=== design 1 ===
Design 1, routing congestion map:
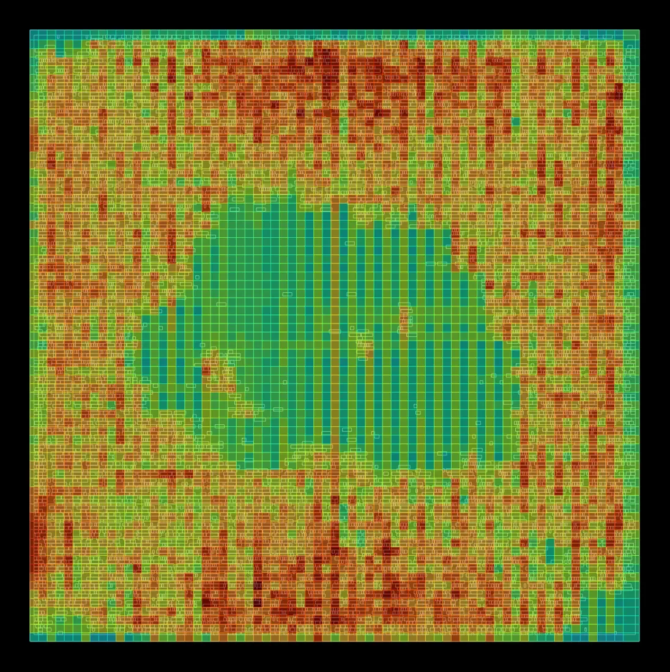
### src/rtl/trace_icache_fetch_queue_pkg.sv
// Shared types and constants for the trace I-cache fetch queue.
package trace_icache_pkg;

    localparam int unsigned LINE_BYTES       = 64;
    localparam logic [63:0] FETCH_ALIGN_MASK = 64'hffff_ffff_ffff_ffe0;

    typedef struct packed {
        logic [63:0]  addr;
        logic [511:0] data;
        logic         fault;
    } fetch_line_t;

endpackage

### src/rtl/trace_icache_fetch_queue_if.sv
// Request, helper and response signals of the fetch queue; slave is the queue's view.
interface trace_icache_fetch_queue_if;

    logic         req_valid;
    logic         req_ready;
    logic [63:0]  req_addr;
    logic         flush;

    logic         helper_enable;
    logic [63:0]  helper_addr;
    logic [63:0]  helper_data0;
    logic [63:0]  helper_data1;
    logic [63:0]  helper_data2;
    logic [63:0]  helper_data3;
    logic [63:0]  helper_data4;
    logic [63:0]  helper_data5;
    logic [63:0]  helper_data6;
    logic [63:0]  helper_data7;
    logic [7:0]   helper_legal;

    logic         resp_valid;
    logic         resp_ready;
    logic [63:0]  resp_addr;
    logic [511:0] resp_data;
    logic         resp_fault;

    modport slave (
        input  req_valid, req_addr, flush, resp_ready, helper_legal,
        input  helper_data0, helper_data1, helper_data2, helper_data3,
        input  helper_data4, helper_data5, helper_data6, helper_data7,
        output req_ready, helper_enable, helper_addr,
        output resp_valid, resp_addr, resp_data, resp_fault
    );

    modport master (
        output req_valid, req_addr, flush, resp_ready, helper_legal,
        output helper_data0, helper_data1, helper_data2, helper_data3,
        output helper_data4, helper_data5, helper_data6, helper_data7,
        input  req_ready, helper_enable, helper_addr,
        input  resp_valid, resp_addr, resp_data, resp_fault
    );

endinterface

### src/rtl/trace_icache_fetch_queue_fifo.sv
// Circular buffer of captured fetch lines with synchronous clear.
module fetch_line_fifo
    import trace_icache_pkg::*;
#(
    parameter int unsigned DEPTH = 4,
    localparam int unsigned PtrW = $clog2(DEPTH),
    localparam int unsigned CntW = PtrW + 1
) (
    input  logic            clock,
    input  logic            reset_n,
    input  logic            push,
    input  fetch_line_t     push_line,
    input  logic            pop,
    input  logic            clear,
    output logic [CntW-1:0] count,
    output logic            empty,
    output fetch_line_t     head
);

    localparam logic [CntW-1:0] FullCount = CntW'(DEPTH);

    fetch_line_t            mem_q [DEPTH];
    logic [PtrW-1:0]        wr_ptr_q, wr_ptr_d;
    logic [PtrW-1:0]        rd_ptr_q, rd_ptr_d;
    logic [CntW-1:0]        count_q, count_d;
    logic                   do_push, do_pop;

    assign empty   = (count_q == '0);
    assign count   = count_q;
    assign head    = mem_q[rd_ptr_q];
    assign do_push = push && !clear;
    assign do_pop  = pop && !clear && !empty;

    always_comb begin
        wr_ptr_d = wr_ptr_q;
        rd_ptr_d = rd_ptr_q;
        count_d  = count_q;
        if (clear) begin
            wr_ptr_d = '0;
            rd_ptr_d = '0;
            count_d  = '0;
        end else begin
            if (do_push) wr_ptr_d = wr_ptr_q + PtrW'(1);
            if (do_pop)  rd_ptr_d = rd_ptr_q + PtrW'(1);
            unique case ({do_push, do_pop})
                2'b10:   count_d = count_q + CntW'(1);
                2'b01:   count_d = count_q - CntW'(1);
                default: count_d = count_q;
            endcase
        end
    end

    always_ff @(posedge clock or negedge reset_n) begin
        if (!reset_n) begin
            wr_ptr_q <= '0;
            rd_ptr_q <= '0;
            count_q  <= '0;
            for (int unsigned i = 0; i < DEPTH; i++) mem_q[i] <= '0;
        end else begin
            wr_ptr_q <= wr_ptr_d;
            rd_ptr_q <= rd_ptr_d;
            count_q  <= count_d;
            if (do_push) mem_q[wr_ptr_q] <= push_line;
        end
    end

    // Upstream credit accounting must make an overflowing push impossible.
    a_no_overflow: assert property (@(posedge clock) disable iff (!reset_n)
        !(do_push && !do_pop && count_q == FullCount));

endmodule

### src/rtl/trace_icache_fetch_queue.sv
// Issues fetches to the trace I-cache helper and queues the returned lines for the frontend.
module trace_icache_fetch_queue
    import trace_icache_pkg::*;
#(
    parameter int unsigned DEPTH = 4
) (
    input logic                        clock,
    input logic                        reset_n,
    trace_icache_fetch_queue_if.slave  bus
);

    localparam int unsigned PtrW = $clog2(DEPTH);

    logic              inflight_q, inflight_d;
    logic [63:0]       inflight_addr_q, inflight_addr_d;
    logic [PtrW:0]     fifo_count;
    logic              fifo_empty;
    fetch_line_t       fifo_head;
    fetch_line_t       push_line;
    logic              fire_req;
    logic              push, pop;
    logic [PtrW+1:0]   used_slots;
    logic              line_fault;

    // Inflight counts as a reserved slot so a capture never finds the FIFO full.
    assign used_slots = {1'b0, fifo_count} + (PtrW+2)'(inflight_q);
    assign line_fault = (bus.helper_legal == 8'h00);

    always_comb begin
        bus.req_ready     = !bus.flush && (used_slots < (PtrW+2)'(DEPTH));
        fire_req          = bus.req_valid && bus.req_ready;
        bus.helper_enable = fire_req;
        bus.helper_addr   = fire_req ? (bus.req_addr & FETCH_ALIGN_MASK) : 64'h0;

        inflight_d      = fire_req;
        inflight_addr_d = fire_req ? (bus.req_addr & FETCH_ALIGN_MASK) : inflight_addr_q;

        push            = inflight_q && !bus.flush;
        pop             = !fifo_empty && bus.resp_ready && !bus.flush;
        push_line.addr  = inflight_addr_q;
        push_line.fault = line_fault;
        push_line.data  = line_fault ? 512'h0 :
            {bus.helper_data7, bus.helper_data6, bus.helper_data5, bus.helper_data4,
             bus.helper_data3, bus.helper_data2, bus.helper_data1, bus.helper_data0};

        bus.resp_valid = !fifo_empty;
        bus.resp_addr  = fifo_empty ? 64'h0  : fifo_head.addr;
        bus.resp_data  = fifo_empty ? 512'h0 : fifo_head.data;
        bus.resp_fault = !fifo_empty && fifo_head.fault;
    end

    always_ff @(posedge clock or negedge reset_n) begin
        if (!reset_n) begin
            inflight_q      <= 1'b0;
            inflight_addr_q <= 64'h0;
        end else begin
            inflight_q      <= inflight_d;
            inflight_addr_q <= inflight_addr_d;
        end
    end

    fetch_line_fifo #(
        .DEPTH (DEPTH)
    ) u_fifo (
        .clock     (clock),
        .reset_n   (reset_n),
        .push      (push),
        .push_line (push_line),
        .pop       (pop),
        .clear     (bus.flush),
        .count     (fifo_count),
        .empty     (fifo_empty),
        .head      (fifo_head)
    );

endmodule

### src/flat_wrapper.sv
// flat-port wrapper written by rule: the top's interface ports become plain ports
module trace_icache_fetch_queue_flat import trace_icache_pkg::*;
#(
    parameter int unsigned DEPTH = 4
)
  (clock, reset_n, bus_req_valid, bus_req_addr, bus_flush, bus_resp_ready, bus_helper_legal, bus_helper_data0, bus_helper_data1, bus_helper_data2, bus_helper_data3, bus_helper_data4, bus_helper_data5, bus_helper_data6, bus_helper_data7, bus_req_ready, bus_helper_enable, bus_helper_addr, bus_resp_valid, bus_resp_addr, bus_resp_data, bus_resp_fault);
  trace_icache_fetch_queue_if bus_i ();
  input logic clock;
  input logic reset_n;
  input wire logic [$bits(bus_i.req_valid)-1:0] bus_req_valid;
  input wire logic [$bits(bus_i.req_addr)-1:0] bus_req_addr;
  input wire logic [$bits(bus_i.flush)-1:0] bus_flush;
  input wire logic [$bits(bus_i.resp_ready)-1:0] bus_resp_ready;
  input wire logic [$bits(bus_i.helper_legal)-1:0] bus_helper_legal;
  input wire logic [$bits(bus_i.helper_data0)-1:0] bus_helper_data0;
  input wire logic [$bits(bus_i.helper_data1)-1:0] bus_helper_data1;
  input wire logic [$bits(bus_i.helper_data2)-1:0] bus_helper_data2;
  input wire logic [$bits(bus_i.helper_data3)-1:0] bus_helper_data3;
  input wire logic [$bits(bus_i.helper_data4)-1:0] bus_helper_data4;
  input wire logic [$bits(bus_i.helper_data5)-1:0] bus_helper_data5;
  input wire logic [$bits(bus_i.helper_data6)-1:0] bus_helper_data6;
  input wire logic [$bits(bus_i.helper_data7)-1:0] bus_helper_data7;
  output wire logic [$bits(bus_i.req_ready)-1:0] bus_req_ready;
  output wire logic [$bits(bus_i.helper_enable)-1:0] bus_helper_enable;
  output wire logic [$bits(bus_i.helper_addr)-1:0] bus_helper_addr;
  output wire logic [$bits(bus_i.resp_valid)-1:0] bus_resp_valid;
  output wire logic [$bits(bus_i.resp_addr)-1:0] bus_resp_addr;
  output wire logic [$bits(bus_i.resp_data)-1:0] bus_resp_data;
  output wire logic [$bits(bus_i.resp_fault)-1:0] bus_resp_fault;
  assign bus_i.req_valid = bus_req_valid;
  assign bus_i.req_addr = bus_req_addr;
  assign bus_i.flush = bus_flush;
  assign bus_i.resp_ready = bus_resp_ready;
  assign bus_i.helper_legal = bus_helper_legal;
  assign bus_i.helper_data0 = bus_helper_data0;
  assign bus_i.helper_data1 = bus_helper_data1;
  assign bus_i.helper_data2 = bus_helper_data2;
  assign bus_i.helper_data3 = bus_helper_data3;
  assign bus_i.helper_data4 = bus_helper_data4;
  assign bus_i.helper_data5 = bus_helper_data5;
  assign bus_i.helper_data6 = bus_helper_data6;
  assign bus_i.helper_data7 = bus_helper_data7;
  assign bus_req_ready = bus_i.req_ready;
  assign bus_helper_enable = bus_i.helper_enable;
  assign bus_helper_addr = bus_i.helper_addr;
  assign bus_resp_valid = bus_i.resp_valid;
  assign bus_resp_addr = bus_i.resp_addr;
  assign bus_resp_data = bus_i.resp_data;
  assign bus_resp_fault = bus_i.resp_fault;
  trace_icache_fetch_queue #(.DEPTH(DEPTH)) u_core (.clock(clock), .reset_n(reset_n), .bus(bus_i));
endmodule
### config.mk
export PLATFORM = sky130hd
export DESIGN_NAME = trace_icache_fetch_queue_flat
export DESIGN_NICKNAME = d
export VERILOG_FILES = /design/src/rtl/trace_icache_fetch_queue_pkg.sv /design/src/rtl/trace_icache_fetch_queue_if.sv /design/src/rtl/trace_icache_fetch_queue_fifo.sv /design/src/rtl/trace_icache_fetch_queue.sv /design/src/flat_wrapper.sv
export SDC_FILE = /design/constraint.sdc
export NUM_CORES = 2
export LEC_CHECK = 0
export CORE_AREA = 3 3 486 488
export CTS_CLUSTER_DIAMETER = 50
export DETAILED_ROUTE_END_ITERATION = 8
export DIE_AREA = 0 0 489 491
export PLACE_DENSITY = 0.67
export SETUP_SLACK_MARGIN = 0.5
export SYNTH_ARGS = -nofsm -noshare
export SYNTH_HDL_FRONTEND = slang
export SYNTH_SLANG_ARGS = --single-unit
### constraint.sdc
create_clock -name clock -period 6.74 [get_ports clock]
set_clock_uncertainty 0.1 [all_clocks]
set_input_delay 1.348 -clock clock [delete_from_list [all_inputs] [get_ports clock]]
set_output_delay 1.348 -clock clock [all_outputs]
set_load 0.02 [all_outputs]
==> results.yml <==
# generated from flow reports
run_status:
  outcome: "complete, no violations"
final_timing:
  report.final.slew_viol_count: 0
  setup_viol: 0
  rsz0062_at_grt: "no"
  fin_ws_ns: 1.26
  fmax_mhz: 183
  period_used_share: 0.813
cts:
  clock_latency_ns: 0.89
  cts_resized: 0
  cts_tree: "done"
  cts.clk_slew.worst_paths_ns: 0.06
  postCtsHoldBufs: 0
  cts.htree.levels: 5
grt:
  met1_usage: 0.328
  grt_pass1_vias: 76700
  grt_overflow: 0
critical_path:
  reg2regPathDepth: 5
  r2r_end: "u_core.inflight_addr_q[10]$_DFFE_PN0N_"
  cp_num_cells: 5
  worstSetupStartpointType: "input pin"
  r2r-start: "u_core.inflight_q$_DFF_PN0_"
  cp_slowest_cell: "clkdlybuf4s50_1"
  worstSetupPathType: "input pin to primary output"
  critPathArrivalTime_ns: 4.03
floorplanning:
  ioPinCount: 1233
  die_area_um2: 240000
  tapCellCount: 3043
route:
  wirelength_um: 307000
  drt_pass1_iterations: 5
  avgViaCountPerCell: 5.54
  initialDrtViolationCount: 6101
  postRouteAntennaNets: 0
  met2_length_um: 147000
  route.met3.wl_um: 22500
  wl_met1_um: 122000
yosys:
  aoi_share: 0.101
  edf_count: 0
  yosysTopAreaCellShare: 0.574
  ys_sh_adder: 0.000683
  ys_async_sr_fraction: 1.00
  ys_area_um2: 103000
  ys_seq_frac: 0.574
  synth_warnings: 0
cells_and_area:
  syn_to_final_growth_pct: 23.5
  comb_cells: 6166
  inverters: 2
  clkbuf_count: 381
  nNetsFinal: 10800
  sh_seq_area: 0.465
  combGateArea_um2: 40500
pwr:
  p_seq_mw: 19.1
  top_power_group: "registers"
  p_clk_frac: 0.337
  p_leak_nw: 56.4
place:
  placed_area_um2: 117000
  gp_congestion: 0.823
## Picture notes: 'routing congestion map' of design 1
M2 GR Usage: 0.403
Avg WL per Cell: 22.8 um
Final Util: 0.545
busiest grt layer: met2


=== design 2 ===
$ cat src/rtl/dmem_access_if.sv
// dmem_access_if: data-memory bus between the access unit (master) and the
// memory (slave). Request/grant on the address phase, rvalid on the data phase.
interface dmem_access_if;
  logic        dmem_req;
  logic        dmem_we;
  logic [3:0]  dmem_be;
  logic [31:0] dmem_addr;
  logic [31:0] dmem_wdata;
  logic        dmem_gnt;
  logic        dmem_rvalid;
  logic [31:0] dmem_rdata;

  modport master (
    output dmem_req, dmem_we, dmem_be, dmem_addr, dmem_wdata,
    input  dmem_gnt, dmem_rvalid, dmem_rdata
  );

  modport slave (
    input  dmem_req, dmem_we, dmem_be, dmem_addr, dmem_wdata,
    output dmem_gnt, dmem_rvalid, dmem_rdata
  );
endinterface

$ cat src/rtl/dmem_access.sv
// dmem_access: sequential load/store unit between execute and data memory.
// Builds a word-aligned request with byte enables and lane-replicated store
// data, runs req/gnt/rvalid, and stalls the pipeline until the access ends.
// Loads return the raw word; addr_q/inst_q let the load formatter pick lanes.
// Optional watchdog: define DMEM_TIMEOUT_EN to abort REQ/WAIT after TIMEOUT
// cycles with a bus_err pulse (read_data forced to 0).
module dmem_access #(
  parameter int TIMEOUT = 255
) (
  input  logic        clk,
  input  logic        reset,
  input  logic        mem_read,
  input  logic        mem_write,
  input  logic [2:0]  inst,
  input  logic [31:0] ALUresult,
  input  logic [31:0] store_data,
  output logic        stall,
  output logic        done,
  output logic        misaligned,
  output logic        bus_err,
  output logic [31:0] read_data,
  output logic [31:0] addr_q,
  output logic [2:0]  inst_q,
  dmem_access_if.master dmem
);

  typedef enum logic [1:0] {
    IDLE = 2'd0,
    REQ  = 2'd1,
    WAIT = 2'd2,
    DONE = 2'd3
  } state_t;

  state_t      state_q;
  logic        done_q;
  logic        misal_q;
  logic        bus_err_q;
  logic [31:0] read_data_q;
  logic [31:0] addr_lat_q;
  logic [2:0]  inst_lat_q;
  logic        req_q;
  logic        we_q;
  logic [3:0]  be_q;
  logic [31:0] maddr_q;
  logic [31:0] wdata_q;

  logic        access_s;
  logic        misal_s;
  logic [3:0]  be_d;
  logic [31:0] wdata_d;

`ifdef DMEM_TIMEOUT_EN
  // Counter is at least 8 bits, wider only if TIMEOUT needs it.
  localparam int CW = (TIMEOUT > 255) ? $clog2(TIMEOUT + 1) : 8;
  localparam logic [CW-1:0] TO_LAST = CW'(TIMEOUT - 1);
  logic [CW-1:0] cnt_q;
`endif

  assign access_s = mem_read | mem_write;

  // Decode alignment, byte enables and replicated store data from funct3 size.
  always_comb begin
    misal_s = 1'b0;
    be_d    = 4'b1111;
    wdata_d = store_data;
    case (inst[1:0])
      2'b00: begin
        misal_s = 1'b0;
        wdata_d = {4{store_data[7:0]}};
        if (mem_write) begin
          be_d = 4'b0001 << ALUresult[1:0];
        end else begin
          be_d = 4'b1111;
        end
      end
      2'b01: begin
        misal_s = ALUresult[0];
        wdata_d = {2{store_data[15:0]}};
        if (mem_write) begin
          be_d = ALUresult[1] ? 4'b1100 : 4'b0011;
        end else begin
          be_d = 4'b1111;
        end
      end
      default: begin
        // word (and the unused size code 11) needs full word alignment
        misal_s = (ALUresult[1:0] != 2'b00);
        wdata_d = store_data;
        be_d    = 4'b1111;
      end
    endcase
  end

  // Stall while a request is pending, except in DONE or when it is rejected.
  always_comb begin
    stall = access_s & (state_q != DONE) & ~((state_q == IDLE) & misal_s);
  end

  // Access FSM with all bus and status outputs registered.
  always_ff @(posedge clk) begin
    if (reset) begin
      state_q     <= IDLE;
      done_q      <= 1'b0;
      misal_q     <= 1'b0;
      bus_err_q   <= 1'b0;
      read_data_q <= 32'h0000_0000;
      addr_lat_q  <= 32'h0000_0000;
      inst_lat_q  <= 3'b000;
      req_q       <= 1'b0;
      we_q        <= 1'b0;
      be_q        <= 4'b0000;
      maddr_q     <= 32'h0000_0000;
      wdata_q     <= 32'h0000_0000;
`ifdef DMEM_TIMEOUT_EN
      cnt_q       <= '0;
`endif
    end else begin
      done_q    <= 1'b0;
      misal_q   <= 1'b0;
      bus_err_q <= 1'b0;
      case (state_q)
        IDLE: begin
          if (access_s && !misal_s) begin
            addr_lat_q <= ALUresult;
            inst_lat_q <= inst;
            maddr_q    <= {ALUresult[31:2], 2'b00};
            be_q       <= be_d;
            we_q       <= mem_write;
            wdata_q    <= wdata_d;
            req_q      <= 1'b1;
            state_q    <= REQ;
`ifdef DMEM_TIMEOUT_EN
            cnt_q      <= '0;
`endif
          end else if (access_s) begin
            misal_q <= 1'b1;
          end else begin
            state_q <= IDLE;
          end
        end
        REQ: begin
          if (dmem.dmem_gnt) begin
            req_q <= 1'b0;
`ifdef DMEM_TIMEOUT_EN
            cnt_q <= '0;
`endif
            if (we_q) begin
              state_q <= DONE;
              done_q  <= 1'b1;
            end else begin
              state_q <= WAIT;
            end
`ifdef DMEM_TIMEOUT_EN
          end else if (cnt_q == TO_LAST) begin
            req_q       <= 1'b0;
            state_q     <= DONE;
            done_q      <= 1'b1;
            bus_err_q   <= 1'b1;
            read_data_q <= 32'h0000_0000;
            cnt_q       <= '0;
          end else begin
            cnt_q <= cnt_q + 1'b1;
`else
          end else begin
            state_q <= REQ;
`endif
          end
        end
        WAIT: begin
          if (dmem.dmem_rvalid) begin
            read_data_q <= dmem.dmem_rdata;
            state_q     <= DONE;
            done_q      <= 1'b1;
`ifdef DMEM_TIMEOUT_EN
            cnt_q       <= '0;
          end else if (cnt_q == TO_LAST) begin
            state_q     <= DONE;
            done_q      <= 1'b1;
            bus_err_q   <= 1'b1;
            read_data_q <= 32'h0000_0000;
            cnt_q       <= '0;
          end else begin
            cnt_q <= cnt_q + 1'b1;
`else
          end else begin
            state_q <= WAIT;
`endif
          end
        end
        DONE: begin
          state_q <= IDLE;
        end
        default: begin
          state_q <= IDLE;
          req_q   <= 1'b0;
        end
      endcase
    end
  end

  assign done            = done_q;
  assign misaligned      = misal_q;
`ifdef DMEM_TIMEOUT_EN
  assign bus_err         = bus_err_q;
`else
  assign bus_err         = 1'b0;
`endif
  assign read_data       = read_data_q;
  assign addr_q          = addr_lat_q;
  assign inst_q          = inst_lat_q;
  assign dmem.dmem_req   = req_q;
  assign dmem.dmem_we    = we_q;
  assign dmem.dmem_be    = be_q;
  assign dmem.dmem_addr  = maddr_q;
  assign dmem.dmem_wdata = wdata_q;

endmodule
$ cat src/flat_wrapper.sv
// flat-port wrapper written by rule: the top's interface ports become plain ports
module dmem_access_flat 
#(
  parameter int TIMEOUT = 255
)
  (clk, reset, mem_read, mem_write, inst, ALUresult, store_data, stall, done, misaligned, bus_err, read_data, addr_q, inst_q, dmem_dmem_req, dmem_dmem_we, dmem_dmem_be, dmem_dmem_addr, dmem_dmem_wdata, dmem_dmem_gnt, dmem_dmem_rvalid, dmem_dmem_rdata);
  dmem_access_if dmem_i ();
  input  logic clk;
  input  logic reset;
  input  logic mem_read;
  input  logic mem_write;
  input  logic [2:0] inst;
  input  logic [31:0] ALUresult;
  input  logic [31:0] store_data;
  output logic stall;
  output logic done;
  output logic misaligned;
  output logic bus_err;
  output logic [31:0] read_data;
  output logic [31:0] addr_q;
  output logic [2:0] inst_q;
  output wire logic [$bits(dmem_i.dmem_req)-1:0] dmem_dmem_req;
  output wire logic [$bits(dmem_i.dmem_we)-1:0] dmem_dmem_we;
  output wire logic [$bits(dmem_i.dmem_be)-1:0] dmem_dmem_be;
  output wire logic [$bits(dmem_i.dmem_addr)-1:0] dmem_dmem_addr;
  output wire logic [$bits(dmem_i.dmem_wdata)-1:0] dmem_dmem_wdata;
  input wire logic [$bits(dmem_i.dmem_gnt)-1:0] dmem_dmem_gnt;
  input wire logic [$bits(dmem_i.dmem_rvalid)-1:0] dmem_dmem_rvalid;
  input wire logic [$bits(dmem_i.dmem_rdata)-1:0] dmem_dmem_rdata;
  assign dmem_dmem_req = dmem_i.dmem_req;
  assign dmem_dmem_we = dmem_i.dmem_we;
  assign dmem_dmem_be = dmem_i.dmem_be;
  assign dmem_dmem_addr = dmem_i.dmem_addr;
  assign dmem_dmem_wdata = dmem_i.dmem_wdata;
  assign dmem_i.dmem_gnt = dmem_dmem_gnt;
  assign dmem_i.dmem_rvalid = dmem_dmem_rvalid;
  assign dmem_i.dmem_rdata = dmem_dmem_rdata;
  dmem_access #(.TIMEOUT(TIMEOUT)) u_core (.clk(clk), .reset(reset), .mem_read(mem_read), .mem_write(mem_write), .inst(inst), .ALUresult(ALUresult), .store_data(store_data), .stall(stall), .done(done), .misaligned(misaligned), .bus_err(bus_err), .read_data(read_data), .addr_q(addr_q), .inst_q(inst_q), .dmem(dmem_i));
endmodule
$ cat config.mk
export PLATFORM = sky130hd
export DESIGN_NAME = dmem_access_flat
export DESIGN_NICKNAME = d
export VERILOG_FILES = /design/src/rtl/dmem_access_if.sv /design/src/rtl/dmem_access.sv /design/src/flat_wrapper.sv
export SDC_FILE = /design/constraint.sdc
export NUM_CORES = 1
export LEC_CHECK = 0
export CORE_MARGIN = 5
export CORE_UTILIZATION = 39
export DETAILED_ROUTE_END_ITERATION = 10
export PLACE_DENSITY = 0.78
export SYNTH_ARGS = -nofsm -noshare
export SYNTH_HDL_FRONTEND = slang
export SYNTH_SLANG_ARGS = --single-unit
$ cat constraint.sdc
create_clock -name clk -period 1.95 [get_ports clk]
set_input_delay 0.195 -clock clk [delete_from_list [all_inputs] [get_ports clk]]
set_output_delay 0.195 -clock clk [all_outputs]
set_load 0.01 [all_outputs]
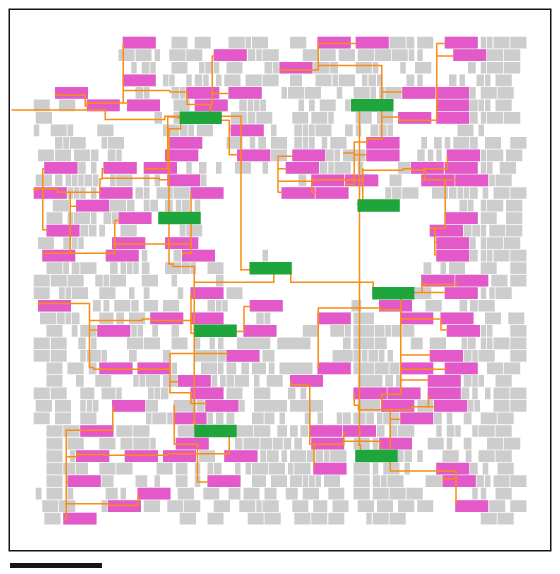
Design 2: routed clock nets over the placement
Scale bar: 20 um.
[magenta] flip-flops | count: 109
[green] clock-net drivers | count: 9
[orange] clock wires | length: 1210 um
flops lie	widely spread
routed clock nets	10
clk pwr: 1.76 mW
skew final: 0.00489 ns
Late-Pin Clk Latency: 0.34 ns

==> results.yml <==
# generated from flow reports
run_status:
  outcome: "complete, no violations"
final_timing:
  period_used_share: 0.905
  rsz0062_at_grt: "no"
  report.final.slew_viol_count: 0
  hold_viol_final: 0
  whs_ns: 0.257
  fin_ws_ns: 0.186
cts:
  postCtsHoldBufs: 0
  cts_tree: "done"
  cts.clk_slew.worst_paths_ns: 0.06
  cts.path.max_buffers: 2
  cts_resized: 1
grt:
  use_met3: 0.0602
  antenna_found_initial: 0
  grt_pass1_vias: 4451
  grt_max_degree: 46
min_path:
  holdPathEnd: "u_core.read_data[6]$_SDFFE_PP0P_"
  min_path_type: "input pin to register"
pwr:
  seq_power_share: 0.452
  p_clk_frac: 0.323
  pwr.group.combinational_mw: 1.23
  combPwrFrac: 0.225
  p_per_area_nw_per_um2: 763
  p_leak_nw: 2.59
cells_and_area:
  nNetsFinal: 877
  comb_share: 0.262
  sh_seq_area: 0.305
  lay_top_count: "clkdlybuf4s50_1"
  instances_no_fill: 915
  drive_gt1_frac: 0.0453
  final-clk-cell-share: 0.0408
  lay_top_cells: "240 x clkdlybuf4s50_1, 189 x nand2_1, 109 x dfxtp_1"
  layout.nonclk_buf_frac: 0.364
  inverters: 4
critical_path:
  worstSetupPathType: "register to primary output"
  cpPeakStageDelay_ns: 0.38
  critPathArrivalTime_ns: 1.57
  reg2reg_slack_ns: 0.27
  critical_path_buf_inv_count: 2
  r2r_end: "u_core.dmem.dmem_wdata[11]$_SDFFE_PP0P_"
  r2r-start: "u_core.state_q[0]$_SDFFE_PP0P_"
  cp.required_ns: 1.75
floorplanning:
  core_um2: 11400
  die_y_um: 117
  ioPinCount: 246
  die_area_um2: 13700
  rows: 39
yosys:
  ys.flops: 109
  synth-main-ff-cell: "dfxtp_1"
  syn_area_per_cell_um2: 7.89
  ys_async_sr_fraction: 0
  ys_sh_adder: 0.0139
  synth_cell_type_count: 30
  synth_warnings: 0
  yosysTopAreaCell: "dfxtp_1"
  yosysTopAreaCellShare: 0.486
  ys_sh_xor: 0
  ys_top_cells_by_area: "dfxtp_1 49%, nand2_1 16%, a21oi_1 9.6%, buf_4 6.0%, mux2i_1 3.6%"
route:
  avgViaCountPerCell: 5.01
  post_drt_wl_per_cell_um: 15.9
  wirelength_um: 14600
  route.met3.wl_um: 1430
  vias: 4582
place:
  dp.cells: 899
  placed_area_um2: 6850
  place_ws_ns: 0.0269
job:
  timing.max_cap.violations: 0
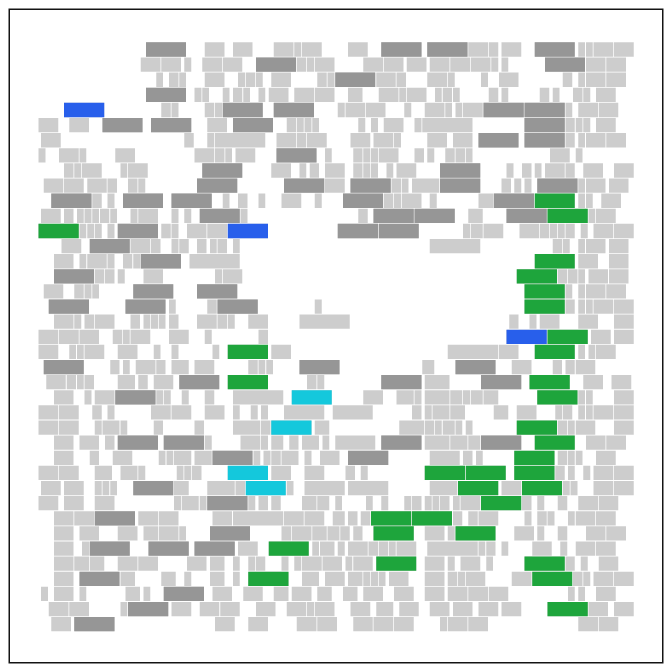
Design 2: where the registers sit
colour	name in the netlist	placed flops
cyan	u_core.dmem.dmem_be	4
blue	u_core.inst_q	3
green	u_core.addr_q	32
not coloured	70
Final Util: 0.628
power in sequential cells: 2.46 mW


=== design 3 ===
**config.mk**
```make
export PLATFORM = sky130hd
export DESIGN_NAME = score_bcd_disp
export DESIGN_NICKNAME = d
export VERILOG_FILES = /design/src/rtl/score_bcd_disp.sv
export SDC_FILE = /design/constraint.sdc
export NUM_CORES = 1
export LEC_CHECK = 0
export CAP_MARGIN = 30
export CORE_MARGIN = 2
export CORE_UTILIZATION = 50
export DETAILED_ROUTE_END_ITERATION = 12
export PLACE_DENSITY_LB_ADDON = 0.25
export SLEW_MARGIN = 20
export SYNTH_ARGS = -nofsm -noshare
export SYNTH_HDL_FRONTEND = slang
export SYNTH_SLANG_ARGS = --single-unit
```
**constraint.sdc**
```tcl
create_clock -name clk -period 2.2 [get_ports clk]
set_input_delay 0.22 -clock clk [delete_from_list [all_inputs] [get_ports clk]]
set_output_delay 0.22 -clock clk [all_outputs]
set_load 0.02 [all_outputs]
```
**src/rtl/score_bcd_disp.sv**
```systemverilog
// score_bcd_disp: binary-to-BCD converter feeding a serial 7-segment driver, with rate-limited refresh pulses
module score_bcd_disp #(
  parameter int BIN_W          = 27,
  parameter int REFRESH_CYCLES = 1024,
  parameter int MIN_GAP        = 96
) (
  input  logic             clk,
  input  logic             rst,
  input  logic [BIN_W-1:0] bin_in,
  input  logic             bin_valid,
  output logic             bin_ready,
  output logic [31:0]      num,
  output logic             start,
  output logic             overflow
);
  localparam int CW = $clog2(REFRESH_CYCLES);
  localparam int SW = $clog2(BIN_W + 1);
  typedef enum logic {IDLE, CONV} state_t;
  state_t           state;
  logic [BIN_W-1:0] sh;
  logic [31:0]      bcd, adj, nxt;
  logic [SW-1:0]    step;
  logic [CW-1:0]    cnt;
  logic             sat, pending, last;
  for (genvar g = 0; g < 8; g++) begin : g_adj
    assign adj[4*g+:4] = bcd[4*g+:4] >= 4'd5 ? bcd[4*g+:4] + 4'd3 : bcd[4*g+:4];
  end
  assign nxt       = {adj[30:0], sh[BIN_W-1]};
  assign last      = state == CONV && step == SW'(BIN_W - 1);
  assign bin_ready = state == IDLE && !rst;
  // Deferred refreshes wait out MIN_GAP so the driver's shift always completes.
  assign start     = !rst && (cnt == CW'(REFRESH_CYCLES - 1) || (pending && cnt >= CW'(MIN_GAP)));
  always_ff @(posedge clk) begin
    if (rst) begin
      state    <= IDLE;
      num      <= '0;
      overflow <= 1'b0;
      pending  <= 1'b0;
      cnt      <= '0;
      sh       <= '0;
      bcd      <= '0;
      step     <= '0;
      sat      <= 1'b0;
    end else begin
      cnt     <= start ? '0 : cnt + CW'(1);
      pending <= last || (pending && !start);
      if (state == IDLE) begin
        if (bin_valid) begin
          sh    <= bin_in;
          bcd   <= '0;
          sat   <= 32'(bin_in) > 32'd99_999_999;
          step  <= '0;
          state <= CONV;
        end
      end else begin
        sh   <= sh << 1;
        bcd  <= nxt;
        step <= step + SW'(1);
        if (last) begin
          num      <= sat ? 32'h9999_9999 : nxt;
          overflow <= sat;
          state    <= IDLE;
        end
      end
    end
  end
endmodule

```
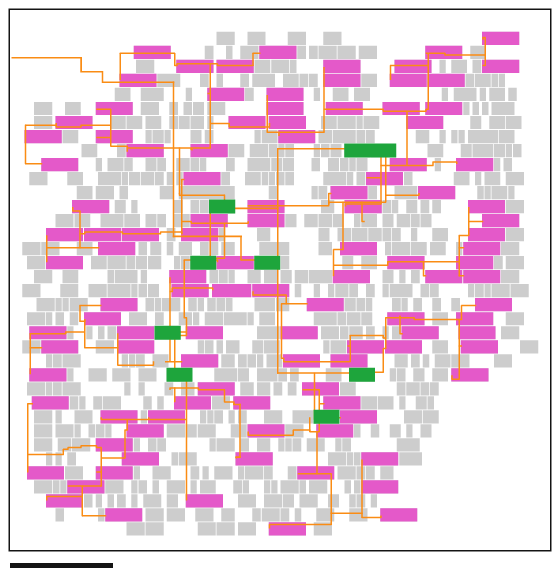
Design 3: routed clock nets over the placement
Scale bar: 20 um.
[magenta] flip-flops | count: 110
[green] clock-net drivers | count: 9
[orange] clock wires | length: 1150 um
routed clock nets	10
flops lie	widely spread
clock group share of total power: 0.346
Late-Pin Clk Latency: 0.36 ns
clk pwr: 1.24 mW

==> results.yml <==
# generated from flow reports
run_status:
  outcome: "complete, no violations"
cells_and_area:
  n_all_buffers: 79
  combGateArea_um2: 2620
  fill_cells: 924
  clkbuf_count: 9
  lay_top_cells: "109 x dfxtp_1, 97 x nor2_1, 62 x a21oi_1"
  stdcell_area_um2: 6010
  sh_seq_area: 0.366
  reg_top3: "bcd (32), num (32), sh (27)"
cts:
  cts.htree.levels: 3
  cts_tree: "done"
  cts_num_sinks: 110
  cts_resized: 1
  cts_buffers: 9
  cts.clk_slew.worst_paths_ns: 0.11
  root_buffer: "clkbuf_8"
yosys:
  mux_share: 0.0732
  ys.flops: 110
  aoi_share: 0.170
  yosysTopAreaCellShare: 0.433
  ys_top_cells_by_area: "dfxtp_1 43%, nor2_1 7.2%, mux2i_1 7.1%, a21oi_1 6.1%, a22o_1 5.5%"
  ys_sh_xor: 0.0276
  netlist_instances: 577
  ys_cells: 577
  syn_area_per_cell_um2: 8.80
  ys_area_um2: 5080
  top_cell: "dfxtp_1"
floorplanning:
  rows: 36
  core_um2: 9820
  fp_util: 0.517
route:
  vias: 4134
  drc: 0
  met2_length_um: 5270
pwr:
  top_power_group: "registers"
  combPwrFrac: 0.081
  p_sw_frac: 0.248
  pwr.group.combinational_uw: 289
  p_leak_nw: 2.38
final_timing:
  rsz0062_at_grt: "no"
  period_used_share: 0.872
  hold_viol_final: 0
  report.final.slew_viol_count: 0
min_path:
  min-delay-start: "rst"
  min_path_type: "input pin to register"
place:
  place_ws_ns: 0.250
grt:
  grt_pass1_vias: 3994
  grt_pass1_wl_um: 18600
  antenna_found_initial: 0
  grtUsageMet2: 0.351
  grt_max_degree: 49
critical_path:
  worstSetupPathType: "register to primary output"
  cp_slowest_cell: "dfxtp_1"
  cp_num_cells: 5
  crit_path_cell_trace: "ha_1, and4_1, a32oi_2, nor2_1, clkbuf_2"
  critPathArrivalTime_ns: 1.70
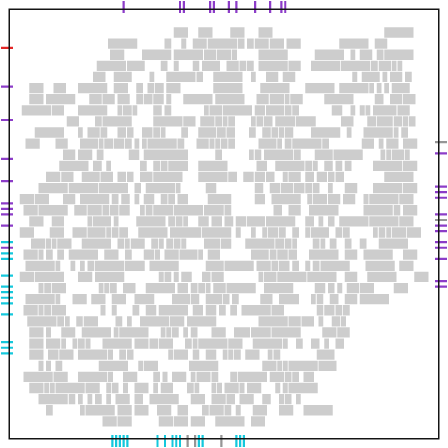
Design 3: ports around the boundary
Pins as bars across the die edge, other pins in grey.
colour	port	pins	direction	edge
cyan	bin_in	27	input	15 south, 12 west
red	clk	1	input	west
purple	num	32	output	12 east, 11 north, 9 west
die width: 105 um
I/O Buffers: 64
Die H: 105 um


=== design 4 ===
File: src/rtl/uart_rx_fifo_pkg.sv
`default_nettype none
// ============================================================================
//  Module      : uart_rx_fifo_pkg
//  Description : Shared definitions for the UART receive path. Holds the
//                receiver state encoding, the 8N1 frame constants, the
//                memory-mapped device addresses decoded by dmem, and the
//                baud-divisor helper.
//  Ports       : none (package)
//  Revision    : 1.0 - initial release
// ============================================================================
package uart_rx_fifo_pkg;

  // Receiver state encoding
  localparam logic [2:0] ST_IDLE  = 3'd0;
  localparam logic [2:0] ST_START = 3'd1;
  localparam logic [2:0] ST_DATA  = 3'd2;
  localparam logic [2:0] ST_STOP  = 3'd3;
  localparam logic [2:0] ST_BREAK = 3'd4;

  // 8N1 frame shape
  localparam int DATA_BITS  = 8;
  localparam int STOP_BITS  = 1;
  localparam int OVERSAMPLE = 16;
  localparam int MID_SAMPLE = 7;   // start-bit centre, in oversample ticks

  // Device addresses seen by dmem
  localparam logic [31:0] RX_DATA_ADDR = 32'ha00003fc;
  localparam logic [31:0] RX_STAT_ADDR = 32'ha00003fd;

  // Oversample divisor: CLK_HZ/(BAUD*16), rounded down, never below 1.
  function automatic int uart_div(input int clk_hz, input int baud);
    int d;
    d = clk_hz / (baud * OVERSAMPLE);
    return (d < 1) ? 1 : d;
  endfunction

endpackage
`default_nettype wire

File: src/rtl/uart_rx_fifo_fifo.sv
`default_nettype none
// ============================================================================
//  Module      : rx_fifo
//  Description : Byte FIFO with first-word fall-through output. Count is kept
//                separately from the pointers so full and empty never alias.
//  Ports       : clk, rst        - clock, synchronous active-high reset
//                push, din       - write strobe and data
//                pop             - read strobe (ignored when empty)
//                dout            - head byte, 0 when empty
//                empty, full     - occupancy flags
//                count           - bytes held (0..DEPTH)
//  Revision    : 1.0 - initial release
// ============================================================================
module rx_fifo #(
  parameter int DEPTH = 16
) (
  input  logic                     clk,
  input  logic                     rst,
  input  logic                     push,
  input  logic                     pop,
  input  logic [7:0]               din,
  output logic [7:0]               dout,
  output logic                     empty,
  output logic                     full,
  output logic [$clog2(DEPTH):0]   count
);

  localparam int AW = $clog2(DEPTH);
  localparam int CW = AW + 1;

  logic [7:0]    mem_q [DEPTH];
  logic [AW-1:0] wptr_q, wptr_d;
  logic [AW-1:0] rptr_q, rptr_d;
  logic [CW-1:0] count_q, count_d;
  logic          w_do_pop;
  logic          w_do_push;

  assign empty = (count_q == '0);
  assign full  = (count_q == CW'(DEPTH));
  assign count = count_q;
  assign dout  = empty ? 8'h00 : mem_q[rptr_q];

  // A pop frees a slot in the same cycle, so a full FIFO can still accept.
  assign w_do_pop  = pop && !empty;
  assign w_do_push = push && (!full || w_do_pop);

  always_comb begin
    wptr_d  = wptr_q;
    rptr_d  = rptr_q;
    count_d = count_q;
    if (w_do_push) wptr_d = wptr_q + AW'(1);
    if (w_do_pop)  rptr_d = rptr_q + AW'(1);
    count_d = count_q + CW'(w_do_push) - CW'(w_do_pop);
  end

  always_ff @(posedge clk) begin
    if (rst) begin
      wptr_q  <= '0;
      rptr_q  <= '0;
      count_q <= '0;
    end else begin
      wptr_q  <= wptr_d;
      rptr_q  <= rptr_d;
      count_q <= count_d;
    end
  end

  // Storage needs no reset: dout is masked while empty.
  always_ff @(posedge clk) begin
    if (w_do_push) mem_q[wptr_q] <= din;
  end

endmodule
`default_nettype wire

File: src/rtl/uart_rx_fifo.sv
`default_nettype none
// ============================================================================
//  Module      : uart_rx_fifo
//  Description : 8N1 UART receiver with 16x oversampling feeding a byte FIFO.
//                Sticky overflow and framing-error flags.
//  Ports       : clk, rst        - clock, synchronous active-high reset
//                rxd             - asynchronous serial input, idle high
//                rd_en           - pop pulse from the dmem read path
//                clr_err         - clears the sticky error flags
//                dout            - FIFO head byte, 0 when empty
//                empty, count    - FIFO occupancy
//                overflow        - byte arrived while FIFO was full
//                frame_err       - stop bit sampled low
//  Revision    : 1.0 - initial release
// ============================================================================
module uart_rx_fifo
  import uart_rx_fifo_pkg::*;
#(
  parameter int CLK_HZ = 100000000,
  parameter int BAUD   = 115200,
  parameter int DEPTH  = 16
) (
  input  logic                    clk,
  input  logic                    rst,
  input  logic                    rxd,
  input  logic                    rd_en,
  input  logic                    clr_err,
  output logic [7:0]              dout,
  output logic                    empty,
  output logic [$clog2(DEPTH):0]  count,
  output logic                    overflow,
  output logic                    frame_err
);

  localparam int DIV = uart_div(CLK_HZ, BAUD);
  localparam int TW  = (DIV > 1) ? $clog2(DIV) : 1;

  logic          sync1_q, sync2_q;
  logic          rxd_s;
  logic [TW-1:0] tick_q, tick_d;
  logic          w_tick;
  logic [3:0]    samp_q, samp_d;
  logic [2:0]    bit_q, bit_d;
  logic [7:0]    shift_q, shift_d;
  logic [2:0]    state_q, state_d;
  logic          ovf_q, ovf_d;
  logic          ferr_q, ferr_d;
  logic          w_push;
  logic          w_ferr_set;
  logic          w_ovf_set;
  logic          w_full;

  assign rxd_s  = sync2_q;
  assign w_tick = (tick_q == TW'(DIV - 1));

  always_comb begin
    state_d    = state_q;
    tick_d     = w_tick ? '0 : tick_q + TW'(1);
    samp_d     = w_tick ? samp_q + 4'd1 : samp_q;
    bit_d      = bit_q;
    shift_d    = shift_q;
    w_push     = 1'b0;
    w_ferr_set = 1'b0;

    case (state_q)
      ST_IDLE: begin
        // Align the oversample phase to the falling edge of the start bit.
        if (!rxd_s) begin
          state_d = ST_START;
          tick_d  = '0;
          samp_d  = '0;
        end
      end
      ST_START: begin
        if (w_tick && samp_q == 4'(MID_SAMPLE)) begin
          if (!rxd_s) begin
            state_d = ST_DATA;
            samp_d  = '0;
            bit_d   = '0;
          end else begin
            state_d = ST_IDLE;
          end
        end
      end
      ST_DATA: begin
        // samp_q==15 lands one bit period after the start-bit centre.
        if (w_tick && samp_q == 4'(OVERSAMPLE - 1)) begin
          shift_d = {rxd_s, shift_q[7:1]};
          bit_d   = bit_q + 3'd1;
          if (bit_q == 3'(DATA_BITS - 1)) state_d = ST_STOP;
        end
      end
      ST_STOP: begin
        if (w_tick && samp_q == 4'(OVERSAMPLE - 1)) begin
          if (rxd_s) begin
            w_push  = 1'b1;
            state_d = ST_IDLE;
          end else begin
            w_ferr_set = 1'b1;
            state_d    = ST_BREAK;
          end
        end
      end
      ST_BREAK: begin
        if (rxd_s) state_d = ST_IDLE;
      end
      default: state_d = ST_IDLE;
    endcase
  end

  // A full FIFO only accepts when the same cycle also pops.
  assign w_ovf_set = w_push && w_full && !rd_en;

  // Set beats clear when both happen in the same cycle.
  always_comb begin
    ovf_d  = w_ovf_set  ? 1'b1 : (clr_err ? 1'b0 : ovf_q);
    ferr_d = w_ferr_set ? 1'b1 : (clr_err ? 1'b0 : ferr_q);
  end

  always_ff @(posedge clk) begin
    if (rst) begin
      sync1_q <= 1'b1;
      sync2_q <= 1'b1;
      tick_q  <= '0;
      samp_q  <= '0;
      bit_q   <= '0;
      shift_q <= '0;
      state_q <= ST_IDLE;
      ovf_q   <= 1'b0;
      ferr_q  <= 1'b0;
    end else begin
      sync1_q <= rxd;
      sync2_q <= sync1_q;
      tick_q  <= tick_d;
      samp_q  <= samp_d;
      bit_q   <= bit_d;
      shift_q <= shift_d;
      state_q <= state_d;
      ovf_q   <= ovf_d;
      ferr_q  <= ferr_d;
    end
  end

  rx_fifo #(
    .DEPTH (DEPTH)
  ) u_fifo (
    .clk   (clk),
    .rst   (rst),
    .push  (w_push),
    .pop   (rd_en),
    .din   (shift_q),
    .dout  (dout),
    .empty (empty),
    .full  (w_full),
    .count (count)
  );

  assign overflow  = ovf_q;
  assign frame_err = ferr_q;

endmodule
`default_nettype wire

File: config.mk
export PLATFORM = sky130hd
export DESIGN_NAME = uart_rx_fifo
export DESIGN_NICKNAME = d
export VERILOG_FILES = /design/src/rtl/uart_rx_fifo_pkg.sv /design/src/rtl/uart_rx_fifo_fifo.sv /design/src/rtl/uart_rx_fifo.sv
export SDC_FILE = /design/constraint.sdc
export NUM_CORES = 1
export LEC_CHECK = 0
export CORE_UTILIZATION = 25
export DETAILED_ROUTE_END_ITERATION = 10
export GPL_TIMING_DRIVEN = 0
export SLEW_MARGIN = 20
export SYNTH_ARGS = -nofsm -noshare
export SYNTH_HDL_FRONTEND = slang
export SYNTH_SLANG_ARGS = --single-unit
File: constraint.sdc
create_clock -name clk -period 3.2 [get_ports clk]
set_clock_uncertainty 0.15 [all_clocks]
set_input_delay 0.32 -clock clk [delete_from_list [all_inputs] [get_ports clk]]
set_output_delay 0.32 -clock clk [all_outputs]
set_load 0.02 [all_outputs]
==> results.yml <==
# generated from flow reports
run_status:
  outcome: "complete, no violations"
floorplanning:
  tapCellCount: 384
  rows: 62
  die_x_um: 172
yosys:
  top_cell: "edfxtp_1"
  synth_cell_type_count: 59
  aoi_share: 0.0464
  yosysTopAreaCellShare: 0.530
  ys_area_um2: 7260
  ys_cells: 454
  logic_family: "multiplexers"
  netlist_instances: 454
  syn_area_per_cell_um2: 16.0
place:
  dp.cells: 858
  dp_hpwl_um: 9470
critical_path:
  critPathArrivalTime_ns: 2.57
  worstSetupPathType: "register to primary output"
  critical_path_buf_inv_count: 3
  critPathTopFamily: "buffers and inverters"
  worstSetupStartpointType: "register"
  crit_end: "dout[3]"
  r2r-start: "u_fifo.count[3]$_SDFF_PP0_"
cells_and_area:
  seqCellArea_um2: 4740
  fin_util: 0.300
  n_all_buffers: 48
  lay_top_count: "edfxtp_1"
  stdcell_area_um2: 8590
  lay_top_cells: "128 x edfxtp_1, 45 x dfxtp_1, 32 x mux4_2"
  largest_register: "u_fifo.mem_q"
min_path:
  min_path_type: "register to register"
  min-delay-start: "sync1_q$_SDFF_PP1_"
  min_path_cells: 1
pwr:
  ir_drop_mv: 0.390
  pwr.group.combinational_mw: 1.26
  p_leak_nw: 2.87
  p_seq_mw: 2.48
  p_per_area_nw_per_um2: 677
cts:
  cts.clk_slew.worst_paths_ns: 0.07
  cts_tree: "done"
  root_buffer: "clkbuf_16"
  cts_resized: 13
final_timing:
  report.final.slew_viol_count: 0
  hold_viol_final: 0
grt:
  grt_pass1_wl_um: 23100
  grtUsageMet2: 0.161
  grt_max_degree: 19
  antenna_found_initial: 0
  met1_usage: 0.147
route:
  drt_pass1_iterations: 4
  met2_length_um: 6460
  highest_layer: "met4"
  route.met3.wl_um: 575
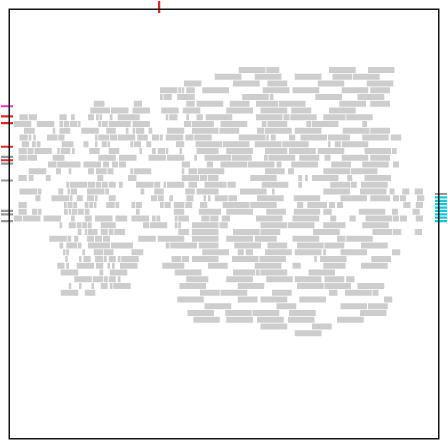
Design 4: ports around the boundary
Pins as bars across the die edge, other pins in grey.
colour	port	pins	direction	edge
magenta	clk	1	input	west
cyan	dout	8	output	east
red	count	5	output	4 west, 1 north

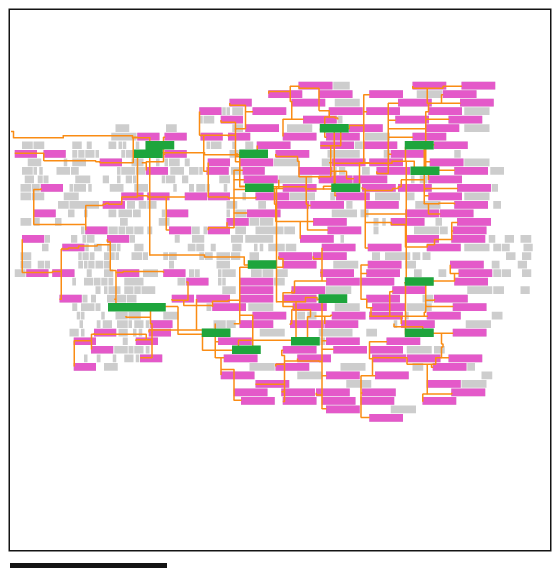
Design 4: routed clock nets over the placement
Scale bar: 50 um.
[orange] clock wires | length: 2020 um
[magenta] flip-flops | count: 173
[green] clock-net drivers | count: 17
routed clock nets	18
clk pwr: 2.07 mW
clock group share of total power: 0.356
Late-Pin Clk Latency: 0.42 ns


=== design 5 ===
## config.mk

```make
export PLATFORM = sky130hd
export DESIGN_NAME = gmii_frame_gen
export DESIGN_NICKNAME = d
export VERILOG_FILES = /design/src/rtl/gmii_frame_gen.sv
export SDC_FILE = /design/constraint.sdc
export NUM_CORES = 1
export LEC_CHECK = 0
export ABC_AREA = 1
export CAP_MARGIN = 5
export CORE_ASPECT_RATIO = 1.25
export CORE_MARGIN = 3
export CORE_UTILIZATION = 29
export DETAILED_ROUTE_END_ITERATION = 8
export HOLD_SLACK_MARGIN = 0.15
export SLEW_MARGIN = 20
export SYNTH_ARGS = -nofsm -noshare
export SYNTH_HDL_FRONTEND = slang
export SYNTH_SLANG_ARGS = --single-unit
```

## constraint.sdc

```tcl
create_clock -name gmii_clk -period 8.35 [get_ports gmii_clk]
set_input_delay 0.835 -clock gmii_clk [delete_from_list [all_inputs] [get_ports gmii_clk]]
set_output_delay 0.835 -clock gmii_clk [all_outputs]
set_load 0.01 [all_outputs]
```

## src/rtl/gmii_frame_gen.sv

```systemverilog
// GMII Ethernet frame generator: emits a programmed burst of frames with
// MAC increment/wrap, optional dst chaining, swept payload lengths, IEEE
// CRC32 FCS (optionally corrupted) and a configurable inter-frame gap.
module gmii_frame_gen #(
  parameter int DATA_WIDTH  = 8,
  parameter int MIN_IFG     = 12,
  parameter int MAX_PAYLOAD = 1500,
  parameter int LEN_W       = 11,
  parameter int CNT_W       = 16
) (
  input  logic                  gmii_clk,
  input  logic                  gmii_rst,
  input  logic                  start_i,
  input  logic                  stop_i,
  input  logic [47:0]           cfg_base_dst_i,
  input  logic [47:0]           cfg_base_src_i,
  input  logic [15:0]           cfg_base_type_i,
  input  logic [CNT_W-1:0]      cfg_num_frames_i,
  input  logic [7:0]            cfg_mac_wrap_i,
  input  logic                  cfg_chain_dst_i,
  input  logic [LEN_W-1:0]      cfg_len_min_i,
  input  logic [LEN_W-1:0]      cfg_len_max_i,
  input  logic                  cfg_len_sweep_i,
  input  logic [7:0]            cfg_ifg_i,
  input  logic                  cfg_bad_fcs_i,
  output logic                  busy_o,
  output logic                  done_o,
  output logic [CNT_W-1:0]      frame_cnt_o,
  output logic [DATA_WIDTH-1:0] gmii_tx_data_o,
  output logic                  gmii_tx_dv_o,
  output logic                  gmii_tx_er_o
);

  // Index counter must hold both payload byte positions and IFG cycles.
  localparam int IDX_W = (LEN_W > 8) ? LEN_W : 8;
  localparam logic [LEN_W-1:0] MIN_LEN = LEN_W'(46);
  localparam logic [LEN_W-1:0] MAX_LEN = LEN_W'(MAX_PAYLOAD);

  // Each state names the kind of byte currently on the GMII outputs.
  typedef enum logic [2:0] {
    S_IDLE, S_PRE, S_SFD, S_HDR, S_PAY, S_FCS, S_IFG, S_FIN
  } state_t;

  state_t            state_q, state_d;
  logic [IDX_W-1:0]  idx_q, idx_d;
  logic              next_frame;
  logic              accept;

  logic [47:0]       base_dst_q, base_src_q;
  logic [15:0]       base_type_q;
  logic [CNT_W-1:0]  num_q;
  logic [7:0]        wrap_q, ifg_q;
  logic              chain_q, sweep_q, bad_q;
  logic [LEN_W-1:0]  len_min_q, len_max_q, len_q;
  logic [LEN_W-1:0]  clamp_min, clamp_max;
  logic [7:0]        ifg_eff;

  logic [7:0]        sel_q, prev_sel_q;
  logic [31:0]       crc_q;
  logic              stop_q;

  logic [7:0]        byte_d;
  logic              dv_d, busy_d, done_d;
  logic [47:0]       cur_dst, cur_src;
  logic [15:0]       cur_type;
  logic [111:0]      hdr, hdr_sh;
  logic [31:0]       fcs_word, fcs_sh;

  // Reflected IEEE CRC32 register update for one byte.
  function automatic logic [31:0] crc32_byte(input logic [31:0] c, input logic [7:0] b);
    logic [31:0] r;
    r = c ^ {24'd0, b};
    for (int i = 0; i < 8; i++) begin
      r = r[0] ? ((r >> 1) ^ 32'hEDB88320) : (r >> 1);
    end
    return r;
  endfunction

  assign accept       = (state_q == S_IDLE) && start_i && !done_o;
  assign gmii_tx_er_o = 1'b0;

  // Clamp the requested payload range and IFG before they are latched.
  always_comb begin
    clamp_min = cfg_len_min_i;
    if (cfg_len_min_i < MIN_LEN) clamp_min = MIN_LEN;
    else if (cfg_len_min_i > MAX_LEN) clamp_min = MAX_LEN;
    clamp_max = cfg_len_max_i;
    if (cfg_len_max_i < MIN_LEN) clamp_max = MIN_LEN;
    else if (cfg_len_max_i > MAX_LEN) clamp_max = MAX_LEN;
    if (clamp_max < clamp_min) clamp_max = clamp_min;
    ifg_eff = (cfg_ifg_i < 8'(MIN_IFG)) ? 8'(MIN_IFG) : cfg_ifg_i;
  end

  // Next-state and byte-index sequencing through the frame fields.
  always_comb begin
    state_d    = state_q;
    idx_d      = idx_q;
    next_frame = 1'b0;
    case (state_q)
      S_IDLE: begin
        if (accept) begin
          state_d = (cfg_num_frames_i == '0) ? S_FIN : S_PRE;
          idx_d   = '0;
        end
      end
      S_FIN: state_d = S_IDLE;
      S_PRE: begin
        if (idx_q == IDX_W'(6)) begin
          state_d = S_SFD;
          idx_d   = '0;
        end else idx_d = idx_q + IDX_W'(1);
      end
      S_SFD: begin
        state_d = S_HDR;
        idx_d   = '0;
      end
      S_HDR: begin
        if (idx_q == IDX_W'(13)) begin
          state_d = S_PAY;
          idx_d   = '0;
        end else idx_d = idx_q + IDX_W'(1);
      end
      S_PAY: begin
        if (idx_q == IDX_W'(len_q) - IDX_W'(1)) begin
          state_d = S_FCS;
          idx_d   = '0;
        end else idx_d = idx_q + IDX_W'(1);
      end
      S_FCS: begin
        if (idx_q == IDX_W'(3)) begin
          state_d = S_IFG;
          idx_d   = '0;
        end else idx_d = idx_q + IDX_W'(1);
      end
      S_IFG: begin
        if (idx_q == IDX_W'(ifg_q) - IDX_W'(1)) begin
          idx_d = '0;
          if ((frame_cnt_o < num_q) && !(stop_q || stop_i)) begin
            state_d    = S_PRE;
            next_frame = 1'b1;
          end else state_d = S_IDLE;
        end else idx_d = idx_q + IDX_W'(1);
      end
      default: state_d = S_IDLE;
    endcase
  end

  // Build the next output byte; frame fields come from the current frame index.
  always_comb begin
    cur_src  = base_src_q + 48'(sel_q);
    cur_dst  = ((frame_cnt_o == '0) || !chain_q) ? (base_dst_q + 48'(sel_q))
                                                 : (base_src_q + 48'(prev_sel_q));
    cur_type = base_type_q + 16'(frame_cnt_o);
    hdr      = {cur_dst, cur_src, cur_type};
    hdr_sh   = hdr << {idx_d, 3'b000};
    fcs_word = ~crc_q ^ {31'd0, bad_q};
    fcs_sh   = fcs_word >> {idx_d[1:0], 3'b000};
    byte_d   = 8'h00;
    dv_d     = 1'b0;
    case (state_d)
      S_PRE: begin byte_d = 8'h55;           dv_d = 1'b1; end
      S_SFD: begin byte_d = 8'hD5;           dv_d = 1'b1; end
      S_HDR: begin byte_d = hdr_sh[111:104]; dv_d = 1'b1; end
      S_PAY: begin byte_d = idx_d[7:0];      dv_d = 1'b1; end
      S_FCS: begin byte_d = fcs_sh[7:0];     dv_d = 1'b1; end
      default: begin byte_d = 8'h00;         dv_d = 1'b0; end
    endcase
    busy_d = (state_d != S_IDLE);
    done_d = (state_q != S_IDLE) && (state_d == S_IDLE);
  end

  // State, run counters, CRC and registered GMII outputs.
  always_ff @(posedge gmii_clk) begin
    if (gmii_rst) begin
      state_q        <= S_IDLE;
      idx_q          <= '0;
      gmii_tx_data_o <= '0;
      gmii_tx_dv_o   <= 1'b0;
      busy_o         <= 1'b0;
      done_o         <= 1'b0;
      frame_cnt_o    <= '0;
      sel_q          <= '0;
      prev_sel_q     <= '0;
      len_q          <= '0;
      stop_q         <= 1'b0;
      crc_q          <= '1;
    end else begin
      state_q        <= state_d;
      idx_q          <= idx_d;
      gmii_tx_data_o <= DATA_WIDTH'(byte_d);
      gmii_tx_dv_o   <= dv_d;
      busy_o         <= busy_d;
      done_o         <= done_d;
      if (accept) begin
        frame_cnt_o <= '0;
        sel_q       <= '0;
        prev_sel_q  <= '0;
        len_q       <= clamp_min;
        stop_q      <= 1'b0;
      end else begin
        if ((state_q != S_IDLE) && stop_i) stop_q <= 1'b1;
        if ((state_d == S_FCS) && (idx_d == IDX_W'(3))) frame_cnt_o <= frame_cnt_o + CNT_W'(1);
        if (next_frame) begin
          prev_sel_q <= sel_q;
          sel_q      <= (({1'b0, sel_q} + 9'd1) >= {1'b0, wrap_q}) ? 8'd0 : sel_q + 8'd1;
          if (sweep_q) len_q <= (len_q == len_max_q) ? len_min_q : len_q + LEN_W'(1);
        end
      end
      if ((state_d == S_HDR) || (state_d == S_PAY)) crc_q <= crc32_byte(crc_q, byte_d);
      else if ((state_d == S_PRE) || (state_d == S_SFD)) crc_q <= '1;
    end
  end

  // Snapshot the burst configuration on the start accept edge.
  always_ff @(posedge gmii_clk) begin
    if (gmii_rst) begin
      base_dst_q  <= '0;
      base_src_q  <= '0;
      base_type_q <= '0;
      num_q       <= '0;
      wrap_q      <= 8'd1;
      chain_q     <= 1'b0;
      len_min_q   <= MIN_LEN;
      len_max_q   <= MIN_LEN;
      sweep_q     <= 1'b0;
      ifg_q       <= 8'(MIN_IFG);
      bad_q       <= 1'b0;
    end else if (accept) begin
      base_dst_q  <= cfg_base_dst_i;
      base_src_q  <= cfg_base_src_i;
      base_type_q <= cfg_base_type_i;
      num_q       <= cfg_num_frames_i;
      wrap_q      <= (cfg_mac_wrap_i == 8'd0) ? 8'd1 : cfg_mac_wrap_i;
      chain_q     <= cfg_chain_dst_i;
      len_min_q   <= clamp_min;
      len_max_q   <= clamp_max;
      sweep_q     <= cfg_len_sweep_i;
      ifg_q       <= ifg_eff;
      bad_q       <= cfg_bad_fcs_i;
    end
  end

endmodule
```

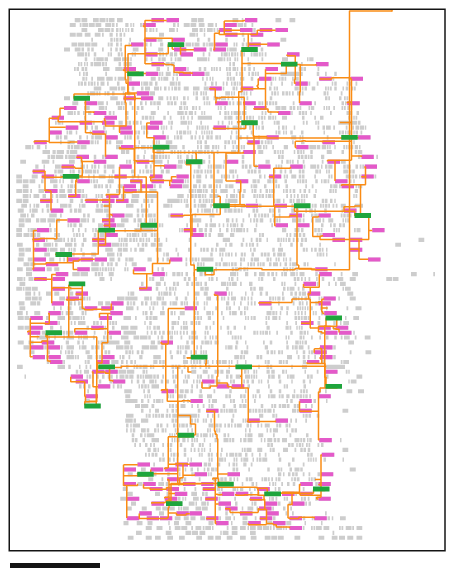
Design 5: routed clock nets over the placement
Scale bar: 50 um.
[green] clock-net drivers | count: 31
[orange] clock wires | length: 4550 um
[magenta] flip-flops | count: 270
routed clock nets	32
clk pwr: 1.54 mW
Late-Pin Clk Latency: 0.61 ns
clock group share of total power: 0.206
skew final: 0.0354 ns

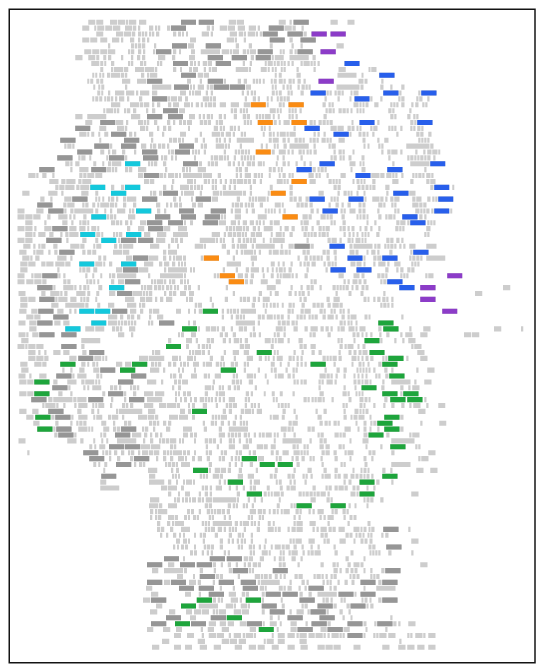
Design 5: where the registers sit
colour	name in the netlist	placed flops
cyan	frame_cnt_o	16
orange	idx_q	11
green	base_src_q	48
purple	gmii_tx_data_o	8
blue	crc_q	32
not coloured	155

==> results.yml <==
# generated from flow reports
yosys:
  yosysTopAreaCell: "dfxtp_1"
  synth_cell_type_count: 67
  ys_cells: 3178
  top_cell: "nand2_1"
  synth-main-ff-cell: "dfxtp_1"
  ys_area_um2: 20200
  mux_share: 0.000993
  synth_warnings: 0
  aoi_share: 0.166
  top_cells_by_count: "833 x nand2_1, 392 x inv_1, 292 x nand3_1, 270 x dfxtp_1, 248 x o21ai_0"
floorplanning:
  ioPinCount: 201
  rows: 107
cts:
  root_buffer: "clkbuf_16"
  cts.path.max_buffers: 3
  postCtsSetupBuffers: 0
  cts_resized: 0
grt:
  use_met3: 0.0238
  grt_pass1_vias: 20900
pwr:
  p_sw_frac: 0.489
  p_int_mw: 3.80
  power_mw: 7.44
critical_path:
  cp.required_ns: 8.82
  critPathTopFamily: "simple AND/OR/NAND/NOR gates"
  cp_slowest_cell: "nand2_1"
  reg2regPathDepth: 29
  reg2reg_slack_ns: 3.04
final_timing:
  report.final.slew_viol_count: 0
  hold_viol_final: 0
  period_used_share: 0.636
  fin_crit_ns: 5.31
  rsz0062_at_grt: "no"
min_path:
  holdPathEnd: "len_min_q[0]$_SDFFE_PP0P_"
  min-delay-start: "len_min_q[0]$_SDFFE_PP0P_"
  min_path_cells: 2
run_status:
  outcome: "complete, no violations"
cells_and_area:
  lay_top_cells: "831 x nand2_1, 391 x inv_1, 292 x nand3_1"
  fill_cells: 7619
  clkbuf_count: 39
  combGateArea_um2: 12700
  drive_gt1_frac: 0.0471
  largestClassByArea: "logic gates"
route:
  highest_layer: "met4"
  wirelength_um: 77800
place:
  place_ws_ns: 2.63

=== design 6 ===
**config.mk**
```make
export PLATFORM = sky130hd
export DESIGN_NAME = demux4w_dispatcher
export DESIGN_NICKNAME = d
export VERILOG_FILES = /design/src/rtl/demux4w_pkg.sv /design/src/rtl/demux4w_dispatcher_rr_pick4.sv /design/src/rtl/demux4w_dispatcher.sv
export SDC_FILE = /design/constraint.sdc
export NUM_CORES = 1
export LEC_CHECK = 0
export ABC_AREA = 0
export CAP_MARGIN = 20
export CORE_MARGIN = 2
export CORE_UTILIZATION = 45
export CTS_CLUSTER_SIZE = 24
export DETAILED_ROUTE_END_ITERATION = 10
export PLACE_DENSITY_LB_ADDON = 0.2
export SKIP_LAST_GASP = 1
export SLEW_MARGIN = 10
export SYNTH_ARGS = -nofsm -noshare
export SYNTH_HDL_FRONTEND = slang
export SYNTH_SLANG_ARGS = --single-unit
```
**constraint.sdc**
```tcl
create_clock -name clk -period 3.6 [get_ports clk]
set_input_delay 0.54 -clock clk [delete_from_list [all_inputs] [get_ports clk]]
set_output_delay 0.54 -clock clk [all_outputs]
set_load 0.005 [all_outputs]
```
**src/rtl/demux4w_pkg.sv**
```systemverilog
// Shared types and constants for the 4-way demux dispatcher.
package demux4w_pkg;

   localparam int unsigned NUM_CH = 4;

   typedef logic [1:0] sel_t;

   typedef enum logic {IDLE, HOLD} state_t;

endpackage

```
**src/rtl/demux4w_dispatcher_rr_pick4.sv**
```systemverilog
// Round-robin channel picker. With skip set, it returns the first requesting
// channel at or after ptr (mod 4). If skip is clear or nothing requests, it
// returns ptr.
module rr_pick4
   import demux4w_pkg::*;
(
   input  sel_t       ptr,
   input  logic [3:0] req,
   input  logic       skip,
   output sel_t       pick
);

   logic [7:0] req_dbl;
   logic [3:0] req_rot;
   sel_t       offset;

   // Rotate req so that bit 0 is the channel ptr points at.
   assign req_dbl = {req, req};
   assign req_rot = req_dbl[ptr +: 4];

   // Priority search over the rotated request vector.
   always_comb begin
      offset = 2'd0;
      if (skip) begin
         if (req_rot[0])      offset = 2'd0;
         else if (req_rot[1]) offset = 2'd1;
         else if (req_rot[2]) offset = 2'd2;
         else if (req_rot[3]) offset = 2'd3;
      end
      pick = ptr + offset;
   end

endmodule

```
**src/rtl/demux4w_dispatcher.sv**
```systemverilog
// Valid/ready dispatcher that drives a 1-to-4 demux. It holds one word and
// sends it to a channel picked by round-robin.
// Optional macro DEMUX4W_DISPATCH_CNT_EN adds per-channel handshake counters
// on the cnt port.
module demux4w_dispatcher
   import demux4w_pkg::*;
#(
   parameter int unsigned WIDTH     = 1,
   parameter bit          SKIP_BUSY = 1'b1
) (
   input  logic                 clk,
   input  logic                 rst_n,
   input  logic                 in_valid,
   output logic                 in_ready,
   input  logic [WIDTH-1:0]     in_data,
   output logic [1:0]           sel,
   output logic [3:0]           out_valid,
   input  logic [3:0]           out_ready,
   output logic [4*WIDTH-1:0]   out_data,
   output logic                 busy
`ifdef DEMUX4W_DISPATCH_CNT_EN
   ,
   output logic [31:0]          cnt
`endif
);

   state_t           state_q, state_d;
   sel_t             ptr_q, ptr_d, ptr_eff;
   sel_t             sel_q, sel_d, pick;
   logic [WIDTH-1:0] data_q, data_d;
   logic             hold, accept, load;

   assign hold    = (state_q == HOLD);
   assign accept  = hold & out_ready[sel_q];
   // The pointer advance from this cycle's handshake feeds a same-cycle reload.
   assign ptr_eff = accept ? sel_q + 2'd1 : ptr_q;
   assign load    = in_valid & in_ready;

   rr_pick4 u_pick (
      .ptr  (ptr_eff),
      .req  (out_ready),
      .skip (SKIP_BUSY),
      .pick (pick)
   );

   // Outputs: the held word goes on the selected lane. All other lanes read zero.
   always_comb begin
      in_ready  = rst_n & (hold ? out_ready[sel_q] : 1'b1);
      out_valid = '0;
      out_data  = '0;
      if (hold) begin
         out_valid[sel_q]                 = 1'b1;
         out_data[sel_q*WIDTH +: WIDTH]   = data_q;
      end
   end

   assign sel  = sel_q;
   assign busy = hold;

   // Next state: a load has priority over going idle after a handshake.
   always_comb begin
      state_d = state_q;
      sel_d   = sel_q;
      data_d  = data_q;
      ptr_d   = ptr_eff;
      if (load) begin
         state_d = HOLD;
         sel_d   = pick;
         data_d  = in_data;
      end else if (accept) begin
         state_d = IDLE;
         data_d  = '0;
      end
   end

   // State registers.
   always_ff @(posedge clk or negedge rst_n) begin
      if (!rst_n) begin
         state_q <= IDLE;
         ptr_q   <= '0;
         sel_q   <= '0;
         data_q  <= '0;
      end else begin
         state_q <= state_d;
         ptr_q   <= ptr_d;
         sel_q   <= sel_d;
         data_q  <= data_d;
      end
   end

`ifdef DEMUX4W_DISPATCH_CNT_EN
   logic [3:0][7:0] cnt_q;

   // Per-channel count of completed output handshakes. Each lane wraps at 256.
   always_ff @(posedge clk or negedge rst_n) begin
      if (!rst_n) begin
         cnt_q <= '0;
      end else if (accept) begin
         cnt_q[sel_q] <= cnt_q[sel_q] + 8'd1;
      end
   end

   assign cnt = cnt_q;
`endif

endmodule
```
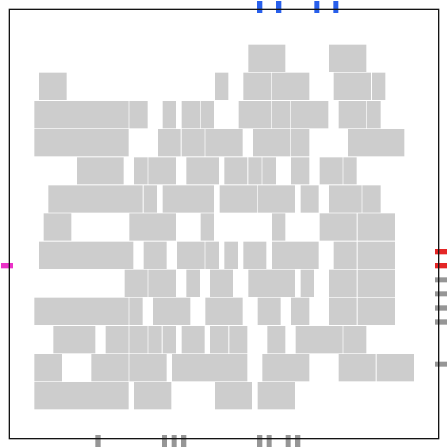
Design 6: ports around the boundary
Pins as bars across the die edge, other pins in grey.
colour	port	pins	direction	edge
red	sel	2	output	east
magenta	clk	1	input	west
blue	out_ready	4	input	north
all pins by edge	8 south, 7 east, 4 north, 1 west
I/O Buffers: 19
Die H: 41.4 um

==> results.yml <==
# generated from flow reports
final_timing:
  period_used_share: 0.837
  fin_ws_ns: 0.586
  slew_headroom: 0.711
  fin_tns_setup_ns: 0
critical_path:
  worstSetupStartpointType: "register"
  cp_num_cells: 6
  cp_slowest_cell: "clkdlybuf4s50_1"
  r2r-start: "sel[0]$_DFFE_PN0P_"
  crit_end: "out_data[1]"
pwr:
  combPwrFrac: 0.665
  p_seq_uw: 142
  p_sw_frac: 0.443
  p_int_uw: 332
  p_per_area_nw_per_um2: 703
  p_sw_uw: 265
yosys:
  aoi_share: 0.229
  ys_top_cells_by_area: "dfrtp_1 24%, ha_1 9.9%, and2_1 6.0%, inv_1 4.2%, nor2_1 4.2%"
  ys_area_um2: 629
  synth_cell_type_count: 31
  ys_cells: 76
  mux_share: 0.0954
  simple_gate_share: 0.264
  yosysTopAreaCellShare: 0.239
  ys_sh_adder: 0.0994
grt:
  grt_overflow: 0
  grt_pass1_wl_um: 2240
  top_usage_layer: "met2"
place:
  dp_hpwl_um: 1180
  placed_area_um2: 826
job:
  warnings: 30
route:
  avgViaCountPerCell: 5.76
  vias: 639
  drt_pass1_iterations: 4
  postRouteAntennaNets: 0
  wl_met1_um: 632
  highest_layer: "met3"
  met2_length_um: 747
cells_and_area:
  comb_share: 0.510
  clkbuf_count: 3
  seqCellArea_um2: 150
  final-clk-cell-share: 0.0265
  largestClassByArea: "logic gates"
run_status:
  outcome: "complete, no violations"
cts:
  clock_latency_ns: 0.24
  cts.clk_slew.worst_paths_ns: 0.04
  cts_tree: "done"

=== design 7 ===
Design 7, routing congestion map:
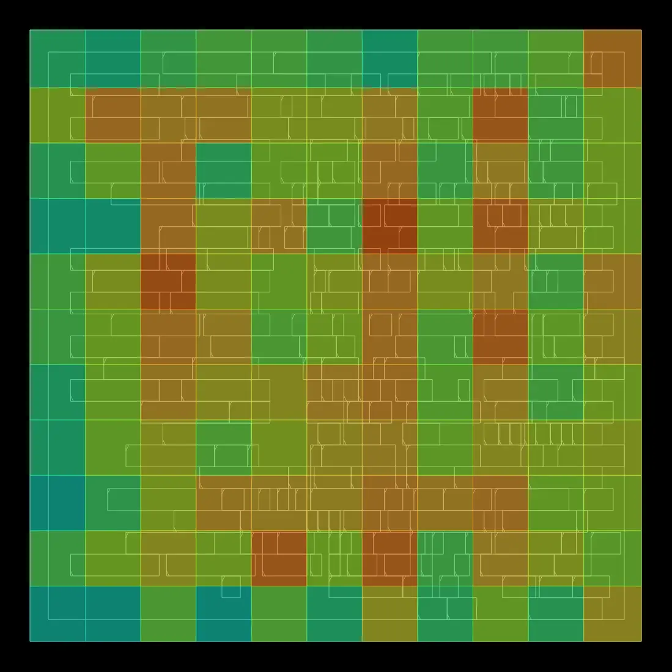
Design 7, wiring by layer:
Scale bar: 20 um.
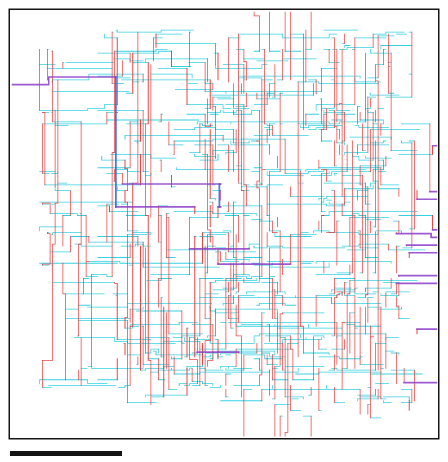
--- src/rtl/maxpool2x2_stream_if.sv ---
// Stream bundle for maxpool2x2_stream: activation input and pooled output handshakes.
// Defining MAXPOOL_TLAST_EN adds the out_last frame marker.
interface maxpool2x2_stream_if #(
    parameter int BIT_REP = 8
);
    logic signed [BIT_REP-1:0] in_data;
    logic                      in_valid;
    logic                      in_ready;
    logic signed [BIT_REP-1:0] out_data;
    logic                      out_valid;
    logic                      out_ready;
`ifdef MAXPOOL_TLAST_EN
    logic                      out_last;

    modport slave (
        input  in_data, in_valid, out_ready,
        output in_ready, out_data, out_valid, out_last
    );
    modport master (
        output in_data, in_valid, out_ready,
        input  in_ready, out_data, out_valid, out_last
    );
`else
    modport slave (
        input  in_data, in_valid, out_ready,
        output in_ready, out_data, out_valid
    );
    modport master (
        output in_data, in_valid, out_ready,
        input  in_ready, out_data, out_valid
    );
`endif
endinterface

--- src/rtl/maxpool2x2_stream.sv ---
// Streaming 2x2 stride-2 signed max pooling over raster-order frames, one output register stage.
// Optional frame marker out_last is built when MAXPOOL_TLAST_EN is defined.
module maxpool2x2_stream #(
    parameter int BIT_REP   = 8,
    parameter int IN_WIDTH  = 8,
    parameter int IN_LENGTH = 8
) (
    input logic                clk,
    input logic                rst_n,
    maxpool2x2_stream_if.slave strm
);
    localparam int HALF_W = IN_WIDTH / 2;
    localparam int COL_W  = $clog2(IN_WIDTH);
    localparam int ROW_W  = $clog2(IN_LENGTH);
    localparam int LB_W   = (HALF_W > 1) ? $clog2(HALF_W) : 1;
    localparam logic [COL_W-1:0] COL_LAST = COL_W'(IN_WIDTH - 1);
    localparam logic [ROW_W-1:0] ROW_LAST = ROW_W'(IN_LENGTH - 1);

    function automatic logic signed [BIT_REP-1:0] smax(
        input logic signed [BIT_REP-1:0] a,
        input logic signed [BIT_REP-1:0] b
    );
        return (a > b) ? a : b;
    endfunction

    logic [COL_W-1:0]          col_q, col_d;
    logic [ROW_W-1:0]          row_q, row_d;
    logic signed [BIT_REP-1:0] hold_q, hold_d;
    logic signed [BIT_REP-1:0] out_data_q, out_data_d;
    logic                      out_valid_q, out_valid_d;
    logic signed [BIT_REP-1:0] lb_q [HALF_W];
    logic [LB_W-1:0]           lb_idx;
    logic                      lb_we;
    logic signed [BIT_REP-1:0] pair_max;
    logic signed [BIT_REP-1:0] pool_max;
    logic                      in_xfer;
    logic                      out_xfer;

    assign strm.in_ready = !out_valid_q || strm.out_ready;
    assign in_xfer       = strm.in_valid && strm.in_ready;
    assign out_xfer      = out_valid_q && strm.out_ready;
    assign lb_idx        = LB_W'(col_q >> 1);

    always_comb begin
        col_d       = col_q;
        row_d       = row_q;
        hold_d      = hold_q;
        out_data_d  = out_data_q;
        out_valid_d = out_valid_q;
        lb_we       = 1'b0;
        pair_max    = smax(hold_q, strm.in_data);
        pool_max    = smax(lb_q[lb_idx], pair_max);

        if (out_xfer) begin
            out_valid_d = 1'b0;
        end

        if (in_xfer) begin
            if (col_q == COL_LAST) begin
                col_d = '0;
                row_d = (row_q == ROW_LAST) ? '0 : row_q + 1'b1;
            end else begin
                col_d = col_q + 1'b1;
            end

            // Even column opens a pair; odd column closes it into the line buffer or the output.
            if (!col_q[0]) begin
                hold_d = strm.in_data;
            end else if (!row_q[0]) begin
                lb_we = 1'b1;
            end else begin
                out_data_d  = pool_max;
                out_valid_d = 1'b1;
            end
        end
    end

    always_ff @(posedge clk or negedge rst_n) begin
        if (!rst_n) begin
            col_q       <= '0;
            row_q       <= '0;
            hold_q      <= '0;
            out_data_q  <= '0;
            out_valid_q <= 1'b0;
        end else begin
            col_q       <= col_d;
            row_q       <= row_d;
            hold_q      <= hold_d;
            out_data_q  <= out_data_d;
            out_valid_q <= out_valid_d;
        end
    end

    // Line buffer is always written in the even row before the odd row reads it, so no reset.
    always_ff @(posedge clk) begin
        if (lb_we) begin
            lb_q[lb_idx] <= pair_max;
        end
    end

    assign strm.out_data  = out_data_q;
    assign strm.out_valid = out_valid_q;

`ifdef MAXPOOL_TLAST_EN
    logic out_last_q, out_last_d;

    always_comb begin
        out_last_d = out_last_q;
        if (out_xfer) begin
            out_last_d = 1'b0;
        end
        if (in_xfer && col_q[0] && row_q[0]) begin
            out_last_d = (row_q == ROW_LAST) && (col_q == COL_LAST);
        end
    end

    always_ff @(posedge clk or negedge rst_n) begin
        if (!rst_n) begin
            out_last_q <= 1'b0;
        end else begin
            out_last_q <= out_last_d;
        end
    end

    assign strm.out_last = out_last_q;
`endif
endmodule

--- src/flat_wrapper.sv ---
// flat-port wrapper written by rule: the top's interface ports become plain ports
module maxpool2x2_stream_flat 
#(
    parameter int BIT_REP   = 8,
    parameter int IN_WIDTH  = 8,
    parameter int IN_LENGTH = 8
)
  (clk, rst_n, strm_in_data, strm_in_valid, strm_out_ready, strm_in_ready, strm_out_data, strm_out_valid);
  maxpool2x2_stream_if #(.BIT_REP(BIT_REP)) strm_i ();
  input logic clk;
  input logic rst_n;
  input wire logic [$bits(strm_i.in_data)-1:0] strm_in_data;
  input wire logic [$bits(strm_i.in_valid)-1:0] strm_in_valid;
  input wire logic [$bits(strm_i.out_ready)-1:0] strm_out_ready;
  output wire logic [$bits(strm_i.in_ready)-1:0] strm_in_ready;
  output wire logic [$bits(strm_i.out_data)-1:0] strm_out_data;
  output wire logic [$bits(strm_i.out_valid)-1:0] strm_out_valid;
  assign strm_i.in_data = strm_in_data;
  assign strm_i.in_valid = strm_in_valid;
  assign strm_i.out_ready = strm_out_ready;
  assign strm_in_ready = strm_i.in_ready;
  assign strm_out_data = strm_i.out_data;
  assign strm_out_valid = strm_i.out_valid;
  maxpool2x2_stream #(.BIT_REP(BIT_REP), .IN_WIDTH(IN_WIDTH), .IN_LENGTH(IN_LENGTH)) u_core (.clk(clk), .rst_n(rst_n), .strm(strm_i));
endmodule
--- config.mk ---
export PLATFORM = sky130hd
export DESIGN_NAME = maxpool2x2_stream_flat
export DESIGN_NICKNAME = d
export VERILOG_FILES = /design/src/rtl/maxpool2x2_stream_if.sv /design/src/rtl/maxpool2x2_stream.sv /design/src/flat_wrapper.sv
export SDC_FILE = /design/constraint.sdc
export NUM_CORES = 1
export LEC_CHECK = 0
export CORE_MARGIN = 2
export CORE_UTILIZATION = 55
export CTS_CLUSTER_SIZE = 8
export DETAILED_ROUTE_END_ITERATION = 8
export GPL_TIMING_DRIVEN = 0
export HOLD_SLACK_MARGIN = 0.03
export PLACE_DENSITY = 0.78
export SKIP_LAST_GASP = 1
export SYNTH_ARGS = -nofsm -noshare
export SYNTH_HDL_FRONTEND = slang
export SYNTH_SLANG_ARGS = --single-unit
--- constraint.sdc ---
create_clock -name clk -period 4.75 [get_ports clk]
set_input_delay 0.7125 -clock clk [delete_from_list [all_inputs] [get_ports clk]]
set_output_delay 0.7125 -clock clk [all_outputs]
set_load 0.05 [all_outputs]
==> results.yml <==
# generated from flow reports
pwr:
  ir_drop_mv: 0.295
  p_sw_frac: 0.413
  p_clk_frac: 0.122
grt:
  use_met3: 0.0379
final_timing:
  rsz0062_at_grt: "no"
  worstMarginPinSlew_ns: 1.04
route:
  drt_pass1_iterations: 4
  wirelength_um: 4880
run_status:
  outcome: "complete, no violations"
yosys:
  fp_nets: 243
  mux_share: 0.143
  ys_seq_frac: 0.536
  top_cell: "edfxtp_1"
cells_and_area:
  final-clk-cell-share: 0.0297
  flops: 55
  largest_register: "u_core.lb_q"
  diodes: 0
  fill_cells: 394
  largestClassByArea: "registers"
  nNetsFinal: 273
  seqCellArea_um2: 1540
cts:
  cts_tree: "done"
  postCtsHoldBufs: 0
critical_path:
  worstSetupStartpointType: "input pin"
  critPathTopFamily: "AND-OR/OR-AND gates"
  cp.required_ns: 4.95
  reg2regPathDepth: 16
  cp-end-kind: "register"
  crit_end: "u_core.strm.out_data[0]$_DFFE_PN0P_"
floorplanning:
  fp_util: 0.565
## Picture notes: 'routing congestion map' of design 7
M1 GR Usage: 0.253
busiest grt layer: met2
Final Util: 0.648
total track usage: 0.186
M2 GR Usage: 0.318

## Picture notes: 'wiring by layer' of design 7
colour	layer	wire length
red	M2	2430 um
cyan	M1	2290 um
blue	M4	27.2 um
purple	M3	129 um


=== design 8 ===
## config.mk

```make
export PLATFORM = sky130hd
export DESIGN_NAME = reg_writeback
export DESIGN_NICKNAME = d
export VERILOG_FILES = /design/src/rtl/reg_wb_pkg.sv /design/src/rtl/wb_load_fifo.sv /design/src/rtl/reg_writeback.sv
export SDC_FILE = /design/constraint.sdc
export NUM_CORES = 1
export LEC_CHECK = 0
export ABC_CLOCK_PERIOD_IN_PS = 2260
export CORE_MARGIN = 3
export CORE_UTILIZATION = 45
export CTS_CLUSTER_SIZE = 14
export DETAILED_ROUTE_END_ITERATION = 10
export PLACE_DENSITY = 0.7
export SYNTH_ARGS = -nofsm -noshare
export SYNTH_HDL_FRONTEND = slang
export SYNTH_SLANG_ARGS = --single-unit
```

## constraint.sdc

```tcl
create_clock -name clk -period 2.26 [get_ports clk]
set_input_delay 0.226 -clock clk [delete_from_list [all_inputs] [get_ports clk]]
set_output_delay 0.226 -clock clk [all_outputs]
set_load 0.03 [all_outputs]
```

## src/rtl/reg_wb_pkg.sv

```systemverilog
// Shared types and widths for the register-file writeback arbiter.
package reg_wb_pkg;

    localparam int unsigned REG_ADR_W = 5;
    localparam int unsigned DATA_W    = 32;

    typedef struct packed {
        logic                 vld;
        logic [REG_ADR_W-1:0] rd;
        logic [DATA_W-1:0]    data;
    } wb_entry_t;

endpackage

```

## src/rtl/wb_load_fifo.sv

```systemverilog
// Circular load-data buffer with per-entry kill on a younger ALU write to the same rd.
module wb_load_fifo
    import reg_wb_pkg::*;
#(
    parameter int unsigned LD_DEPTH = 4
) (
    input  logic                 clk,
    input  logic                 rst,
    input  logic                 push_valid,
    output logic                 push_ready,
    input  logic [REG_ADR_W-1:0] push_rd,
    input  logic [DATA_W-1:0]    push_data,
    input  logic                 pop_en,
    output wb_entry_t            head,
    output logic                 not_empty,
    input  logic                 kill_en,
    input  logic [REG_ADR_W-1:0] kill_rd
);

    localparam int unsigned PtrW = $clog2(LD_DEPTH);
    localparam int unsigned CntW = $clog2(LD_DEPTH + 1);

    wb_entry_t       mem_q [LD_DEPTH];
    wb_entry_t       mem_d [LD_DEPTH];
    logic [PtrW-1:0] wr_ptr_q, wr_ptr_d;
    logic [PtrW-1:0] rd_ptr_q, rd_ptr_d;
    logic [CntW-1:0] count_q, count_d;
    logic            push_fire;
    logic            pop_fire;

    assign push_ready = (count_q != CntW'(LD_DEPTH));
    assign not_empty  = (count_q != '0);
    assign head       = mem_q[rd_ptr_q];

    // Beats to x0 complete the handshake but are never stored.
    assign push_fire = push_valid && push_ready && (push_rd != '0);
    assign pop_fire  = pop_en && not_empty;

    always_comb begin
        mem_d = mem_q;
        if (kill_en) begin
            for (int i = 0; i < LD_DEPTH; i++) begin
                if (mem_q[i].rd == kill_rd) begin
                    mem_d[i].vld = 1'b0;
                end
            end
        end
        if (push_fire) begin
            mem_d[wr_ptr_q].vld  = !(kill_en && (push_rd == kill_rd));
            mem_d[wr_ptr_q].rd   = push_rd;
            mem_d[wr_ptr_q].data = push_data;
        end
        wr_ptr_d = wr_ptr_q + PtrW'(push_fire);
        rd_ptr_d = rd_ptr_q + PtrW'(pop_fire);
        count_d  = count_q + CntW'(push_fire) - CntW'(pop_fire);
    end

    always_ff @(posedge clk or negedge rst) begin
        if (!rst) begin
            mem_q    <= '{default: '0};
            wr_ptr_q <= '0;
            rd_ptr_q <= '0;
            count_q  <= '0;
        end else begin
            mem_q    <= mem_d;
            wr_ptr_q <= wr_ptr_d;
            rd_ptr_q <= rd_ptr_d;
            count_q  <= count_d;
        end
    end

endmodule

```

## src/rtl/reg_writeback.sv

```systemverilog
// Register-file write-port arbiter: ALU results first, buffered loads otherwise.
// Optional same-cycle forwarding from the write port is enabled by REG_WB_FWD_EN.
module reg_writeback
    import reg_wb_pkg::*;
#(
    parameter int unsigned LD_DEPTH = 4
) (
    input  logic                 clk,
    input  logic                 rst,
    input  logic                 alu_valid,
    input  logic [REG_ADR_W-1:0] alu_rd,
    input  logic [DATA_W-1:0]    alu_data,
    input  logic                 ld_valid,
    output logic                 ld_ready,
    input  logic [REG_ADR_W-1:0] ld_rd,
    input  logic [DATA_W-1:0]    ld_data,
    output logic                 regwrite,
    output logic [REG_ADR_W-1:0] adr_wr_reg,
    output logic [DATA_W-1:0]    wr_data,
    output logic                 ld_pending
`ifdef REG_WB_FWD_EN
   ,input  logic [REG_ADR_W-1:0] adr_reg1,
    input  logic [REG_ADR_W-1:0] adr_reg2,
    output logic                 fwd1_hit,
    output logic                 fwd2_hit,
    output logic [DATA_W-1:0]    fwd1_data,
    output logic [DATA_W-1:0]    fwd2_data
`endif
);

    logic                 alu_live;
    logic                 pop;
    wb_entry_t            head;
    logic                 not_empty;
    logic                 regwrite_q, regwrite_d;
    logic [REG_ADR_W-1:0] adr_q, adr_d;
    logic [DATA_W-1:0]    data_q, data_d;

    assign alu_live = alu_valid && (alu_rd != '0);
    assign pop      = !alu_live && not_empty;

    wb_load_fifo #(
        .LD_DEPTH (LD_DEPTH)
    ) u_fifo (
        .clk        (clk),
        .rst        (rst),
        .push_valid (ld_valid),
        .push_ready (ld_ready),
        .push_rd    (ld_rd),
        .push_data  (ld_data),
        .pop_en     (pop),
        .head       (head),
        .not_empty  (not_empty),
        .kill_en    (alu_live),
        .kill_rd    (alu_rd)
    );

    // A killed head still consumes its pop cycle, with the write suppressed.
    always_comb begin
        regwrite_d = 1'b0;
        adr_d      = adr_q;
        data_d     = data_q;
        if (alu_live) begin
            regwrite_d = 1'b1;
            adr_d      = alu_rd;
            data_d     = alu_data;
        end else if (pop && head.vld) begin
            regwrite_d = 1'b1;
            adr_d      = head.rd;
            data_d     = head.data;
        end
    end

    always_ff @(posedge clk or negedge rst) begin
        if (!rst) begin
            regwrite_q <= 1'b0;
            adr_q      <= '0;
            data_q     <= '0;
        end else begin
            regwrite_q <= regwrite_d;
            adr_q      <= adr_d;
            data_q     <= data_d;
        end
    end

    assign regwrite   = regwrite_q;
    assign adr_wr_reg = adr_q;
    assign wr_data    = data_q;
    assign ld_pending = not_empty;

`ifdef REG_WB_FWD_EN
    always_comb begin
        fwd1_hit  = regwrite_q && (adr_q == adr_reg1) && (adr_reg1 != '0);
        fwd2_hit  = regwrite_q && (adr_q == adr_reg2) && (adr_reg2 != '0);
        fwd1_data = data_q;
        fwd2_data = data_q;
    end
`endif

endmodule

```

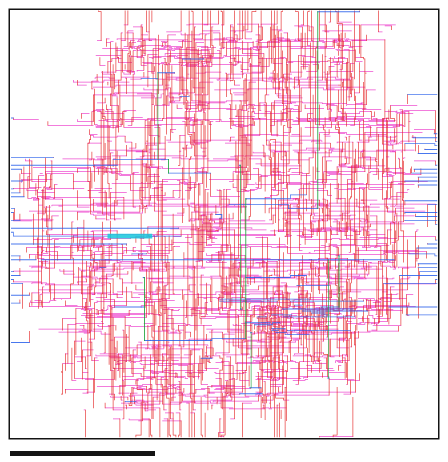
Design 8: wiring by layer
Scale bar: 50 um.
colour	layer	wire length
magenta	M1	8970 um
cyan	M5	13.8 um
green	M4	300 um
red	M2	10600 um
blue	M3	1060 um
final wirelength: 21000 um
total track usage: 0.201
via count: 5680
Avg WL per Cell: 20.5 um

==> results.yml <==
# generated from flow reports
cells_and_area:
  flops: 197
  sh_seq_area: 0.428
  fill_cells: 1522
  layout.nonclk_buf_frac: 0.146
  instances_no_fill: 1023
  stdcell_area_um2: 11500
yosys:
  syn_area_per_cell_um2: 14.8
  yosysTopAreaCell: "dfrtp_1"
  edf_count: 0
  ys_area_um2: 9050
  top_cell: "dfrtp_1"
  synth_warnings: 0
  synth_cell_type_count: 33
  synth_area_um2: 9050
  ys_top_cells_by_area: "dfrtp_1 54%, mux2_2 16%, mux4_2 9.5%, mux2i_1 3.8%, mux2_1 2.7%"
cts:
  cts_tree: "done"
  cts.clk_slew.worst_paths_ns: 0.07
  cts.path.max_buffers: 2
  root_buffer: "clkbuf_16"
  cts_buffers: 17
run_status:
  outcome: "complete, no violations"
route:
  drc: 0
  highest_layer: "met5"
grt:
  grt_pass1_wl_um: 34200
pwr:
  p_seq_mw: 6.41
place:
  placed_area_um2: 10800
critical_path:
  worstSetupStartpointType: "input pin"
  cp_common_cell: "buf_4"
  r2r-start: "u_fifo.count_q[1]$_DFF_PN0_"
floorplanning:
  die_x_um: 148
final_timing:
  hold_viol_final: 0
  period_used_share: 0.952

=== design 9 ===
**config.mk**
```make
export PLATFORM = sky130hd
export DESIGN_NAME = peak_packetizer
export DESIGN_NICKNAME = d
export VERILOG_FILES = /design/src/rtl/peak_packetizer.sv
export SDC_FILE = /design/constraint.sdc
export NUM_CORES = 2
export LEC_CHECK = 0
export ABC_AREA = 1
export CAP_MARGIN = 20
export CORE_MARGIN = 5
export CORE_UTILIZATION = 50
export CTS_CLUSTER_SIZE = 14
export DETAILED_ROUTE_END_ITERATION = 12
export GPL_TIMING_DRIVEN = 0
export MAX_ROUTING_LAYER = met4
export PLACE_DENSITY = 0.67
export SLEW_MARGIN = 20
export SYNTH_ARGS = -nofsm -noshare
export SYNTH_HDL_FRONTEND = slang
export SYNTH_SLANG_ARGS = --single-unit
```
**constraint.sdc**
```tcl
create_clock -name clk -period 54 [get_ports clk]
set_input_delay 8.1 -clock clk [delete_from_list [all_inputs] [get_ports clk]]
set_output_delay 8.1 -clock clk [all_outputs]
set_load 0.02 [all_outputs]
```
**src/rtl/peak_packetizer.sv**
```systemverilog
// Captures FFT peak-record frames and serialises them as A5 | N | N x {freq,mag,phase} | xor byte.
// Latency: header byte is valid the cycle after the completing eop when the transmitter is idle.
// Backpressure: source_ready stalls the byte stream; frames completing while busy are dropped and counted.
module peak_packetizer #(
   parameter int PEAKS      = 4,
   parameter int DROP_WIDTH = 16
) (
   input  logic                  clk,
   input  logic                  reset,
   input  logic                  sink_sop,
   input  logic                  sink_eop,
   input  logic                  sink_valid,
   input  logic [31:0]           sink_freq,
   input  logic [31:0]           sink_mag,
   input  logic [31:0]           sink_phase,
   output logic [7:0]            source_data,
   output logic                  source_valid,
   input  logic                  source_ready,
   output logic [DROP_WIDTH-1:0] drop_count
);

   localparam int NW = $clog2(PEAKS + 1);

   typedef enum logic [2:0] {IDLE, HEADER, COUNT, PAYLOAD, CHECKSUM} state_t;

   state_t                 state, state_nxt;
   logic [PEAKS-1:0][95:0] cap_buf, cap_buf_nxt, tx_buf;
   logic [NW-1:0]          n, n_nxt, tx_n, rec_idx, rec_nxt;
   logic                   in_frame, in_frame_nxt, frame_done;
   logic [3:0]             byte_idx, byte_nxt;
   logic [7:0]             chk, chk_nxt, data_nxt, sel_byte;
   logic                   valid_nxt, hs, can_load, load, use_payload;
   logic [95:0]            sel_rec;

   // Capture side: next buffer contents include the current record so a
   // completing frame can be copied straight into the transmit buffer.
   always_comb begin
      cap_buf_nxt  = cap_buf;
      n_nxt        = n;
      in_frame_nxt = in_frame;
      frame_done   = 1'b0;
      if (sink_valid) begin
         if (sink_sop) begin
            cap_buf_nxt[0] = {sink_freq, sink_mag, sink_phase};
            n_nxt          = NW'(1);
            in_frame_nxt   = !sink_eop;
            frame_done     = sink_eop;
         end else if (in_frame) begin
            if (n < NW'(PEAKS)) begin
               for (int i = 0; i < PEAKS; i++) begin
                  if (n == NW'(i)) cap_buf_nxt[i] = {sink_freq, sink_mag, sink_phase};
               end
               n_nxt = n + NW'(1);
            end
            if (sink_eop) begin
               frame_done   = 1'b1;
               in_frame_nxt = 1'b0;
            end
         end
      end
   end

   assign hs       = source_valid && source_ready;
   assign can_load = (state == IDLE) || (state == CHECKSUM && hs);
   assign load     = frame_done && can_load;

   always_comb begin
      state_nxt   = state;
      rec_nxt     = rec_idx;
      byte_nxt    = byte_idx;
      chk_nxt     = chk;
      data_nxt    = source_data;
      valid_nxt   = source_valid;
      use_payload = 1'b0;
      sel_rec     = '0;
      sel_byte    = '0;
      case (state)
         IDLE: begin
            if (load) begin
               state_nxt = HEADER;
               data_nxt  = 8'hA5;
               valid_nxt = 1'b1;
               chk_nxt   = '0;
            end
         end
         HEADER: begin
            if (hs) begin
               state_nxt = COUNT;
               data_nxt  = 8'(tx_n);
            end
         end
         COUNT: begin
            if (hs) begin
               state_nxt   = PAYLOAD;
               chk_nxt     = chk ^ source_data;
               rec_nxt     = '0;
               byte_nxt    = '0;
               use_payload = 1'b1;
            end
         end
         PAYLOAD: begin
            if (hs) begin
               chk_nxt = chk ^ source_data;
               if (byte_idx == 4'd11) begin
                  byte_nxt = '0;
                  if (rec_idx == tx_n - NW'(1)) begin
                     state_nxt = CHECKSUM;
                     data_nxt  = chk_nxt;
                  end else begin
                     rec_nxt     = rec_idx + NW'(1);
                     use_payload = 1'b1;
                  end
               end else begin
                  byte_nxt    = byte_idx + 4'd1;
                  use_payload = 1'b1;
               end
            end
         end
         CHECKSUM: begin
            if (hs) begin
               if (load) begin
                  state_nxt = HEADER;
                  data_nxt  = 8'hA5;
                  chk_nxt   = '0;
               end else begin
                  state_nxt = IDLE;
                  valid_nxt = 1'b0;
               end
            end
         end
         default: state_nxt = IDLE;
      endcase

      // Next payload byte: record rec_nxt, byte byte_nxt counted MSB first.
      for (int i = 0; i < PEAKS; i++) begin
         if (rec_nxt == NW'(i)) sel_rec = tx_buf[i];
      end
      for (int b = 0; b < 12; b++) begin
         if (byte_nxt == 4'(b)) sel_byte = sel_rec[95-8*b -: 8];
      end
      if (use_payload) data_nxt = sel_byte;
   end

   always_ff @(posedge clk or posedge reset) begin
      if (reset) begin
         state        <= IDLE;
         cap_buf      <= '0;
         n            <= '0;
         in_frame     <= 1'b0;
         tx_buf       <= '0;
         tx_n         <= '0;
         rec_idx      <= '0;
         byte_idx     <= '0;
         chk          <= '0;
         source_data  <= '0;
         source_valid <= 1'b0;
         drop_count   <= '0;
      end else begin
         state        <= state_nxt;
         cap_buf      <= cap_buf_nxt;
         n            <= n_nxt;
         in_frame     <= in_frame_nxt;
         rec_idx      <= rec_nxt;
         byte_idx     <= byte_nxt;
         chk          <= chk_nxt;
         source_data  <= data_nxt;
         source_valid <= valid_nxt;
         if (load) begin
            tx_buf <= cap_buf_nxt;
            tx_n   <= n_nxt;
         end
         if (frame_done && !can_load && drop_count != '1)
            drop_count <= drop_count + DROP_WIDTH'(1);
      end
   end

endmodule

```
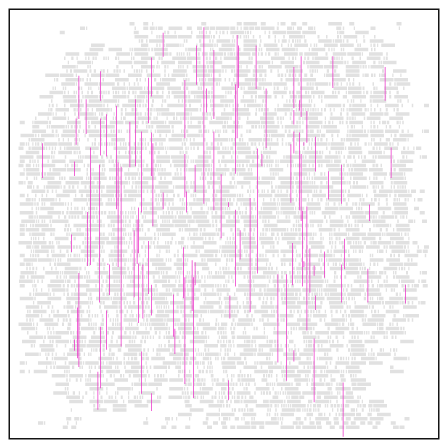
Design 9: the metal 4 layer
nets with wire on the layer	60
main direction	vertical
wire length on this layer	3340 um
share of all routed wire	3.2%

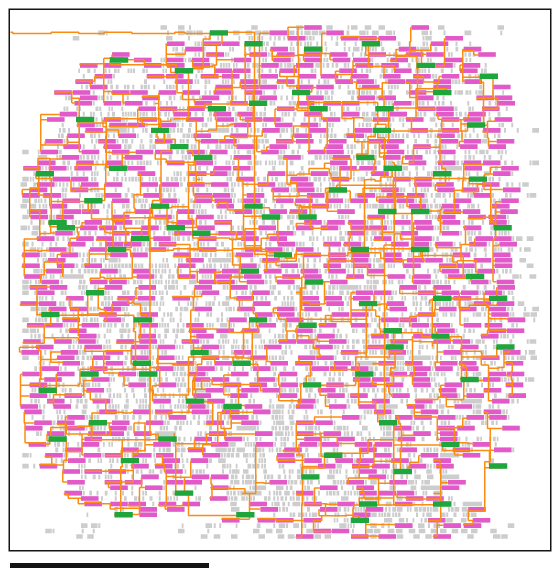
Design 9: routed clock nets over the placement
Scale bar: 100 um.
[magenta] flip-flops | count: 818
[green] clock-net drivers | count: 86
[orange] clock wires | length: 10100 um
flops lie	widely spread
routed clock nets	87

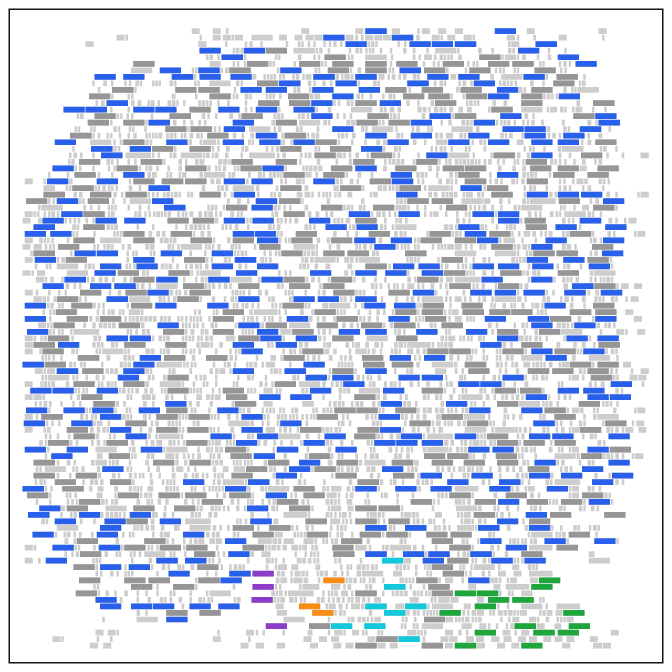
Design 9: where the registers sit
colour	name in the netlist	placed flops
purple	byte_idx	4
cyan	chk	8
blue	cap_buf	384
green	drop_count	16
orange	state	3

==> results.yml <==
# generated from flow reports
cells_and_area:
  seqCellArea_um2: 20500
  largestClassByArea: "registers"
  inverters: 368
  clkbuf_count: 126
  comb_cells: 2531
place:
  dp.cells: 4949
  dp_hpwl_um: 71500
yosys:
  syn_area_per_cell_um2: 8.66
  logic_family: "simple AND/OR/NAND/NOR gates"
  ys_sh_xor: 0.00513
  synth_warnings: 0
  mux_share: 0.00132
job:
  timing.max_cap.violations: 0
floorplanning:
  die_area_um2: 73600
run_status:
  outcome: "complete, no violations"
route:
  avgViaCountPerCell: 5.51
  drt_pass1_iterations: 6
  post_drt_wl_per_cell_um: 20.6
  met2_length_um: 49200
pwr:
  p_sw_frac: 0.261
  seq_power_share: 0.483
grt:
  grt_overflow: 0
critical_path:
  worstSetupStartpointType: "input pin"
  cp-end-kind: "register"
final_timing:
  hold_viol_final: 0
cts:
  postCtsHoldBufs: 0

=== design 10 ===
Design 10, where the registers sit:
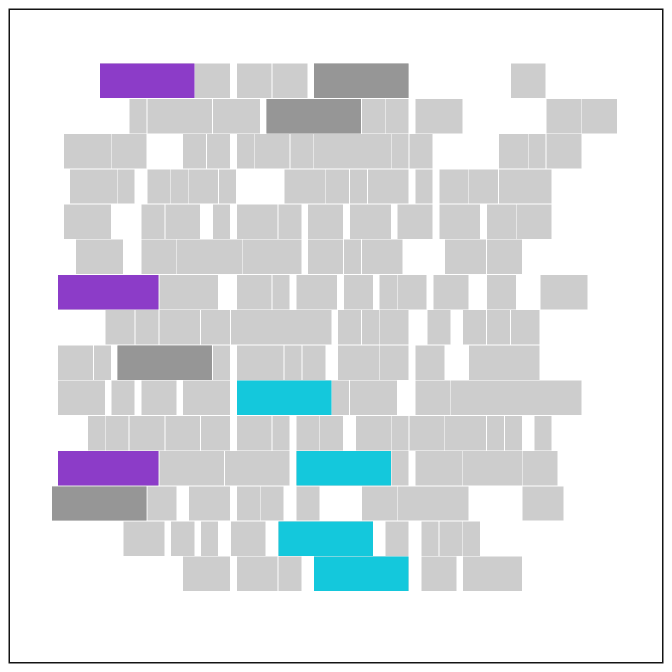
$ cat src/rtl/traffic_phase_scheduler.sv
// traffic_phase_scheduler: demand-actuated two-approach signal controller with a pedestrian walk phase
module traffic_phase_scheduler #(
  parameter int MIN_GREEN = 4,
  parameter int MAX_GREEN = 10,
  parameter int YELLOW    = 2,
  parameter int ALL_RED   = 1,
  parameter int WALK      = 5,
  parameter int CW        = 4
) (
  input  logic       clk,
  input  logic       reset,
  input  logic       tick,
  input  logic       sense_a,
  input  logic       sense_b,
  input  logic       ped_btn,
  output logic [2:0] light_A,
  output logic [2:0] light_B,
  output logic       walk,
  output logic [2:0] phase
);
  typedef enum logic [2:0] {A_GRN, A_YEL, A_CLR, B_GRN, B_YEL, B_CLR, PED} state_t;
  localparam logic [CW:0]   L_MIN  = (CW+1)'(MIN_GREEN);
  localparam logic [CW:0]   L_MAX  = (CW+1)'(MAX_GREEN);
  localparam logic [CW:0]   L_YEL  = (CW+1)'(YELLOW);
  localparam logic [CW:0]   L_CLR  = (CW+1)'(ALL_RED);
  localparam logic [CW:0]   L_WALK = (CW+1)'(WALK);
  localparam logic [CW-1:0] L_CMAX = CW'(MAX_GREEN);
  state_t        r_state, w_next;
  logic [CW-1:0] r_ctr;
  logic [CW:0]   w_elapsed;
  logic          r_req_a, r_req_b, r_ped, r_last_b, w_last_b;
  logic          w_chg, w_enter_a, w_enter_b, w_enter_p;
  assign w_elapsed = {1'b0, r_ctr} + 1'b1;
  assign w_chg     = w_next != r_state;
  assign w_enter_a = w_next == A_GRN && r_state != A_GRN;
  assign w_enter_b = w_next == B_GRN && r_state != B_GRN;
  assign w_enter_p = w_next == PED && r_state != PED;
  // next phase: timed exits on tick cycles, greens yield only to conflicting demand
  always_comb begin
    w_next   = r_state;
    w_last_b = r_last_b;
    case (r_state)
      A_GRN: if (tick && (r_req_b || r_ped) && (w_elapsed >= L_MAX || (w_elapsed >= L_MIN && !sense_a))) w_next = A_YEL;
      A_YEL: if (tick && w_elapsed >= L_YEL) w_next = A_CLR;
      A_CLR: if (tick && w_elapsed >= L_CLR) begin
        w_next   = r_ped ? PED : B_GRN;
        w_last_b = 1'b0;
      end
      B_GRN: if (tick && (r_req_a || r_ped) && (w_elapsed >= L_MAX || (w_elapsed >= L_MIN && !sense_b))) w_next = B_YEL;
      B_YEL: if (tick && w_elapsed >= L_YEL) w_next = B_CLR;
      B_CLR: if (tick && w_elapsed >= L_CLR) begin
        w_next   = r_ped ? PED : A_GRN;
        w_last_b = 1'b1;
      end
      PED:   if (tick && w_elapsed >= L_WALK) w_next = r_last_b ? A_GRN : B_GRN;
      default: w_next = A_GRN;
    endcase
  end
  // phase register, saturating tick timer and demand latches (entry clear beats a new request)
  always_ff @(posedge clk) begin
    if (reset) begin
      r_state  <= A_GRN;
      r_ctr    <= '0;
      r_req_a  <= 1'b0;
      r_req_b  <= 1'b0;
      r_ped    <= 1'b0;
      r_last_b <= 1'b0;
    end else begin
      r_state  <= w_next;
      r_ctr    <= w_chg ? '0 : !tick ? r_ctr : r_ctr == L_CMAX ? r_ctr : r_ctr + 1'b1;
      r_req_a  <= !w_enter_a && (r_req_a || (sense_a && r_state != A_GRN));
      r_req_b  <= !w_enter_b && (r_req_b || (sense_b && r_state != B_GRN));
      r_ped    <= !w_enter_p && (r_ped || (ped_btn && r_state != PED));
      r_last_b <= w_last_b;
    end
  end
  // lamp decode straight from the phase register
  always_comb begin
    light_A = r_state == A_GRN ? 3'b001 : r_state == A_YEL ? 3'b010 : 3'b100;
    light_B = r_state == B_GRN ? 3'b001 : r_state == B_YEL ? 3'b010 : 3'b100;
    walk    = r_state == PED;
    phase   = r_state;
  end
endmodule

$ cat config.mk
export PLATFORM = sky130hd
export DESIGN_NAME = traffic_phase_scheduler
export DESIGN_NICKNAME = d
export VERILOG_FILES = /design/src/rtl/traffic_phase_scheduler.sv
export SDC_FILE = /design/constraint.sdc
export NUM_CORES = 1
export LEC_CHECK = 0
export CAP_MARGIN = 20
export CORE_MARGIN = 3
export CORE_UTILIZATION = 50
export CTS_BUF_LIST = sky130_fd_sc_hd__clkbuf_8
export DETAILED_ROUTE_END_ITERATION = 7
export GPL_ROUTABILITY_DRIVEN = 0
export PLACE_DENSITY_LB_ADDON = 0.3
export SLEW_MARGIN = 15
export SYNTH_ARGS = -nofsm -noshare
export SYNTH_HDL_FRONTEND = slang
export SYNTH_SLANG_ARGS = --single-unit
$ cat constraint.sdc
create_clock -name clk -period 2.54 [get_ports clk]
set_input_delay 0.635 -clock clk [delete_from_list [all_inputs] [get_ports clk]]
set_output_delay 0.635 -clock clk [all_outputs]
set_load 0.05 [all_outputs]
==> results.yml <==
# generated from flow reports
pwr:
  ir_drop_mv: 0.433
  p_sw_uw: 158
yosys:
  ys_seq_frac: 0.224
  ys_top_cells_by_area: "dfxtp_1 22%, ha_1 5.1%, nor3_1 5.1%, nor2_1 5.0%, o21ai_0 4.1%"
final_timing:
  setup_viol: 0
  whs_ns: 0.522
cells_and_area:
  comb_share: 0.564
  flops: 11
  layout.nonclk_buf_frac: 0.186
  largest_register: "r_ctr"
  largestClassByArea: "logic gates"
  inverters: 6
  largest_reg_flops: 4
critical_path:
  reg2regPathDepth: 9
  startpoint: "phase[1]$_SDFF_PP0_"
  worstSetupPathType: "register to primary output"
  critPathArrivalTime_ns: 1.81
  r2r_end: "r_req_a$_SDFF_PP0_"
run_status:
  outcome: "complete, no violations"
route:
  vias: 1113
grt:
  grt_overflow: 0
## Picture notes: 'where the registers sit' of design 10
colour	name in the netlist	placed flops
purple	phase	3
cyan	r_ctr	4
not coloured	4


=== design 11 ===
==> src/rtl/mult4x4_seq_ctrl_if.sv <==
// mult4x4_seq_ctrl_if: request/grant/result bundle between two requesters
// and the shift-and-add multiplier sequencer.
//   master : requester side (drives req/operands, observes grant/result)
//   slave  : sequencer side (observes req/operands, drives grant/result)
interface mult4x4_seq_ctrl_if #(
  parameter int WIDTH = 4
);
  logic                 req0;
  logic [WIDTH-1:0]     a0;
  logic [WIDTH-1:0]     b0;
  logic                 req1;
  logic [WIDTH-1:0]     a1;
  logic [WIDTH-1:0]     b1;
  logic                 grant0;
  logic                 grant1;
  logic                 busy;
  logic                 done;
  logic                 owner;
  logic [2*WIDTH-1:0]   product;

  modport master (
    output req0, a0, b0, req1, a1, b1,
    input  grant0, grant1, busy, done, owner, product
  );

  modport slave (
    input  req0, a0, b0, req1, a1, b1,
    output grant0, grant1, busy, done, owner, product
  );
endinterface

==> src/rtl/mult4x4_seq_ctrl.sv <==
// mult4x4_seq_ctrl: two-port round-robin arbiter in front of an iterative
// unsigned shift-and-add multiplier. One AND-gated partial product is added
// per ITER cycle; the product is published with a one-cycle done pulse.
// Optional feature macro: MULT_EARLY_EXIT_EN -- leave ITER as soon as the
// unconsumed multiplier bits are all zero, aligning the result in one step.
// All outputs come straight from registers.
module mult4x4_seq_ctrl #(
  parameter int WIDTH = 4
) (
  input  logic              clk,
  input  logic              rst,
  mult4x4_seq_ctrl_if.slave bus
);

  localparam int CW = (WIDTH > 1) ? $clog2(WIDTH) : 1;

  localparam logic [1:0] S_IDLE = 2'd0;
  localparam logic [1:0] S_ITER = 2'd1;
  localparam logic [1:0] S_DONE = 2'd2;

  localparam logic [CW-1:0] CNT_LAST = CW'(WIDTH - 1);
  localparam logic [CW-1:0] CNT_ONE  = CW'(1);

  logic [1:0]           state_r;
  logic [WIDTH-1:0]     mcand_r;
  logic [WIDTH-1:0]     mplier_r;
  logic [WIDTH:0]       acc_r;
  logic [CW-1:0]        cnt_r;
  logic                 last_owner_r;
  logic                 owner_r;
  logic                 grant0_r;
  logic                 grant1_r;
  logic                 busy_r;
  logic                 done_r;
  logic [2*WIDTH-1:0]   product_r;

  logic                 gnt0_s;
  logic                 gnt1_s;
  logic [WIDTH-1:0]     pp_s;
  logic [WIDTH:0]       sum_s;
  logic [2*WIDTH:0]     shifted_s;
  logic [2*WIDTH:0]     final_s;
  logic                 last_iter_s;

`ifdef MULT_EARLY_EXIT_EN
  logic [WIDTH-1:0]     rem_r;
  logic [WIDTH-1:0]     rem_next_s;
  logic [CW-1:0]        shamt_s;
`endif

  // Round-robin arbitration: only in IDLE; on a tie the requester that was not served last wins.
  always_comb begin
    gnt0_s = 1'b0;
    gnt1_s = 1'b0;
    if (state_r == S_IDLE) begin
      if (bus.req0 && bus.req1) begin
        gnt0_s = last_owner_r;
        gnt1_s = ~last_owner_r;
      end else begin
        gnt0_s = bus.req0;
        gnt1_s = bus.req1;
      end
    end else begin
      gnt0_s = 1'b0;
      gnt1_s = 1'b0;
    end
  end

  // One shift-and-add step; the adder carry lands in acc's top bit and is shifted down into the result.
  always_comb begin
    pp_s      = mcand_r & {WIDTH{mplier_r[0]}};
    sum_s     = acc_r + {1'b0, pp_s};
    shifted_s = {sum_s, mplier_r} >> 1;
`ifdef MULT_EARLY_EXIT_EN
    rem_next_s = rem_r >> 1;
    if (rem_next_s == {WIDTH{1'b0}}) begin
      // Remaining iterations would only shift, so apply all of them now.
      shamt_s     = CNT_LAST - cnt_r;
      final_s     = shifted_s >> shamt_s;
      last_iter_s = 1'b1;
    end else begin
      shamt_s     = {CW{1'b0}};
      final_s     = shifted_s;
      last_iter_s = (cnt_r == CNT_LAST);
    end
`else
    final_s     = shifted_s;
    last_iter_s = (cnt_r == CNT_LAST);
`endif
  end

  // Sequencer state, operand capture, iteration registers and registered outputs.
  always_ff @(posedge clk) begin
    if (rst) begin
      state_r      <= S_IDLE;
      mcand_r      <= {WIDTH{1'b0}};
      mplier_r     <= {WIDTH{1'b0}};
      acc_r        <= {(WIDTH+1){1'b0}};
      cnt_r        <= {CW{1'b0}};
      last_owner_r <= 1'b1;
      owner_r      <= 1'b0;
      grant0_r     <= 1'b0;
      grant1_r     <= 1'b0;
      busy_r       <= 1'b0;
      done_r       <= 1'b0;
      product_r    <= {(2*WIDTH){1'b0}};
`ifdef MULT_EARLY_EXIT_EN
      rem_r        <= {WIDTH{1'b0}};
`endif
    end else begin
      grant0_r <= gnt0_s;
      grant1_r <= gnt1_s;
      busy_r   <= (state_r != S_IDLE);
      done_r   <= 1'b0;
      case (state_r)
        S_IDLE: begin
          if (gnt0_s || gnt1_s) begin
            mcand_r      <= gnt1_s ? bus.a1 : bus.a0;
            mplier_r     <= gnt1_s ? bus.b1 : bus.b0;
            acc_r        <= {(WIDTH+1){1'b0}};
            cnt_r        <= {CW{1'b0}};
            owner_r      <= gnt1_s;
            last_owner_r <= gnt1_s;
`ifdef MULT_EARLY_EXIT_EN
            rem_r        <= gnt1_s ? bus.b1 : bus.b0;
`endif
            state_r      <= S_ITER;
          end else begin
            state_r      <= S_IDLE;
          end
        end
        S_ITER: begin
          acc_r    <= final_s[2*WIDTH:WIDTH];
          mplier_r <= final_s[WIDTH-1:0];
          cnt_r    <= cnt_r + CNT_ONE;
`ifdef MULT_EARLY_EXIT_EN
          rem_r    <= rem_next_s;
`endif
          if (last_iter_s) begin
            state_r <= S_DONE;
          end else begin
            state_r <= S_ITER;
          end
        end
        S_DONE: begin
          product_r <= {acc_r[WIDTH-1:0], mplier_r};
          done_r    <= 1'b1;
          state_r   <= S_IDLE;
        end
        default: begin
          state_r <= S_IDLE;
        end
      endcase
    end
  end

  assign bus.grant0  = grant0_r;
  assign bus.grant1  = grant1_r;
  assign bus.busy    = busy_r;
  assign bus.done    = done_r;
  assign bus.owner   = owner_r;
  assign bus.product = product_r;

endmodule

==> src/flat_wrapper.sv <==
// flat-port wrapper written by rule: the top's interface ports become plain ports
module mult4x4_seq_ctrl_flat 
#(
  parameter int WIDTH = 4
)
  (clk, rst, bus_req0, bus_a0, bus_b0, bus_req1, bus_a1, bus_b1, bus_grant0, bus_grant1, bus_busy, bus_done, bus_owner, bus_product);
  mult4x4_seq_ctrl_if #(.WIDTH(WIDTH)) bus_i ();
  input  logic clk;
  input  logic rst;
  input wire logic [$bits(bus_i.req0)-1:0] bus_req0;
  input wire logic [$bits(bus_i.a0)-1:0] bus_a0;
  input wire logic [$bits(bus_i.b0)-1:0] bus_b0;
  input wire logic [$bits(bus_i.req1)-1:0] bus_req1;
  input wire logic [$bits(bus_i.a1)-1:0] bus_a1;
  input wire logic [$bits(bus_i.b1)-1:0] bus_b1;
  output wire logic [$bits(bus_i.grant0)-1:0] bus_grant0;
  output wire logic [$bits(bus_i.grant1)-1:0] bus_grant1;
  output wire logic [$bits(bus_i.busy)-1:0] bus_busy;
  output wire logic [$bits(bus_i.done)-1:0] bus_done;
  output wire logic [$bits(bus_i.owner)-1:0] bus_owner;
  output wire logic [$bits(bus_i.product)-1:0] bus_product;
  assign bus_i.req0 = bus_req0;
  assign bus_i.a0 = bus_a0;
  assign bus_i.b0 = bus_b0;
  assign bus_i.req1 = bus_req1;
  assign bus_i.a1 = bus_a1;
  assign bus_i.b1 = bus_b1;
  assign bus_grant0 = bus_i.grant0;
  assign bus_grant1 = bus_i.grant1;
  assign bus_busy = bus_i.busy;
  assign bus_done = bus_i.done;
  assign bus_owner = bus_i.owner;
  assign bus_product = bus_i.product;
  mult4x4_seq_ctrl #(.WIDTH(WIDTH)) u_core (.clk(clk), .rst(rst), .bus(bus_i));
endmodule
==> config.mk <==
export PLATFORM = sky130hd
export DESIGN_NAME = mult4x4_seq_ctrl_flat
export DESIGN_NICKNAME = d
export VERILOG_FILES = /design/src/rtl/mult4x4_seq_ctrl_if.sv /design/src/rtl/mult4x4_seq_ctrl.sv /design/src/flat_wrapper.sv
export SDC_FILE = /design/constraint.sdc
export NUM_CORES = 1
export LEC_CHECK = 0
export CORE_UTILIZATION = 51
export DETAILED_ROUTE_END_ITERATION = 8
export MAX_ROUTING_LAYER = met4
export PLACE_DENSITY_LB_ADDON = 0.05
export SETUP_SLACK_MARGIN = 0.2
export SYNTH_ARGS = -nofsm -noshare
export SYNTH_HDL_FRONTEND = slang
export SYNTH_SLANG_ARGS = --single-unit
==> constraint.sdc <==
create_clock -name clk -period 2 [get_ports clk]
set_input_delay 0.5 -clock clk [delete_from_list [all_inputs] [get_ports clk]]
set_output_delay 0.5 -clock clk [all_outputs]
set_load 0.02 [all_outputs]
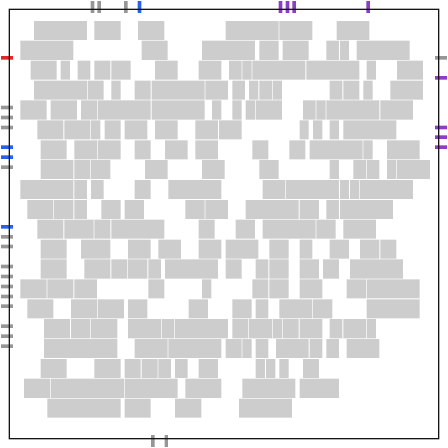
Design 11: ports around the boundary
Pins as bars across the die edge, other pins in grey.
colour	port	pins	direction	edge
red	clk	1	input	west
blue	bus_b0	4	input	3 west, 1 north
purple	bus_product	8	output	4 north, 4 east
all pins by edge	18 west, 8 north, 5 east, 2 south

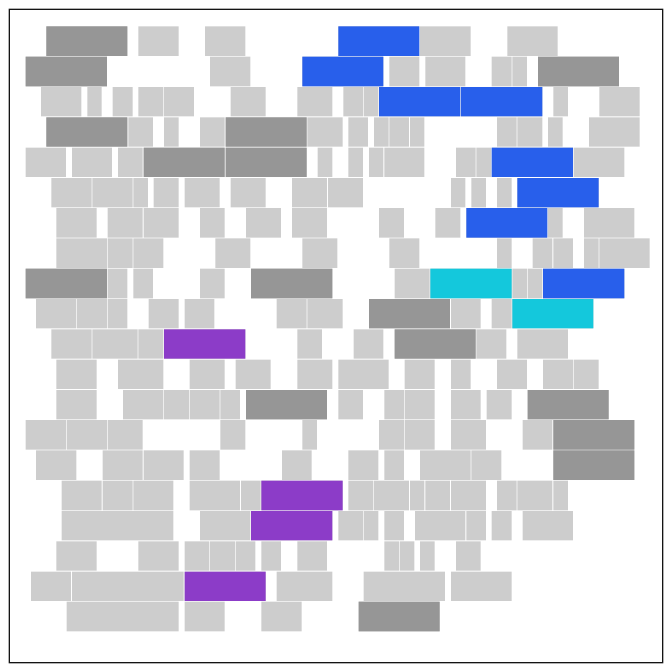
Design 11: where the registers sit
colour	name in the netlist	placed flops
blue	u_core.bus.product	8
purple	u_core.mcand_r	4
cyan	u_core.cnt_r	2
Final Util: 0.670
Seq/total area: 0.294
sequential cell area: 601 um^2

==> results.yml <==
# generated from flow reports
run_status:
  outcome: "complete, no violations"
cells_and_area:
  comb_cells: 124
  layout.nonclk_buf_frac: 0.206
  nNetsFinal: 233
  diodes: 0
  fill_cells: 275
  lay_top_count: "dfxtp_1"
  drive_gt1_frac: 0.136
  stdcell_area_um2: 2050
floorplanning:
  ioPinCount: 33
  die_x_um: 58.6
  tapCellCount: 44
yosys:
  ys_seq_frac: 0.368
  logic_family: "simple AND/OR/NAND/NOR gates"
  ys_sh_adder: 0.0506
  top_cells_by_count: "30 x dfxtp_1, 21 x nand2_1, 18 x a21oi_1, 8 x nor2b_1"
  top_cell: "dfxtp_1"
  ys_async_sr_fraction: 0
  ys_top_cells_by_area: "dfxtp_1 37%, a21oi_1 5.5%, a2111oi_4 5.1%, nand2_1 4.8%, ha_1 3.8%"
  synth_warnings: 0
  synth-main-ff-cell: "dfxtp_1"
  yosysTopAreaCellShare: 0.368
  syn_area_per_cell_um2: 9.32
  edf_count: 0
pwr:
  p_int_uw: 912
  ir_drop_mv: 0.356
  power_mw: 1.25
  seq_power_share: 0.527
  p_clk_uw: 341
  top_power_group: "registers"
  p_seq_uw: 659
  combPwrFrac: 0.200
final_timing:
  worstMarginPinSlew_ns: 0.475
  report.final.slew_viol_count: 0
critical_path:
  critical_path_buf_inv_count: 1
  cp_slowest_cell: "clkdlybuf4s50_1"
  crit_end: "bus_product[1]"
  r2r_end: "u_core.acc_r[2]$_SDFFE_PP0P_"
  worstSetupPathType: "register to primary output"
  r2r-start: "u_core.mplier_r[0]$_SDFFE_PP0P_"
  reg2regPathDepth: 6
min_path:
  min_path_cells: 2
  min-delay-start: "u_core.bus.product[7]$_SDFFE_PP0P_"
route:
  highest_layer: "met4"
  post_drt_wl_per_cell_um: 13.8
  initialDrtViolationCount: 55
  route.met3.wl_um: 168
grt:
  top_usage_layer: "met2"
  grt_overflow: 0
  antenna_found_initial: 0
  grt_pass1_vias: 1369
cts:
  root_buffer: "clkbuf_4"
  postCtsHoldBufs: 0
  clock_latency_ns: 0.31
place:
  placed_area_um2: 1980
  io_buffer_count: 32
  dp.cells: 244

=== design 12 ===
Design 12, wiring by layer:
Scale bar: 20 um.
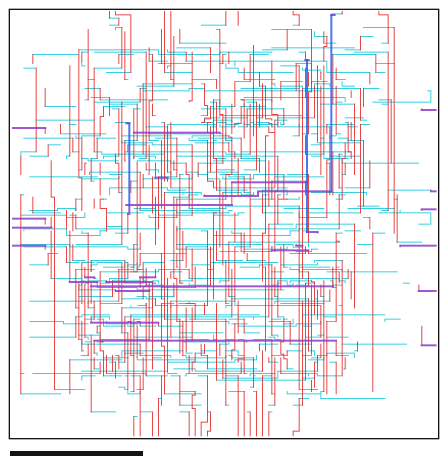
**src/rtl/race_official_multi.sv**
```systemverilog
// Multi-lane race official: starts all enabled lanes together, reports the first finisher and aborts on timeout.
// Optional false-start detection is compiled in with `define FALSE_START_DET_EN.
module race_official_multi #(
  parameter  int LANES   = 4,
  parameter  int CNT_W   = 10,
  parameter  int TIMEOUT = 1000,
  localparam int IDX_W   = $clog2(LANES)
) (
  input  logic             clk,
  input  logic             rst,
  input  logic [LANES-1:0] lane_en,
  input  logic [LANES-1:0] ready,
  input  logic [LANES-1:0] done,
  output logic [LANES-1:0] start,
  output logic             race_active,
  output logic [IDX_W-1:0] winner,
  output logic             winner_valid,
  output logic [CNT_W-1:0] race_time,
  output logic             timeout,
  output logic             false_start
);

  typedef enum logic [1:0] {
    IDLE    = 2'd0,
    RACE    = 2'd1,
    RELEASE = 2'd2
  } state_t;

  localparam logic [CNT_W-1:0] TO_LAST = CNT_W'((TIMEOUT > 0) ? TIMEOUT - 1 : 0);

  state_t           state, state_nx;
  logic [LANES-1:0] en_mask, en_mask_nx;
  logic [LANES-1:0] fin_mask, fin_mask_nx;
  logic [CNT_W-1:0] timer, timer_nx;
  logic [LANES-1:0] start_nx;
  logic [IDX_W-1:0] winner_nx;
  logic             winner_valid_nx;
  logic [CNT_W-1:0] race_time_nx;
  logic             timeout_nx;
  logic [LANES-1:0] fin_now;
  logic [LANES-1:0] fin_all;
  logic             ready_ok;
  logic             go;
  logic             to_hit;

  function automatic logic [CNT_W-1:0] sat_inc(input logic [CNT_W-1:0] v);
    return (v == {CNT_W{1'b1}}) ? v : v + CNT_W'(1);
  endfunction

  // Scanning downwards leaves the lowest set index as the result.
  function automatic logic [IDX_W-1:0] lowest_idx(input logic [LANES-1:0] m);
    logic [IDX_W-1:0] idx;
    idx = '0;
    for (int i = LANES - 1; i >= 0; i--) begin
      if (m[i]) idx = IDX_W'(i);
    end
    return idx;
  endfunction

  assign fin_now  = start & done & en_mask;
  assign fin_all  = fin_mask | fin_now;
  assign ready_ok = (lane_en != '0) && ((ready & lane_en) == lane_en);
  assign to_hit   = (TIMEOUT != 0) && (timer == TO_LAST);

`ifdef FALSE_START_DET_EN
  logic early_done;
  assign early_done = (done & lane_en) != '0;
  assign go         = ready_ok && !early_done;
`else
  assign go         = ready_ok;
`endif

  always_comb begin
    state_nx        = state;
    en_mask_nx      = en_mask;
    fin_mask_nx     = fin_mask;
    timer_nx        = timer;
    start_nx        = start;
    winner_nx       = winner;
    winner_valid_nx = winner_valid;
    race_time_nx    = race_time;
    timeout_nx      = timeout;
    case (state)
      IDLE: begin
        if (go) begin
          en_mask_nx      = lane_en;
          start_nx        = lane_en;
          fin_mask_nx     = '0;
          timer_nx        = '0;
          winner_valid_nx = 1'b0;
          timeout_nx      = 1'b0;
          state_nx        = RACE;
        end
      end
      RACE: begin
        timer_nx    = sat_inc(timer);
        start_nx    = start & ~fin_now;
        fin_mask_nx = fin_all;
        if (!winner_valid && (fin_now != '0)) begin
          winner_nx       = lowest_idx(fin_now);
          race_time_nx    = timer;
          winner_valid_nx = 1'b1;
        end
        // Finishes take priority: a race completed on the timeout cycle is not a timeout.
        if (fin_all == en_mask) begin
          state_nx = RELEASE;
        end else if (to_hit) begin
          timeout_nx = 1'b1;
          start_nx   = '0;
          state_nx   = RELEASE;
        end
      end
      RELEASE: begin
        if (((ready | done) & en_mask) == '0) state_nx = IDLE;
      end
      default: begin
        start_nx = '0;
        state_nx = IDLE;
      end
    endcase
  end

  always_ff @(posedge clk or posedge rst) begin
    if (rst) begin
      state        <= IDLE;
      en_mask      <= '0;
      fin_mask     <= '0;
      timer        <= '0;
      start        <= '0;
      winner       <= '0;
      winner_valid <= 1'b0;
      race_time    <= '0;
      timeout      <= 1'b0;
    end else begin
      state        <= state_nx;
      en_mask      <= en_mask_nx;
      fin_mask     <= fin_mask_nx;
      timer        <= timer_nx;
      start        <= start_nx;
      winner       <= winner_nx;
      winner_valid <= winner_valid_nx;
      race_time    <= race_time_nx;
      timeout      <= timeout_nx;
    end
  end

  assign race_active = (state != IDLE);

`ifdef FALSE_START_DET_EN
  logic false_start_q;
  always_ff @(posedge clk or posedge rst) begin
    if (rst) false_start_q <= 1'b0;
    else     false_start_q <= (state == IDLE) && early_done;
  end
  assign false_start = false_start_q;
`else
  assign false_start = 1'b0;
`endif

endmodule

```
**config.mk**
```make
export PLATFORM = sky130hd
export DESIGN_NAME = race_official_multi
export DESIGN_NICKNAME = d
export VERILOG_FILES = /design/src/rtl/race_official_multi.sv
export SDC_FILE = /design/constraint.sdc
export NUM_CORES = 1
export LEC_CHECK = 0
export CORE_UTILIZATION = 53
export DETAILED_ROUTE_END_ITERATION = 10
export GPL_TIMING_DRIVEN = 0
export PLACE_DENSITY = 0.79
export SLEW_MARGIN = 40
export SYNTH_ARGS = -nofsm -noshare
export SYNTH_HDL_FRONTEND = slang
export SYNTH_SLANG_ARGS = --single-unit
```
**constraint.sdc**
```tcl
create_clock -name clk -period 2.31 [get_ports clk]
set_input_delay 0.5775 -clock clk [delete_from_list [all_inputs] [get_ports clk]]
set_output_delay 0.5775 -clock clk [all_outputs]
set_load 0.01 [all_outputs]
```
==> results.yml <==
# generated from flow reports
run_status:
  outcome: "complete, no violations"
pwr:
  ir_drop_mv: 0.761
  p_per_area_nw_per_um2: 1170
  top_power_group: "combinational logic"
  combPwrFrac: 0.441
  power_mw: 2.98
cells_and_area:
  drive_gt1_frac: 0.208
  layout.nonclk_buf_frac: 0.144
  reg_top3: "race_time (10), timer (10)"
  diodes: 0
  instances_no_fill: 284
  syn_to_final_growth_pct: 23.9
  seqCellArea_um2: 951
  comb_cells: 143
  lay_top_count: "dfrtp_1"
critical_path:
  worstSetupStartpointType: "register"
  reg2regPathDepth: 4
  crit_end: "race_active"
  cp_slowest_cell: "clkdlybuf4s50_1"
  reg2reg_slack_ns: 0.42
cts:
  cts.htree.levels: 2
  cts_tree: "done"
  cts.path.max_buffers: 2
  clock_latency_ns: 0.29
  cts_num_sinks: 38
  cts.clk_slew.worst_paths_ns: 0.07
yosys:
  edf_count: 0
  top_cell: "dfrtp_1"
  syn_area_per_cell_um2: 10.5
  top_cells_by_count: "38 x dfrtp_1, 15 x nand2_1, 15 x o21ai_0, 12 x mux2_2, 12 x nand3_1"
  aoi_share: 0.184
  yosysTopAreaCell: "dfrtp_1"
  synth_area_um2: 2060
  ys_seq_frac: 0.462
  fp_nets: 211
final_timing:
  fmax_mhz: 451
  worstMarginPinSlew_ns: 0.681
  fin_worst_skew_ns: 0.00863
  report.final.slew_viol_count: 0
  fin_tns_setup_ns: 0
  whs_ns: 0.510
route:
  drt_pass1_iterations: 4
  met2_length_um: 2100
  post_drt_wl_per_cell_um: 15.8
  highest_layer: "met4"
job:
  timing.max_cap.violations: 0
grt:
  grt_pass1_wl_um: 7580
  grt_util_all_layers: 0.242
  met1_usage: 0.336
place:
  io_buffer_count: 32
  gp_congestion: 0.867
floorplanning:
  ioPinCount: 34
## Picture notes: 'wiring by layer' of design 12
colour	layer	wire length
cyan	M1	2120 um
red	M2	2100 um
purple	M3	209 um
blue	M4	64.6 um


=== design 13 ===
Design 13, routing congestion map:
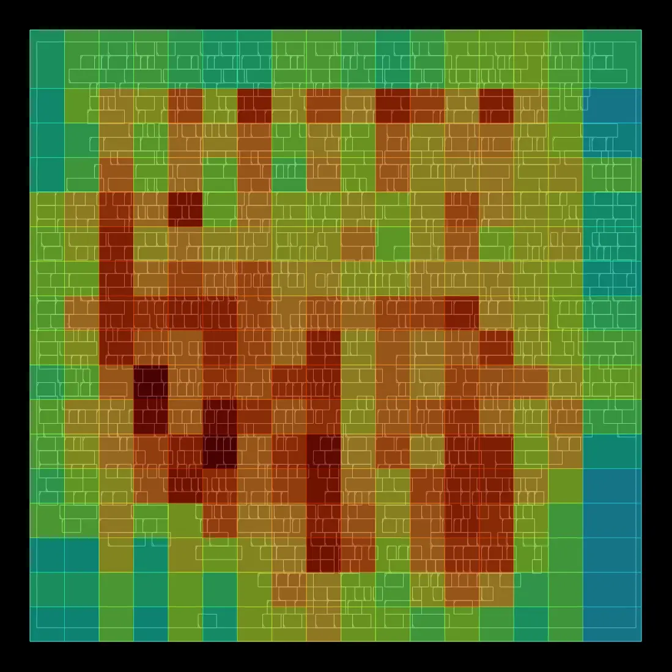
`config.mk`:
```
export PLATFORM = sky130hd
export DESIGN_NAME = instruction_decode
export DESIGN_NICKNAME = d
export VERILOG_FILES = /design/src/rtl/instruction_decode.sv
export SDC_FILE = /design/constraint.sdc
export NUM_CORES = 1
export LEC_CHECK = 0
export CAP_MARGIN = 15
export CORE_UTILIZATION = 45
export DETAILED_ROUTE_END_ITERATION = 16
export PLACE_DENSITY = 0.77
export SLEW_MARGIN = 20
export SYNTH_ARGS = -nofsm -noshare
export SYNTH_HDL_FRONTEND = slang
export SYNTH_SLANG_ARGS = --single-unit
```
`constraint.sdc`:
```
create_clock -name clk -period 6.8 [get_ports clk]
set_clock_uncertainty 0.15 [all_clocks]
set_input_delay 1.36 -clock clk [delete_from_list [all_inputs] [get_ports clk]]
set_output_delay 1.36 -clock clk [all_outputs]
set_load 0.01 [all_outputs]
```
`src/rtl/instruction_decode.sv`:
```
// Decode stage: registers fetched PC/instruction pairs, decodes them for execute,
// and expands LDM/STM into one micro-op per listed register while holding fetch.
module instruction_decode (
  input  logic        clk,
  input  logic        rst_n,
  input  logic [31:0] pc_i,
  input  logic [31:0] instr_i,
  input  logic        valid_i,
  input  logic        stall_i,
  input  logic        flush_i,
  output logic        stall_o,
  output logic        valid_o,
  output logic [31:0] pc_o,
  output logic [3:0]  cond_o,
  output logic [2:0]  class_o,
  output logic [3:0]  opc_o,
  output logic [3:0]  rn_o,
  output logic [3:0]  rd_o,
  output logic [3:0]  rs_o,
  output logic [3:0]  rm_o,
  output logic [31:0] imm_o,
  output logic        set_flags_o,
  output logic        load_o,
  output logic        link_o,
  output logic        uop_last_o
);

  localparam logic [2:0] CLS_DP     = 3'd0;
  localparam logic [2:0] CLS_MUL    = 3'd1;
  localparam logic [2:0] CLS_SINGLE = 3'd2;
  localparam logic [2:0] CLS_BLOCK  = 3'd3;
  localparam logic [2:0] CLS_BRANCH = 3'd4;
  localparam logic [2:0] CLS_SWI    = 3'd5;
  localparam logic [2:0] CLS_UNDEF  = 3'd6;

  localparam logic [0:0] IDLE  = 1'b0;
  localparam logic [0:0] BLOCK = 1'b1;

  logic [0:0]  state;
  logic [15:0] pending;
  logic [3:0]  uop_cnt;

  logic [2:0]  dec_class;
  logic [3:0]  dec_rn;
  logic [3:0]  dec_rd;
  logic [31:0] dec_imm;
  logic        dec_sf;
  logic        dec_ld;
  logic        dec_lk;

  logic [15:0] list;
  logic [15:0] list_rest;
  logic [15:0] pending_rest;
  logic [31:0] imm8;
  logic [4:0]  rot_amt;
  logic [31:0] rot_imm;

  // x & (x-1) clears the lowest set bit, i.e. the register just emitted
  assign list         = instr_i[15:0];
  assign list_rest    = list & (list - 16'd1);
  assign pending_rest = pending & (pending - 16'd1);

  assign imm8    = {24'b0, instr_i[7:0]};
  assign rot_amt = {instr_i[11:8], 1'b0};
  assign rot_imm = (imm8 >> rot_amt) | (imm8 << (6'd32 - {1'b0, rot_amt}));

  assign stall_o = (state == BLOCK);

  function automatic logic [3:0] lowest_bit(input logic [15:0] v);
    logic [3:0] idx;
    idx = 4'd0;
    for (int i = 15; i >= 0; i--) begin
      if (v[i]) idx = 4'(i);
    end
    return idx;
  endfunction

  always_comb begin
    dec_class = CLS_UNDEF;
    dec_rn    = instr_i[19:16];
    dec_rd    = instr_i[15:12];
    dec_imm   = 32'd0;
    dec_sf    = 1'b0;
    dec_ld    = 1'b0;
    dec_lk    = 1'b0;
    if (instr_i[27:22] == 6'b000000 && instr_i[7:4] == 4'b1001) begin
      dec_class = CLS_MUL;
      dec_rd    = instr_i[19:16];
      dec_rn    = instr_i[15:12];
      dec_sf    = instr_i[20];
    end else if (instr_i[27:26] == 2'b00) begin
      dec_class = CLS_DP;
      dec_sf    = instr_i[20];
      if (instr_i[25]) dec_imm = rot_imm;
    end else if (instr_i[27:26] == 2'b01) begin
      if (!(instr_i[25] && instr_i[4])) begin
        dec_class = CLS_SINGLE;
        dec_ld    = instr_i[20];
        if (!instr_i[25]) dec_imm = {20'b0, instr_i[11:0]};
      end
    end else if (instr_i[27:25] == 3'b100) begin
      if (list != 16'd0) begin
        dec_class = CLS_BLOCK;
        dec_ld    = instr_i[20];
      end
    end else if (instr_i[27:25] == 3'b101) begin
      dec_class = CLS_BRANCH;
      dec_lk    = instr_i[24];
      dec_imm   = {{6{instr_i[23]}}, instr_i[23:0], 2'b00};
    end else if (instr_i[27:24] == 4'b1111) begin
      dec_class = CLS_SWI;
    end
  end

  // In BLOCK only rd/imm/last change; the remaining fields keep the block instruction's decode
  always_ff @(posedge clk) begin
    if (!rst_n) begin
      state       <= IDLE;
      pending     <= 16'd0;
      uop_cnt     <= 4'd0;
      valid_o     <= 1'b0;
      pc_o        <= 32'd0;
      cond_o      <= 4'd0;
      class_o     <= 3'd0;
      opc_o       <= 4'd0;
      rn_o        <= 4'd0;
      rd_o        <= 4'd0;
      rs_o        <= 4'd0;
      rm_o        <= 4'd0;
      imm_o       <= 32'd0;
      set_flags_o <= 1'b0;
      load_o      <= 1'b0;
      link_o      <= 1'b0;
      uop_last_o  <= 1'b1;
    end else if (flush_i) begin
      state   <= IDLE;
      pending <= 16'd0;
      uop_cnt <= 4'd0;
      valid_o <= 1'b0;
    end else if (!stall_i) begin
      if (state == BLOCK) begin
        valid_o <= 1'b1;
        rd_o    <= lowest_bit(pending);
        imm_o   <= {26'b0, uop_cnt, 2'b00};
        uop_cnt <= uop_cnt + 4'd1;
        pending <= pending_rest;
        if (pending_rest == 16'd0) begin
          uop_last_o <= 1'b1;
          state      <= IDLE;
        end
      end else if (valid_i) begin
        valid_o     <= 1'b1;
        pc_o        <= pc_i;
        cond_o      <= instr_i[31:28];
        class_o     <= dec_class;
        opc_o       <= instr_i[24:21];
        rn_o        <= dec_rn;
        rd_o        <= dec_rd;
        rs_o        <= instr_i[11:8];
        rm_o        <= instr_i[3:0];
        imm_o       <= dec_imm;
        set_flags_o <= dec_sf;
        load_o      <= dec_ld;
        link_o      <= dec_lk;
        uop_last_o  <= 1'b1;
        if (dec_class == CLS_BLOCK) begin
          rd_o <= lowest_bit(list);
          if (list_rest != 16'd0) begin
            uop_last_o <= 1'b0;
            pending    <= list_rest;
            uop_cnt    <= 4'd1;
            state      <= BLOCK;
          end
        end
      end else begin
        valid_o <= 1'b0;
      end
    end
  end

endmodule

```
==> results.yml <==
# generated from flow reports
floorplanning:
  die_area_um2: 14900
yosys:
  ys.flops: 116
place:
  placed_area_um2: 8170
final_timing:
  worstMarginPinSlew_ns: 0.939
  whs_ns: 0.310
cts:
  postCtsSetupBuffers: 0
  postCtsHoldBufs: 0
  cts.htree.levels: 4
cells_and_area:
  drive_gt1_frac: 0.0599
  seqCellArea_um2: 2320
  nNetsFinal: 1060
  flops: 116
grt:
  use_met3: 0.0679
  met1_usage: 0.391
run_status:
  outcome: "complete, no violations"
route:
  initialDrtViolationCount: 1053
critical_path:
  cp_common_cell: "buf_4"
pwr:
  p_sw_frac: 0.263
  p_seq_uw: 708
## Picture notes: 'routing congestion map' of design 13
M2 GR Usage: 0.443
total track usage: 0.293
Final Util: 0.630
Avg WL per Cell: 18.5 um


=== design 14 ===
--- src/rtl/vec_op_seq.sv ---
// Vector operation sequencer: streams operand pairs from the scratchpad
// through the external combinational ALU and writes results back.
module vec_op_seq #(
    parameter int ADDR_W = 10,
    parameter int LEN_W  = 11
) (
    input  logic              clk,
    input  logic              rst_n,
    input  logic              cmd_valid,
    output logic              cmd_ready,
    input  logic [2:0]        cmd_opcode,
    input  logic [ADDR_W-1:0] cmd_src_a,
    input  logic [ADDR_W-1:0] cmd_src_b,
    input  logic [ADDR_W-1:0] cmd_dst,
    input  logic [LEN_W-1:0]  cmd_len,
    input  logic [63:0]       cmd_q,
    output logic              rd_en,
    output logic [ADDR_W-1:0] rd_addr_a,
    output logic [ADDR_W-1:0] rd_addr_b,
    input  logic [63:0]       rd_data_a,
    input  logic [63:0]       rd_data_b,
    output logic [2:0]        alu_opcode,
    output logic [63:0]       alu_a,
    output logic [63:0]       alu_b,
    output logic [63:0]       alu_q,
    input  logic [63:0]       alu_res,
    output logic              wr_en,
    output logic [ADDR_W-1:0] wr_addr,
    output logic [63:0]       wr_data,
    output logic              busy,
    output logic              done,
    output logic              err
);

    typedef enum logic [1:0] {
        IDLE  = 2'd0,
        RUN   = 2'd1,
        DRAIN = 2'd2
    } state_t;

    localparam logic [LEN_W-1:0]  LEN_ONE  = LEN_W'(1);
    localparam logic [ADDR_W-1:0] ADDR_ONE = ADDR_W'(1);

    state_t             state;
    state_t             state_n;
    logic [2:0]         op_q;
    logic [ADDR_W-1:0]  sa_q;
    logic [ADDR_W-1:0]  sb_q;
    logic [ADDR_W-1:0]  d_q;
    logic [LEN_W-1:0]   len_q;
    logic [63:0]        q_q;
    logic [LEN_W-1:0]   rd_idx;
    logic [ADDR_W-1:0]  wr_idx;
    logic               v1;
    logic               wr_en_q;
    logic [ADDR_W-1:0]  wr_addr_q;
    logic [63:0]        wr_data_q;
    logic               rdy_q;
    logic               done_q;
    logic               err_q;
    logic               accept;
    logic               legal;
    logic               start;
    logic               quick;
    logic               fin;

    assign accept = cmd_valid && rdy_q;
    assign legal  = cmd_opcode <= 3'd2;
    assign start  = accept && legal && (cmd_len != '0);
    // Empty or illegal commands complete without touching memory
    assign quick  = accept && !start;

    always_comb begin
        state_n = state;
        fin     = 1'b0;
        unique case (state)
            IDLE: begin
                if (start) state_n = RUN;
            end
            RUN: begin
                if (rd_idx == len_q - LEN_ONE) state_n = DRAIN;
            end
            DRAIN: begin
                // Last write is on the bus once no read data is pending
                if (wr_en_q && !v1) begin
                    state_n = IDLE;
                    fin     = 1'b1;
                end
            end
            default: state_n = IDLE;
        endcase
    end

    always_ff @(posedge clk or negedge rst_n) begin
        if (!rst_n) begin
            state     <= IDLE;
            op_q      <= '0;
            sa_q      <= '0;
            sb_q      <= '0;
            d_q       <= '0;
            len_q     <= '0;
            q_q       <= '0;
            rd_idx    <= '0;
            wr_idx    <= '0;
            v1        <= 1'b0;
            wr_en_q   <= 1'b0;
            wr_addr_q <= '0;
            wr_data_q <= '0;
            rdy_q     <= 1'b0;
            done_q    <= 1'b0;
            err_q     <= 1'b0;
        end else begin
            state   <= state_n;
            rdy_q   <= (state_n == IDLE) && !quick;
            done_q  <= fin || quick;
            err_q   <= quick && !legal;
            v1      <= (state == RUN);
            wr_en_q <= v1;
            if (accept) begin
                op_q   <= cmd_opcode;
                sa_q   <= cmd_src_a;
                sb_q   <= cmd_src_b;
                d_q    <= cmd_dst;
                len_q  <= cmd_len;
                q_q    <= cmd_q;
                rd_idx <= '0;
                wr_idx <= '0;
            end else if (state == RUN) begin
                rd_idx <= rd_idx + LEN_ONE;
            end
            if (v1) begin
                wr_addr_q <= d_q + wr_idx;
                wr_data_q <= alu_res;
                wr_idx    <= wr_idx + ADDR_ONE;
            end
        end
    end

    assign cmd_ready  = rdy_q;
    assign busy       = (state != IDLE);
    assign rd_en      = (state == RUN);
    assign rd_addr_a  = sa_q + rd_idx[ADDR_W-1:0];
    assign rd_addr_b  = sb_q + rd_idx[ADDR_W-1:0];
    // Operands are forced to zero when no read data is in flight
    assign alu_a      = v1 ? rd_data_a : '0;
    assign alu_b      = v1 ? rd_data_b : '0;
    assign alu_opcode = op_q;
    assign alu_q      = q_q;
    assign wr_en      = wr_en_q;
    assign wr_addr    = wr_addr_q;
    assign wr_data    = wr_data_q;
    assign done       = done_q;
    assign err        = err_q;

endmodule

--- config.mk ---
export PLATFORM = sky130hd
export DESIGN_NAME = vec_op_seq
export DESIGN_NICKNAME = d
export VERILOG_FILES = /design/src/rtl/vec_op_seq.sv
export SDC_FILE = /design/constraint.sdc
export NUM_CORES = 1
export LEC_CHECK = 0
export CORE_AREA = 2 2 235 237
export DETAILED_ROUTE_END_ITERATION = 8
export DIE_AREA = 0 0 237 239
export PLACE_DENSITY_LB_ADDON = 0.3
export SLEW_MARGIN = 20
export SYNTH_ARGS = -nofsm -noshare
export SYNTH_HDL_FRONTEND = slang
export SYNTH_SLANG_ARGS = --single-unit
export TNS_END_PERCENT = 20
--- constraint.sdc ---
create_clock -name clk -period 2.2 [get_ports clk]
set_input_delay 0.44 -clock clk [delete_from_list [all_inputs] [get_ports clk]]
set_output_delay 0.44 -clock clk [all_outputs]
set_load 0.01 [all_outputs]
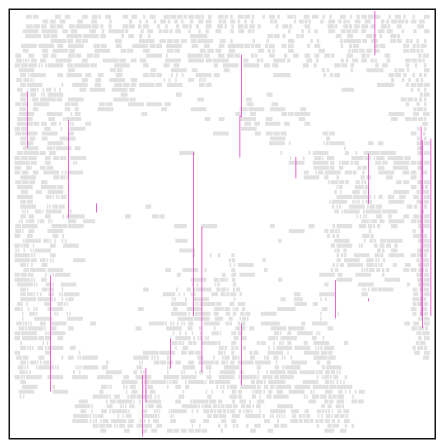
Design 14: the metal 4 layer
wire length on this layer	884 um
longest straight run	105 um
share of all routed wire	2.1%
main direction	vertical
nets with wire on the layer	11
via count: 9947
final wirelength: 43100 um

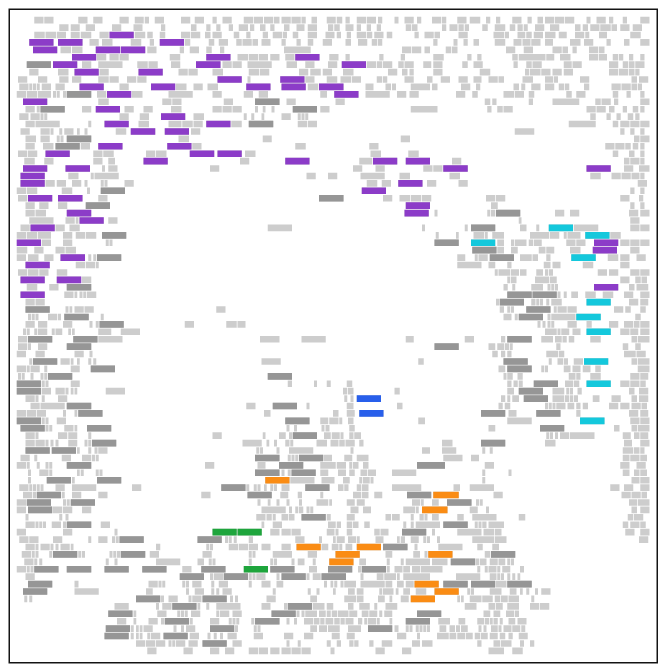
Design 14: where the registers sit
colour	name in the netlist	placed flops
purple	wr_data	64
orange	rd_idx	11
green	alu_opcode	3
cyan	wr_addr	10
blue	state	2
not coloured	120
power in sequential cells: 6.49 mW
sequential cell area: 5260 um^2
Final Util: 0.342
Seq/total area: 0.283

==> results.yml <==
# generated from flow reports
run_status:
  outcome: "complete, but fails checks"
  violations: "negative setup slack"
route:
  route.met3.wl_um: 3740
  avgViaCountPerCell: 4.03
  met2_length_um: 20000
  initialDrtViolationCount: 374
yosys:
  yosysTopAreaCellShare: 0.508
  ys_top_cells_by_area: "dfrtp_1 51%, nand2_1 12%, and2_1 7.9%, mux2_2 7.6%, ha_1 3.6%"
  logic_family: "simple AND/OR/NAND/NOR gates"
  ys_seq_frac: 0.508
  synth-main-ff-cell: "dfrtp_1"
  yosysTopAreaCell: "dfrtp_1"
  ys_sh_xor: 0.0372
  synth_cell_type_count: 48
  ys_cells: 1085
  aoi_share: 0.0457
critical_path:
  cp.required_ns: 1.76
  cp-end-kind: "primary output"
  reg2regPathDepth: 9
  critical_path_buf_inv_count: 1
  reg2reg_slack_ns: 0.14
  r2r-start: "d_q[0]$_DFFE_PN0P_"
  cp_slowest_cell: "dfrtp_2"
  worstSetupPathType: "register to primary output"
cts:
  clock_latency_ns: 0.55
  postCtsSetupBuffers: 8
  cts.htree.levels: 1
cells_and_area:
  nNetsFinal: 2081
  clkbuf_count: 41
  combGateArea_um2: 5090
  final-clk-cell-share: 0.0465
  layout.nonclk_buf_frac: 0.345
  drive_gt1_frac: 0.223
  largestClassByArea: "buffers"
  fill_cells: 5570
  lay_top_count: "clkdlybuf4s50_1"
  syn_to_final_growth_pct: 79.7
floorplanning:
  tapCellCount: 704
  die_area_um2: 56600
  ioPinCount: 598
  core_um2: 54300
final_timing:
  period_used_share: 1.38
  fin_tns_setup_ns: -9.58
  setup_viol: 28
  fin_crit_ns: 3.03
  fin_ws_ns: -0.828
  fin_worst_skew_ns: 0.0187
  whs_ns: 0.377
place:
  dp_hpwl_um: 33100
  placed_area_um2: 17700
  place_ws_ns: -0.747
  dp.cells: 2403
  gp_congestion: 0.806
grt:
  use_met3: 0.0478
  top_usage_layer: "met2"
  grt_pass1_wl_um: 62700
  grt_overflow: 0
pwr:
  p_clk_frac: 0.182
  p_per_area_nw_per_um2: 1280
  power_mw: 23.9
  p_sw_frac: 0.371
  top_power_group: "combinational logic"
  p_sw_mw: 8.85
job:
  timing.max_cap.violations: 0
  warnings: 29
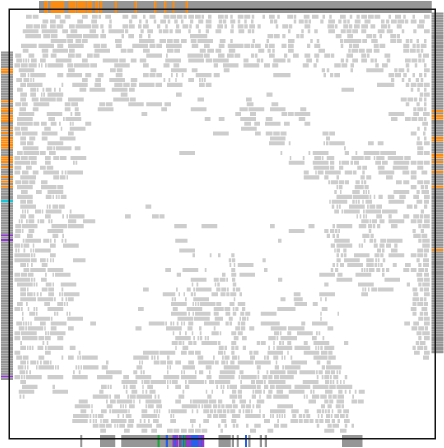
Design 14: ports around the boundary
Pins as bars across the die edge, other pins in grey.
colour	port	pins	direction	edge
cyan	cmd_ready	1	output	west
orange	wr_data	64	output	31 north, 22 west, 11 east
green	alu_opcode	3	output	south
purple	cmd_len	11	input	8 south, 3 west
blue	cmd_src_a	10	input	south
I/O Buffers: 597
Die H: 239 um
die width: 237 um


=== design 15 ===
Design 15, wiring by layer:
Scale bar: 20 um.
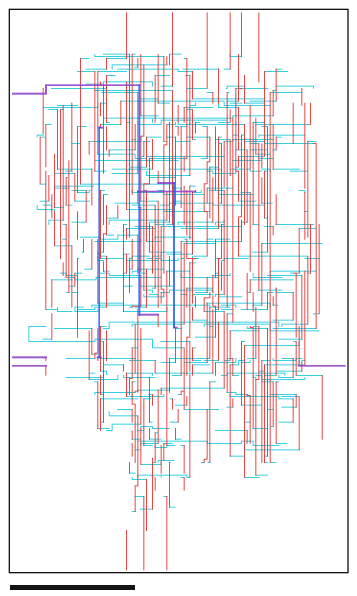
Design 15, routed clock nets over the placement:
Scale bar: 20 um.
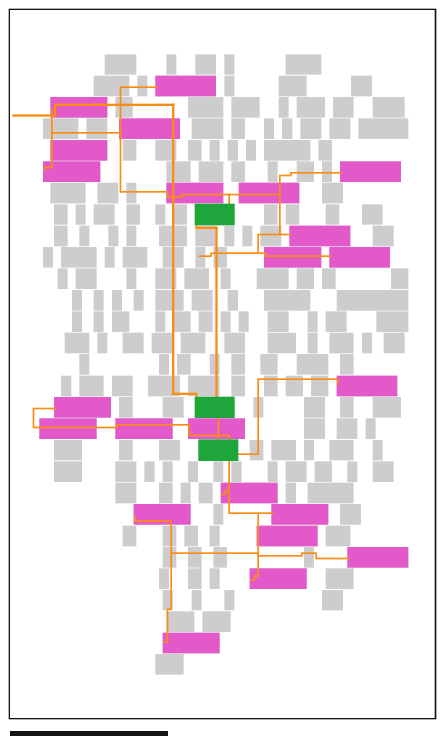
===== src/rtl/fifo_serial_pkg.sv =====
// fifo_serial_pkg: shared types and constants for the FIFO-to-serial transmitter.
// Optional feature macro: FIFO_SERIAL_TX_PARITY_EN (adds the PARITY state).
package fifo_serial_pkg;

  typedef enum logic [2:0] {
    IDLE,
    POP,
    LOAD,
    START,
    DATA,
`ifdef FIFO_SERIAL_TX_PARITY_EN
    PARITY,
`endif
    STOP
  } tx_state_t;

  localparam logic IDLE_LEVEL  = 1'b1;
  localparam logic START_LEVEL = 1'b0;

  // Clock cycles from START entry to the end of the last stop bit.
  function automatic int frame_cycles(input int data_w, input int clks_per_bit,
                                      input int stop_bits, input int parity_en);
    return (1 + data_w + stop_bits + parity_en) * clks_per_bit;
  endfunction

endpackage


===== src/rtl/fifo_tx_baud_gen.sv =====
// fifo_tx_baud_gen: free-running 8-bit baud counter with synchronous clear.
// bit_tick pulses for one cycle on the cycle the counter wraps.
// Optional feature macro: FIFO_SERIAL_TX_PARITY_EN (no effect in this file).
module fifo_tx_baud_gen
  import fifo_serial_pkg::*;
#(
  parameter int CLKS_PER_BIT = 4
) (
  input  logic clk,
  input  logic rst,
  input  logic ena,
  input  logic clear,
  output logic bit_tick
);

  localparam logic [7:0] WRAP_VAL = 8'(CLKS_PER_BIT - 1);

  logic [7:0] r_cnt;
  logic       w_wrap;

  assign w_wrap   = (r_cnt == WRAP_VAL);
  assign bit_tick = ena && !clear && w_wrap;

  // Count 0..CLKS_PER_BIT-1; clear restarts a bit period, ena=0 freezes it.
  always_ff @(posedge clk) begin
    if (rst) begin
      r_cnt <= 8'd0;
    end else if (ena) begin
      if (clear || w_wrap) begin
        r_cnt <= 8'd0;
      end else begin
        r_cnt <= r_cnt + 8'd1;
      end
    end
  end

endmodule


===== src/rtl/fifo_serial_tx.sv =====
// fifo_serial_tx: pops words from a FIFO and shifts each out as an async
// serial frame (start, DATA_W bits LSB-first, optional even parity, stop).
// Optional feature macro: FIFO_SERIAL_TX_PARITY_EN (even parity bit before stop).
module fifo_serial_tx
  import fifo_serial_pkg::*;
#(
  parameter int DATA_W       = 6,
  parameter int CLKS_PER_BIT = 4,
  parameter int STOP_BITS    = 1
) (
  input  logic              clk,
  input  logic              rst,
  input  logic              ena,
  input  logic              fifo_empty,
  input  logic [DATA_W-1:0] fifo_data,
  output logic              fifo_rd_en,
  output logic              tx,
  output logic              busy
);

  localparam int BIT_CNT_W = $clog2(DATA_W + 1);
  localparam logic [BIT_CNT_W-1:0] LAST_DATA_BIT = BIT_CNT_W'(DATA_W - 1);
  localparam logic [BIT_CNT_W-1:0] LAST_STOP_BIT = BIT_CNT_W'(STOP_BITS - 1);

  tx_state_t             r_state, w_state_next;
  logic [DATA_W-1:0]     r_shift, w_shift_next;
  logic [BIT_CNT_W-1:0]  r_bit_cnt, w_bit_cnt_next;
  logic                  r_tx, w_tx_next;
  logic                  r_rd_en, w_rd_en_next;
  logic                  r_busy, w_busy_next;
  logic                  w_bit_tick;
  logic                  w_baud_clear;
`ifdef FIFO_SERIAL_TX_PARITY_EN
  logic                  r_parity, w_parity_next;
`endif

  assign w_baud_clear = (r_state == LOAD);

  fifo_tx_baud_gen #(
    .CLKS_PER_BIT(CLKS_PER_BIT)
  ) u_baud_gen (
    .clk      (clk),
    .rst      (rst),
    .ena      (ena),
    .clear    (w_baud_clear),
    .bit_tick (w_bit_tick)
  );

  // Next-state, shift/counter updates and the next values of the registered outputs.
  always_comb begin
    w_state_next   = r_state;
    w_shift_next   = r_shift;
    w_bit_cnt_next = r_bit_cnt;
`ifdef FIFO_SERIAL_TX_PARITY_EN
    w_parity_next  = r_parity;
`endif

    case (r_state)
      IDLE: begin
        if (!fifo_empty) begin
          w_state_next = POP;
        end
      end
      POP: begin
        // Leave only once the pulse has actually been on the wire during an
        // enabled edge; a stalled pop re-raises the strobe instead.
        if (r_rd_en) begin
          w_state_next = LOAD;
        end
      end
      LOAD: begin
        w_shift_next = fifo_data;
`ifdef FIFO_SERIAL_TX_PARITY_EN
        w_parity_next = ^fifo_data;
`endif
        w_state_next = START;
      end
      START: begin
        if (w_bit_tick) begin
          w_state_next   = DATA;
          w_bit_cnt_next = '0;
        end
      end
      DATA: begin
        if (w_bit_tick) begin
          w_shift_next = r_shift >> 1;
          if (r_bit_cnt == LAST_DATA_BIT) begin
            w_bit_cnt_next = '0;
`ifdef FIFO_SERIAL_TX_PARITY_EN
            w_state_next   = PARITY;
`else
            w_state_next   = STOP;
`endif
          end else begin
            w_bit_cnt_next = r_bit_cnt + 1'b1;
          end
        end
      end
`ifdef FIFO_SERIAL_TX_PARITY_EN
      PARITY: begin
        if (w_bit_tick) begin
          w_state_next   = STOP;
          w_bit_cnt_next = '0;
        end
      end
`endif
      STOP: begin
        if (w_bit_tick) begin
          if (r_bit_cnt == LAST_STOP_BIT) begin
            w_state_next   = IDLE;
            w_bit_cnt_next = '0;
          end else begin
            w_bit_cnt_next = r_bit_cnt + 1'b1;
          end
        end
      end
      default: begin
        w_state_next = IDLE;
      end
    endcase

    // Outputs are decoded from the next state so the registers line up with r_state.
    w_tx_next = IDLE_LEVEL;
    case (w_state_next)
      START:   w_tx_next = START_LEVEL;
      DATA:    w_tx_next = w_shift_next[0];
`ifdef FIFO_SERIAL_TX_PARITY_EN
      PARITY:  w_tx_next = w_parity_next;
`endif
      default: w_tx_next = IDLE_LEVEL;
    endcase
    w_rd_en_next = (w_state_next == POP);
    w_busy_next  = (w_state_next != IDLE);
  end

  // State and output registers; ena=0 freezes everything and drops the pop strobe.
  always_ff @(posedge clk) begin
    if (rst) begin
      r_state   <= IDLE;
      r_shift   <= '0;
      r_bit_cnt <= '0;
      r_tx      <= IDLE_LEVEL;
      r_rd_en   <= 1'b0;
      r_busy    <= 1'b0;
`ifdef FIFO_SERIAL_TX_PARITY_EN
      r_parity  <= 1'b0;
`endif
    end else if (ena) begin
      r_state   <= w_state_next;
      r_shift   <= w_shift_next;
      r_bit_cnt <= w_bit_cnt_next;
      r_tx      <= w_tx_next;
      r_rd_en   <= w_rd_en_next;
      r_busy    <= w_busy_next;
`ifdef FIFO_SERIAL_TX_PARITY_EN
      r_parity  <= w_parity_next;
`endif
    end else begin
      r_rd_en <= 1'b0;
    end
  end

  assign fifo_rd_en = r_rd_en;
  assign tx         = r_tx;
  assign busy       = r_busy;

endmodule

===== config.mk =====
export PLATFORM = sky130hd
export DESIGN_NAME = fifo_serial_tx
export DESIGN_NICKNAME = d
export VERILOG_FILES = /design/src/rtl/fifo_serial_pkg.sv /design/src/rtl/fifo_tx_baud_gen.sv /design/src/rtl/fifo_serial_tx.sv
export SDC_FILE = /design/constraint.sdc
export NUM_CORES = 1
export LEC_CHECK = 0
export ABC_AREA = 1
export CELL_PAD_IN_SITES_DETAIL_PLACEMENT = 1
export CELL_PAD_IN_SITES_GLOBAL_PLACEMENT = 1
export CORE_ASPECT_RATIO = 1.75
export CORE_MARGIN = 3
export CORE_UTILIZATION = 30
export CTS_BUF_LIST = sky130_fd_sc_hd__clkbuf_8
export DETAILED_ROUTE_END_ITERATION = 10
export PLACE_DENSITY = 0.75
export SLEW_MARGIN = 0
export SYNTH_ARGS = -nofsm -noshare
export SYNTH_HDL_FRONTEND = slang
export SYNTH_SLANG_ARGS = --single-unit

===== constraint.sdc =====
create_clock -name clk -period 1.4 [get_ports clk]
set_input_delay 0.21 -clock clk [delete_from_list [all_inputs] [get_ports clk]]
set_output_delay 0.21 -clock clk [all_outputs]
set_load 0.01 [all_outputs]

==> results.yml <==
# generated from flow reports
run_status:
  outcome: "complete, but fails checks"
  violations: "negative setup slack"
yosys:
  ys_async_sr_fraction: 0
  aoi_share: 0.186
pwr:
  p_clk_frac: 0.288
  top_power_group: "registers"
  seq_power_share: 0.494
  p_seq_uw: 710
  combPwrFrac: 0.218
cts:
  cts_buffers: 3
  root_buffer: "clkbuf_8"
  cts.htree.levels: 1
  postCtsHoldBufs: 0
  clock_latency_ns: 0.27
min_path:
  min-delay-start: "ena"
place:
  dp_hpwl_um: 2960
cells_and_area:
  instances_no_fill: 259
  n_all_buffers: 45
  stdcell_area_um2: 1800
  lay_top_count: "buf_4"
final_timing:
  rsz0062_at_grt: "yes"
  fin_ws_ns: -0.191
  setup_viol: 12
critical_path:
  r2r-start: "u_baud_gen.r_cnt[5]$_SDFFE_PP0P_"
  cp_common_cell: "nand2_1"
job:
  warnings: 30
grt:
  grtUsageMet2: 0.340
  grt_max_degree: 13
## Picture notes: 'wiring by layer' of design 15
colour	layer	wire length
red	M2	2350 um
cyan	M1	1500 um
purple	M3	54.9 um
blue	M4	96.6 um
total track usage: 0.177
via count: 1297
Avg WL per Cell: 15.4 um
final wirelength: 4000 um

## Picture notes: 'routed clock nets over the placement' of design 15
[green] clock-net drivers | count: 3
[orange] clock wires | length: 326 um
[magenta] flip-flops | count: 23
routed clock nets	4


=== design 16 ===
--- src/rtl/pipe_pattern_pkg.sv ---
// Shared definitions for the pipe pattern generator and the Pipe In verifier.
// Both ends import this package so their seeds, taps and step rule are identical.
package pipe_pattern_pkg;

    localparam logic [63:0] SEED_LFSR  = 64'h0D0C0B0A04030201;
    localparam logic [63:0] SEED_COUNT = 64'h0000000100000001;

    localparam int TAP_A = 31;
    localparam int TAP_B = 21;
    localparam int TAP_C = 1;

    typedef enum logic {
        MODE_COUNT = 1'b0,
        MODE_LFSR  = 1'b1
    } mode_e;

    typedef enum logic [1:0] {
        ST_IDLE  = 2'd0,
        ST_RUN   = 2'd1,
        ST_FAULT = 2'd2
    } state_e;

    function automatic logic [31:0] lfsr_step(input logic [31:0] h);
        return {h[30:0], h[TAP_A] ^ h[TAP_B] ^ h[TAP_C]};
    endfunction

    function automatic logic [63:0] seed_for(input mode_e m);
        return (m == MODE_LFSR) ? SEED_LFSR : SEED_COUNT;
    endfunction

endpackage

--- src/rtl/pipe_pattern_step.sv ---
// Combinational next-state of the 64-bit pattern: two independent 32-bit halves,
// each either a 3-tap Fibonacci LFSR or a plain incrementer.
module pipe_pattern_step
    import pipe_pattern_pkg::*;
(
    input  mode_e       i_mode,
    input  logic [63:0] i_state,
    output logic [63:0] o_next
);

    always_comb begin
        o_next = i_state;
        case (i_mode)
            MODE_LFSR:  o_next = {lfsr_step(i_state[63:32]), lfsr_step(i_state[31:0])};
            MODE_COUNT: o_next = {i_state[63:32] + 32'd1, i_state[31:0] + 32'd1};
            default:    o_next = i_state;
        endcase
    end

endmodule

--- src/rtl/pipe_in_verify.sv ---
// Scores a looped-back Pipe In word stream against the count/LFSR pattern.
// Two stages: S1 compares on the write cycle, S2 updates counters and first-error capture.
module pipe_in_verify
    import pipe_pattern_pkg::*;
#(
    parameter int ERR_W  = 16,
    parameter int WCNT_W = 32
) (
    input  logic              clk,
    input  logic              reset,
    input  logic              pipe_in_write,
    input  logic [15:0]       pipe_in_data,
    input  logic              mode,
    output logic [WCNT_W-1:0] word_count,
    output logic [ERR_W-1:0]  error_count,
    output logic              error_flag,
    output logic [WCNT_W-1:0] first_err_index,
    output logic [15:0]       first_err_exp,
    output logic [15:0]       first_err_got
);

    mode_e             r_mode_q;
    logic [63:0]       r_exp_state;
    logic [63:0]       w_next_state;
    logic              w_mismatch;

    logic              r_s1_valid;
    logic              r_s1_err;
    logic [15:0]       r_s1_exp;
    logic [15:0]       r_s1_got;

    state_e            r_state;
    logic [WCNT_W-1:0] r_word_count;
    logic [ERR_W-1:0]  r_error_count;
    logic              r_error_flag;
    logic [WCNT_W-1:0] r_first_err_index;
    logic [15:0]       r_first_err_exp;
    logic [15:0]       r_first_err_got;

    pipe_pattern_step u_step (
        .i_mode  (r_mode_q),
        .i_state (r_exp_state),
        .o_next  (w_next_state)
    );

    assign w_mismatch = (pipe_in_data != r_exp_state[15:0]);

    // Mode is latched only while reset is held; the seed uses the live input in that cycle.
    always_ff @(posedge clk) begin
        if (reset) begin
            r_mode_q    <= mode_e'(mode);
            r_exp_state <= seed_for(mode_e'(mode));
        end else if (pipe_in_write) begin
            // NOTE: non-blocking so every flop samples pre-edge values regardless of block order.
            r_exp_state <= w_next_state;
        end
    end

    always_ff @(posedge clk) begin
        if (reset) begin
            r_s1_valid <= 1'b0;
        end else begin
            r_s1_valid <= pipe_in_write;
        end
    end

    // NOTE: payload flops carry no reset; they are only consumed when r_s1_valid is set.
    always_ff @(posedge clk) begin
        if (pipe_in_write) begin
            r_s1_err <= w_mismatch;
            r_s1_exp <= r_exp_state[15:0];
            r_s1_got <= pipe_in_data;
        end
    end

    always_ff @(posedge clk) begin
        if (reset) begin
            r_state           <= ST_IDLE;
            r_word_count      <= '0;
            r_error_count     <= '0;
            r_error_flag      <= 1'b0;
            r_first_err_index <= '0;
            r_first_err_exp   <= '0;
            r_first_err_got   <= '0;
        end else begin
            if (pipe_in_write && r_state == ST_IDLE) begin
                r_state <= ST_RUN;
            end
            if (r_s1_valid) begin
                r_word_count <= r_word_count + WCNT_W'(1);
                if (r_s1_err) begin
                    if (r_error_count != '1) begin
                        r_error_count <= r_error_count + ERR_W'(1);
                    end
                    // Capture uses the pre-increment count, so the first word is index 0.
                    if (r_state != ST_FAULT) begin
                        r_state           <= ST_FAULT;
                        r_error_flag      <= 1'b1;
                        r_first_err_index <= r_word_count;
                        r_first_err_exp   <= r_s1_exp;
                        r_first_err_got   <= r_s1_got;
                    end
                end
            end
        end
    end

    assign word_count      = r_word_count;
    assign error_count     = r_error_count;
    assign error_flag      = r_error_flag;
    assign first_err_index = r_first_err_index;
    assign first_err_exp   = r_first_err_exp;
    assign first_err_got   = r_first_err_got;

endmodule

--- config.mk ---
export PLATFORM = sky130hd
export DESIGN_NAME = pipe_in_verify
export DESIGN_NICKNAME = d
export VERILOG_FILES = /design/src/rtl/pipe_pattern_pkg.sv /design/src/rtl/pipe_pattern_step.sv /design/src/rtl/pipe_in_verify.sv
export SDC_FILE = /design/constraint.sdc
export NUM_CORES = 1
export LEC_CHECK = 0
export ABC_AREA = 1
export ABC_CLOCK_PERIOD_IN_PS = 3750
export CORE_ASPECT_RATIO = 0.9
export CORE_MARGIN = 1
export CORE_UTILIZATION = 45
export CTS_CLUSTER_DIAMETER = 200
export DETAILED_ROUTE_END_ITERATION = 12
export PLACE_DENSITY = 0.69
export SLEW_MARGIN = 20
export SYNTH_ARGS = -nofsm -noshare
export SYNTH_HDL_FRONTEND = slang
export SYNTH_SLANG_ARGS = --single-unit
--- constraint.sdc ---
create_clock -name clk -period 3.75 [get_ports clk]
set_input_delay 0.75 -clock clk [delete_from_list [all_inputs] [get_ports clk]]
set_output_delay 0.75 -clock clk [all_outputs]
set_load 0.01 [all_outputs]
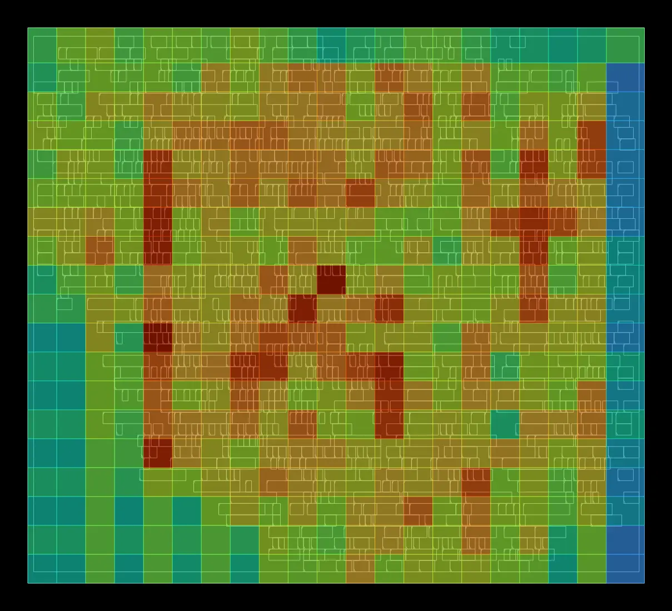
Design 16: routing congestion map
total track usage: 0.223
M3 GR Usage: 0.0455
busiest grt layer: met2
M1 GR Usage: 0.319

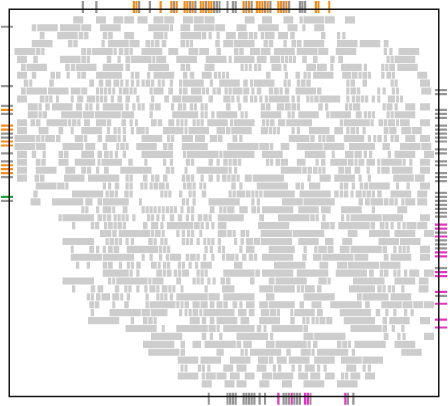
Design 16: ports around the boundary
Pins as bars across the die edge, other pins in grey.
colour	port	pins	direction	edge
green	reset	1	input	west
orange	word_count	32	output	24 north, 8 west
magenta	first_err_got	16	output	11 east, 5 south
I/O Buffers: 132
die width: 147 um
Die H: 133 um

==> results.yml <==
# generated from flow reports
cts:
  cts.path.max_buffers: 2
  cts.htree.levels: 4
  postCtsSetupBuffers: 0
critical_path:
  critPathArrivalTime_ns: 1.53
  startpoint: "word_count[5]$_SDFFE_PP0P_"
  r2r-start: "r_exp_state[0]$_SDFFCE_PP1P_"
  worstSetupPathType: "register to primary output"
  reg2regPathDepth: 8
  worstSetupStartpointType: "register"
cells_and_area:
  comb_cells: 755
  drive_gt1_frac: 0.0672
  flops: 182
  fin_util: 0.573
  sh_seq_area: 0.407
  comb_share: 0.340
  clkbuf_count: 19
  layout.nonclk_buf_frac: 0.131
  stdcell_area_um2: 10600
  diodes: 0
  combGateArea_um2: 3600
pwr:
  p_sw_mw: 1.19
  top_power_group: "registers"
  p_leak_nw: 3.95
  p_int_mw: 3.30
  p_clk_mw: 1.73
  pwr.group.combinational_uw: 473
yosys:
  top_cells_by_count: "210 x nor2_1, 196 x nand2_1, 116 x dfxtp_1, 107 x inv_1, 99 x o21ai_0"
  ys_seq_frac: 0.505
  yosysTopAreaCellShare: 0.272
  ys.flops: 182
  ys_sh_xor: 0.0298
  synth_cell_type_count: 43
  simple_gate_share: 0.268
final_timing:
  setup_viol: 0
  hold_viol_final: 0
  rsz0062_at_grt: "no"
  period_used_share: 0.608
grt:
  grt_overflow: 0
  grt_pass1_vias: 6860
  grt_max_degree: 62
run_status:
  outcome: "complete, no violations"
min_path:
  holdPathEnd: "error_flag$_SDFFE_PP0P_"
  min-delay-start: "error_flag$_SDFFE_PP0P_"
route:
  vias: 7386
  drt_pass1_iterations: 5
  drc: 0
  postRouteAntennaNets: 0
  wl_met1_um: 10300
  wirelength_um: 21000
place:
  place_ws_ns: 1.59
  dp_hpwl_um: 14700
  placed_area_um2: 10000
  gp_congestion: 0.877
floorplanning:
  ioPinCount: 133

=== design 17 ===
[src/rtl/mem_arbiter.sv]
// Shares one single-ported, fixed-latency memory between the fetch port and the
// load/store port, one transaction at a time, data first with a fetch anti-starvation guard.
module mem_arbiter #(
    parameter int DATA_W     = 32,
    parameter int ADDR_W     = 9,
    parameter int MEM_LAT    = 1,
    parameter int STARVE_MAX = 4
) (
    input  logic              clk,
    input  logic              reset,

    input  logic              if_req,
    input  logic [ADDR_W-1:0] if_addr,
    output logic              if_ready,
    output logic [DATA_W-1:0] if_rdata,
    output logic              if_stall,

    input  logic              d_req,
    input  logic              d_we,
    input  logic [ADDR_W-1:0] d_addr,
    input  logic [DATA_W-1:0] d_wdata,
    output logic              d_ready,
    output logic [DATA_W-1:0] d_rdata,
    output logic              d_stall,

    output logic              mem_en,
    output logic              mem_we,
    output logic [ADDR_W-1:0] mem_addr,
    output logic [DATA_W-1:0] mem_wdata,
    input  logic [DATA_W-1:0] mem_rdata
);

    localparam logic [1:0] S_IDLE  = 2'd0;
    localparam logic [1:0] S_ISSUE = 2'd1;
    localparam logic [1:0] S_WAIT  = 2'd2;
    localparam logic [1:0] S_RESP  = 2'd3;

    localparam int CNT_W  = $clog2(MEM_LAT + 1);
    localparam int STRK_W = $clog2(STARVE_MAX + 1);

    logic [1:0]        state;
    logic [CNT_W-1:0]  cnt;
    logic [STRK_W-1:0] streak;
    logic              own_d;
    logic              starved;
    logic              grant_d;
    logic              grant_i;

    function automatic logic [STRK_W-1:0] sat_inc(input logic [STRK_W-1:0] v);
        return (v == STRK_W'(STARVE_MAX)) ? v : v + 1'b1;
    endfunction

    // Data has priority unless fetch has waited through STARVE_MAX data grants.
    always_comb begin
        starved = (streak == STRK_W'(STARVE_MAX));
        grant_d = d_req & ~(if_req & starved);
        grant_i = if_req & ~grant_d;
    end

    assign if_stall = if_req & ~if_ready;
    assign d_stall  = d_req & ~d_ready;

    always_ff @(posedge clk) begin
        if (reset) begin
            state     <= S_IDLE;
            cnt       <= '0;
            streak    <= '0;
            own_d     <= 1'b0;
            if_ready  <= 1'b0;
            d_ready   <= 1'b0;
            if_rdata  <= '0;
            d_rdata   <= '0;
            mem_en    <= 1'b0;
            mem_we    <= 1'b0;
            mem_addr  <= '0;
            mem_wdata <= '0;
        end else begin
            if_ready  <= 1'b0;
            d_ready   <= 1'b0;
            mem_en    <= 1'b0;
            mem_we    <= 1'b0;
            mem_addr  <= '0;
            mem_wdata <= '0;

            case (state)
                S_IDLE: begin
                    // The mem_* registers double as the winner's latched request
                    // for the single ISSUE cycle that follows.
                    if (grant_d || grant_i) begin
                        own_d     <= grant_d;
                        mem_en    <= 1'b1;
                        mem_we    <= grant_d & d_we;
                        mem_addr  <= grant_d ? d_addr : if_addr;
                        mem_wdata <= grant_d ? d_wdata : '0;
                        state     <= S_ISSUE;
                        if (grant_i)
                            streak <= '0;
                        else if (if_req)
                            streak <= sat_inc(streak);
                    end
                end

                S_ISSUE: begin
                    cnt   <= CNT_W'(MEM_LAT);
                    state <= S_WAIT;
                end

                S_WAIT: begin
                    if (cnt == CNT_W'(1)) begin
                        cnt <= '0;
                        if (own_d) begin
                            d_rdata <= mem_rdata;
                            d_ready <= 1'b1;
                        end else begin
                            if_rdata <= mem_rdata;
                            if_ready <= 1'b1;
                        end
                        state <= S_RESP;
                    end else begin
                        cnt <= cnt - 1'b1;
                    end
                end

                S_RESP: begin
                    state <= S_IDLE;
                end

                default: begin
                    state <= S_IDLE;
                end
            endcase
        end
    end

endmodule

[config.mk]
export PLATFORM = sky130hd
export DESIGN_NAME = mem_arbiter
export DESIGN_NICKNAME = d
export VERILOG_FILES = /design/src/rtl/mem_arbiter.sv
export SDC_FILE = /design/constraint.sdc
export NUM_CORES = 1
export LEC_CHECK = 0
export ABC_AREA = 0
export ABC_CLOCK_PERIOD_IN_PS = 2500
export CAP_MARGIN = 5
export CORE_MARGIN = 3
export CORE_UTILIZATION = 43
export CTS_CLUSTER_SIZE = 25
export DETAILED_ROUTE_END_ITERATION = 6
export PLACE_DENSITY = 0.81
export SETUP_SLACK_MARGIN = 0.3
export SYNTH_ARGS = -nofsm -noshare
export SYNTH_HDL_FRONTEND = slang
export SYNTH_SLANG_ARGS = --single-unit
[constraint.sdc]
create_clock -name clk -period 2.5 [get_ports clk]
set_input_delay 0.375 -clock clk [delete_from_list [all_inputs] [get_ports clk]]
set_output_delay 0.375 -clock clk [all_outputs]
set_load 0.05 [all_outputs]
==> results.yml <==
# generated from flow reports
run_status:
  outcome: "complete, no violations"
yosys:
  ys_seq_frac: 0.584
  syn_area_per_cell_um2: 8.86
  synth_warnings: 0
  top_cells_by_count: "141 x nand2_1, 116 x dfxtp_1, 65 x a21oi_1, 34 x and2_1, 13 x clkbuf_1"
  netlist_instances: 449
min_path:
  min-delay-start: "reset"
  min_path_type: "input pin to register"
critical_path:
  critical_path_buf_inv_count: 1
  r2r-start: "state[0]$_SDFFE_PP0P_"
cells_and_area:
  n_all_buffers: 204
  comb_cells: 294
  clkbuf_count: 21
  instances_no_fill: 759
  fill_cells: 630
final_timing:
  whs_ns: 0.279
  fmax_mhz: 485
  fin_crit_ns: 2.06
  report.final.slew_viol_count: 0
route:
  drc: 0
  postRouteAntennaNets: 0
  wirelength_um: 11900
  wl_met1_um: 4680
pwr:
  seq_power_share: 0.356
  power_mw: 5.80
  p_sw_frac: 0.283
floorplanning:
  core_um2: 8850
  fp_util: 0.450
grt:
  antenna_found_initial: 0
  grt_pass1_vias: 3562
  grt_overflow: 0
cts:
  cts.htree.levels: 4
  cts_tree: "done"
  cts_resized: 0
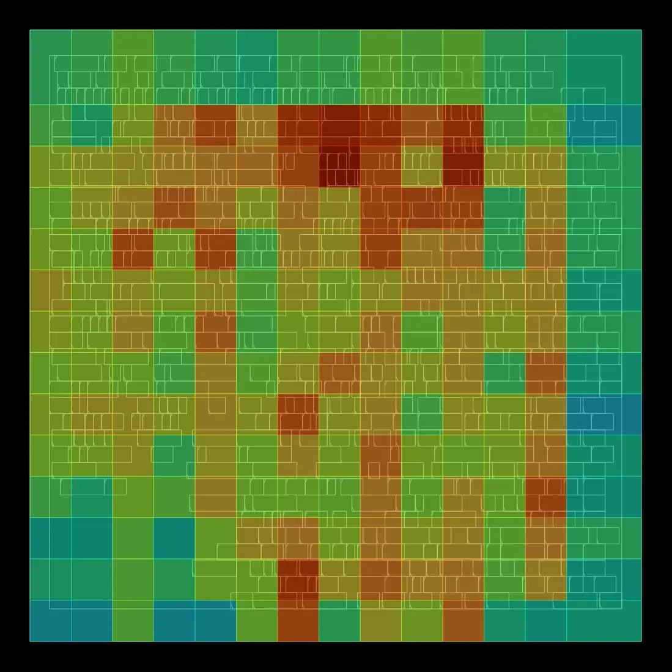
Design 17: routing congestion map
M3 GR Usage: 0.0874
total track usage: 0.224
busiest grt layer: met2
Avg WL per Cell: 15.6 um
M2 GR Usage: 0.386

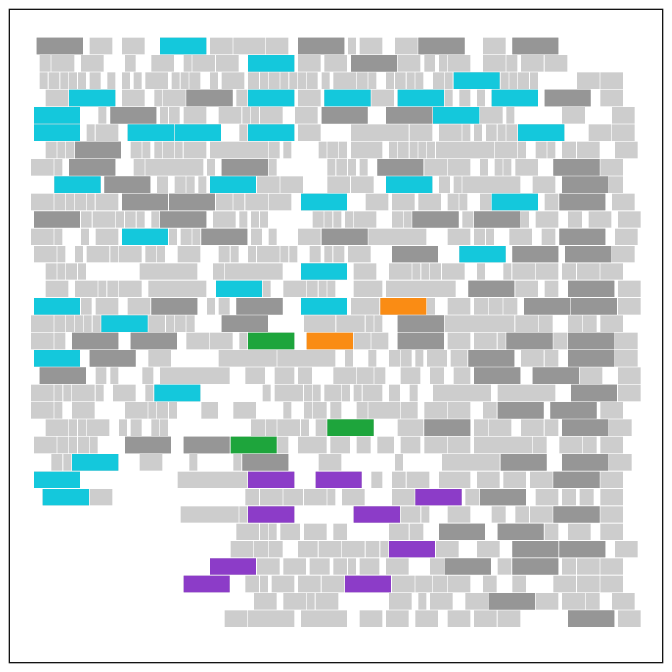
Design 17: where the registers sit
colour	name in the netlist	placed flops
orange	state	2
cyan	if_rdata	32
green	streak	3
purple	mem_addr	9
not coloured	70
power in sequential cells: 2.06 mW
sequential cell area: 2320 um^2
Final Util: 0.746
Seq/total area: 0.352

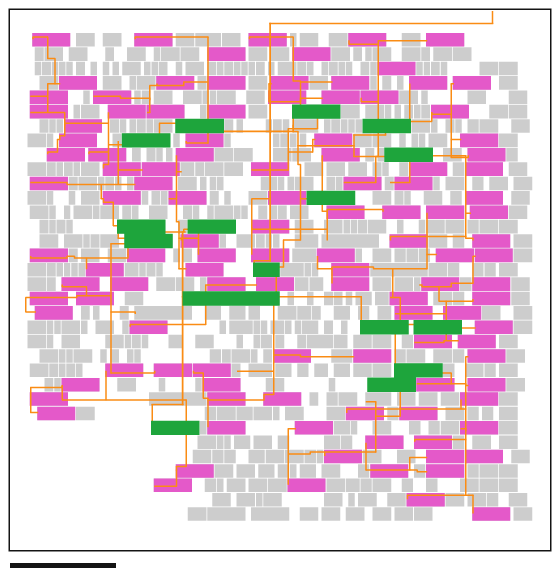
Design 17: routed clock nets over the placement
Scale bar: 20 um.
[orange] clock wires | length: 1390 um
[green] clock-net drivers | count: 17
[magenta] flip-flops | count: 116
routed clock nets	18
clock group share of total power: 0.429
skew final: 0.00989 ns


=== design 18 ===
===== config.mk =====
export PLATFORM = sky130hd
export DESIGN_NAME = mix_column_sequencer
export DESIGN_NICKNAME = d
export VERILOG_FILES = /design/src/rtl/mix_column_sequencer_pkg.sv /design/src/rtl/mix_column_sequencer_gf_mul.sv /design/src/rtl/mix_column_sequencer.sv
export SDC_FILE = /design/constraint.sdc
export NUM_CORES = 1
export LEC_CHECK = 0
export CAP_MARGIN = 10
export CORE_UTILIZATION = 52
export CTS_CLUSTER_SIZE = 30
export DETAILED_ROUTE_END_ITERATION = 10
export MAX_ROUTING_LAYER = met4
export PLACE_DENSITY = 0.78
export SYNTH_ARGS = -nofsm -noshare
export SYNTH_HDL_FRONTEND = slang
export SYNTH_SLANG_ARGS = --single-unit
export TNS_END_PERCENT = 5

===== constraint.sdc =====
create_clock -name clk -period 3.3 [get_ports clk]
set_input_delay 0.99 -clock clk [delete_from_list [all_inputs] [get_ports clk]]
set_output_delay 0.99 -clock clk [all_outputs]
set_load 0.005 [all_outputs]

===== src/rtl/mix_column_sequencer_pkg.sv =====
// Shared types and constants for the MixColumns sequencer: FSM states and the
// forward and inverse MixColumns coefficient rows.
package mix_column_sequencer_pkg;

  typedef enum logic [1:0] {
    ST_IDLE = 2'd0,
    ST_MUL  = 2'd1,
    ST_DONE = 2'd2
  } state_t;

  localparam logic [7:0] MC_ENC_COEF0 = 8'h02;
  localparam logic [7:0] MC_ENC_COEF1 = 8'h03;
  localparam logic [7:0] MC_ENC_COEF2 = 8'h01;
  localparam logic [7:0] MC_ENC_COEF3 = 8'h01;
  localparam logic [7:0] MC_DEC_COEF0 = 8'h0E;
  localparam logic [7:0] MC_DEC_COEF1 = 8'h0B;
  localparam logic [7:0] MC_DEC_COEF2 = 8'h0D;
  localparam logic [7:0] MC_DEC_COEF3 = 8'h09;

  localparam logic [7:0] GF_POLY_LOW = 8'h1B;

  // Coefficient for circulant position idx = (j - i) mod 4.
  function automatic logic [7:0] coef_sel(input logic dec, input logic [1:0] idx);
    logic [7:0] c;
    case ({dec, idx})
      3'b0_00: c = MC_ENC_COEF0;
      3'b0_01: c = MC_ENC_COEF1;
      3'b0_10: c = MC_ENC_COEF2;
      3'b0_11: c = MC_ENC_COEF3;
      3'b1_00: c = MC_DEC_COEF0;
      3'b1_01: c = MC_DEC_COEF1;
      3'b1_10: c = MC_DEC_COEF2;
      3'b1_11: c = MC_DEC_COEF3;
      default: c = 8'h00;
    endcase
    return c;
  endfunction

endpackage


===== src/rtl/mix_column_sequencer_gf_mul.sv =====
// Combinational GF(2^8) multiplier over the AES field (poly 0x11B),
// shift-and-add form: out = in1 * in2.
module mix_column_sequencer_gf_mul
  import mix_column_sequencer_pkg::*;
(
  input  logic [7:0] in1,
  input  logic [7:0] in2,
  output logic [7:0] out
);

  logic [7:0] part;
  logic [7:0] shifted;

  // Accumulate in1 * x^k for every set bit k of in2, reducing as in1 is shifted.
  always_comb begin
    part    = 8'h00;
    shifted = in1;
    for (int k = 0; k < 8; k++) begin
      if (in2[k]) begin
        part = part ^ shifted;
      end else begin
        part = part;
      end
      shifted = {shifted[6:0], 1'b0} ^ (shifted[7] ? GF_POLY_LOW : 8'h00);
    end
    out = part;
  end

endmodule


===== src/rtl/mix_column_sequencer.sv =====
// AES MixColumns / InvMixColumns on one column, time-sharing a single GF(2^8)
// multiplier over 16 cycles with valid/ready handshakes on both sides.
module mix_column_sequencer
  import mix_column_sequencer_pkg::*;
#(
  parameter bit DECRYPT_EN = 1'b1
) (
  input  logic        clk,
  input  logic        rst,
  input  logic        in_valid,
  output logic        in_ready,
  input  logic [31:0] col_in,
  input  logic        dec_in,
  output logic        out_valid,
  input  logic        out_ready,
  output logic [31:0] col_out,
  output logic        busy
);

  state_t      state_r;
  logic [3:0]  cnt_r;
  logic [7:0]  acc_r;
  logic [7:0]  a_r [0:3];
  logic        dec_r;

  logic [1:0]  row_s;
  logic [1:0]  byte_s;
  logic [7:0]  coef_s;
  logic [7:0]  operand_s;
  logic [7:0]  prod_s;
  logic [7:0]  row_sum_s;

  assign row_s  = cnt_r[3:2];
  assign byte_s = cnt_r[1:0];

  // Select the circulant coefficient and input byte for this cycle's product.
  always_comb begin
    coef_s    = coef_sel(dec_r, byte_s - row_s);
    operand_s = a_r[byte_s];
    row_sum_s = acc_r ^ prod_s;
  end

  mix_column_sequencer_gf_mul u_gf_mul (
    .in1 (coef_s),
    .in2 (operand_s),
    .out (prod_s)
  );

  // Control FSM with datapath registers; all outputs registered.
  always_ff @(posedge clk) begin
    if (rst) begin
      state_r   <= ST_IDLE;
      cnt_r     <= 4'd0;
      acc_r     <= 8'h00;
      dec_r     <= 1'b0;
      col_out   <= 32'h0000_0000;
      out_valid <= 1'b0;
      in_ready  <= 1'b1;
      busy      <= 1'b0;
      for (int k = 0; k < 4; k++) begin
        a_r[k] <= 8'h00;
      end
    end else begin
      case (state_r)
        ST_IDLE: begin
          if (in_valid && in_ready) begin
            a_r[0]   <= col_in[31:24];
            a_r[1]   <= col_in[23:16];
            a_r[2]   <= col_in[15:8];
            a_r[3]   <= col_in[7:0];
            dec_r    <= dec_in & DECRYPT_EN;
            cnt_r    <= 4'd0;
            acc_r    <= 8'h00;
            in_ready <= 1'b0;
            busy     <= 1'b1;
            state_r  <= ST_MUL;
          end
        end
        ST_MUL: begin
          cnt_r <= cnt_r + 4'd1;
          if (byte_s != 2'd3) begin
            acc_r <= row_sum_s;
          end else begin
            acc_r <= 8'h00;
            // Last product of a row: the finished byte lands in its col_out lane.
            case (row_s)
              2'd0:    col_out[31:24] <= row_sum_s;
              2'd1:    col_out[23:16] <= row_sum_s;
              2'd2:    col_out[15:8]  <= row_sum_s;
              2'd3:    col_out[7:0]   <= row_sum_s;
              default: col_out        <= col_out;
            endcase
          end
          if (cnt_r == 4'd15) begin
            out_valid <= 1'b1;
            state_r   <= ST_DONE;
          end
        end
        ST_DONE: begin
          // Input is only taken from IDLE, so a concurrent in_valid waits a cycle.
          if (out_ready) begin
            out_valid <= 1'b0;
            in_ready  <= 1'b1;
            busy      <= 1'b0;
            state_r   <= ST_IDLE;
          end
        end
        default: begin
          state_r   <= ST_IDLE;
          out_valid <= 1'b0;
          in_ready  <= 1'b1;
          busy      <= 1'b0;
        end
      endcase
    end
  end

endmodule


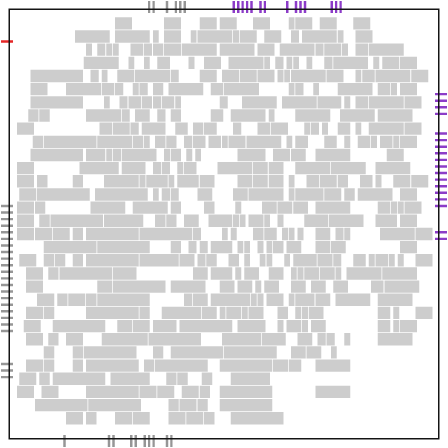
Design 18: ports around the boundary
Pins as bars across the die edge, other pins in grey.
colour	port	pins	direction	edge
red	clk	1	input	west
purple	col_out	32	output	18 east, 14 north
all pins by edge	24 west, 20 north, 18 east, 10 south
I/O Buffers: 71
Die H: 88.4 um
die width: 88.4 um

==> results.yml <==
# generated from flow reports
cells_and_area:
  comb_cells: 267
  lay_top_cells: "71 x clkdlybuf4s50_1, 52 x dfxtp_1, 50 x nor2_1"
  fin_util: 0.673
  sh_seq_area: 0.410
  seqCellArea_um2: 2000
route:
  vias: 2810
  wirelength_um: 7860
  postRouteAntennaNets: 0
  highest_layer: "met4"
  avgViaCountPerCell: 5.13
  wl_met1_um: 3500
  initialDrtViolationCount: 152
  drc: 0
place:
  dp_hpwl_um: 5730
yosys:
  fp_nets: 416
  ys_sh_xor: 0.0957
  yosysTopAreaCell: "dfxtp_1"
  ys_seq_frac: 0.515
  yosysTopAreaCellShare: 0.268
  ys_cells: 375
  synth-main-ff-cell: "dfxtp_1"
  ys_sh_adder: 0.0129
  ys_async_sr_fraction: 0
critical_path:
  cp_num_cells: 12
  cp-end-kind: "register"
  worstPathMaxFanout: 12
  startpoint: "cnt_r[2]$_SDFFE_PP0P_"
  cp_common_cell: "xnor2_1"
  cpPeakStageDelay_ns: 0.56
  cp.required_ns: 3.53
  r2r-start: "cnt_r[2]$_SDFFE_PP0P_"
final_timing:
  fin_crit_ns: 3.08
  period_used_share: 0.934
  fmax_mhz: 324
  fin_worst_skew_ns: 0.0140
cts:
  cts_tree: "done"
  cts_num_sinks: 84
  cts.clk_slew.worst_paths_ns: 0.10
grt:
  met1_usage: 0.271
  grt_max_degree: 38
  grtUsageMet2: 0.376
pwr:
  power_mw: 2.29
  combPwrFrac: 0.184
  p_sw_uw: 668
  top_power_group: "registers"
job:
  timing.max_cap.violations: 0
min_path:
  holdPathEnd: "acc_r[4]$_SDFFE_PP0P_"
  min_path_cells: 2
run_status:
  outcome: "complete, no violations"
floorplanning:
  ioPinCount: 72
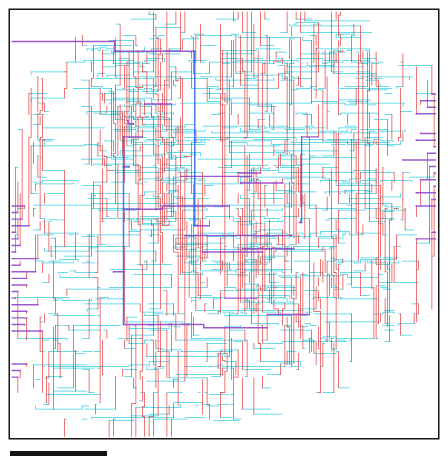
Design 18: wiring by layer
Scale bar: 20 um.
colour	layer	wire length
purple	M3	303 um
cyan	M1	3500 um
blue	M4	92.5 um
red	M2	3960 um


=== design 19 ===
**config.mk**
```make
export PLATFORM = sky130hd
export DESIGN_NAME = pipelined_csel_adder
export DESIGN_NICKNAME = d
export VERILOG_FILES = /design/src/rtl/pipelined_csel_adder.sv
export SDC_FILE = /design/constraint.sdc
export NUM_CORES = 1
export LEC_CHECK = 0
export ABC_AREA = 1
export CAP_MARGIN = 0
export CORE_ASPECT_RATIO = 0.7
export CORE_MARGIN = 1
export CORE_UTILIZATION = 50
export CTS_CLUSTER_DIAMETER = 100
export DETAILED_ROUTE_END_ITERATION = 6
export GPL_TIMING_DRIVEN = 0
export PLACE_DENSITY = 0.78
export SLEW_MARGIN = 25
export SYNTH_ARGS = -nofsm -noshare
export SYNTH_HDL_FRONTEND = slang
export SYNTH_SLANG_ARGS = --single-unit
```
**constraint.sdc**
```tcl
create_clock -name clk -period 9 [get_ports clk]
set_input_delay 1.8 -clock clk [delete_from_list [all_inputs] [get_ports clk]]
set_output_delay 1.8 -clock clk [all_outputs]
set_load 0.05 [all_outputs]
```
**src/rtl/pipelined_csel_adder.sv**
```systemverilog
// pipelined_csel_adder: WIDTH-bit add/subtract built from BLOCK-bit
// carry-select blocks spread over STAGES register stages, with valid/ready
// handshakes on both sides.
// Optional feature macro: PIPELINED_CSEL_ADDER_SATURATE_EN clamps S to the
// signed extreme on overflow. Cout and Overflow are not affected.
module pipelined_csel_adder #(
    parameter int unsigned WIDTH  = 32,
    parameter int unsigned BLOCK  = 4,
    parameter int unsigned STAGES = 2
) (
    input  logic             clk,
    input  logic             rst,
    input  logic [WIDTH-1:0] a,
    input  logic [WIDTH-1:0] b,
    input  logic             Cin,
    input  logic             sub,
    input  logic             in_valid,
    output logic             in_ready,
    output logic [WIDTH-1:0] S,
    output logic             Cout,
    output logic             Overflow,
    output logic             out_valid,
    input  logic             out_ready
);

    localparam int unsigned NBLK = WIDTH / BLOCK;

    logic             r_out_valid;
    logic [WIDTH-1:0] r_S;
    logic             r_Cout;
    logic             r_Overflow;
    logic             w_advance;

    // The whole pipeline moves together. It stalls only when a finished
    // result is waiting at the output and nobody takes it.
    assign w_advance = !r_out_valid || out_ready;
    assign in_ready  = w_advance;

    for (genvar s = 0; s < STAGES; s++) begin : g_stage
        localparam int unsigned SI = s;

        logic [WIDTH-1:0] w_a;
        logic [WIDTH-1:0] w_b;
        logic [WIDTH-1:0] w_sin;
        logic [WIDTH-1:0] w_sout;
        logic             w_cin;
        logic             w_cout;
        logic             w_vin;
        logic [BLOCK:0]   w_lo;
        logic [BLOCK:0]   w_hi;
        logic [BLOCK:0]   w_sel;
        logic             w_c;

        if (s == 0) begin : g_src
            // b is inverted for subtraction. The carry-in then becomes the
            // inverted borrow-in.
            assign w_a   = a;
            assign w_b   = b ^ {WIDTH{sub}};
            assign w_sin = '0;
            assign w_cin = Cin ^ sub;
            assign w_vin = in_valid;
        end else begin : g_src
            assign w_a   = g_stage[s-1].g_reg.r_a;
            assign w_b   = g_stage[s-1].g_reg.r_b;
            assign w_sin = g_stage[s-1].g_reg.r_s;
            assign w_cin = g_stage[s-1].g_reg.r_c;
            assign w_vin = g_stage[s-1].g_reg.r_v;
        end

        // Resolve the carry-select blocks owned by this stage. The incoming
        // carry picks the precomputed carry-0 or carry-1 sum for each block.
        always_comb begin
            w_sout = w_sin;
            w_c    = w_cin;
            w_lo   = '0;
            w_hi   = '0;
            w_sel  = '0;
            for (int unsigned i = 0; i < NBLK; i++) begin
                if ((i * STAGES) / NBLK == SI) begin
                    w_lo  = {1'b0, w_a[i*BLOCK +: BLOCK]} + {1'b0, w_b[i*BLOCK +: BLOCK]};
                    w_hi  = {1'b0, w_a[i*BLOCK +: BLOCK]} + {1'b0, w_b[i*BLOCK +: BLOCK]}
                            + {{BLOCK{1'b0}}, 1'b1};
                    w_sel = w_c ? w_hi : w_lo;
                    w_sout[i*BLOCK +: BLOCK] = w_sel[BLOCK-1:0];
                    w_c   = w_sel[BLOCK];
                end
            end
            w_cout = w_c;
        end

        if (s < STAGES - 1) begin : g_reg
            logic [WIDTH-1:0] r_a;
            logic [WIDTH-1:0] r_b;
            logic [WIDTH-1:0] r_s;
            logic             r_c;
            logic             r_v;

            // Stage boundary register. Data loads only for valid
            // transactions. Bubbles pass through the valid bit alone.
            always_ff @(posedge clk) begin
                if (rst) begin
                    r_v <= 1'b0;
                    r_a <= '0;
                    r_b <= '0;
                    r_s <= '0;
                    r_c <= 1'b0;
                end else if (w_advance) begin
                    r_v <= w_vin;
                    if (w_vin) begin
                        r_a <= w_a;
                        r_b <= w_b;
                        r_s <= w_sout;
                        r_c <= w_cout;
                    end
                end
            end
        end
    end

    logic [WIDTH-1:0] w_res;
    logic             w_ovf;
`ifdef PIPELINED_CSEL_ADDER_SATURATE_EN
    logic [WIDTH-1:0] w_sat;
`endif

    // Final result. Signed overflow is the carry into the MSB XOR the carry
    // out. The carry into the MSB is recovered from the MSB sum bit.
    always_comb begin
        w_ovf = g_stage[STAGES-1].w_sout[WIDTH-1] ^ g_stage[STAGES-1].w_a[WIDTH-1]
              ^ g_stage[STAGES-1].w_b[WIDTH-1] ^ g_stage[STAGES-1].w_cout;
`ifdef PIPELINED_CSEL_ADDER_SATURATE_EN
        w_sat = g_stage[STAGES-1].w_a[WIDTH-1] ? {1'b1, {(WIDTH-1){1'b0}}}
                                               : {1'b0, {(WIDTH-1){1'b1}}};
        w_res = w_ovf ? w_sat : g_stage[STAGES-1].w_sout;
`else
        w_res = g_stage[STAGES-1].w_sout;
`endif
    end

    // Output register. It holds its value while the output is stalled.
    always_ff @(posedge clk) begin
        if (rst) begin
            r_out_valid <= 1'b0;
            r_S         <= '0;
            r_Cout      <= 1'b0;
            r_Overflow  <= 1'b0;
        end else if (w_advance) begin
            r_out_valid <= g_stage[STAGES-1].w_vin;
            if (g_stage[STAGES-1].w_vin) begin
                r_S        <= w_res;
                r_Cout     <= g_stage[STAGES-1].w_cout;
                r_Overflow <= w_ovf;
            end
        end
    end

    assign S         = r_S;
    assign Cout      = r_Cout;
    assign Overflow  = r_Overflow;
    assign out_valid = r_out_valid;

endmodule

```
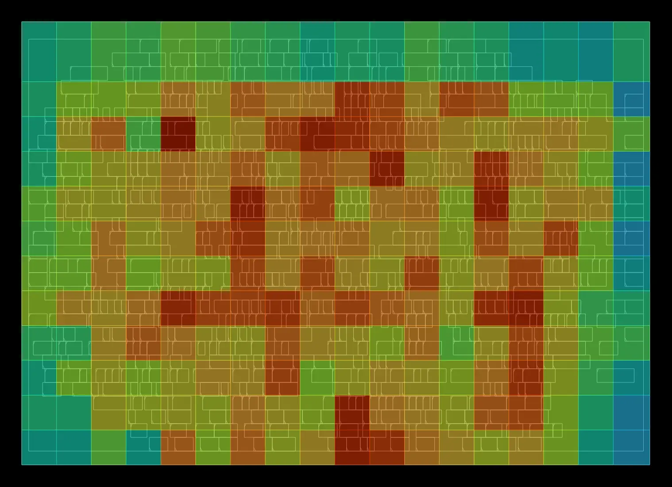
Design 19: routing congestion map
total track usage: 0.274
M1 GR Usage: 0.355
busiest grt layer: met2

==> results.yml <==
# generated from flow reports
floorplanning:
  ioPinCount: 106
  die_area_um2: 10900
  die_y_um: 87.8
  core_um2: 9950
route:
  drt_pass1_iterations: 7
  postRouteAntennaNets: 0
grt:
  grt_pass1_wl_um: 23600
  grtUsageMet2: 0.469
cells_and_area:
  seqCellArea_um2: 1700
  combGateArea_um2: 3100
  flops: 85
  drive_gt1_frac: 0.0489
  inverters: 91
yosys:
  ys_cells: 700
  fp_nets: 818
  ys_seq_frac: 0.324
cts:
  cts_tree: "done"
  clock_latency_ns: 0.35
  postCtsSetupBuffers: 0
job:
  timing.max_cap.violations: 0
run_status:
  outcome: "complete, no violations"
critical_path:
  worstSetupPathType: "input pin to primary output"
  r2r-start: "g_stage[0].g_reg.r_a[16]$_SDFFE_PP0P_"
  reg2reg_slack_ns: 6.14
pwr:
  seq_power_share: 0.364
  p_int_uw: 769
  p_per_area_nw_per_um2: 178
  combPwrFrac: 0.350
  ir_drop_mv: 0.108
final_timing:
  fin_crit_ns: 5.06
  slew_headroom: 0.432
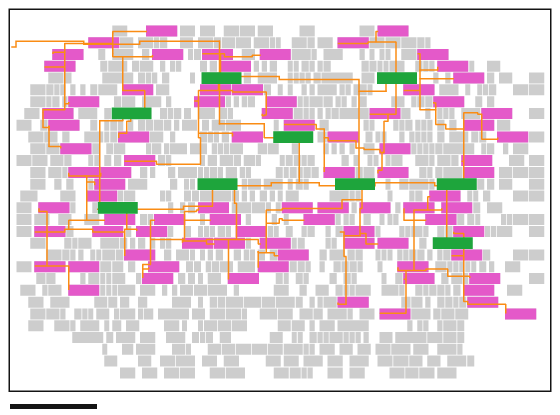
Design 19: routed clock nets over the placement
Scale bar: 20 um.
[orange] clock wires | length: 1080 um
[magenta] flip-flops | count: 85
[green] clock-net drivers | count: 9
routed clock nets	10
skew final: 0.00447 ns
clk pwr: 341 uW
clock group share of total power: 0.286


=== design 20 ===
--- src/rtl/mac_pattern_detector.sv ---
// Pipelined unsigned multiply / multiply-accumulate with a maskable pattern detector on the result.
// Three register stages (inputs, product, result+flags); c itself is the accumulator.
module mac_pattern_detector #(
  parameter int unsigned DW          = 8,
  parameter int unsigned GW          = 4,
  parameter int unsigned CNTW        = 8,
  parameter int unsigned DEF_PATTERN = 18,
  localparam int unsigned PW         = 2*DW + GW
) (
  input  logic            clk,
  input  logic            rst_n,
  input  logic            in_valid,
  input  logic [DW-1:0]   a,
  input  logic [DW-1:0]   b,
  input  logic            mode,
  input  logic            acc_clr,
  input  logic            cfg_we,
  input  logic [PW-1:0]   cfg_pattern,
  input  logic [PW-1:0]   cfg_mask,
  input  logic            cnt_clr,
  output logic            out_valid,
  output logic [PW-1:0]   c,
  output logic            pattern_detect,
  output logic            patternb_detect,
  output logic            acc_ovf,
  output logic [CNTW-1:0] match_cnt
);

  localparam logic [PW-1:0] DEF_PAT = PW'(DEF_PATTERN);

  logic            v1, m1, clr1;
  logic [DW-1:0]   a1, b1;
  logic            v2, m2, clr2;
  logic [2*DW-1:0] p2;
  logic [PW-1:0]   pattern_q, mask_q;

  logic [PW-1:0]   prod_ext;
  logic [PW:0]     sum;
  logic [PW-1:0]   c_nxt;
  logic            pd_nxt, pbd_nxt;

  // S1: input capture
  always_ff @(posedge clk or negedge rst_n) begin
    if (!rst_n) begin
      v1   <= 1'b0;
      m1   <= 1'b0;
      clr1 <= 1'b0;
      a1   <= '0;
      b1   <= '0;
    end else begin
      v1   <= in_valid;
      m1   <= mode;
      clr1 <= acc_clr;
      a1   <= a;
      b1   <= b;
    end
  end

  // S2: product
  always_ff @(posedge clk or negedge rst_n) begin
    if (!rst_n) begin
      v2   <= 1'b0;
      m2   <= 1'b0;
      clr2 <= 1'b0;
      p2   <= '0;
    end else begin
      v2   <= v1;
      m2   <= m1;
      clr2 <= clr1;
      p2   <= {{DW{1'b0}}, a1} * {{DW{1'b0}}, b1};
    end
  end

  // Flags are derived from the value c is about to take, so they always match it.
  always_comb begin
    prod_ext = {{GW{1'b0}}, p2};
    sum      = {1'b0, c} + {1'b0, prod_ext};
    c_nxt    = (m2 && !clr2) ? sum[PW-1:0] : prod_ext;
    pd_nxt   = ((c_nxt ^ pattern_q) & ~mask_q) == '0;
    pbd_nxt  = ((c_nxt ^ ~pattern_q) & ~mask_q) == '0;
  end

  // S3: result, flags, sticky overflow
  always_ff @(posedge clk or negedge rst_n) begin
    if (!rst_n) begin
      out_valid       <= 1'b0;
      c               <= '0;
      pattern_detect  <= 1'b0;
      patternb_detect <= 1'b0;
      acc_ovf         <= 1'b0;
    end else begin
      out_valid <= v2;
      if (v2) begin
        c               <= c_nxt;
        pattern_detect  <= pd_nxt;
        patternb_detect <= pbd_nxt;
        if (m2) begin
          if (clr2)        acc_ovf <= 1'b0;
          else if (sum[PW]) acc_ovf <= 1'b1;
        end
      end else begin
        pattern_detect  <= 1'b0;
        patternb_detect <= 1'b0;
      end
    end
  end

  // Counter advances on the same edge the matching result is registered.
  always_ff @(posedge clk or negedge rst_n) begin
    if (!rst_n) begin
      match_cnt <= '0;
    end else if (cnt_clr) begin
      match_cnt <= '0;
    end else if (v2 && pd_nxt && (match_cnt != '1)) begin
      match_cnt <= match_cnt + CNTW'(1);
    end
  end

  always_ff @(posedge clk or negedge rst_n) begin
    if (!rst_n) begin
      pattern_q <= DEF_PAT;
      mask_q    <= '0;
    end else if (cfg_we) begin
      pattern_q <= cfg_pattern;
      mask_q    <= cfg_mask;
    end
  end

endmodule

--- config.mk ---
export PLATFORM = sky130hd
export DESIGN_NAME = mac_pattern_detector
export DESIGN_NICKNAME = d
export VERILOG_FILES = /design/src/rtl/mac_pattern_detector.sv
export SDC_FILE = /design/constraint.sdc
export NUM_CORES = 1
export LEC_CHECK = 0
export ABC_AREA = 1
export CORE_MARGIN = 10
export CORE_UTILIZATION = 40
export CTS_CLUSTER_DIAMETER = 80
export DETAILED_ROUTE_END_ITERATION = 6
export PLACE_DENSITY = 0.67
export RECOVER_POWER = 50
export SKIP_CTS_REPAIR_TIMING = 1
export SLEW_MARGIN = 20
export SYNTH_ARGS = -nofsm -noshare
export SYNTH_HDL_FRONTEND = slang
export SYNTH_SLANG_ARGS = --single-unit
--- constraint.sdc ---
create_clock -name clk -period 4.15 [get_ports clk]
set_input_delay 0.6225 -clock clk [delete_from_list [all_inputs] [get_ports clk]]
set_output_delay 0.6225 -clock clk [all_outputs]
set_load 0.02 [all_outputs]
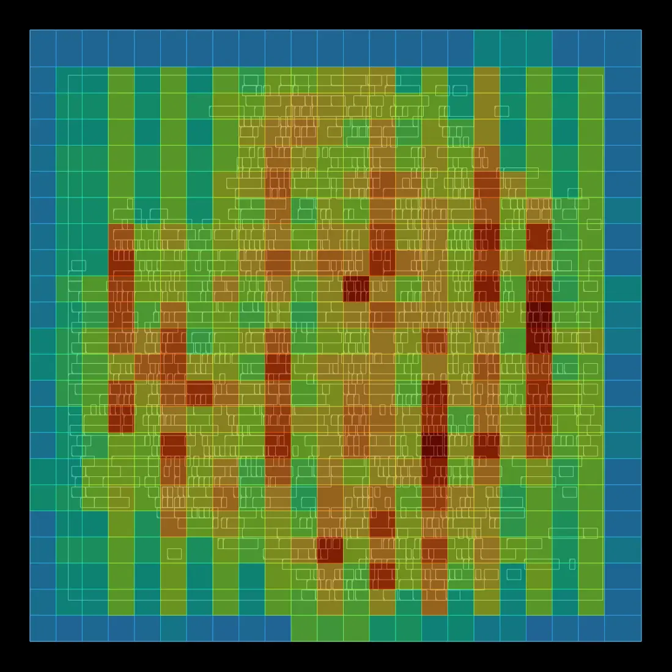
Design 20: routing congestion map
Final Util: 0.501
M2 GR Usage: 0.269

==> results.yml <==
# generated from flow reports
floorplanning:
  ioPinCount: 95
  fp_util: 0.409
cells_and_area:
  reg_top3: "c (20), mask_q (20), pattern_q (20)"
  layout.nonclk_buf_frac: 0.122
  inverters: 227
  final-clk-cell-share: 0.0289
  lay_top_cells: "293 x nand2_1, 211 x inv_1, 100 x dfrtp_1"
  diodes: 0
yosys:
  logic_family: "simple AND/OR/NAND/NOR gates"
  synth-main-ff-cell: "dfrtp_1"
  ys_cells: 1078
  ys_sh_adder: 0.175
  ys_sh_xor: 0.0164
run_status:
  violations: "max-capacitance violations, max-slew violations"
  outcome: "complete, but fails checks"
place:
  dp_hpwl_um: 16100
  placed_area_um2: 9390
route:
  drc: 0
  initialDrtViolationCount: 347
  postRouteAntennaNets: 0
pwr:
  p_int_mw: 2.86
  ir_drop_mv: 0.253
  power_mw: 5.14
  p_seq_mw: 1.43
  pwr.group.combinational_mw: 2.86
cts:
  root_buffer: "clkbuf_16"
  cts.path.max_buffers: 2
final_timing:
  rsz0062_at_grt: "yes"
  fin_worst_skew_ns: 0.00834
  hold_viol_final: 0
  report.final.slew_viol_count: 108
critical_path:
  r2r-start: "a1[2]$_DFF_PN0_"
  cp-end-kind: "register"
grt:
  use_met3: 0.0318
job:
  timing.max_cap.violations: 2

=== design 21 ===
Design 21, routing congestion map:
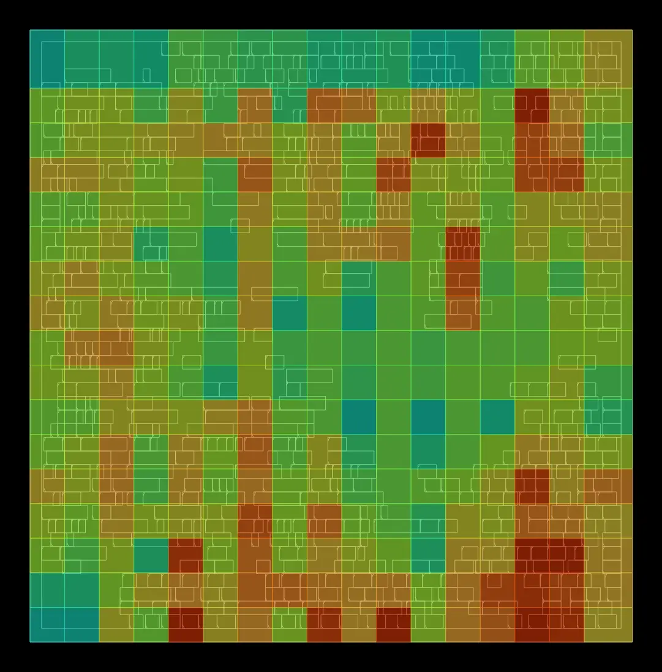
Design 21, routed clock nets over the placement:
Scale bar: 20 um.
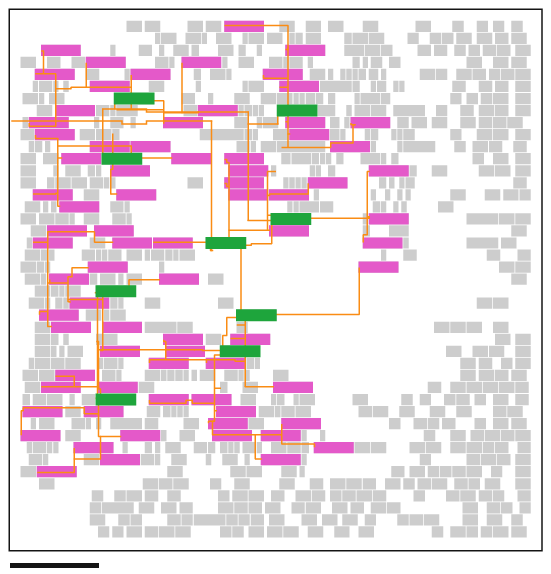
File: config.mk
export PLATFORM = sky130hd
export DESIGN_NAME = dmem_arbiter_flat
export DESIGN_NICKNAME = d
export VERILOG_FILES = /design/src/rtl/dmem_arbiter_if.sv /design/src/rtl/dmem_arbiter.sv /design/src/flat_wrapper.sv
export SDC_FILE = /design/constraint.sdc
export NUM_CORES = 1
export LEC_CHECK = 0
export ABC_AREA = 1
export CAP_MARGIN = 20
export CORE_AREA = 2 2 118 120
export DETAILED_ROUTE_END_ITERATION = 12
export DIE_AREA = 0 0 120 122
export GPL_TIMING_DRIVEN = 1
export PLACE_DENSITY = 0.71
export SKIP_CTS_REPAIR_TIMING = 1
export SLEW_MARGIN = 20
export SYNTH_ARGS = -nofsm -noshare
export SYNTH_HDL_FRONTEND = slang
export SYNTH_SLANG_ARGS = --single-unit
File: constraint.sdc
create_clock -name clk -period 2.6 [get_ports clk]
set_input_delay 0.26 -clock clk [delete_from_list [all_inputs] [get_ports clk]]
set_output_delay 0.26 -clock clk [all_outputs]
set_load 0.03 [all_outputs]
File: src/rtl/dmem_arbiter_if.sv
// ----------------------------------------------------------------------------
// dmem_arbiter_if
// Purpose : one requester port of the data-memory arbiter. It bundles the
//           request payload (req/wen/addr/wdata) with the grant and the
//           read-return channel (gnt/rvalid/rdata).
// Modports:
//   master - requester side (CPU MEM stage or loader/DMA). It drives the
//            request and receives gnt/rvalid/rdata.
//   slave  - arbiter side. It receives the request and drives
//            gnt/rvalid/rdata.
// Signals :
//   req    1   request; held with wen/addr/wdata stable until gnt
//   wen    1   1 = write, 0 = read
//   addr   AW  access address
//   wdata  DW  write data
//   gnt    1   grant, 1-cycle pulse in the issue cycle
//   rvalid 1   read data valid, 1-cycle pulse
//   rdata  DW  read data, holds its value between reads
// ----------------------------------------------------------------------------
interface dmem_arbiter_if #(
  parameter int unsigned AW = 32,
  parameter int unsigned DW = 32
) ();

  logic          req;
  logic          wen;
  logic [AW-1:0] addr;
  logic [DW-1:0] wdata;
  logic          gnt;
  logic          rvalid;
  logic [DW-1:0] rdata;

  modport master (
    output req,
    output wen,
    output addr,
    output wdata,
    input  gnt,
    input  rvalid,
    input  rdata
  );

  modport slave (
    input  req,
    input  wen,
    input  addr,
    input  wdata,
    output gnt,
    output rvalid,
    output rdata
  );

endinterface

File: src/rtl/dmem_arbiter.sv
// ----------------------------------------------------------------------------
// dmem_arbiter
// Purpose : shares one single-port data memory between two requesters.
//           Port 0 is the CPU MEM stage and port 1 is the loader/debug DMA.
//           The arbiter issues one memory access per grant. A small FSM
//           sequences the read latency, and read data returns with a
//           one-cycle valid pulse. Port 0 has priority, but port 1 cannot
//           be starved for more than MAX_BURST consecutive port-0 grants.
// Ports   :
//   clk          in   system clock, rising edge
//   rst          in   asynchronous active-high reset
//   m0_if        if   port 0 (CPU) requester, slave modport
//   m1_if        if   port 1 (loader/DMA) requester, slave modport
//   o_m0_stall   out  CPU stall request (combinational)
//   o_mem_en     out  memory access strobe (combinational, issue cycle)
//   o_mem_wen    out  memory write enable (combinational)
//   o_mem_addr   out  memory address (combinational, 0 when idle)
//   o_mem_wdata  out  memory write data (combinational, 0 when idle)
//   i_mem_rdata  in   memory read data, valid RD_LAT cycles after issue
//   o_busy       out  1 while a read is outstanding (state RD_WAIT)
// Parameters:
//   AW, DW       address / data width
//   RD_LAT       memory read latency in cycles, 1..4
//   MAX_BURST    consecutive port-0 grants allowed while port 1 waits, 1..15
// ----------------------------------------------------------------------------
module dmem_arbiter #(
  parameter int unsigned AW        = 32,
  parameter int unsigned DW        = 32,
  parameter int unsigned RD_LAT    = 1,
  parameter int unsigned MAX_BURST = 4
) (
  input  logic                 clk,
  input  logic                 rst,
  dmem_arbiter_if.slave        m0_if,
  dmem_arbiter_if.slave        m1_if,
  output logic                 o_m0_stall,
  output logic                 o_mem_en,
  output logic                 o_mem_wen,
  output logic [AW-1:0]        o_mem_addr,
  output logic [DW-1:0]        o_mem_wdata,
  input  logic [DW-1:0]        i_mem_rdata,
  output logic                 o_busy
);

  localparam int unsigned LAT_W = 3;  // holds RD_LAT up to 4
  localparam int unsigned SC_W  = 4;  // starvation counter width

  localparam logic [LAT_W-1:0] LAT_INIT  = LAT_W'(RD_LAT);
  localparam logic [LAT_W-1:0] LAT_LAST  = LAT_W'(1);
  localparam logic [SC_W-1:0]  SC_LIMIT  = SC_W'(MAX_BURST);
  localparam logic [SC_W-1:0]  SC_ONE    = SC_W'(1);

  typedef enum logic [0:0] {
    S_IDLE    = 1'b0,
    S_RD_WAIT = 1'b1
  } state_t;

  // --------------------------------------------------------------------------
  // State
  // --------------------------------------------------------------------------
  state_t            r_state;
  logic [LAT_W-1:0]  r_lat_cnt;
  logic [SC_W-1:0]   r_starve_cnt;
  logic              r_pend_port;    // port that owns the outstanding read
  logic              r_busy;
  logic              r_m0_rvalid;
  logic              r_m1_rvalid;
  logic [DW-1:0]     r_m0_rdata;
  logic [DW-1:0]     r_m1_rdata;

  // --------------------------------------------------------------------------
  // Issue-cycle decode
  // --------------------------------------------------------------------------
  logic w_can_issue;
  logic w_pick_m1;
  logic w_gnt0;
  logic w_gnt1;
  logic w_issue;
  logic w_issue_wen;
  logic w_issue_rd;
  logic w_m0_rd_out;

  // Winner selection and combinational memory drive. Reset masks every
  // grant so that nothing reaches the memory while rst is high.
  always_comb begin
    w_can_issue = (r_state == S_IDLE) && !rst;
    // Port 1 wins when it is alone, or when port 0 has used up its burst.
    w_pick_m1   = m1_if.req && (!m0_if.req || (r_starve_cnt == SC_LIMIT));
    w_gnt1      = w_can_issue && w_pick_m1;
    w_gnt0      = w_can_issue && m0_if.req && !w_pick_m1;
    w_issue     = w_gnt0 || w_gnt1;

    w_issue_wen = 1'b0;
    o_mem_addr  = '0;
    o_mem_wdata = '0;
    if (w_gnt1) begin
      w_issue_wen = m1_if.wen;
      o_mem_addr  = m1_if.addr;
      o_mem_wdata = m1_if.wdata;
    end else if (w_gnt0) begin
      w_issue_wen = m0_if.wen;
      o_mem_addr  = m0_if.addr;
      o_mem_wdata = m0_if.wdata;
    end

    w_issue_rd  = w_issue && !w_issue_wen;
    o_mem_en    = w_issue;
    o_mem_wen   = w_issue_wen;
  end

  // A port-0 read counts as outstanding from its grant cycle until the data
  // returns. The CPU therefore keeps stalling through a read grant, but
  // stops stalling on a write grant.
  always_comb begin
    w_m0_rd_out = (w_gnt0 && !m0_if.wen) ||
                  ((r_state == S_RD_WAIT) && !r_pend_port);
    o_m0_stall  = !rst && ((m0_if.req && !w_gnt0) ||
                           (w_m0_rd_out && !r_m0_rvalid));
  end

  // --------------------------------------------------------------------------
  // Requester-facing outputs
  // --------------------------------------------------------------------------
  assign m0_if.gnt    = w_gnt0;
  assign m1_if.gnt    = w_gnt1;
  assign m0_if.rvalid = r_m0_rvalid;
  assign m1_if.rvalid = r_m1_rvalid;
  assign m0_if.rdata  = r_m0_rdata;
  assign m1_if.rdata  = r_m1_rdata;
  assign o_busy       = r_busy;

  // --------------------------------------------------------------------------
  // Read sequencer FSM, starvation counter and read-return registers
  // --------------------------------------------------------------------------
  always_ff @(posedge clk or posedge rst) begin
    if (rst) begin
      r_state      <= S_IDLE;
      r_lat_cnt    <= '0;
      r_starve_cnt <= '0;
      r_pend_port  <= 1'b0;
      r_busy       <= 1'b0;
      r_m0_rvalid  <= 1'b0;
      r_m1_rvalid  <= 1'b0;
      r_m0_rdata   <= '0;
      r_m1_rdata   <= '0;
    end else begin
      // rvalid is a single-cycle pulse
      r_m0_rvalid <= 1'b0;
      r_m1_rvalid <= 1'b0;

      // Count port-0 wins while port 1 is waiting. Saturate at the burst limit.
      if (!m1_if.req || w_gnt1) begin
        r_starve_cnt <= '0;
      end else if (w_gnt0 && (r_starve_cnt < SC_LIMIT)) begin
        r_starve_cnt <= r_starve_cnt + SC_ONE;
      end

      case (r_state)
        S_IDLE: begin
          // Writes finish in the issue cycle. Only reads leave IDLE.
          if (w_issue_rd) begin
            r_state     <= S_RD_WAIT;
            r_busy      <= 1'b1;
            r_lat_cnt   <= LAT_INIT;
            r_pend_port <= w_gnt1;
          end
        end

        S_RD_WAIT: begin
          // When the counter reaches its last count, the memory data is
          // valid this cycle.
          if (r_lat_cnt == LAT_LAST) begin
            r_state   <= S_IDLE;
            r_busy    <= 1'b0;
            r_lat_cnt <= '0;
            if (r_pend_port) begin
              r_m1_rdata  <= i_mem_rdata;
              r_m1_rvalid <= 1'b1;
            end else begin
              r_m0_rdata  <= i_mem_rdata;
              r_m0_rvalid <= 1'b1;
            end
          end else begin
            r_lat_cnt <= r_lat_cnt - LAT_LAST;
          end
        end

        default: begin
          r_state <= S_IDLE;
          r_busy  <= 1'b0;
        end
      endcase
    end
  end

endmodule
File: src/flat_wrapper.sv
// flat-port wrapper written by rule: the top's interface ports become plain ports
module dmem_arbiter_flat 
#(
  parameter int unsigned AW        = 32,
  parameter int unsigned DW        = 32,
  parameter int unsigned RD_LAT    = 1,
  parameter int unsigned MAX_BURST = 4
)
  (clk, rst, o_m0_stall, o_mem_en, o_mem_wen, o_mem_addr, o_mem_wdata, i_mem_rdata, o_busy, m0_if_req, m0_if_wen, m0_if_addr, m0_if_wdata, m0_if_gnt, m0_if_rvalid, m0_if_rdata, m1_if_req, m1_if_wen, m1_if_addr, m1_if_wdata, m1_if_gnt, m1_if_rvalid, m1_if_rdata);
  dmem_arbiter_if #(.AW(AW), .DW(DW)) m0_if_i ();
  dmem_arbiter_if #(.AW(AW), .DW(DW)) m1_if_i ();
  input  logic clk;
  input  logic rst;
  output logic o_m0_stall;
  output logic o_mem_en;
  output logic o_mem_wen;
  output logic [AW-1:0] o_mem_addr;
  output logic [DW-1:0] o_mem_wdata;
  input  logic [DW-1:0] i_mem_rdata;
  output logic o_busy;
  input wire logic [$bits(m0_if_i.req)-1:0] m0_if_req;
  input wire logic [$bits(m0_if_i.wen)-1:0] m0_if_wen;
  input wire logic [$bits(m0_if_i.addr)-1:0] m0_if_addr;
  input wire logic [$bits(m0_if_i.wdata)-1:0] m0_if_wdata;
  output wire logic [$bits(m0_if_i.gnt)-1:0] m0_if_gnt;
  output wire logic [$bits(m0_if_i.rvalid)-1:0] m0_if_rvalid;
  output wire logic [$bits(m0_if_i.rdata)-1:0] m0_if_rdata;
  input wire logic [$bits(m1_if_i.req)-1:0] m1_if_req;
  input wire logic [$bits(m1_if_i.wen)-1:0] m1_if_wen;
  input wire logic [$bits(m1_if_i.addr)-1:0] m1_if_addr;
  input wire logic [$bits(m1_if_i.wdata)-1:0] m1_if_wdata;
  output wire logic [$bits(m1_if_i.gnt)-1:0] m1_if_gnt;
  output wire logic [$bits(m1_if_i.rvalid)-1:0] m1_if_rvalid;
  output wire logic [$bits(m1_if_i.rdata)-1:0] m1_if_rdata;
  assign m0_if_i.req = m0_if_req;
  assign m0_if_i.wen = m0_if_wen;
  assign m0_if_i.addr = m0_if_addr;
  assign m0_if_i.wdata = m0_if_wdata;
  assign m0_if_gnt = m0_if_i.gnt;
  assign m0_if_rvalid = m0_if_i.rvalid;
  assign m0_if_rdata = m0_if_i.rdata;
  assign m1_if_i.req = m1_if_req;
  assign m1_if_i.wen = m1_if_wen;
  assign m1_if_i.addr = m1_if_addr;
  assign m1_if_i.wdata = m1_if_wdata;
  assign m1_if_gnt = m1_if_i.gnt;
  assign m1_if_rvalid = m1_if_i.rvalid;
  assign m1_if_rdata = m1_if_i.rdata;
  dmem_arbiter #(.AW(AW), .DW(DW), .RD_LAT(RD_LAT), .MAX_BURST(MAX_BURST)) u_core (.clk(clk), .rst(rst), .m0_if(m0_if_i), .m1_if(m1_if_i), .o_m0_stall(o_m0_stall), .o_mem_en(o_mem_en), .o_mem_wen(o_mem_wen), .o_mem_addr(o_mem_addr), .o_mem_wdata(o_mem_wdata), .i_mem_rdata(i_mem_rdata), .o_busy(o_busy));
endmodule
==> results.yml <==
# generated from flow reports
critical_path:
  cp_num_cells: 10
  reg2reg_slack_ns: 0.77
  crit_path_cell_trace: "inv_1, ha_1, nand3_1, nand2_2, nand2_2, nand2_1, inv_2, buf_12, a22o_1, buf_12"
  critical_path_buf_inv_count: 4
  worstSetupStartpointType: "register"
yosys:
  ys_sh_adder: 0.0127
  yosysTopAreaCell: "dfrtp_1"
  yosysTopAreaCellShare: 0.483
  top_cells_by_count: "83 x nand2_1, 76 x dfrtp_1, 64 x a22o_1, 46 x inv_1, 37 x o21ai_2"
  syn_area_per_cell_um2: 9.74
  synth_warnings: 0
run_status:
  outcome: "complete, no violations"
floorplanning:
  die_area_um2: 14600
  fp_util: 0.291
  die_x_um: 120
  core_um2: 13500
cells_and_area:
  largestClassByArea: "buffers"
  clkbuf_count: 12
  syn_to_final_growth_pct: 84.2
  flops: 76
  lay_top_cells: "234 x clkdlybuf4s50_1, 82 x nand2_1, 76 x dfrtp_1"
  stdcell_area_um2: 7250
  final-clk-cell-share: 0.0420
  nNetsFinal: 866
pwr:
  p_int_mw: 4.21
  pwr.group.combinational_mw: 4.09
  p_per_area_nw_per_um2: 1020
  p_leak_nw: 3.41
route:
  drt_pass1_iterations: 4
  post_drt_wl_per_cell_um: 18.0
  initialDrtViolationCount: 181
  highest_layer: "met4"
grt:
  antenna_found_initial: 1
  grt_pass1_wl_um: 23000
  grt_pass1_vias: 4049
final_timing:
  whs_ns: 0.475
  report.final.slew_viol_count: 0
place:
  dp_hpwl_um: 12100
cts:
  cts_buffers: 9
  root_buffer: "clkbuf_16"
  cts.htree.levels: 3
  cts.clk_slew.worst_paths_ns: 0.06
job:
  warnings: 28
Notes on 'routing congestion map' of design 21 above:
M2 GR Usage: 0.339
Final Util: 0.537
M1 GR Usage: 0.254
busiest grt layer: met2
total track usage: 0.207

Notes on 'routed clock nets over the placement' of design 21 above:
[green] clock-net drivers | count: 9
[magenta] flip-flops | count: 76
[orange] clock wires | length: 988 um
routed clock nets	10
Late-Pin Clk Latency: 0.33 ns
clk pwr: 1.26 mW
clock group share of total power: 0.171
skew final: 0.00463 ns


=== design 22 ===
Design 22, routing congestion map:
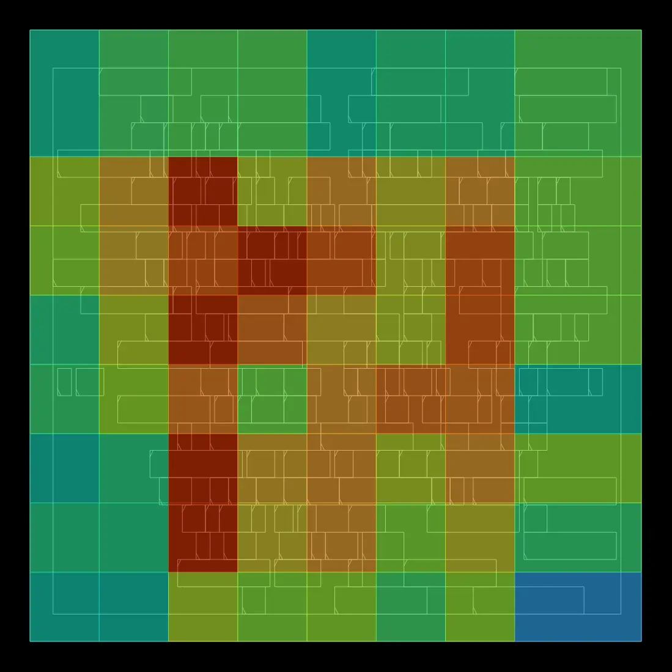
Design 22, ports around the boundary:
Pins as bars across the die edge, other pins in grey.
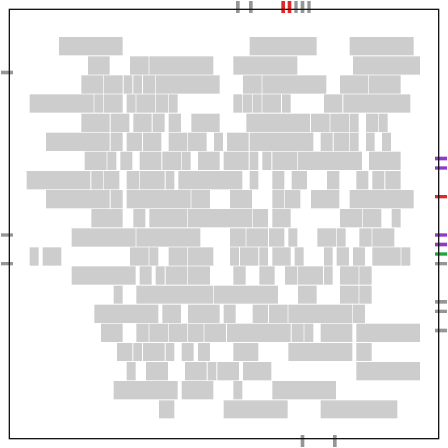
Design 22, wiring by layer:
Scale bar: 20 um.
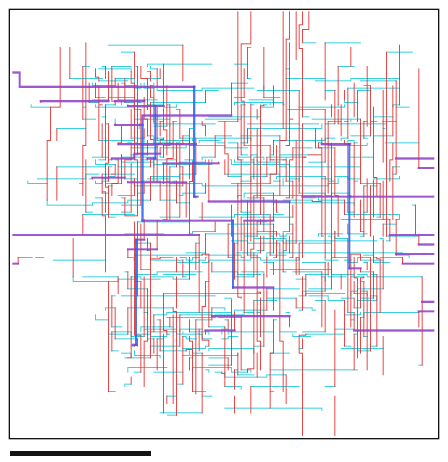
## src/rtl/game_sequencer.sv

```systemverilog
// game_sequencer: game-flow controller for the player/enemy/bullet datapath.
// Tracks lives and level; drives freeze, flash, level reload and end states.
//
// Ports:
//   clk_i, reset_i (async, active-high)
//   shoot_i       start/resume button (level, synchronised)
//   frame_tick_i  one-cycle pulse per video frame
//   hit_i         player struck (pulse)
//   cleared_i     level cleared (pulse)
//   freeze_o      halt motion in the datapath
//   flash_o       player sprite blink enable
//   level_reset_o one-cycle reload of formation and player position
//   lives_o       remaining lives
//   level_o       current level, 0-based
//   game_over_o   high in OVER
//   game_won_o    high in WON
//   state_o       present state code (debug)
module game_sequencer #(
    parameter int unsigned lives_p        = 3,
    parameter int unsigned levels_p       = 4,
    parameter int unsigned hold_frames_p  = 30,
    parameter int unsigned flash_frames_p = 8
) (
    input  logic       clk_i,
    input  logic       reset_i,
    input  logic       shoot_i,
    input  logic       frame_tick_i,
    input  logic       hit_i,
    input  logic       cleared_i,
    output logic       freeze_o,
    output logic       flash_o,
    output logic       level_reset_o,
    output logic [3:0] lives_o,
    output logic [3:0] level_o,
    output logic       game_over_o,
    output logic       game_won_o,
    output logic [2:0] state_o
);

    typedef enum logic [2:0] {
        TITLE = 3'd0,
        PLAY  = 3'd1,
        HIT   = 3'd2,
        CLEAR = 3'd3,
        OVER  = 3'd4,
        WON   = 3'd5
    } state_e;

    localparam logic [3:0] LIVES_INIT = 4'(lives_p);
    localparam logic [3:0] LAST_LEVEL = 4'(levels_p - 1);
    localparam logic [7:0] HOLD_MAX   = 8'(hold_frames_p);
    localparam logic [7:0] FLASH_LAST = 8'(flash_frames_p - 1);

    state_e     state_q, state_d;
    logic [3:0] lives_q, lives_d;
    logic [3:0] level_q, level_d;
    logic [7:0] hold_q, hold_d;
    logic [7:0] flash_cnt_q, flash_cnt_d;
    logic       flash_q, flash_d;
    logic       freeze_q, freeze_d;
    logic       level_reset_q, level_reset_d;
    logic       game_over_q, game_over_d;
    logic       game_won_q, game_won_d;
    logic       shoot_q, shoot_d;

    logic press;
    logic ready;

    assign press = shoot_i & ~shoot_q;
    assign ready = (hold_q == HOLD_MAX);

    always_comb begin
        state_d       = state_q;
        lives_d       = lives_q;
        level_d       = level_q;
        hold_d        = hold_q;
        flash_cnt_d   = flash_cnt_q;
        flash_d       = flash_q;
        level_reset_d = 1'b0;
        shoot_d       = shoot_i;

        // Saturating frame count; only meaningful in paused states,
        // where it is zeroed on the entering transition.
        if (frame_tick_i && (hold_q != HOLD_MAX)) begin
            hold_d = hold_q + 8'd1;
        end

        case (state_q)
            TITLE: begin
                if (press) begin
                    state_d       = PLAY;
                    lives_d       = LIVES_INIT;
                    level_d       = 4'd0;
                    level_reset_d = 1'b1;
                end
            end
            PLAY: begin
                // A hit outranks a clear arriving in the same cycle.
                if (hit_i) begin
                    lives_d     = lives_q - 4'd1;
                    hold_d      = 8'd0;
                    flash_cnt_d = 8'd0;
                    flash_d     = 1'b1;
                    state_d     = (lives_q == 4'd1) ? OVER : HIT;
                end else if (cleared_i) begin
                    hold_d  = 8'd0;
                    state_d = (level_q == LAST_LEVEL) ? WON : CLEAR;
                end
            end
            HIT: begin
                if (frame_tick_i) begin
                    if (flash_cnt_q == FLASH_LAST) begin
                        flash_cnt_d = 8'd0;
                        flash_d     = ~flash_q;
                    end else begin
                        flash_cnt_d = flash_cnt_q + 8'd1;
                    end
                end
                // Resume mid-level: no formation reload.
                if (press && ready) begin
                    state_d = PLAY;
                end
            end
            CLEAR: begin
                if (press && ready) begin
                    state_d       = PLAY;
                    level_d       = level_q + 4'd1;
                    level_reset_d = 1'b1;
                end
            end
            OVER: begin
                if (press && ready) begin
                    state_d       = PLAY;
                    lives_d       = LIVES_INIT;
                    level_d       = 4'd0;
                    level_reset_d = 1'b1;
                end
            end
            WON: begin
                state_d = WON;
            end
            default: begin
                state_d = TITLE;
            end
        endcase

        if (state_d != HIT) begin
            flash_d = 1'b0;
        end
        freeze_d    = (state_d != PLAY);
        game_over_d = (state_d == OVER);
        game_won_d  = (state_d == WON);
    end

    always_ff @(posedge clk_i or posedge reset_i) begin
        if (reset_i) begin
            state_q       <= TITLE;
            lives_q       <= LIVES_INIT;
            level_q       <= 4'd0;
            hold_q        <= 8'd0;
            flash_cnt_q   <= 8'd0;
            flash_q       <= 1'b0;
            freeze_q      <= 1'b1;
            level_reset_q <= 1'b0;
            game_over_q   <= 1'b0;
            game_won_q    <= 1'b0;
            shoot_q       <= 1'b0;
        end else begin
            state_q       <= state_d;
            lives_q       <= lives_d;
            level_q       <= level_d;
            hold_q        <= hold_d;
            flash_cnt_q   <= flash_cnt_d;
            flash_q       <= flash_d;
            freeze_q      <= freeze_d;
            level_reset_q <= level_reset_d;
            game_over_q   <= game_over_d;
            game_won_q    <= game_won_d;
            shoot_q       <= shoot_d;
        end
    end

    assign freeze_o      = freeze_q;
    assign flash_o       = flash_q;
    assign level_reset_o = level_reset_q;
    assign lives_o       = lives_q;
    assign level_o       = level_q;
    assign game_over_o   = game_over_q;
    assign game_won_o    = game_won_q;
    assign state_o       = state_q;

endmodule
```

## config.mk

```make
export PLATFORM = sky130hd
export DESIGN_NAME = game_sequencer
export DESIGN_NICKNAME = d
export VERILOG_FILES = /design/src/rtl/game_sequencer.sv
export SDC_FILE = /design/constraint.sdc
export NUM_CORES = 1
export LEC_CHECK = 0
export CAP_MARGIN = 25
export CORE_MARGIN = 2
export CORE_UTILIZATION = 56
export DETAILED_ROUTE_END_ITERATION = 12
export DONT_BUFFER_PORTS = 1
export PLACE_DENSITY = 0.81
export SETUP_SLACK_MARGIN = 0.15
export SLEW_MARGIN = 15
export SYNTH_ARGS = -nofsm -noshare
export SYNTH_HDL_FRONTEND = slang
export SYNTH_SLANG_ARGS = --single-unit
```

## constraint.sdc

```tcl
create_clock -name clk_i -period 5.98 [get_ports clk_i]
set_input_delay 0.598 -clock clk_i [delete_from_list [all_inputs] [get_ports clk_i]]
set_output_delay 0.598 -clock clk_i [all_outputs]
set_load 0.01 [all_outputs]
```

==> results.yml <==
# generated from flow reports
place:
  gp_congestion: 0.897
grt:
  met1_usage: 0.286
  grt_max_degree: 34
route:
  avgViaCountPerCell: 6.29
  postRouteAntennaNets: 0
yosys:
  simple_gate_share: 0.237
  netlist_instances: 187
  ys.flops: 33
  ys_seq_frac: 0.457
  synth-main-ff-cell: "dfrtp_1"
  yosysTopAreaCell: "dfrtp_1"
  ys_area_um2: 1810
  ys_async_sr_fraction: 1.00
final_timing:
  hold_viol_final: 0
  fin_crit_ns: 2.24
floorplanning:
  ioPinCount: 22
  fp_util: 0.589
  tapCellCount: 44
cells_and_area:
  comb_cells: 136
  flops: 33
  n_all_buffers: 1
  lay_top_count: "dfrtp_1"
  clkbuf_count: 5
  seqCellArea_um2: 830
run_status:
  outcome: "complete, no violations"
job:
  warnings: 28
  timing.max_cap.violations: 0
cts:
  cts.clk_slew.worst_paths_ns: 0.11
critical_path:
  r2r-start: "state_o[1]$_DFF_PP0_"
  cp-end-kind: "register"
pwr:
  power_uw: 852
  p_sw_frac: 0.371
## Picture notes: 'routing congestion map' of design 22
Final Util: 0.634
busiest grt layer: met2
M2 GR Usage: 0.389

## Picture notes: 'ports around the boundary' of design 22
colour	port	pins	direction	edge
purple	lives_o	4	output	east
green	hit_i	1	input	east
red	state_o	3	output	2 north, 1 east
all pins by edge	10 east, 7 north, 3 west, 2 south

## Picture notes: 'wiring by layer' of design 22
colour	layer	wire length
blue	M4	78.9 um
purple	M3	252 um
cyan	M1	1480 um
red	M2	1880 um
total track usage: 0.235
final wirelength: 3700 um
Avg WL per Cell: 15.9 um
via count: 1466


=== design 23 ===
==> src/rtl/fifo_wr_arbiter.sv <==
// Round-robin write-port scheduler for async_fifo: grants bursts of up to MAX_BURST words
// to one of NUM_REQ producers. Optional stats counters under FIFO_WR_ARB_STATS_EN.
module fifo_wr_arbiter #(
  parameter int DATA_WIDTH = 8,
  parameter int NUM_REQ    = 4,
  parameter int MAX_BURST  = 4
) (
  input  logic                          wclk,
  input  logic                          wrst,
  input  logic [NUM_REQ-1:0]            req_valid,
  input  logic [NUM_REQ*DATA_WIDTH-1:0] req_data,
  input  logic [NUM_REQ-1:0]            req_last,
  output logic [NUM_REQ-1:0]            req_ready,
  output logic [NUM_REQ-1:0]            grant,
  output logic                          busy,
  output logic                          wr_en,
  output logic [DATA_WIDTH-1:0]         wdata,
  input  logic                          wfull
`ifdef FIFO_WR_ARB_STATS_EN
  ,
  output logic [15:0]                   wr_cnt,
  output logic [15:0]                   stall_cnt
`endif
);

  localparam int IW = $clog2(NUM_REQ);
  localparam int BW = $clog2(MAX_BURST + 1);

  typedef enum logic {IDLE, BURST} state_t;

  state_t               state_q, state_d;
  logic [NUM_REQ-1:0]   grant_q, grant_d;
  logic [IW-1:0]        owner_q, owner_d;
  logic [IW-1:0]        rr_q, rr_d;
  logic [BW-1:0]        beat_q, beat_d;
  logic                 pick_found;
  logic [IW-1:0]        pick_idx;
  logic                 owner_valid;
  logic                 owner_last;
  logic                 transfer;

  function automatic logic [IW-1:0] wrap_idx(input logic [IW-1:0] base, input int off);
    int s;
    s = int'(base) + off;
    if (s >= NUM_REQ) s = s - NUM_REQ;
    return IW'(s);
  endfunction

  // First valid requester at or after rr_q, wrapping around.
  always_comb begin
    pick_found = 1'b0;
    pick_idx   = '0;
    for (int k = 0; k < NUM_REQ; k++) begin
      if (!pick_found && req_valid[wrap_idx(rr_q, k)]) begin
        pick_found = 1'b1;
        pick_idx   = wrap_idx(rr_q, k);
      end
    end
  end

  assign owner_valid = req_valid[owner_q];
  assign owner_last  = req_last[owner_q];

  // Handshake: a word moves when req_valid[i] & req_ready[i] are both high at a wclk edge;
  // the producer holds valid/data/last stable until then. Ready is only offered to the
  // owner and only while the FIFO has room, so wr_en is exactly that handshake.
  always_comb begin
    state_d  = state_q;
    grant_d  = grant_q;
    owner_d  = owner_q;
    rr_d     = rr_q;
    beat_d   = beat_q;
    transfer = 1'b0;
    case (state_q)
      IDLE: begin
        if (pick_found) begin
          grant_d = NUM_REQ'(1) << pick_idx;
          owner_d = pick_idx;
          beat_d  = '0;
          state_d = BURST;
        end
      end
      BURST: begin
        transfer = owner_valid & !wfull;
        if (!owner_valid || (transfer && (owner_last || beat_q == BW'(MAX_BURST - 1)))) begin
          grant_d = '0;
          rr_d    = wrap_idx(owner_q, 1);
          state_d = IDLE;
        end else if (transfer) begin
          beat_d = beat_q + BW'(1);
        end
      end
      default: state_d = IDLE;
    endcase
  end

  always_ff @(posedge wclk) begin
    if (wrst) begin
      state_q <= IDLE;
      grant_q <= '0;
      owner_q <= '0;
      rr_q    <= '0;
      beat_q  <= '0;
    end else begin
      state_q <= state_d;
      grant_q <= grant_d;
      owner_q <= owner_d;
      rr_q    <= rr_d;
      beat_q  <= beat_d;
    end
  end

  // Data mux keyed off the registered one-hot grant; all-zero grant yields zero data.
  always_comb begin
    wdata = '0;
    for (int i = 0; i < NUM_REQ; i++) begin
      if (grant_q[i]) wdata = req_data[i*DATA_WIDTH +: DATA_WIDTH];
    end
  end

  assign busy      = (state_q == BURST);
  assign grant     = grant_q;
  assign wr_en     = transfer;
  assign req_ready = (busy && !wfull) ? grant_q : '0;

`ifdef FIFO_WR_ARB_STATS_EN
  always_ff @(posedge wclk) begin
    if (wrst) begin
      wr_cnt    <= '0;
      stall_cnt <= '0;
    end else begin
      if (wr_en && wr_cnt != 16'hFFFF) wr_cnt <= wr_cnt + 16'd1;
      if (busy && owner_valid && wfull && stall_cnt != 16'hFFFF) stall_cnt <= stall_cnt + 16'd1;
    end
  end
`endif

endmodule
==> config.mk <==
export PLATFORM = sky130hd
export DESIGN_NAME = fifo_wr_arbiter
export DESIGN_NICKNAME = d
export VERILOG_FILES = /design/src/rtl/fifo_wr_arbiter.sv
export SDC_FILE = /design/constraint.sdc
export NUM_CORES = 1
export LEC_CHECK = 0
export ABC_AREA = 1
export CORE_UTILIZATION = 40
export DETAILED_ROUTE_END_ITERATION = 7
export GPL_TIMING_DRIVEN = 0
export HOLD_SLACK_MARGIN = 0.1
export PLACE_DENSITY = 0.8
export SETUP_SLACK_MARGIN = 0.1
export SYNTH_ARGS = -nofsm -noshare
export SYNTH_HDL_FRONTEND = slang
export SYNTH_SLANG_ARGS = --single-unit
==> constraint.sdc <==
create_clock -name wclk -period 2.1 [get_ports wclk]
set_clock_uncertainty 0.1 [all_clocks]
set_input_delay 0.315 -clock wclk [delete_from_list [all_inputs] [get_ports wclk]]
set_output_delay 0.315 -clock wclk [all_outputs]
set_load 0.02 [all_outputs]
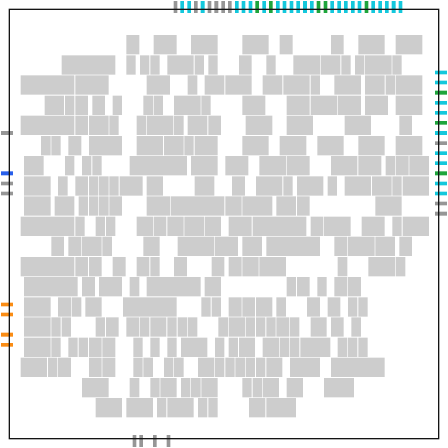
Design 23: ports around the boundary
Pins as bars across the die edge, other pins in grey.
colour	port	pins	direction	edge
orange	req_last	4	input	west
cyan	req_data	32	input	23 north, 9 east
green	wdata	8	output	5 north, 3 east
blue	wr_en	1	output	west
die width: 57.7 um
I/O Buffers: 59
Die H: 57.7 um

==> results.yml <==
# generated from flow reports
yosys:
  fp_nets: 250
  synth_warnings: 0
  ys_async_sr_fraction: 0
  ys_cells: 205
  synth_area_um2: 1240
critical_path:
  critical_path_buf_inv_count: 3
  crit_end: "wdata[7]"
  reg2reg_slack_ns: 0.34
run_status:
  violations: "design-rule violations"
  outcome: "complete, but fails checks"
cells_and_area:
  inverters: 27
  fin_util: 0.663
  seqCellArea_um2: 241
  n_all_buffers: 67
  instances_no_fill: 301
route:
  met2_length_um: 1660
  drt_pass1_iterations: 6
  avgViaCountPerCell: 4.88
  drc: 4
cts:
  cts_num_sinks: 12
  root_buffer: "clkbuf_4"
final_timing:
  worstMarginPinSlew_ns: 0.475
place:
  dp_hpwl_um: 2830
grt:
  grt_max_degree: 11
  top_usage_layer: "met2"
  grt_util_all_layers: 0.214
job:
  timing.max_cap.violations: 0

=== design 24 ===
Design 24, routing congestion map:
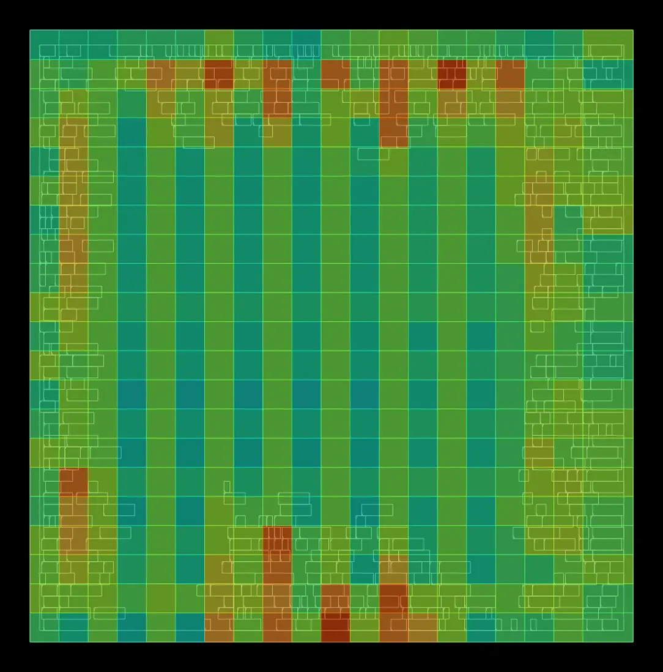
Design 24, ports around the boundary:
Pins as bars across the die edge, other pins in grey.
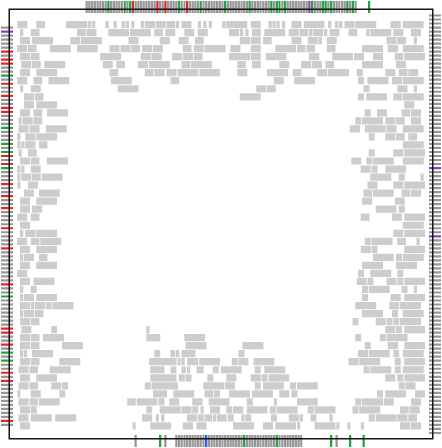
Design 24, routed clock nets over the placement:
Scale bar: 50 um.
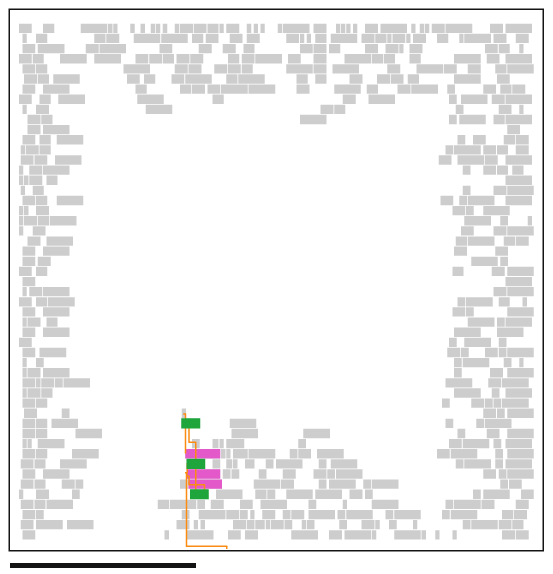
==> src/rtl/sdram_arbiter.sv <==
// Two-master Wishbone arbiter in front of the SDRAM controller: whole-cycle grants, round-robin.
// Optional grant counters on stat0_o/stat1_o when SDRAM_ARB_STATS_EN is defined.
module sdram_arbiter #(
  parameter int AWIDTH = 25,
  parameter int DWIDTH = 32,
  parameter int SELW   = 4
) (
  input  logic              clk_i,
  input  logic              rst_i,
  input  logic              m0_cyc_i,
  input  logic              m0_stb_i,
  input  logic              m0_we_i,
  input  logic [AWIDTH-1:0] m0_adr_i,
  input  logic [DWIDTH-1:0] m0_dat_i,
  input  logic [SELW-1:0]   m0_sel_i,
  output logic [DWIDTH-1:0] m0_dat_o,
  output logic              m0_ack_o,
  output logic              m0_stall_o,
  input  logic              m1_cyc_i,
  input  logic              m1_stb_i,
  input  logic              m1_we_i,
  input  logic [AWIDTH-1:0] m1_adr_i,
  input  logic [DWIDTH-1:0] m1_dat_i,
  input  logic [SELW-1:0]   m1_sel_i,
  output logic [DWIDTH-1:0] m1_dat_o,
  output logic              m1_ack_o,
  output logic              m1_stall_o,
  output logic              s_cyc_o,
  output logic              s_stb_o,
  output logic              s_we_o,
  output logic [AWIDTH-1:0] s_adr_o,
  output logic [DWIDTH-1:0] s_dat_o,
  output logic [SELW-1:0]   s_sel_o,
  input  logic [DWIDTH-1:0] s_dat_i,
  input  logic              s_ack_i,
  input  logic              s_stall_i,
  output logic [31:0]       stat0_o,
  output logic [31:0]       stat1_o
);

  typedef enum logic [1:0] {IDLE = 2'd0, GNT0 = 2'd1, GNT1 = 2'd2} state_t;

  state_t state_q, state_d;
  logic   last_q, last_d;
  logic   g0, g1;

  always_comb begin
    state_d = state_q;
    last_d  = last_q;
    case (state_q)
      IDLE: begin
        if (m0_cyc_i && m1_cyc_i) state_d = last_q ? GNT0 : GNT1;
        else if (m0_cyc_i)        state_d = GNT0;
        else if (m1_cyc_i)        state_d = GNT1;
      end
      GNT0: begin
        // release only when the master ends its bus cycle; hand straight over if the other waits
        if (!m0_cyc_i) begin
          last_d  = 1'b0;
          state_d = m1_cyc_i ? GNT1 : IDLE;
        end
      end
      GNT1: begin
        if (!m1_cyc_i) begin
          last_d  = 1'b1;
          state_d = m0_cyc_i ? GNT0 : IDLE;
        end
      end
      default: state_d = IDLE;
    endcase
  end

  always_ff @(posedge clk_i or negedge rst_i) begin
    if (!rst_i) begin
      state_q <= IDLE;
      last_q  <= 1'b1;
    end else begin
      state_q <= state_d;
      last_q  <= last_d;
    end
  end

  assign g0 = (state_q == GNT0);
  assign g1 = (state_q == GNT1);

  always_comb begin
    s_cyc_o = 1'b0;
    s_stb_o = 1'b0;
    s_we_o  = 1'b0;
    s_adr_o = '0;
    s_dat_o = '0;
    s_sel_o = '0;
    if (g0) begin
      s_cyc_o = m0_cyc_i;
      s_stb_o = m0_stb_i;
      s_we_o  = m0_we_i;
      s_adr_o = m0_adr_i;
      s_dat_o = m0_dat_i;
      s_sel_o = m0_sel_i;
    end else if (g1) begin
      s_cyc_o = m1_cyc_i;
      s_stb_o = m1_stb_i;
      s_we_o  = m1_we_i;
      s_adr_o = m1_adr_i;
      s_dat_o = m1_dat_i;
      s_sel_o = m1_sel_i;
    end
  end

  // gating ack with the master's own cyc drops late acks from an abandoned cycle
  assign m0_ack_o   = s_ack_i & g0 & m0_cyc_i;
  assign m1_ack_o   = s_ack_i & g1 & m1_cyc_i;
  assign m0_dat_o   = g0 ? s_dat_i : '0;
  assign m1_dat_o   = g1 ? s_dat_i : '0;
  assign m0_stall_o = g0 ? s_stall_i : 1'b1;
  assign m1_stall_o = g1 ? s_stall_i : 1'b1;

`ifdef SDRAM_ARB_STATS_EN
  logic [31:0] stat0_q, stat1_q;

  always_ff @(posedge clk_i or negedge rst_i) begin
    if (!rst_i) begin
      stat0_q <= '0;
      stat1_q <= '0;
    end else begin
      if (state_d == GNT0 && state_q != GNT0) stat0_q <= stat0_q + 32'd1;
      if (state_d == GNT1 && state_q != GNT1) stat1_q <= stat1_q + 32'd1;
    end
  end

  assign stat0_o = stat0_q;
  assign stat1_o = stat1_q;
`else
  assign stat0_o = '0;
  assign stat1_o = '0;
`endif

endmodule
==> config.mk <==
export PLATFORM = sky130hd
export DESIGN_NAME = sdram_arbiter
export DESIGN_NICKNAME = d
export VERILOG_FILES = /design/src/rtl/sdram_arbiter.sv
export SDC_FILE = /design/constraint.sdc
export NUM_CORES = 1
export LEC_CHECK = 0
export CORE_AREA = 2 2 141 143
export CTS_BUF_LIST = sky130_fd_sc_hd__clkbuf_8
export DETAILED_ROUTE_END_ITERATION = 7
export DIE_AREA = 0 0 143 145
export GPL_ROUTABILITY_DRIVEN = 0
export SLEW_MARGIN = 30
export SYNTH_ARGS = -nofsm -noshare
export SYNTH_HDL_FRONTEND = slang
export SYNTH_SLANG_ARGS = --single-unit
==> constraint.sdc <==
create_clock -name clk_i -period 2.3 [get_ports clk_i]
set_input_delay 0.23 -clock clk_i [delete_from_list [all_inputs] [get_ports clk_i]]
set_output_delay 0.23 -clock clk_i [all_outputs]
set_load 0.05 [all_outputs]
==> results.yml <==
# generated from flow reports
pwr:
  pwr.group.combinational_mw: 4.43
  power_mw: 4.67
  ir_drop_mv: 0.276
  p_sw_frac: 0.528
  p_int_mw: 2.20
  seq_power_share: 0.021
  p_leak_nw: 2.52
cells_and_area:
  clkbuf_count: 3
  lay_top_count: "clkdlybuf4s50_1"
  diodes: 0
  n_all_buffers: 299
  drive_gt1_frac: 0.276
  combGateArea_um2: 1300
  flops: 3
  instances_no_fill: 780
  layout.nonclk_buf_frac: 0.710
  comb_share: 0.214
route:
  wirelength_um: 9750
  vias: 2619
  route.met3.wl_um: 1320
  avgViaCountPerCell: 3.36
  drt_pass1_iterations: 4
  initialDrtViolationCount: 41
  highest_layer: "met4"
critical_path:
  reg2reg_slack_ns: 1.29
  worstSetupPathType: "register to primary output"
  worstPathMaxFanout: 6
  startpoint: "state_q[0]$_DFFE_PN0P_"
  cpPeakStageDelay_ns: 0.70
  cp_num_cells: 3
  worstSetupStartpointType: "register"
  reg2regPathDepth: 3
  cp-end-kind: "primary output"
  cp_slowest_cell: "clkdlybuf4s50_1"
cts:
  postCtsHoldBufs: 0
  cts_num_sinks: 3
  cts.path.max_buffers: 2
  cts_tree: "done"
  root_buffer: "clkbuf_8"
  cts.clk_slew.worst_paths_ns: 0.03
yosys:
  logic_family: "buffers and inverters"
  ys_sh_xor: 0
  synth-main-ff-cell: "dfrtp_1"
  yosysTopAreaCell: "a22o_1"
  ys_area_um2: 1740
  edf_count: 0
  ys_cells: 234
  synth_area_um2: 1740
  ys_seq_frac: 0.0438
  mux_share: 0
  ys_async_sr_fraction: 1.00
  synth_cell_type_count: 19
grt:
  grt_util_all_layers: 0.0839
  antenna_found_initial: 0
  grt_max_degree: 55
floorplanning:
  die_x_um: 143
  ioPinCount: 360
job:
  warnings: 26
  timing.max_cap.violations: 0
final_timing:
  fin_ws_ns: 0.259
  whs_ns: 0.209
  fin_crit_ns: 2.04
place:
  dp_hpwl_um: 8600
  io_buffer_count: 295
min_path:
  min_path_type: "input pin to asynchronous set/reset pin"
run_status:
  outcome: "complete, no violations"
Notes on 'routing congestion map' of design 24 above:
M2 GR Usage: 0.172
Avg WL per Cell: 12.5 um
Final Util: 0.317
busiest grt layer: met2

Notes on 'ports around the boundary' of design 24 above:
colour	port	pins	direction	edge
red	m1_adr_i	25	input	21 west, 4 north
green	stat1_o	32	output	18 north, 8 west, 6 south
purple	s_sel_o	4	output	2 east, 1 north, 1 west
blue	m0_stall_o	1	output	south

Notes on 'routed clock nets over the placement' of design 24 above:
[magenta] flip-flops | count: 3
[green] clock-net drivers | count: 3
[orange] clock wires | length: 83.7 um
routed clock nets	4
skew final: 0.00179 ns
clock group share of total power: 0.031
Late-Pin Clk Latency: 0.21 ns
clk pwr: 145 uW


=== design 25 ===
Design 25, routed clock nets over the placement:
Scale bar: 50 um.
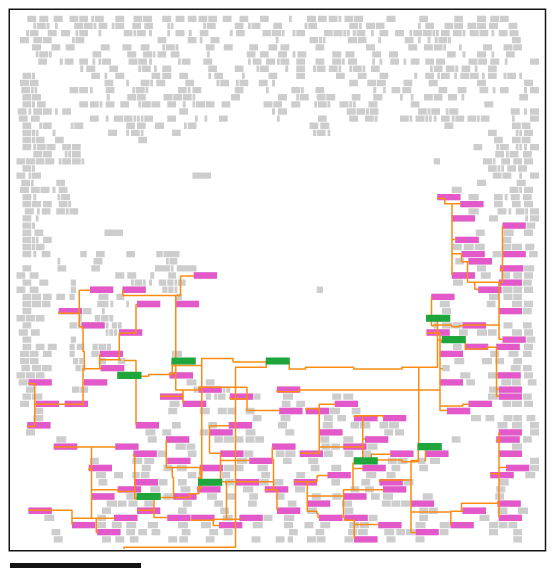
Design 25, the metal 4 layer:
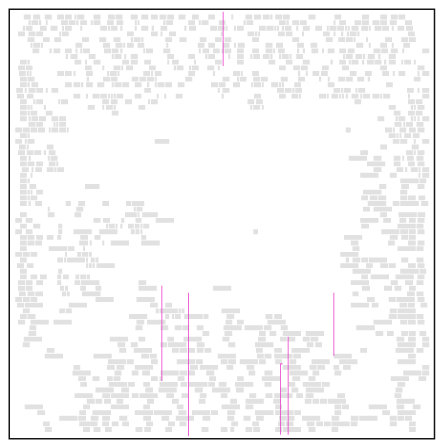
Design 25, routing congestion map:
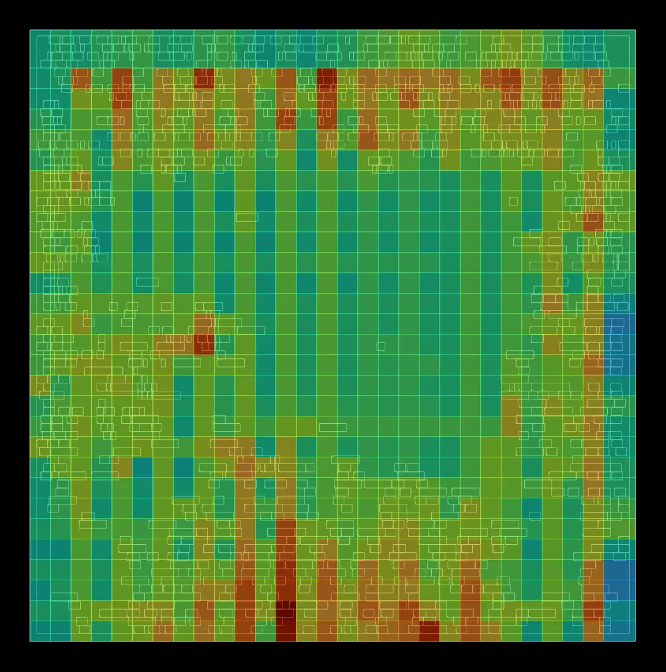
`src/rtl/hard_mem_arb_pkg.sv`:
```
// Shared types and constants for the single-port SRAM arbitration controller.
package hard_mem_arb_pkg;

    typedef enum logic {
        e_init,
        e_run
    } state_e;

    localparam int unsigned num_req_lp = 2;

endpackage

```
`src/rtl/bsg_arb_round_robin_2.sv`:
```
// Two-input round-robin arbiter. On contention the pointed-to requester wins
// and the pointer moves to the other one; an uncontested grant leaves it alone.
module bsg_arb_round_robin_2 (
    input  logic       clk_i,
    input  logic       reset_i,
    input  logic [1:0] reqs_i,
    output logic [1:0] grants_o
);

    logic ptr_q, ptr_d;

    // Pick the winner and compute the pointer update
    always_comb begin
        grants_o = '0;
        ptr_d    = ptr_q;
        case (reqs_i)
            2'b01:   grants_o = 2'b01;
            2'b10:   grants_o = 2'b10;
            2'b11: begin
                grants_o = ptr_q ? 2'b10 : 2'b01;
                ptr_d    = ~ptr_q;
            end
            default: grants_o = '0;
        endcase
    end

    // Round-robin pointer register
    always_ff @(posedge clk_i or posedge reset_i) begin
        if (reset_i) ptr_q <= 1'b0;
        else         ptr_q <= ptr_d;
    end

endmodule

```
`src/rtl/hard_mem_1rw_arb_ctrl.sv`:
```
// Controller for a 1RW hardened SRAM: zero-fills the array after reset, then
// shares the port between two requesters and returns reads through a held,
// back-pressured response register.
module hard_mem_1rw_arb_ctrl
    import hard_mem_arb_pkg::*;
#(
    parameter  int unsigned width_p       = 95,
    parameter  int unsigned els_p         = 256,
    parameter  int unsigned init_p        = 1,
    localparam int unsigned addr_width_lp = (els_p > 1) ? $clog2(els_p) : 1
) (
    input  logic                              clk_i,
    input  logic                              reset_i,
    input  logic [num_req_lp-1:0]             req_v_i,
    input  logic [num_req_lp-1:0]             req_w_i,
    input  logic [num_req_lp*addr_width_lp-1:0] req_addr_i,
    input  logic [num_req_lp*width_p-1:0]     req_data_i,
    output logic [num_req_lp-1:0]             req_ready_o,
    output logic [num_req_lp-1:0]             resp_v_o,
    output logic [width_p-1:0]                resp_data_o,
    input  logic [num_req_lp-1:0]             resp_yumi_i,
    output logic                              mem_v_o,
    output logic                              mem_w_o,
    output logic [addr_width_lp-1:0]          mem_addr_o,
    output logic [width_p-1:0]                mem_data_o,
    input  logic [width_p-1:0]                mem_data_i,
    output logic                              init_done_o
);

    localparam logic [addr_width_lp-1:0] last_addr_lp = addr_width_lp'(els_p - 1);

    state_e                   state_q, state_d;
    logic [addr_width_lp-1:0] init_cnt_q, init_cnt_d;
    logic                     init_done_q, init_done_d;
    logic                     rd_pend_q, rd_pend_d;
    logic                     rd_id_q, rd_id_d;
    logic [num_req_lp-1:0]    resp_v_q, resp_v_d;
    logic [width_p-1:0]       resp_data_q, resp_data_d;

    logic                     read_ok;
    logic [num_req_lp-1:0]    eligible;
    logic [num_req_lp-1:0]    grants;
    logic                     gnt_id;
    logic                     gnt_w;
    logic [addr_width_lp-1:0] gnt_addr;
    logic [width_p-1:0]       gnt_data;

    // Reads need an empty response path (or one being drained); writes never wait
    always_comb begin
        read_ok  = (!rd_pend_q && (resp_v_q == '0)) || ((resp_v_q & resp_yumi_i) != '0);
        eligible = '0;
        if (state_q == e_run) begin
            eligible = req_v_i & (req_w_i | {num_req_lp{read_ok}});
        end
    end

    bsg_arb_round_robin_2 arb (
        .clk_i    (clk_i),
        .reset_i  (reset_i),
        .reqs_i   (eligible),
        .grants_o (grants)
    );

    // Select the winning requester's command fields
    always_comb begin
        gnt_id   = grants[1];
        gnt_w    = gnt_id ? req_w_i[1] : req_w_i[0];
        gnt_addr = gnt_id ? req_addr_i[2*addr_width_lp-1:addr_width_lp]
                          : req_addr_i[addr_width_lp-1:0];
        gnt_data = gnt_id ? req_data_i[2*width_p-1:width_p]
                          : req_data_i[width_p-1:0];
    end

    // Drive the SRAM port: zero-fill writes during INIT, granted command in RUN
    always_comb begin
        mem_v_o    = 1'b0;
        mem_w_o    = 1'b0;
        mem_addr_o = '0;
        mem_data_o = '0;
        if (state_q == e_init) begin
            mem_v_o    = 1'b1;
            mem_w_o    = 1'b1;
            mem_addr_o = init_cnt_q;
        end else if (grants != '0) begin
            mem_v_o    = 1'b1;
            mem_w_o    = gnt_w;
            mem_addr_o = gnt_addr;
            mem_data_o = gnt_data;
        end
    end

    // Next state: fill sequencing, read tracking and response capture/drain
    always_comb begin
        state_d     = state_q;
        init_cnt_d  = init_cnt_q;
        init_done_d = init_done_q;
        rd_pend_d   = 1'b0;
        rd_id_d     = rd_id_q;
        resp_v_d    = resp_v_q & ~resp_yumi_i;
        resp_data_d = resp_data_q;
        case (state_q)
            e_init: begin
                if (init_cnt_q == last_addr_lp) begin
                    state_d     = e_run;
                    init_done_d = 1'b1;
                end else begin
                    init_cnt_d = init_cnt_q + addr_width_lp'(1);
                end
            end
            e_run: begin
                if (rd_pend_q) begin
                    resp_v_d[rd_id_q] = 1'b1;
                    resp_data_d       = mem_data_i;
                end
                if ((grants != '0) && !gnt_w) begin
                    rd_pend_d = 1'b1;
                    rd_id_d   = gnt_id;
                end
            end
            default: state_d = e_init;
        endcase
    end

    // State registers; reset aborts any fill or pending response
    always_ff @(posedge clk_i or posedge reset_i) begin
        if (reset_i) begin
            state_q     <= (init_p != 0) ? e_init : e_run;
            init_cnt_q  <= '0;
            init_done_q <= (init_p == 0);
            rd_pend_q   <= 1'b0;
            rd_id_q     <= 1'b0;
            resp_v_q    <= '0;
            resp_data_q <= '0;
        end else begin
            state_q     <= state_d;
            init_cnt_q  <= init_cnt_d;
            init_done_q <= init_done_d;
            rd_pend_q   <= rd_pend_d;
            rd_id_q     <= rd_id_d;
            resp_v_q    <= resp_v_d;
            resp_data_q <= resp_data_d;
        end
    end

    assign req_ready_o = grants;
    assign resp_v_o    = resp_v_q;
    assign resp_data_o = resp_data_q;
    assign init_done_o = init_done_q;

`ifndef SYNTHESIS
    a_yumi_without_valid: assert property (@(posedge clk_i) disable iff (reset_i)
        (resp_yumi_i & ~resp_v_q) == '0);
    a_grant_in_init: assert property (@(posedge clk_i) disable iff (reset_i)
        !((state_q == e_init) && (req_ready_o != '0)));
    a_ready_onehot: assert property (@(posedge clk_i) disable iff (reset_i)
        $onehot0(req_ready_o));
`endif

endmodule

```
`config.mk`:
```
export PLATFORM = sky130hd
export DESIGN_NAME = hard_mem_1rw_arb_ctrl
export DESIGN_NICKNAME = d
export VERILOG_FILES = /design/src/rtl/hard_mem_arb_pkg.sv /design/src/rtl/bsg_arb_round_robin_2.sv /design/src/rtl/hard_mem_1rw_arb_ctrl.sv
export SDC_FILE = /design/constraint.sdc
export NUM_CORES = 1
export LEC_CHECK = 0
export ABC_CLOCK_PERIOD_IN_PS = 6060
export CAP_MARGIN = 20
export CORE_AREA = 2 2 202 204
export CTS_CLUSTER_SIZE = 40
export DETAILED_ROUTE_END_ITERATION = 10
export DIE_AREA = 0 0 204 206
export PLACE_DENSITY = 0.46
export SLEW_MARGIN = 20
export SYNTH_ARGS = -nofsm -noshare
export SYNTH_HDL_FRONTEND = slang
export SYNTH_SLANG_ARGS = --single-unit
```
`constraint.sdc`:
```
create_clock -name clk_i -period 6.06 [get_ports clk_i]
set_input_delay 0.606 -clock clk_i [delete_from_list [all_inputs] [get_ports clk_i]]
set_output_delay 0.606 -clock clk_i [all_outputs]
set_load 0.03 [all_outputs]
```
==> results.yml <==
# generated from flow reports
cells_and_area:
  stdcell_area_um2: 12200
  lay_top_cells: "513 x clkdlybuf4s50_1, 110 x dfrtp_1, 100 x inv_1"
  comb_cells: 354
  seqCellArea_um2: 2750
final_timing:
  period_used_share: 0.705
  hold_viol_final: 0
  fin_worst_skew_ns: 0.00681
  setup_viol: 0
job:
  warnings: 26
critical_path:
  cp-end-kind: "primary output"
  reg2regPathDepth: 3
  cp.required_ns: 5.45
  crit_path_cell_trace: "clkdlybuf4s50_1, a22o_1, o311ai_2, a31o_4, buf_12, mux2i_1, clkdlybuf4s50_1"
  cpPeakStageDelay_ns: 0.70
  reg2reg_slack_ns: 3.53
cts:
  cts_buffers: 9
  cts.htree.levels: 3
  root_buffer: "clkbuf_16"
  cts.path.max_buffers: 2
yosys:
  edf_count: 0
  mux_share: 0.328
  logic_family: "multiplexers"
  ys_sh_xor: 0.00989
pwr:
  power_mw: 1.76
  seq_power_share: 0.442
  p_seq_uw: 780
run_status:
  outcome: "complete, no violations"
route:
  avgViaCountPerCell: 3.65
  wl_met1_um: 10200
About 'routed clock nets over the placement' of design 25:
[orange] clock wires | length: 1760 um
[green] clock-net drivers | count: 9
[magenta] flip-flops | count: 110
routed clock nets	10
Late-Pin Clk Latency: 0.36 ns
clk pwr: 583 uW

About 'the metal 4 layer' of design 25:
longest straight run	68.7 um
wire length on this layer	252 um
nets with wire on the layer	5
main direction	vertical
final wirelength: 25500 um
via count: 5960

About 'routing congestion map' of design 25:
M1 GR Usage: 0.135
M3 GR Usage: 0.0304
M2 GR Usage: 0.198



==> gallery <==
Routing congestion map.
image #1
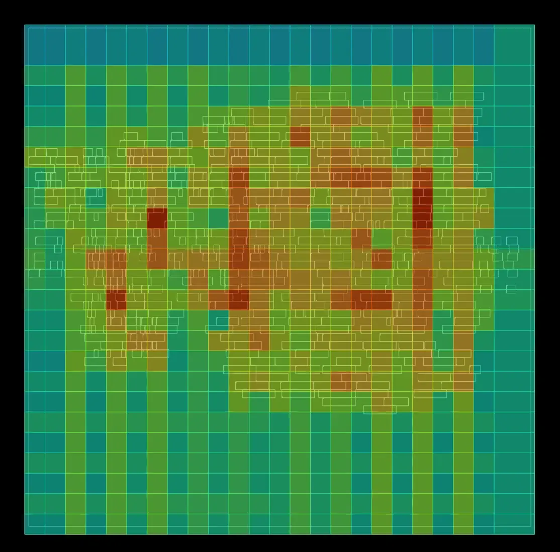
image #2
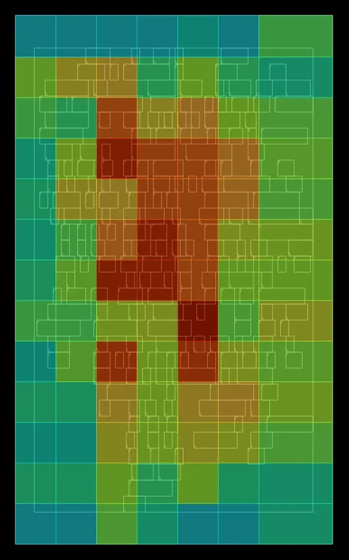
image #3
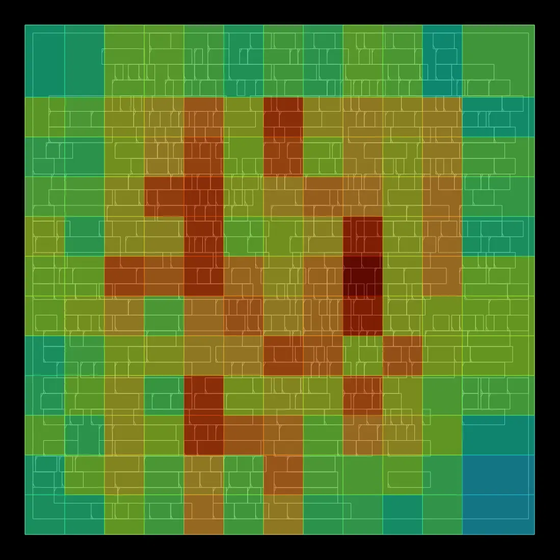
image #4
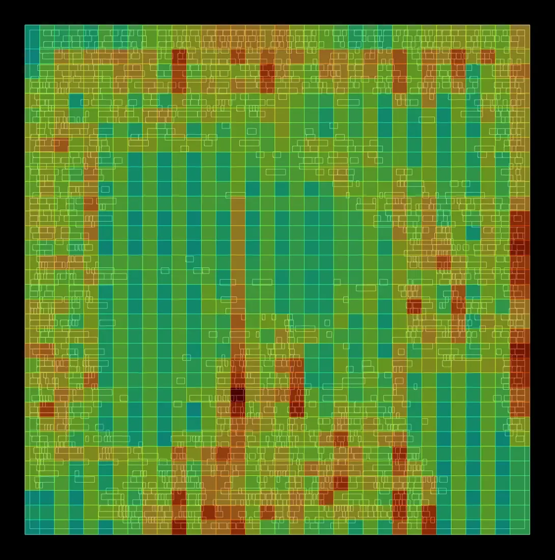
image #5
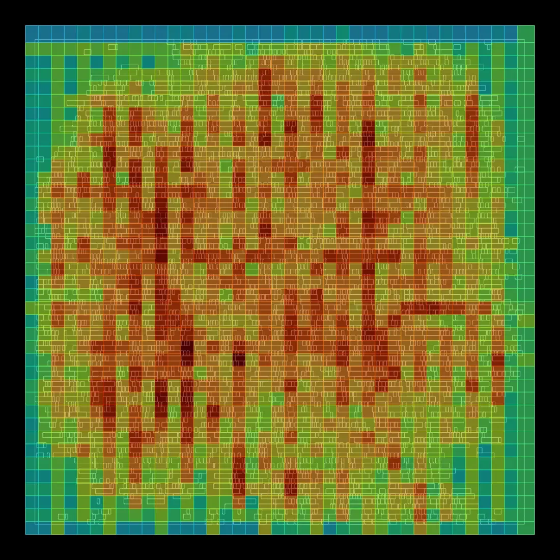
image #6
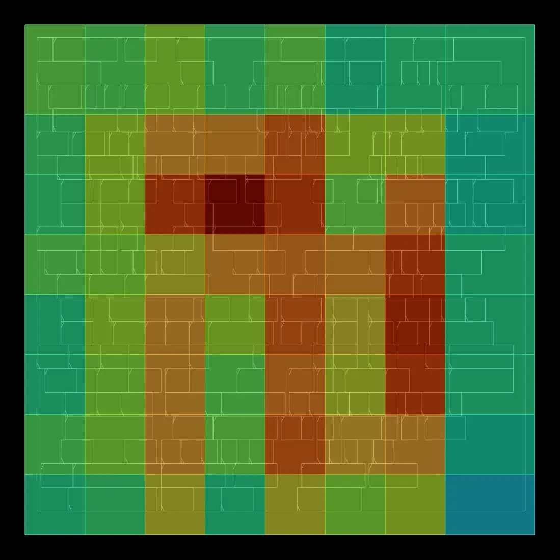
- design 14 = image #4
- design 15 = image #2
- design 11 = image #6
- design 9 = image #5
- design 18 = image #3
- design 4 = image #1
- highest track usage: image #5


==> screenshots <==
Ports around the boundary.
Pins as bars across the die edge, other pins in grey.
picture 1
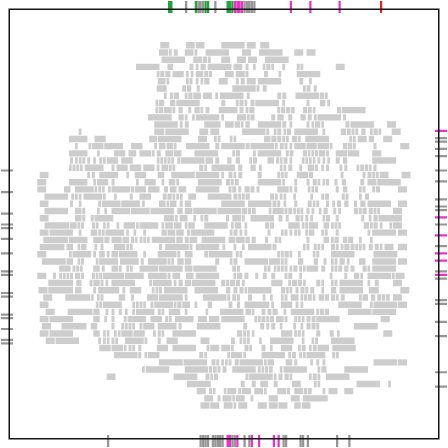
picture 2
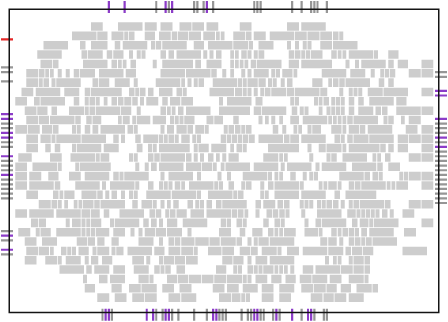
picture 3
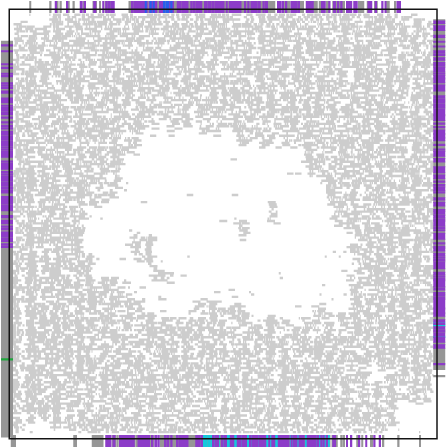
picture 4
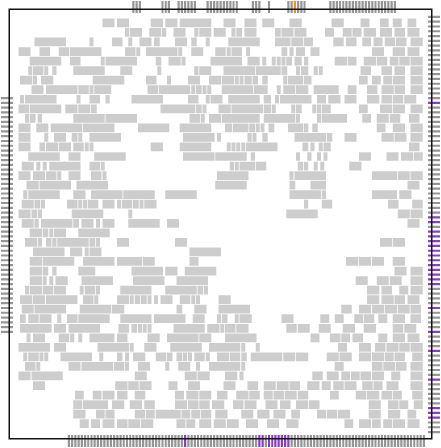
picture 5
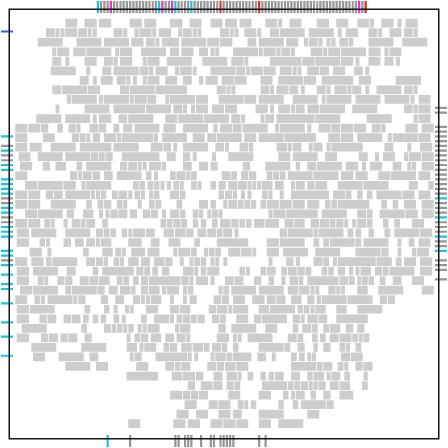
- design 20 = picture 1
- design 13 = picture 5
- design 19 = picture 2
- design 1 = picture 3
- design 21 = picture 4
Of these, most pins: picture 3

Power figures rest on the tool's default switching activity, not on a simulated workload.
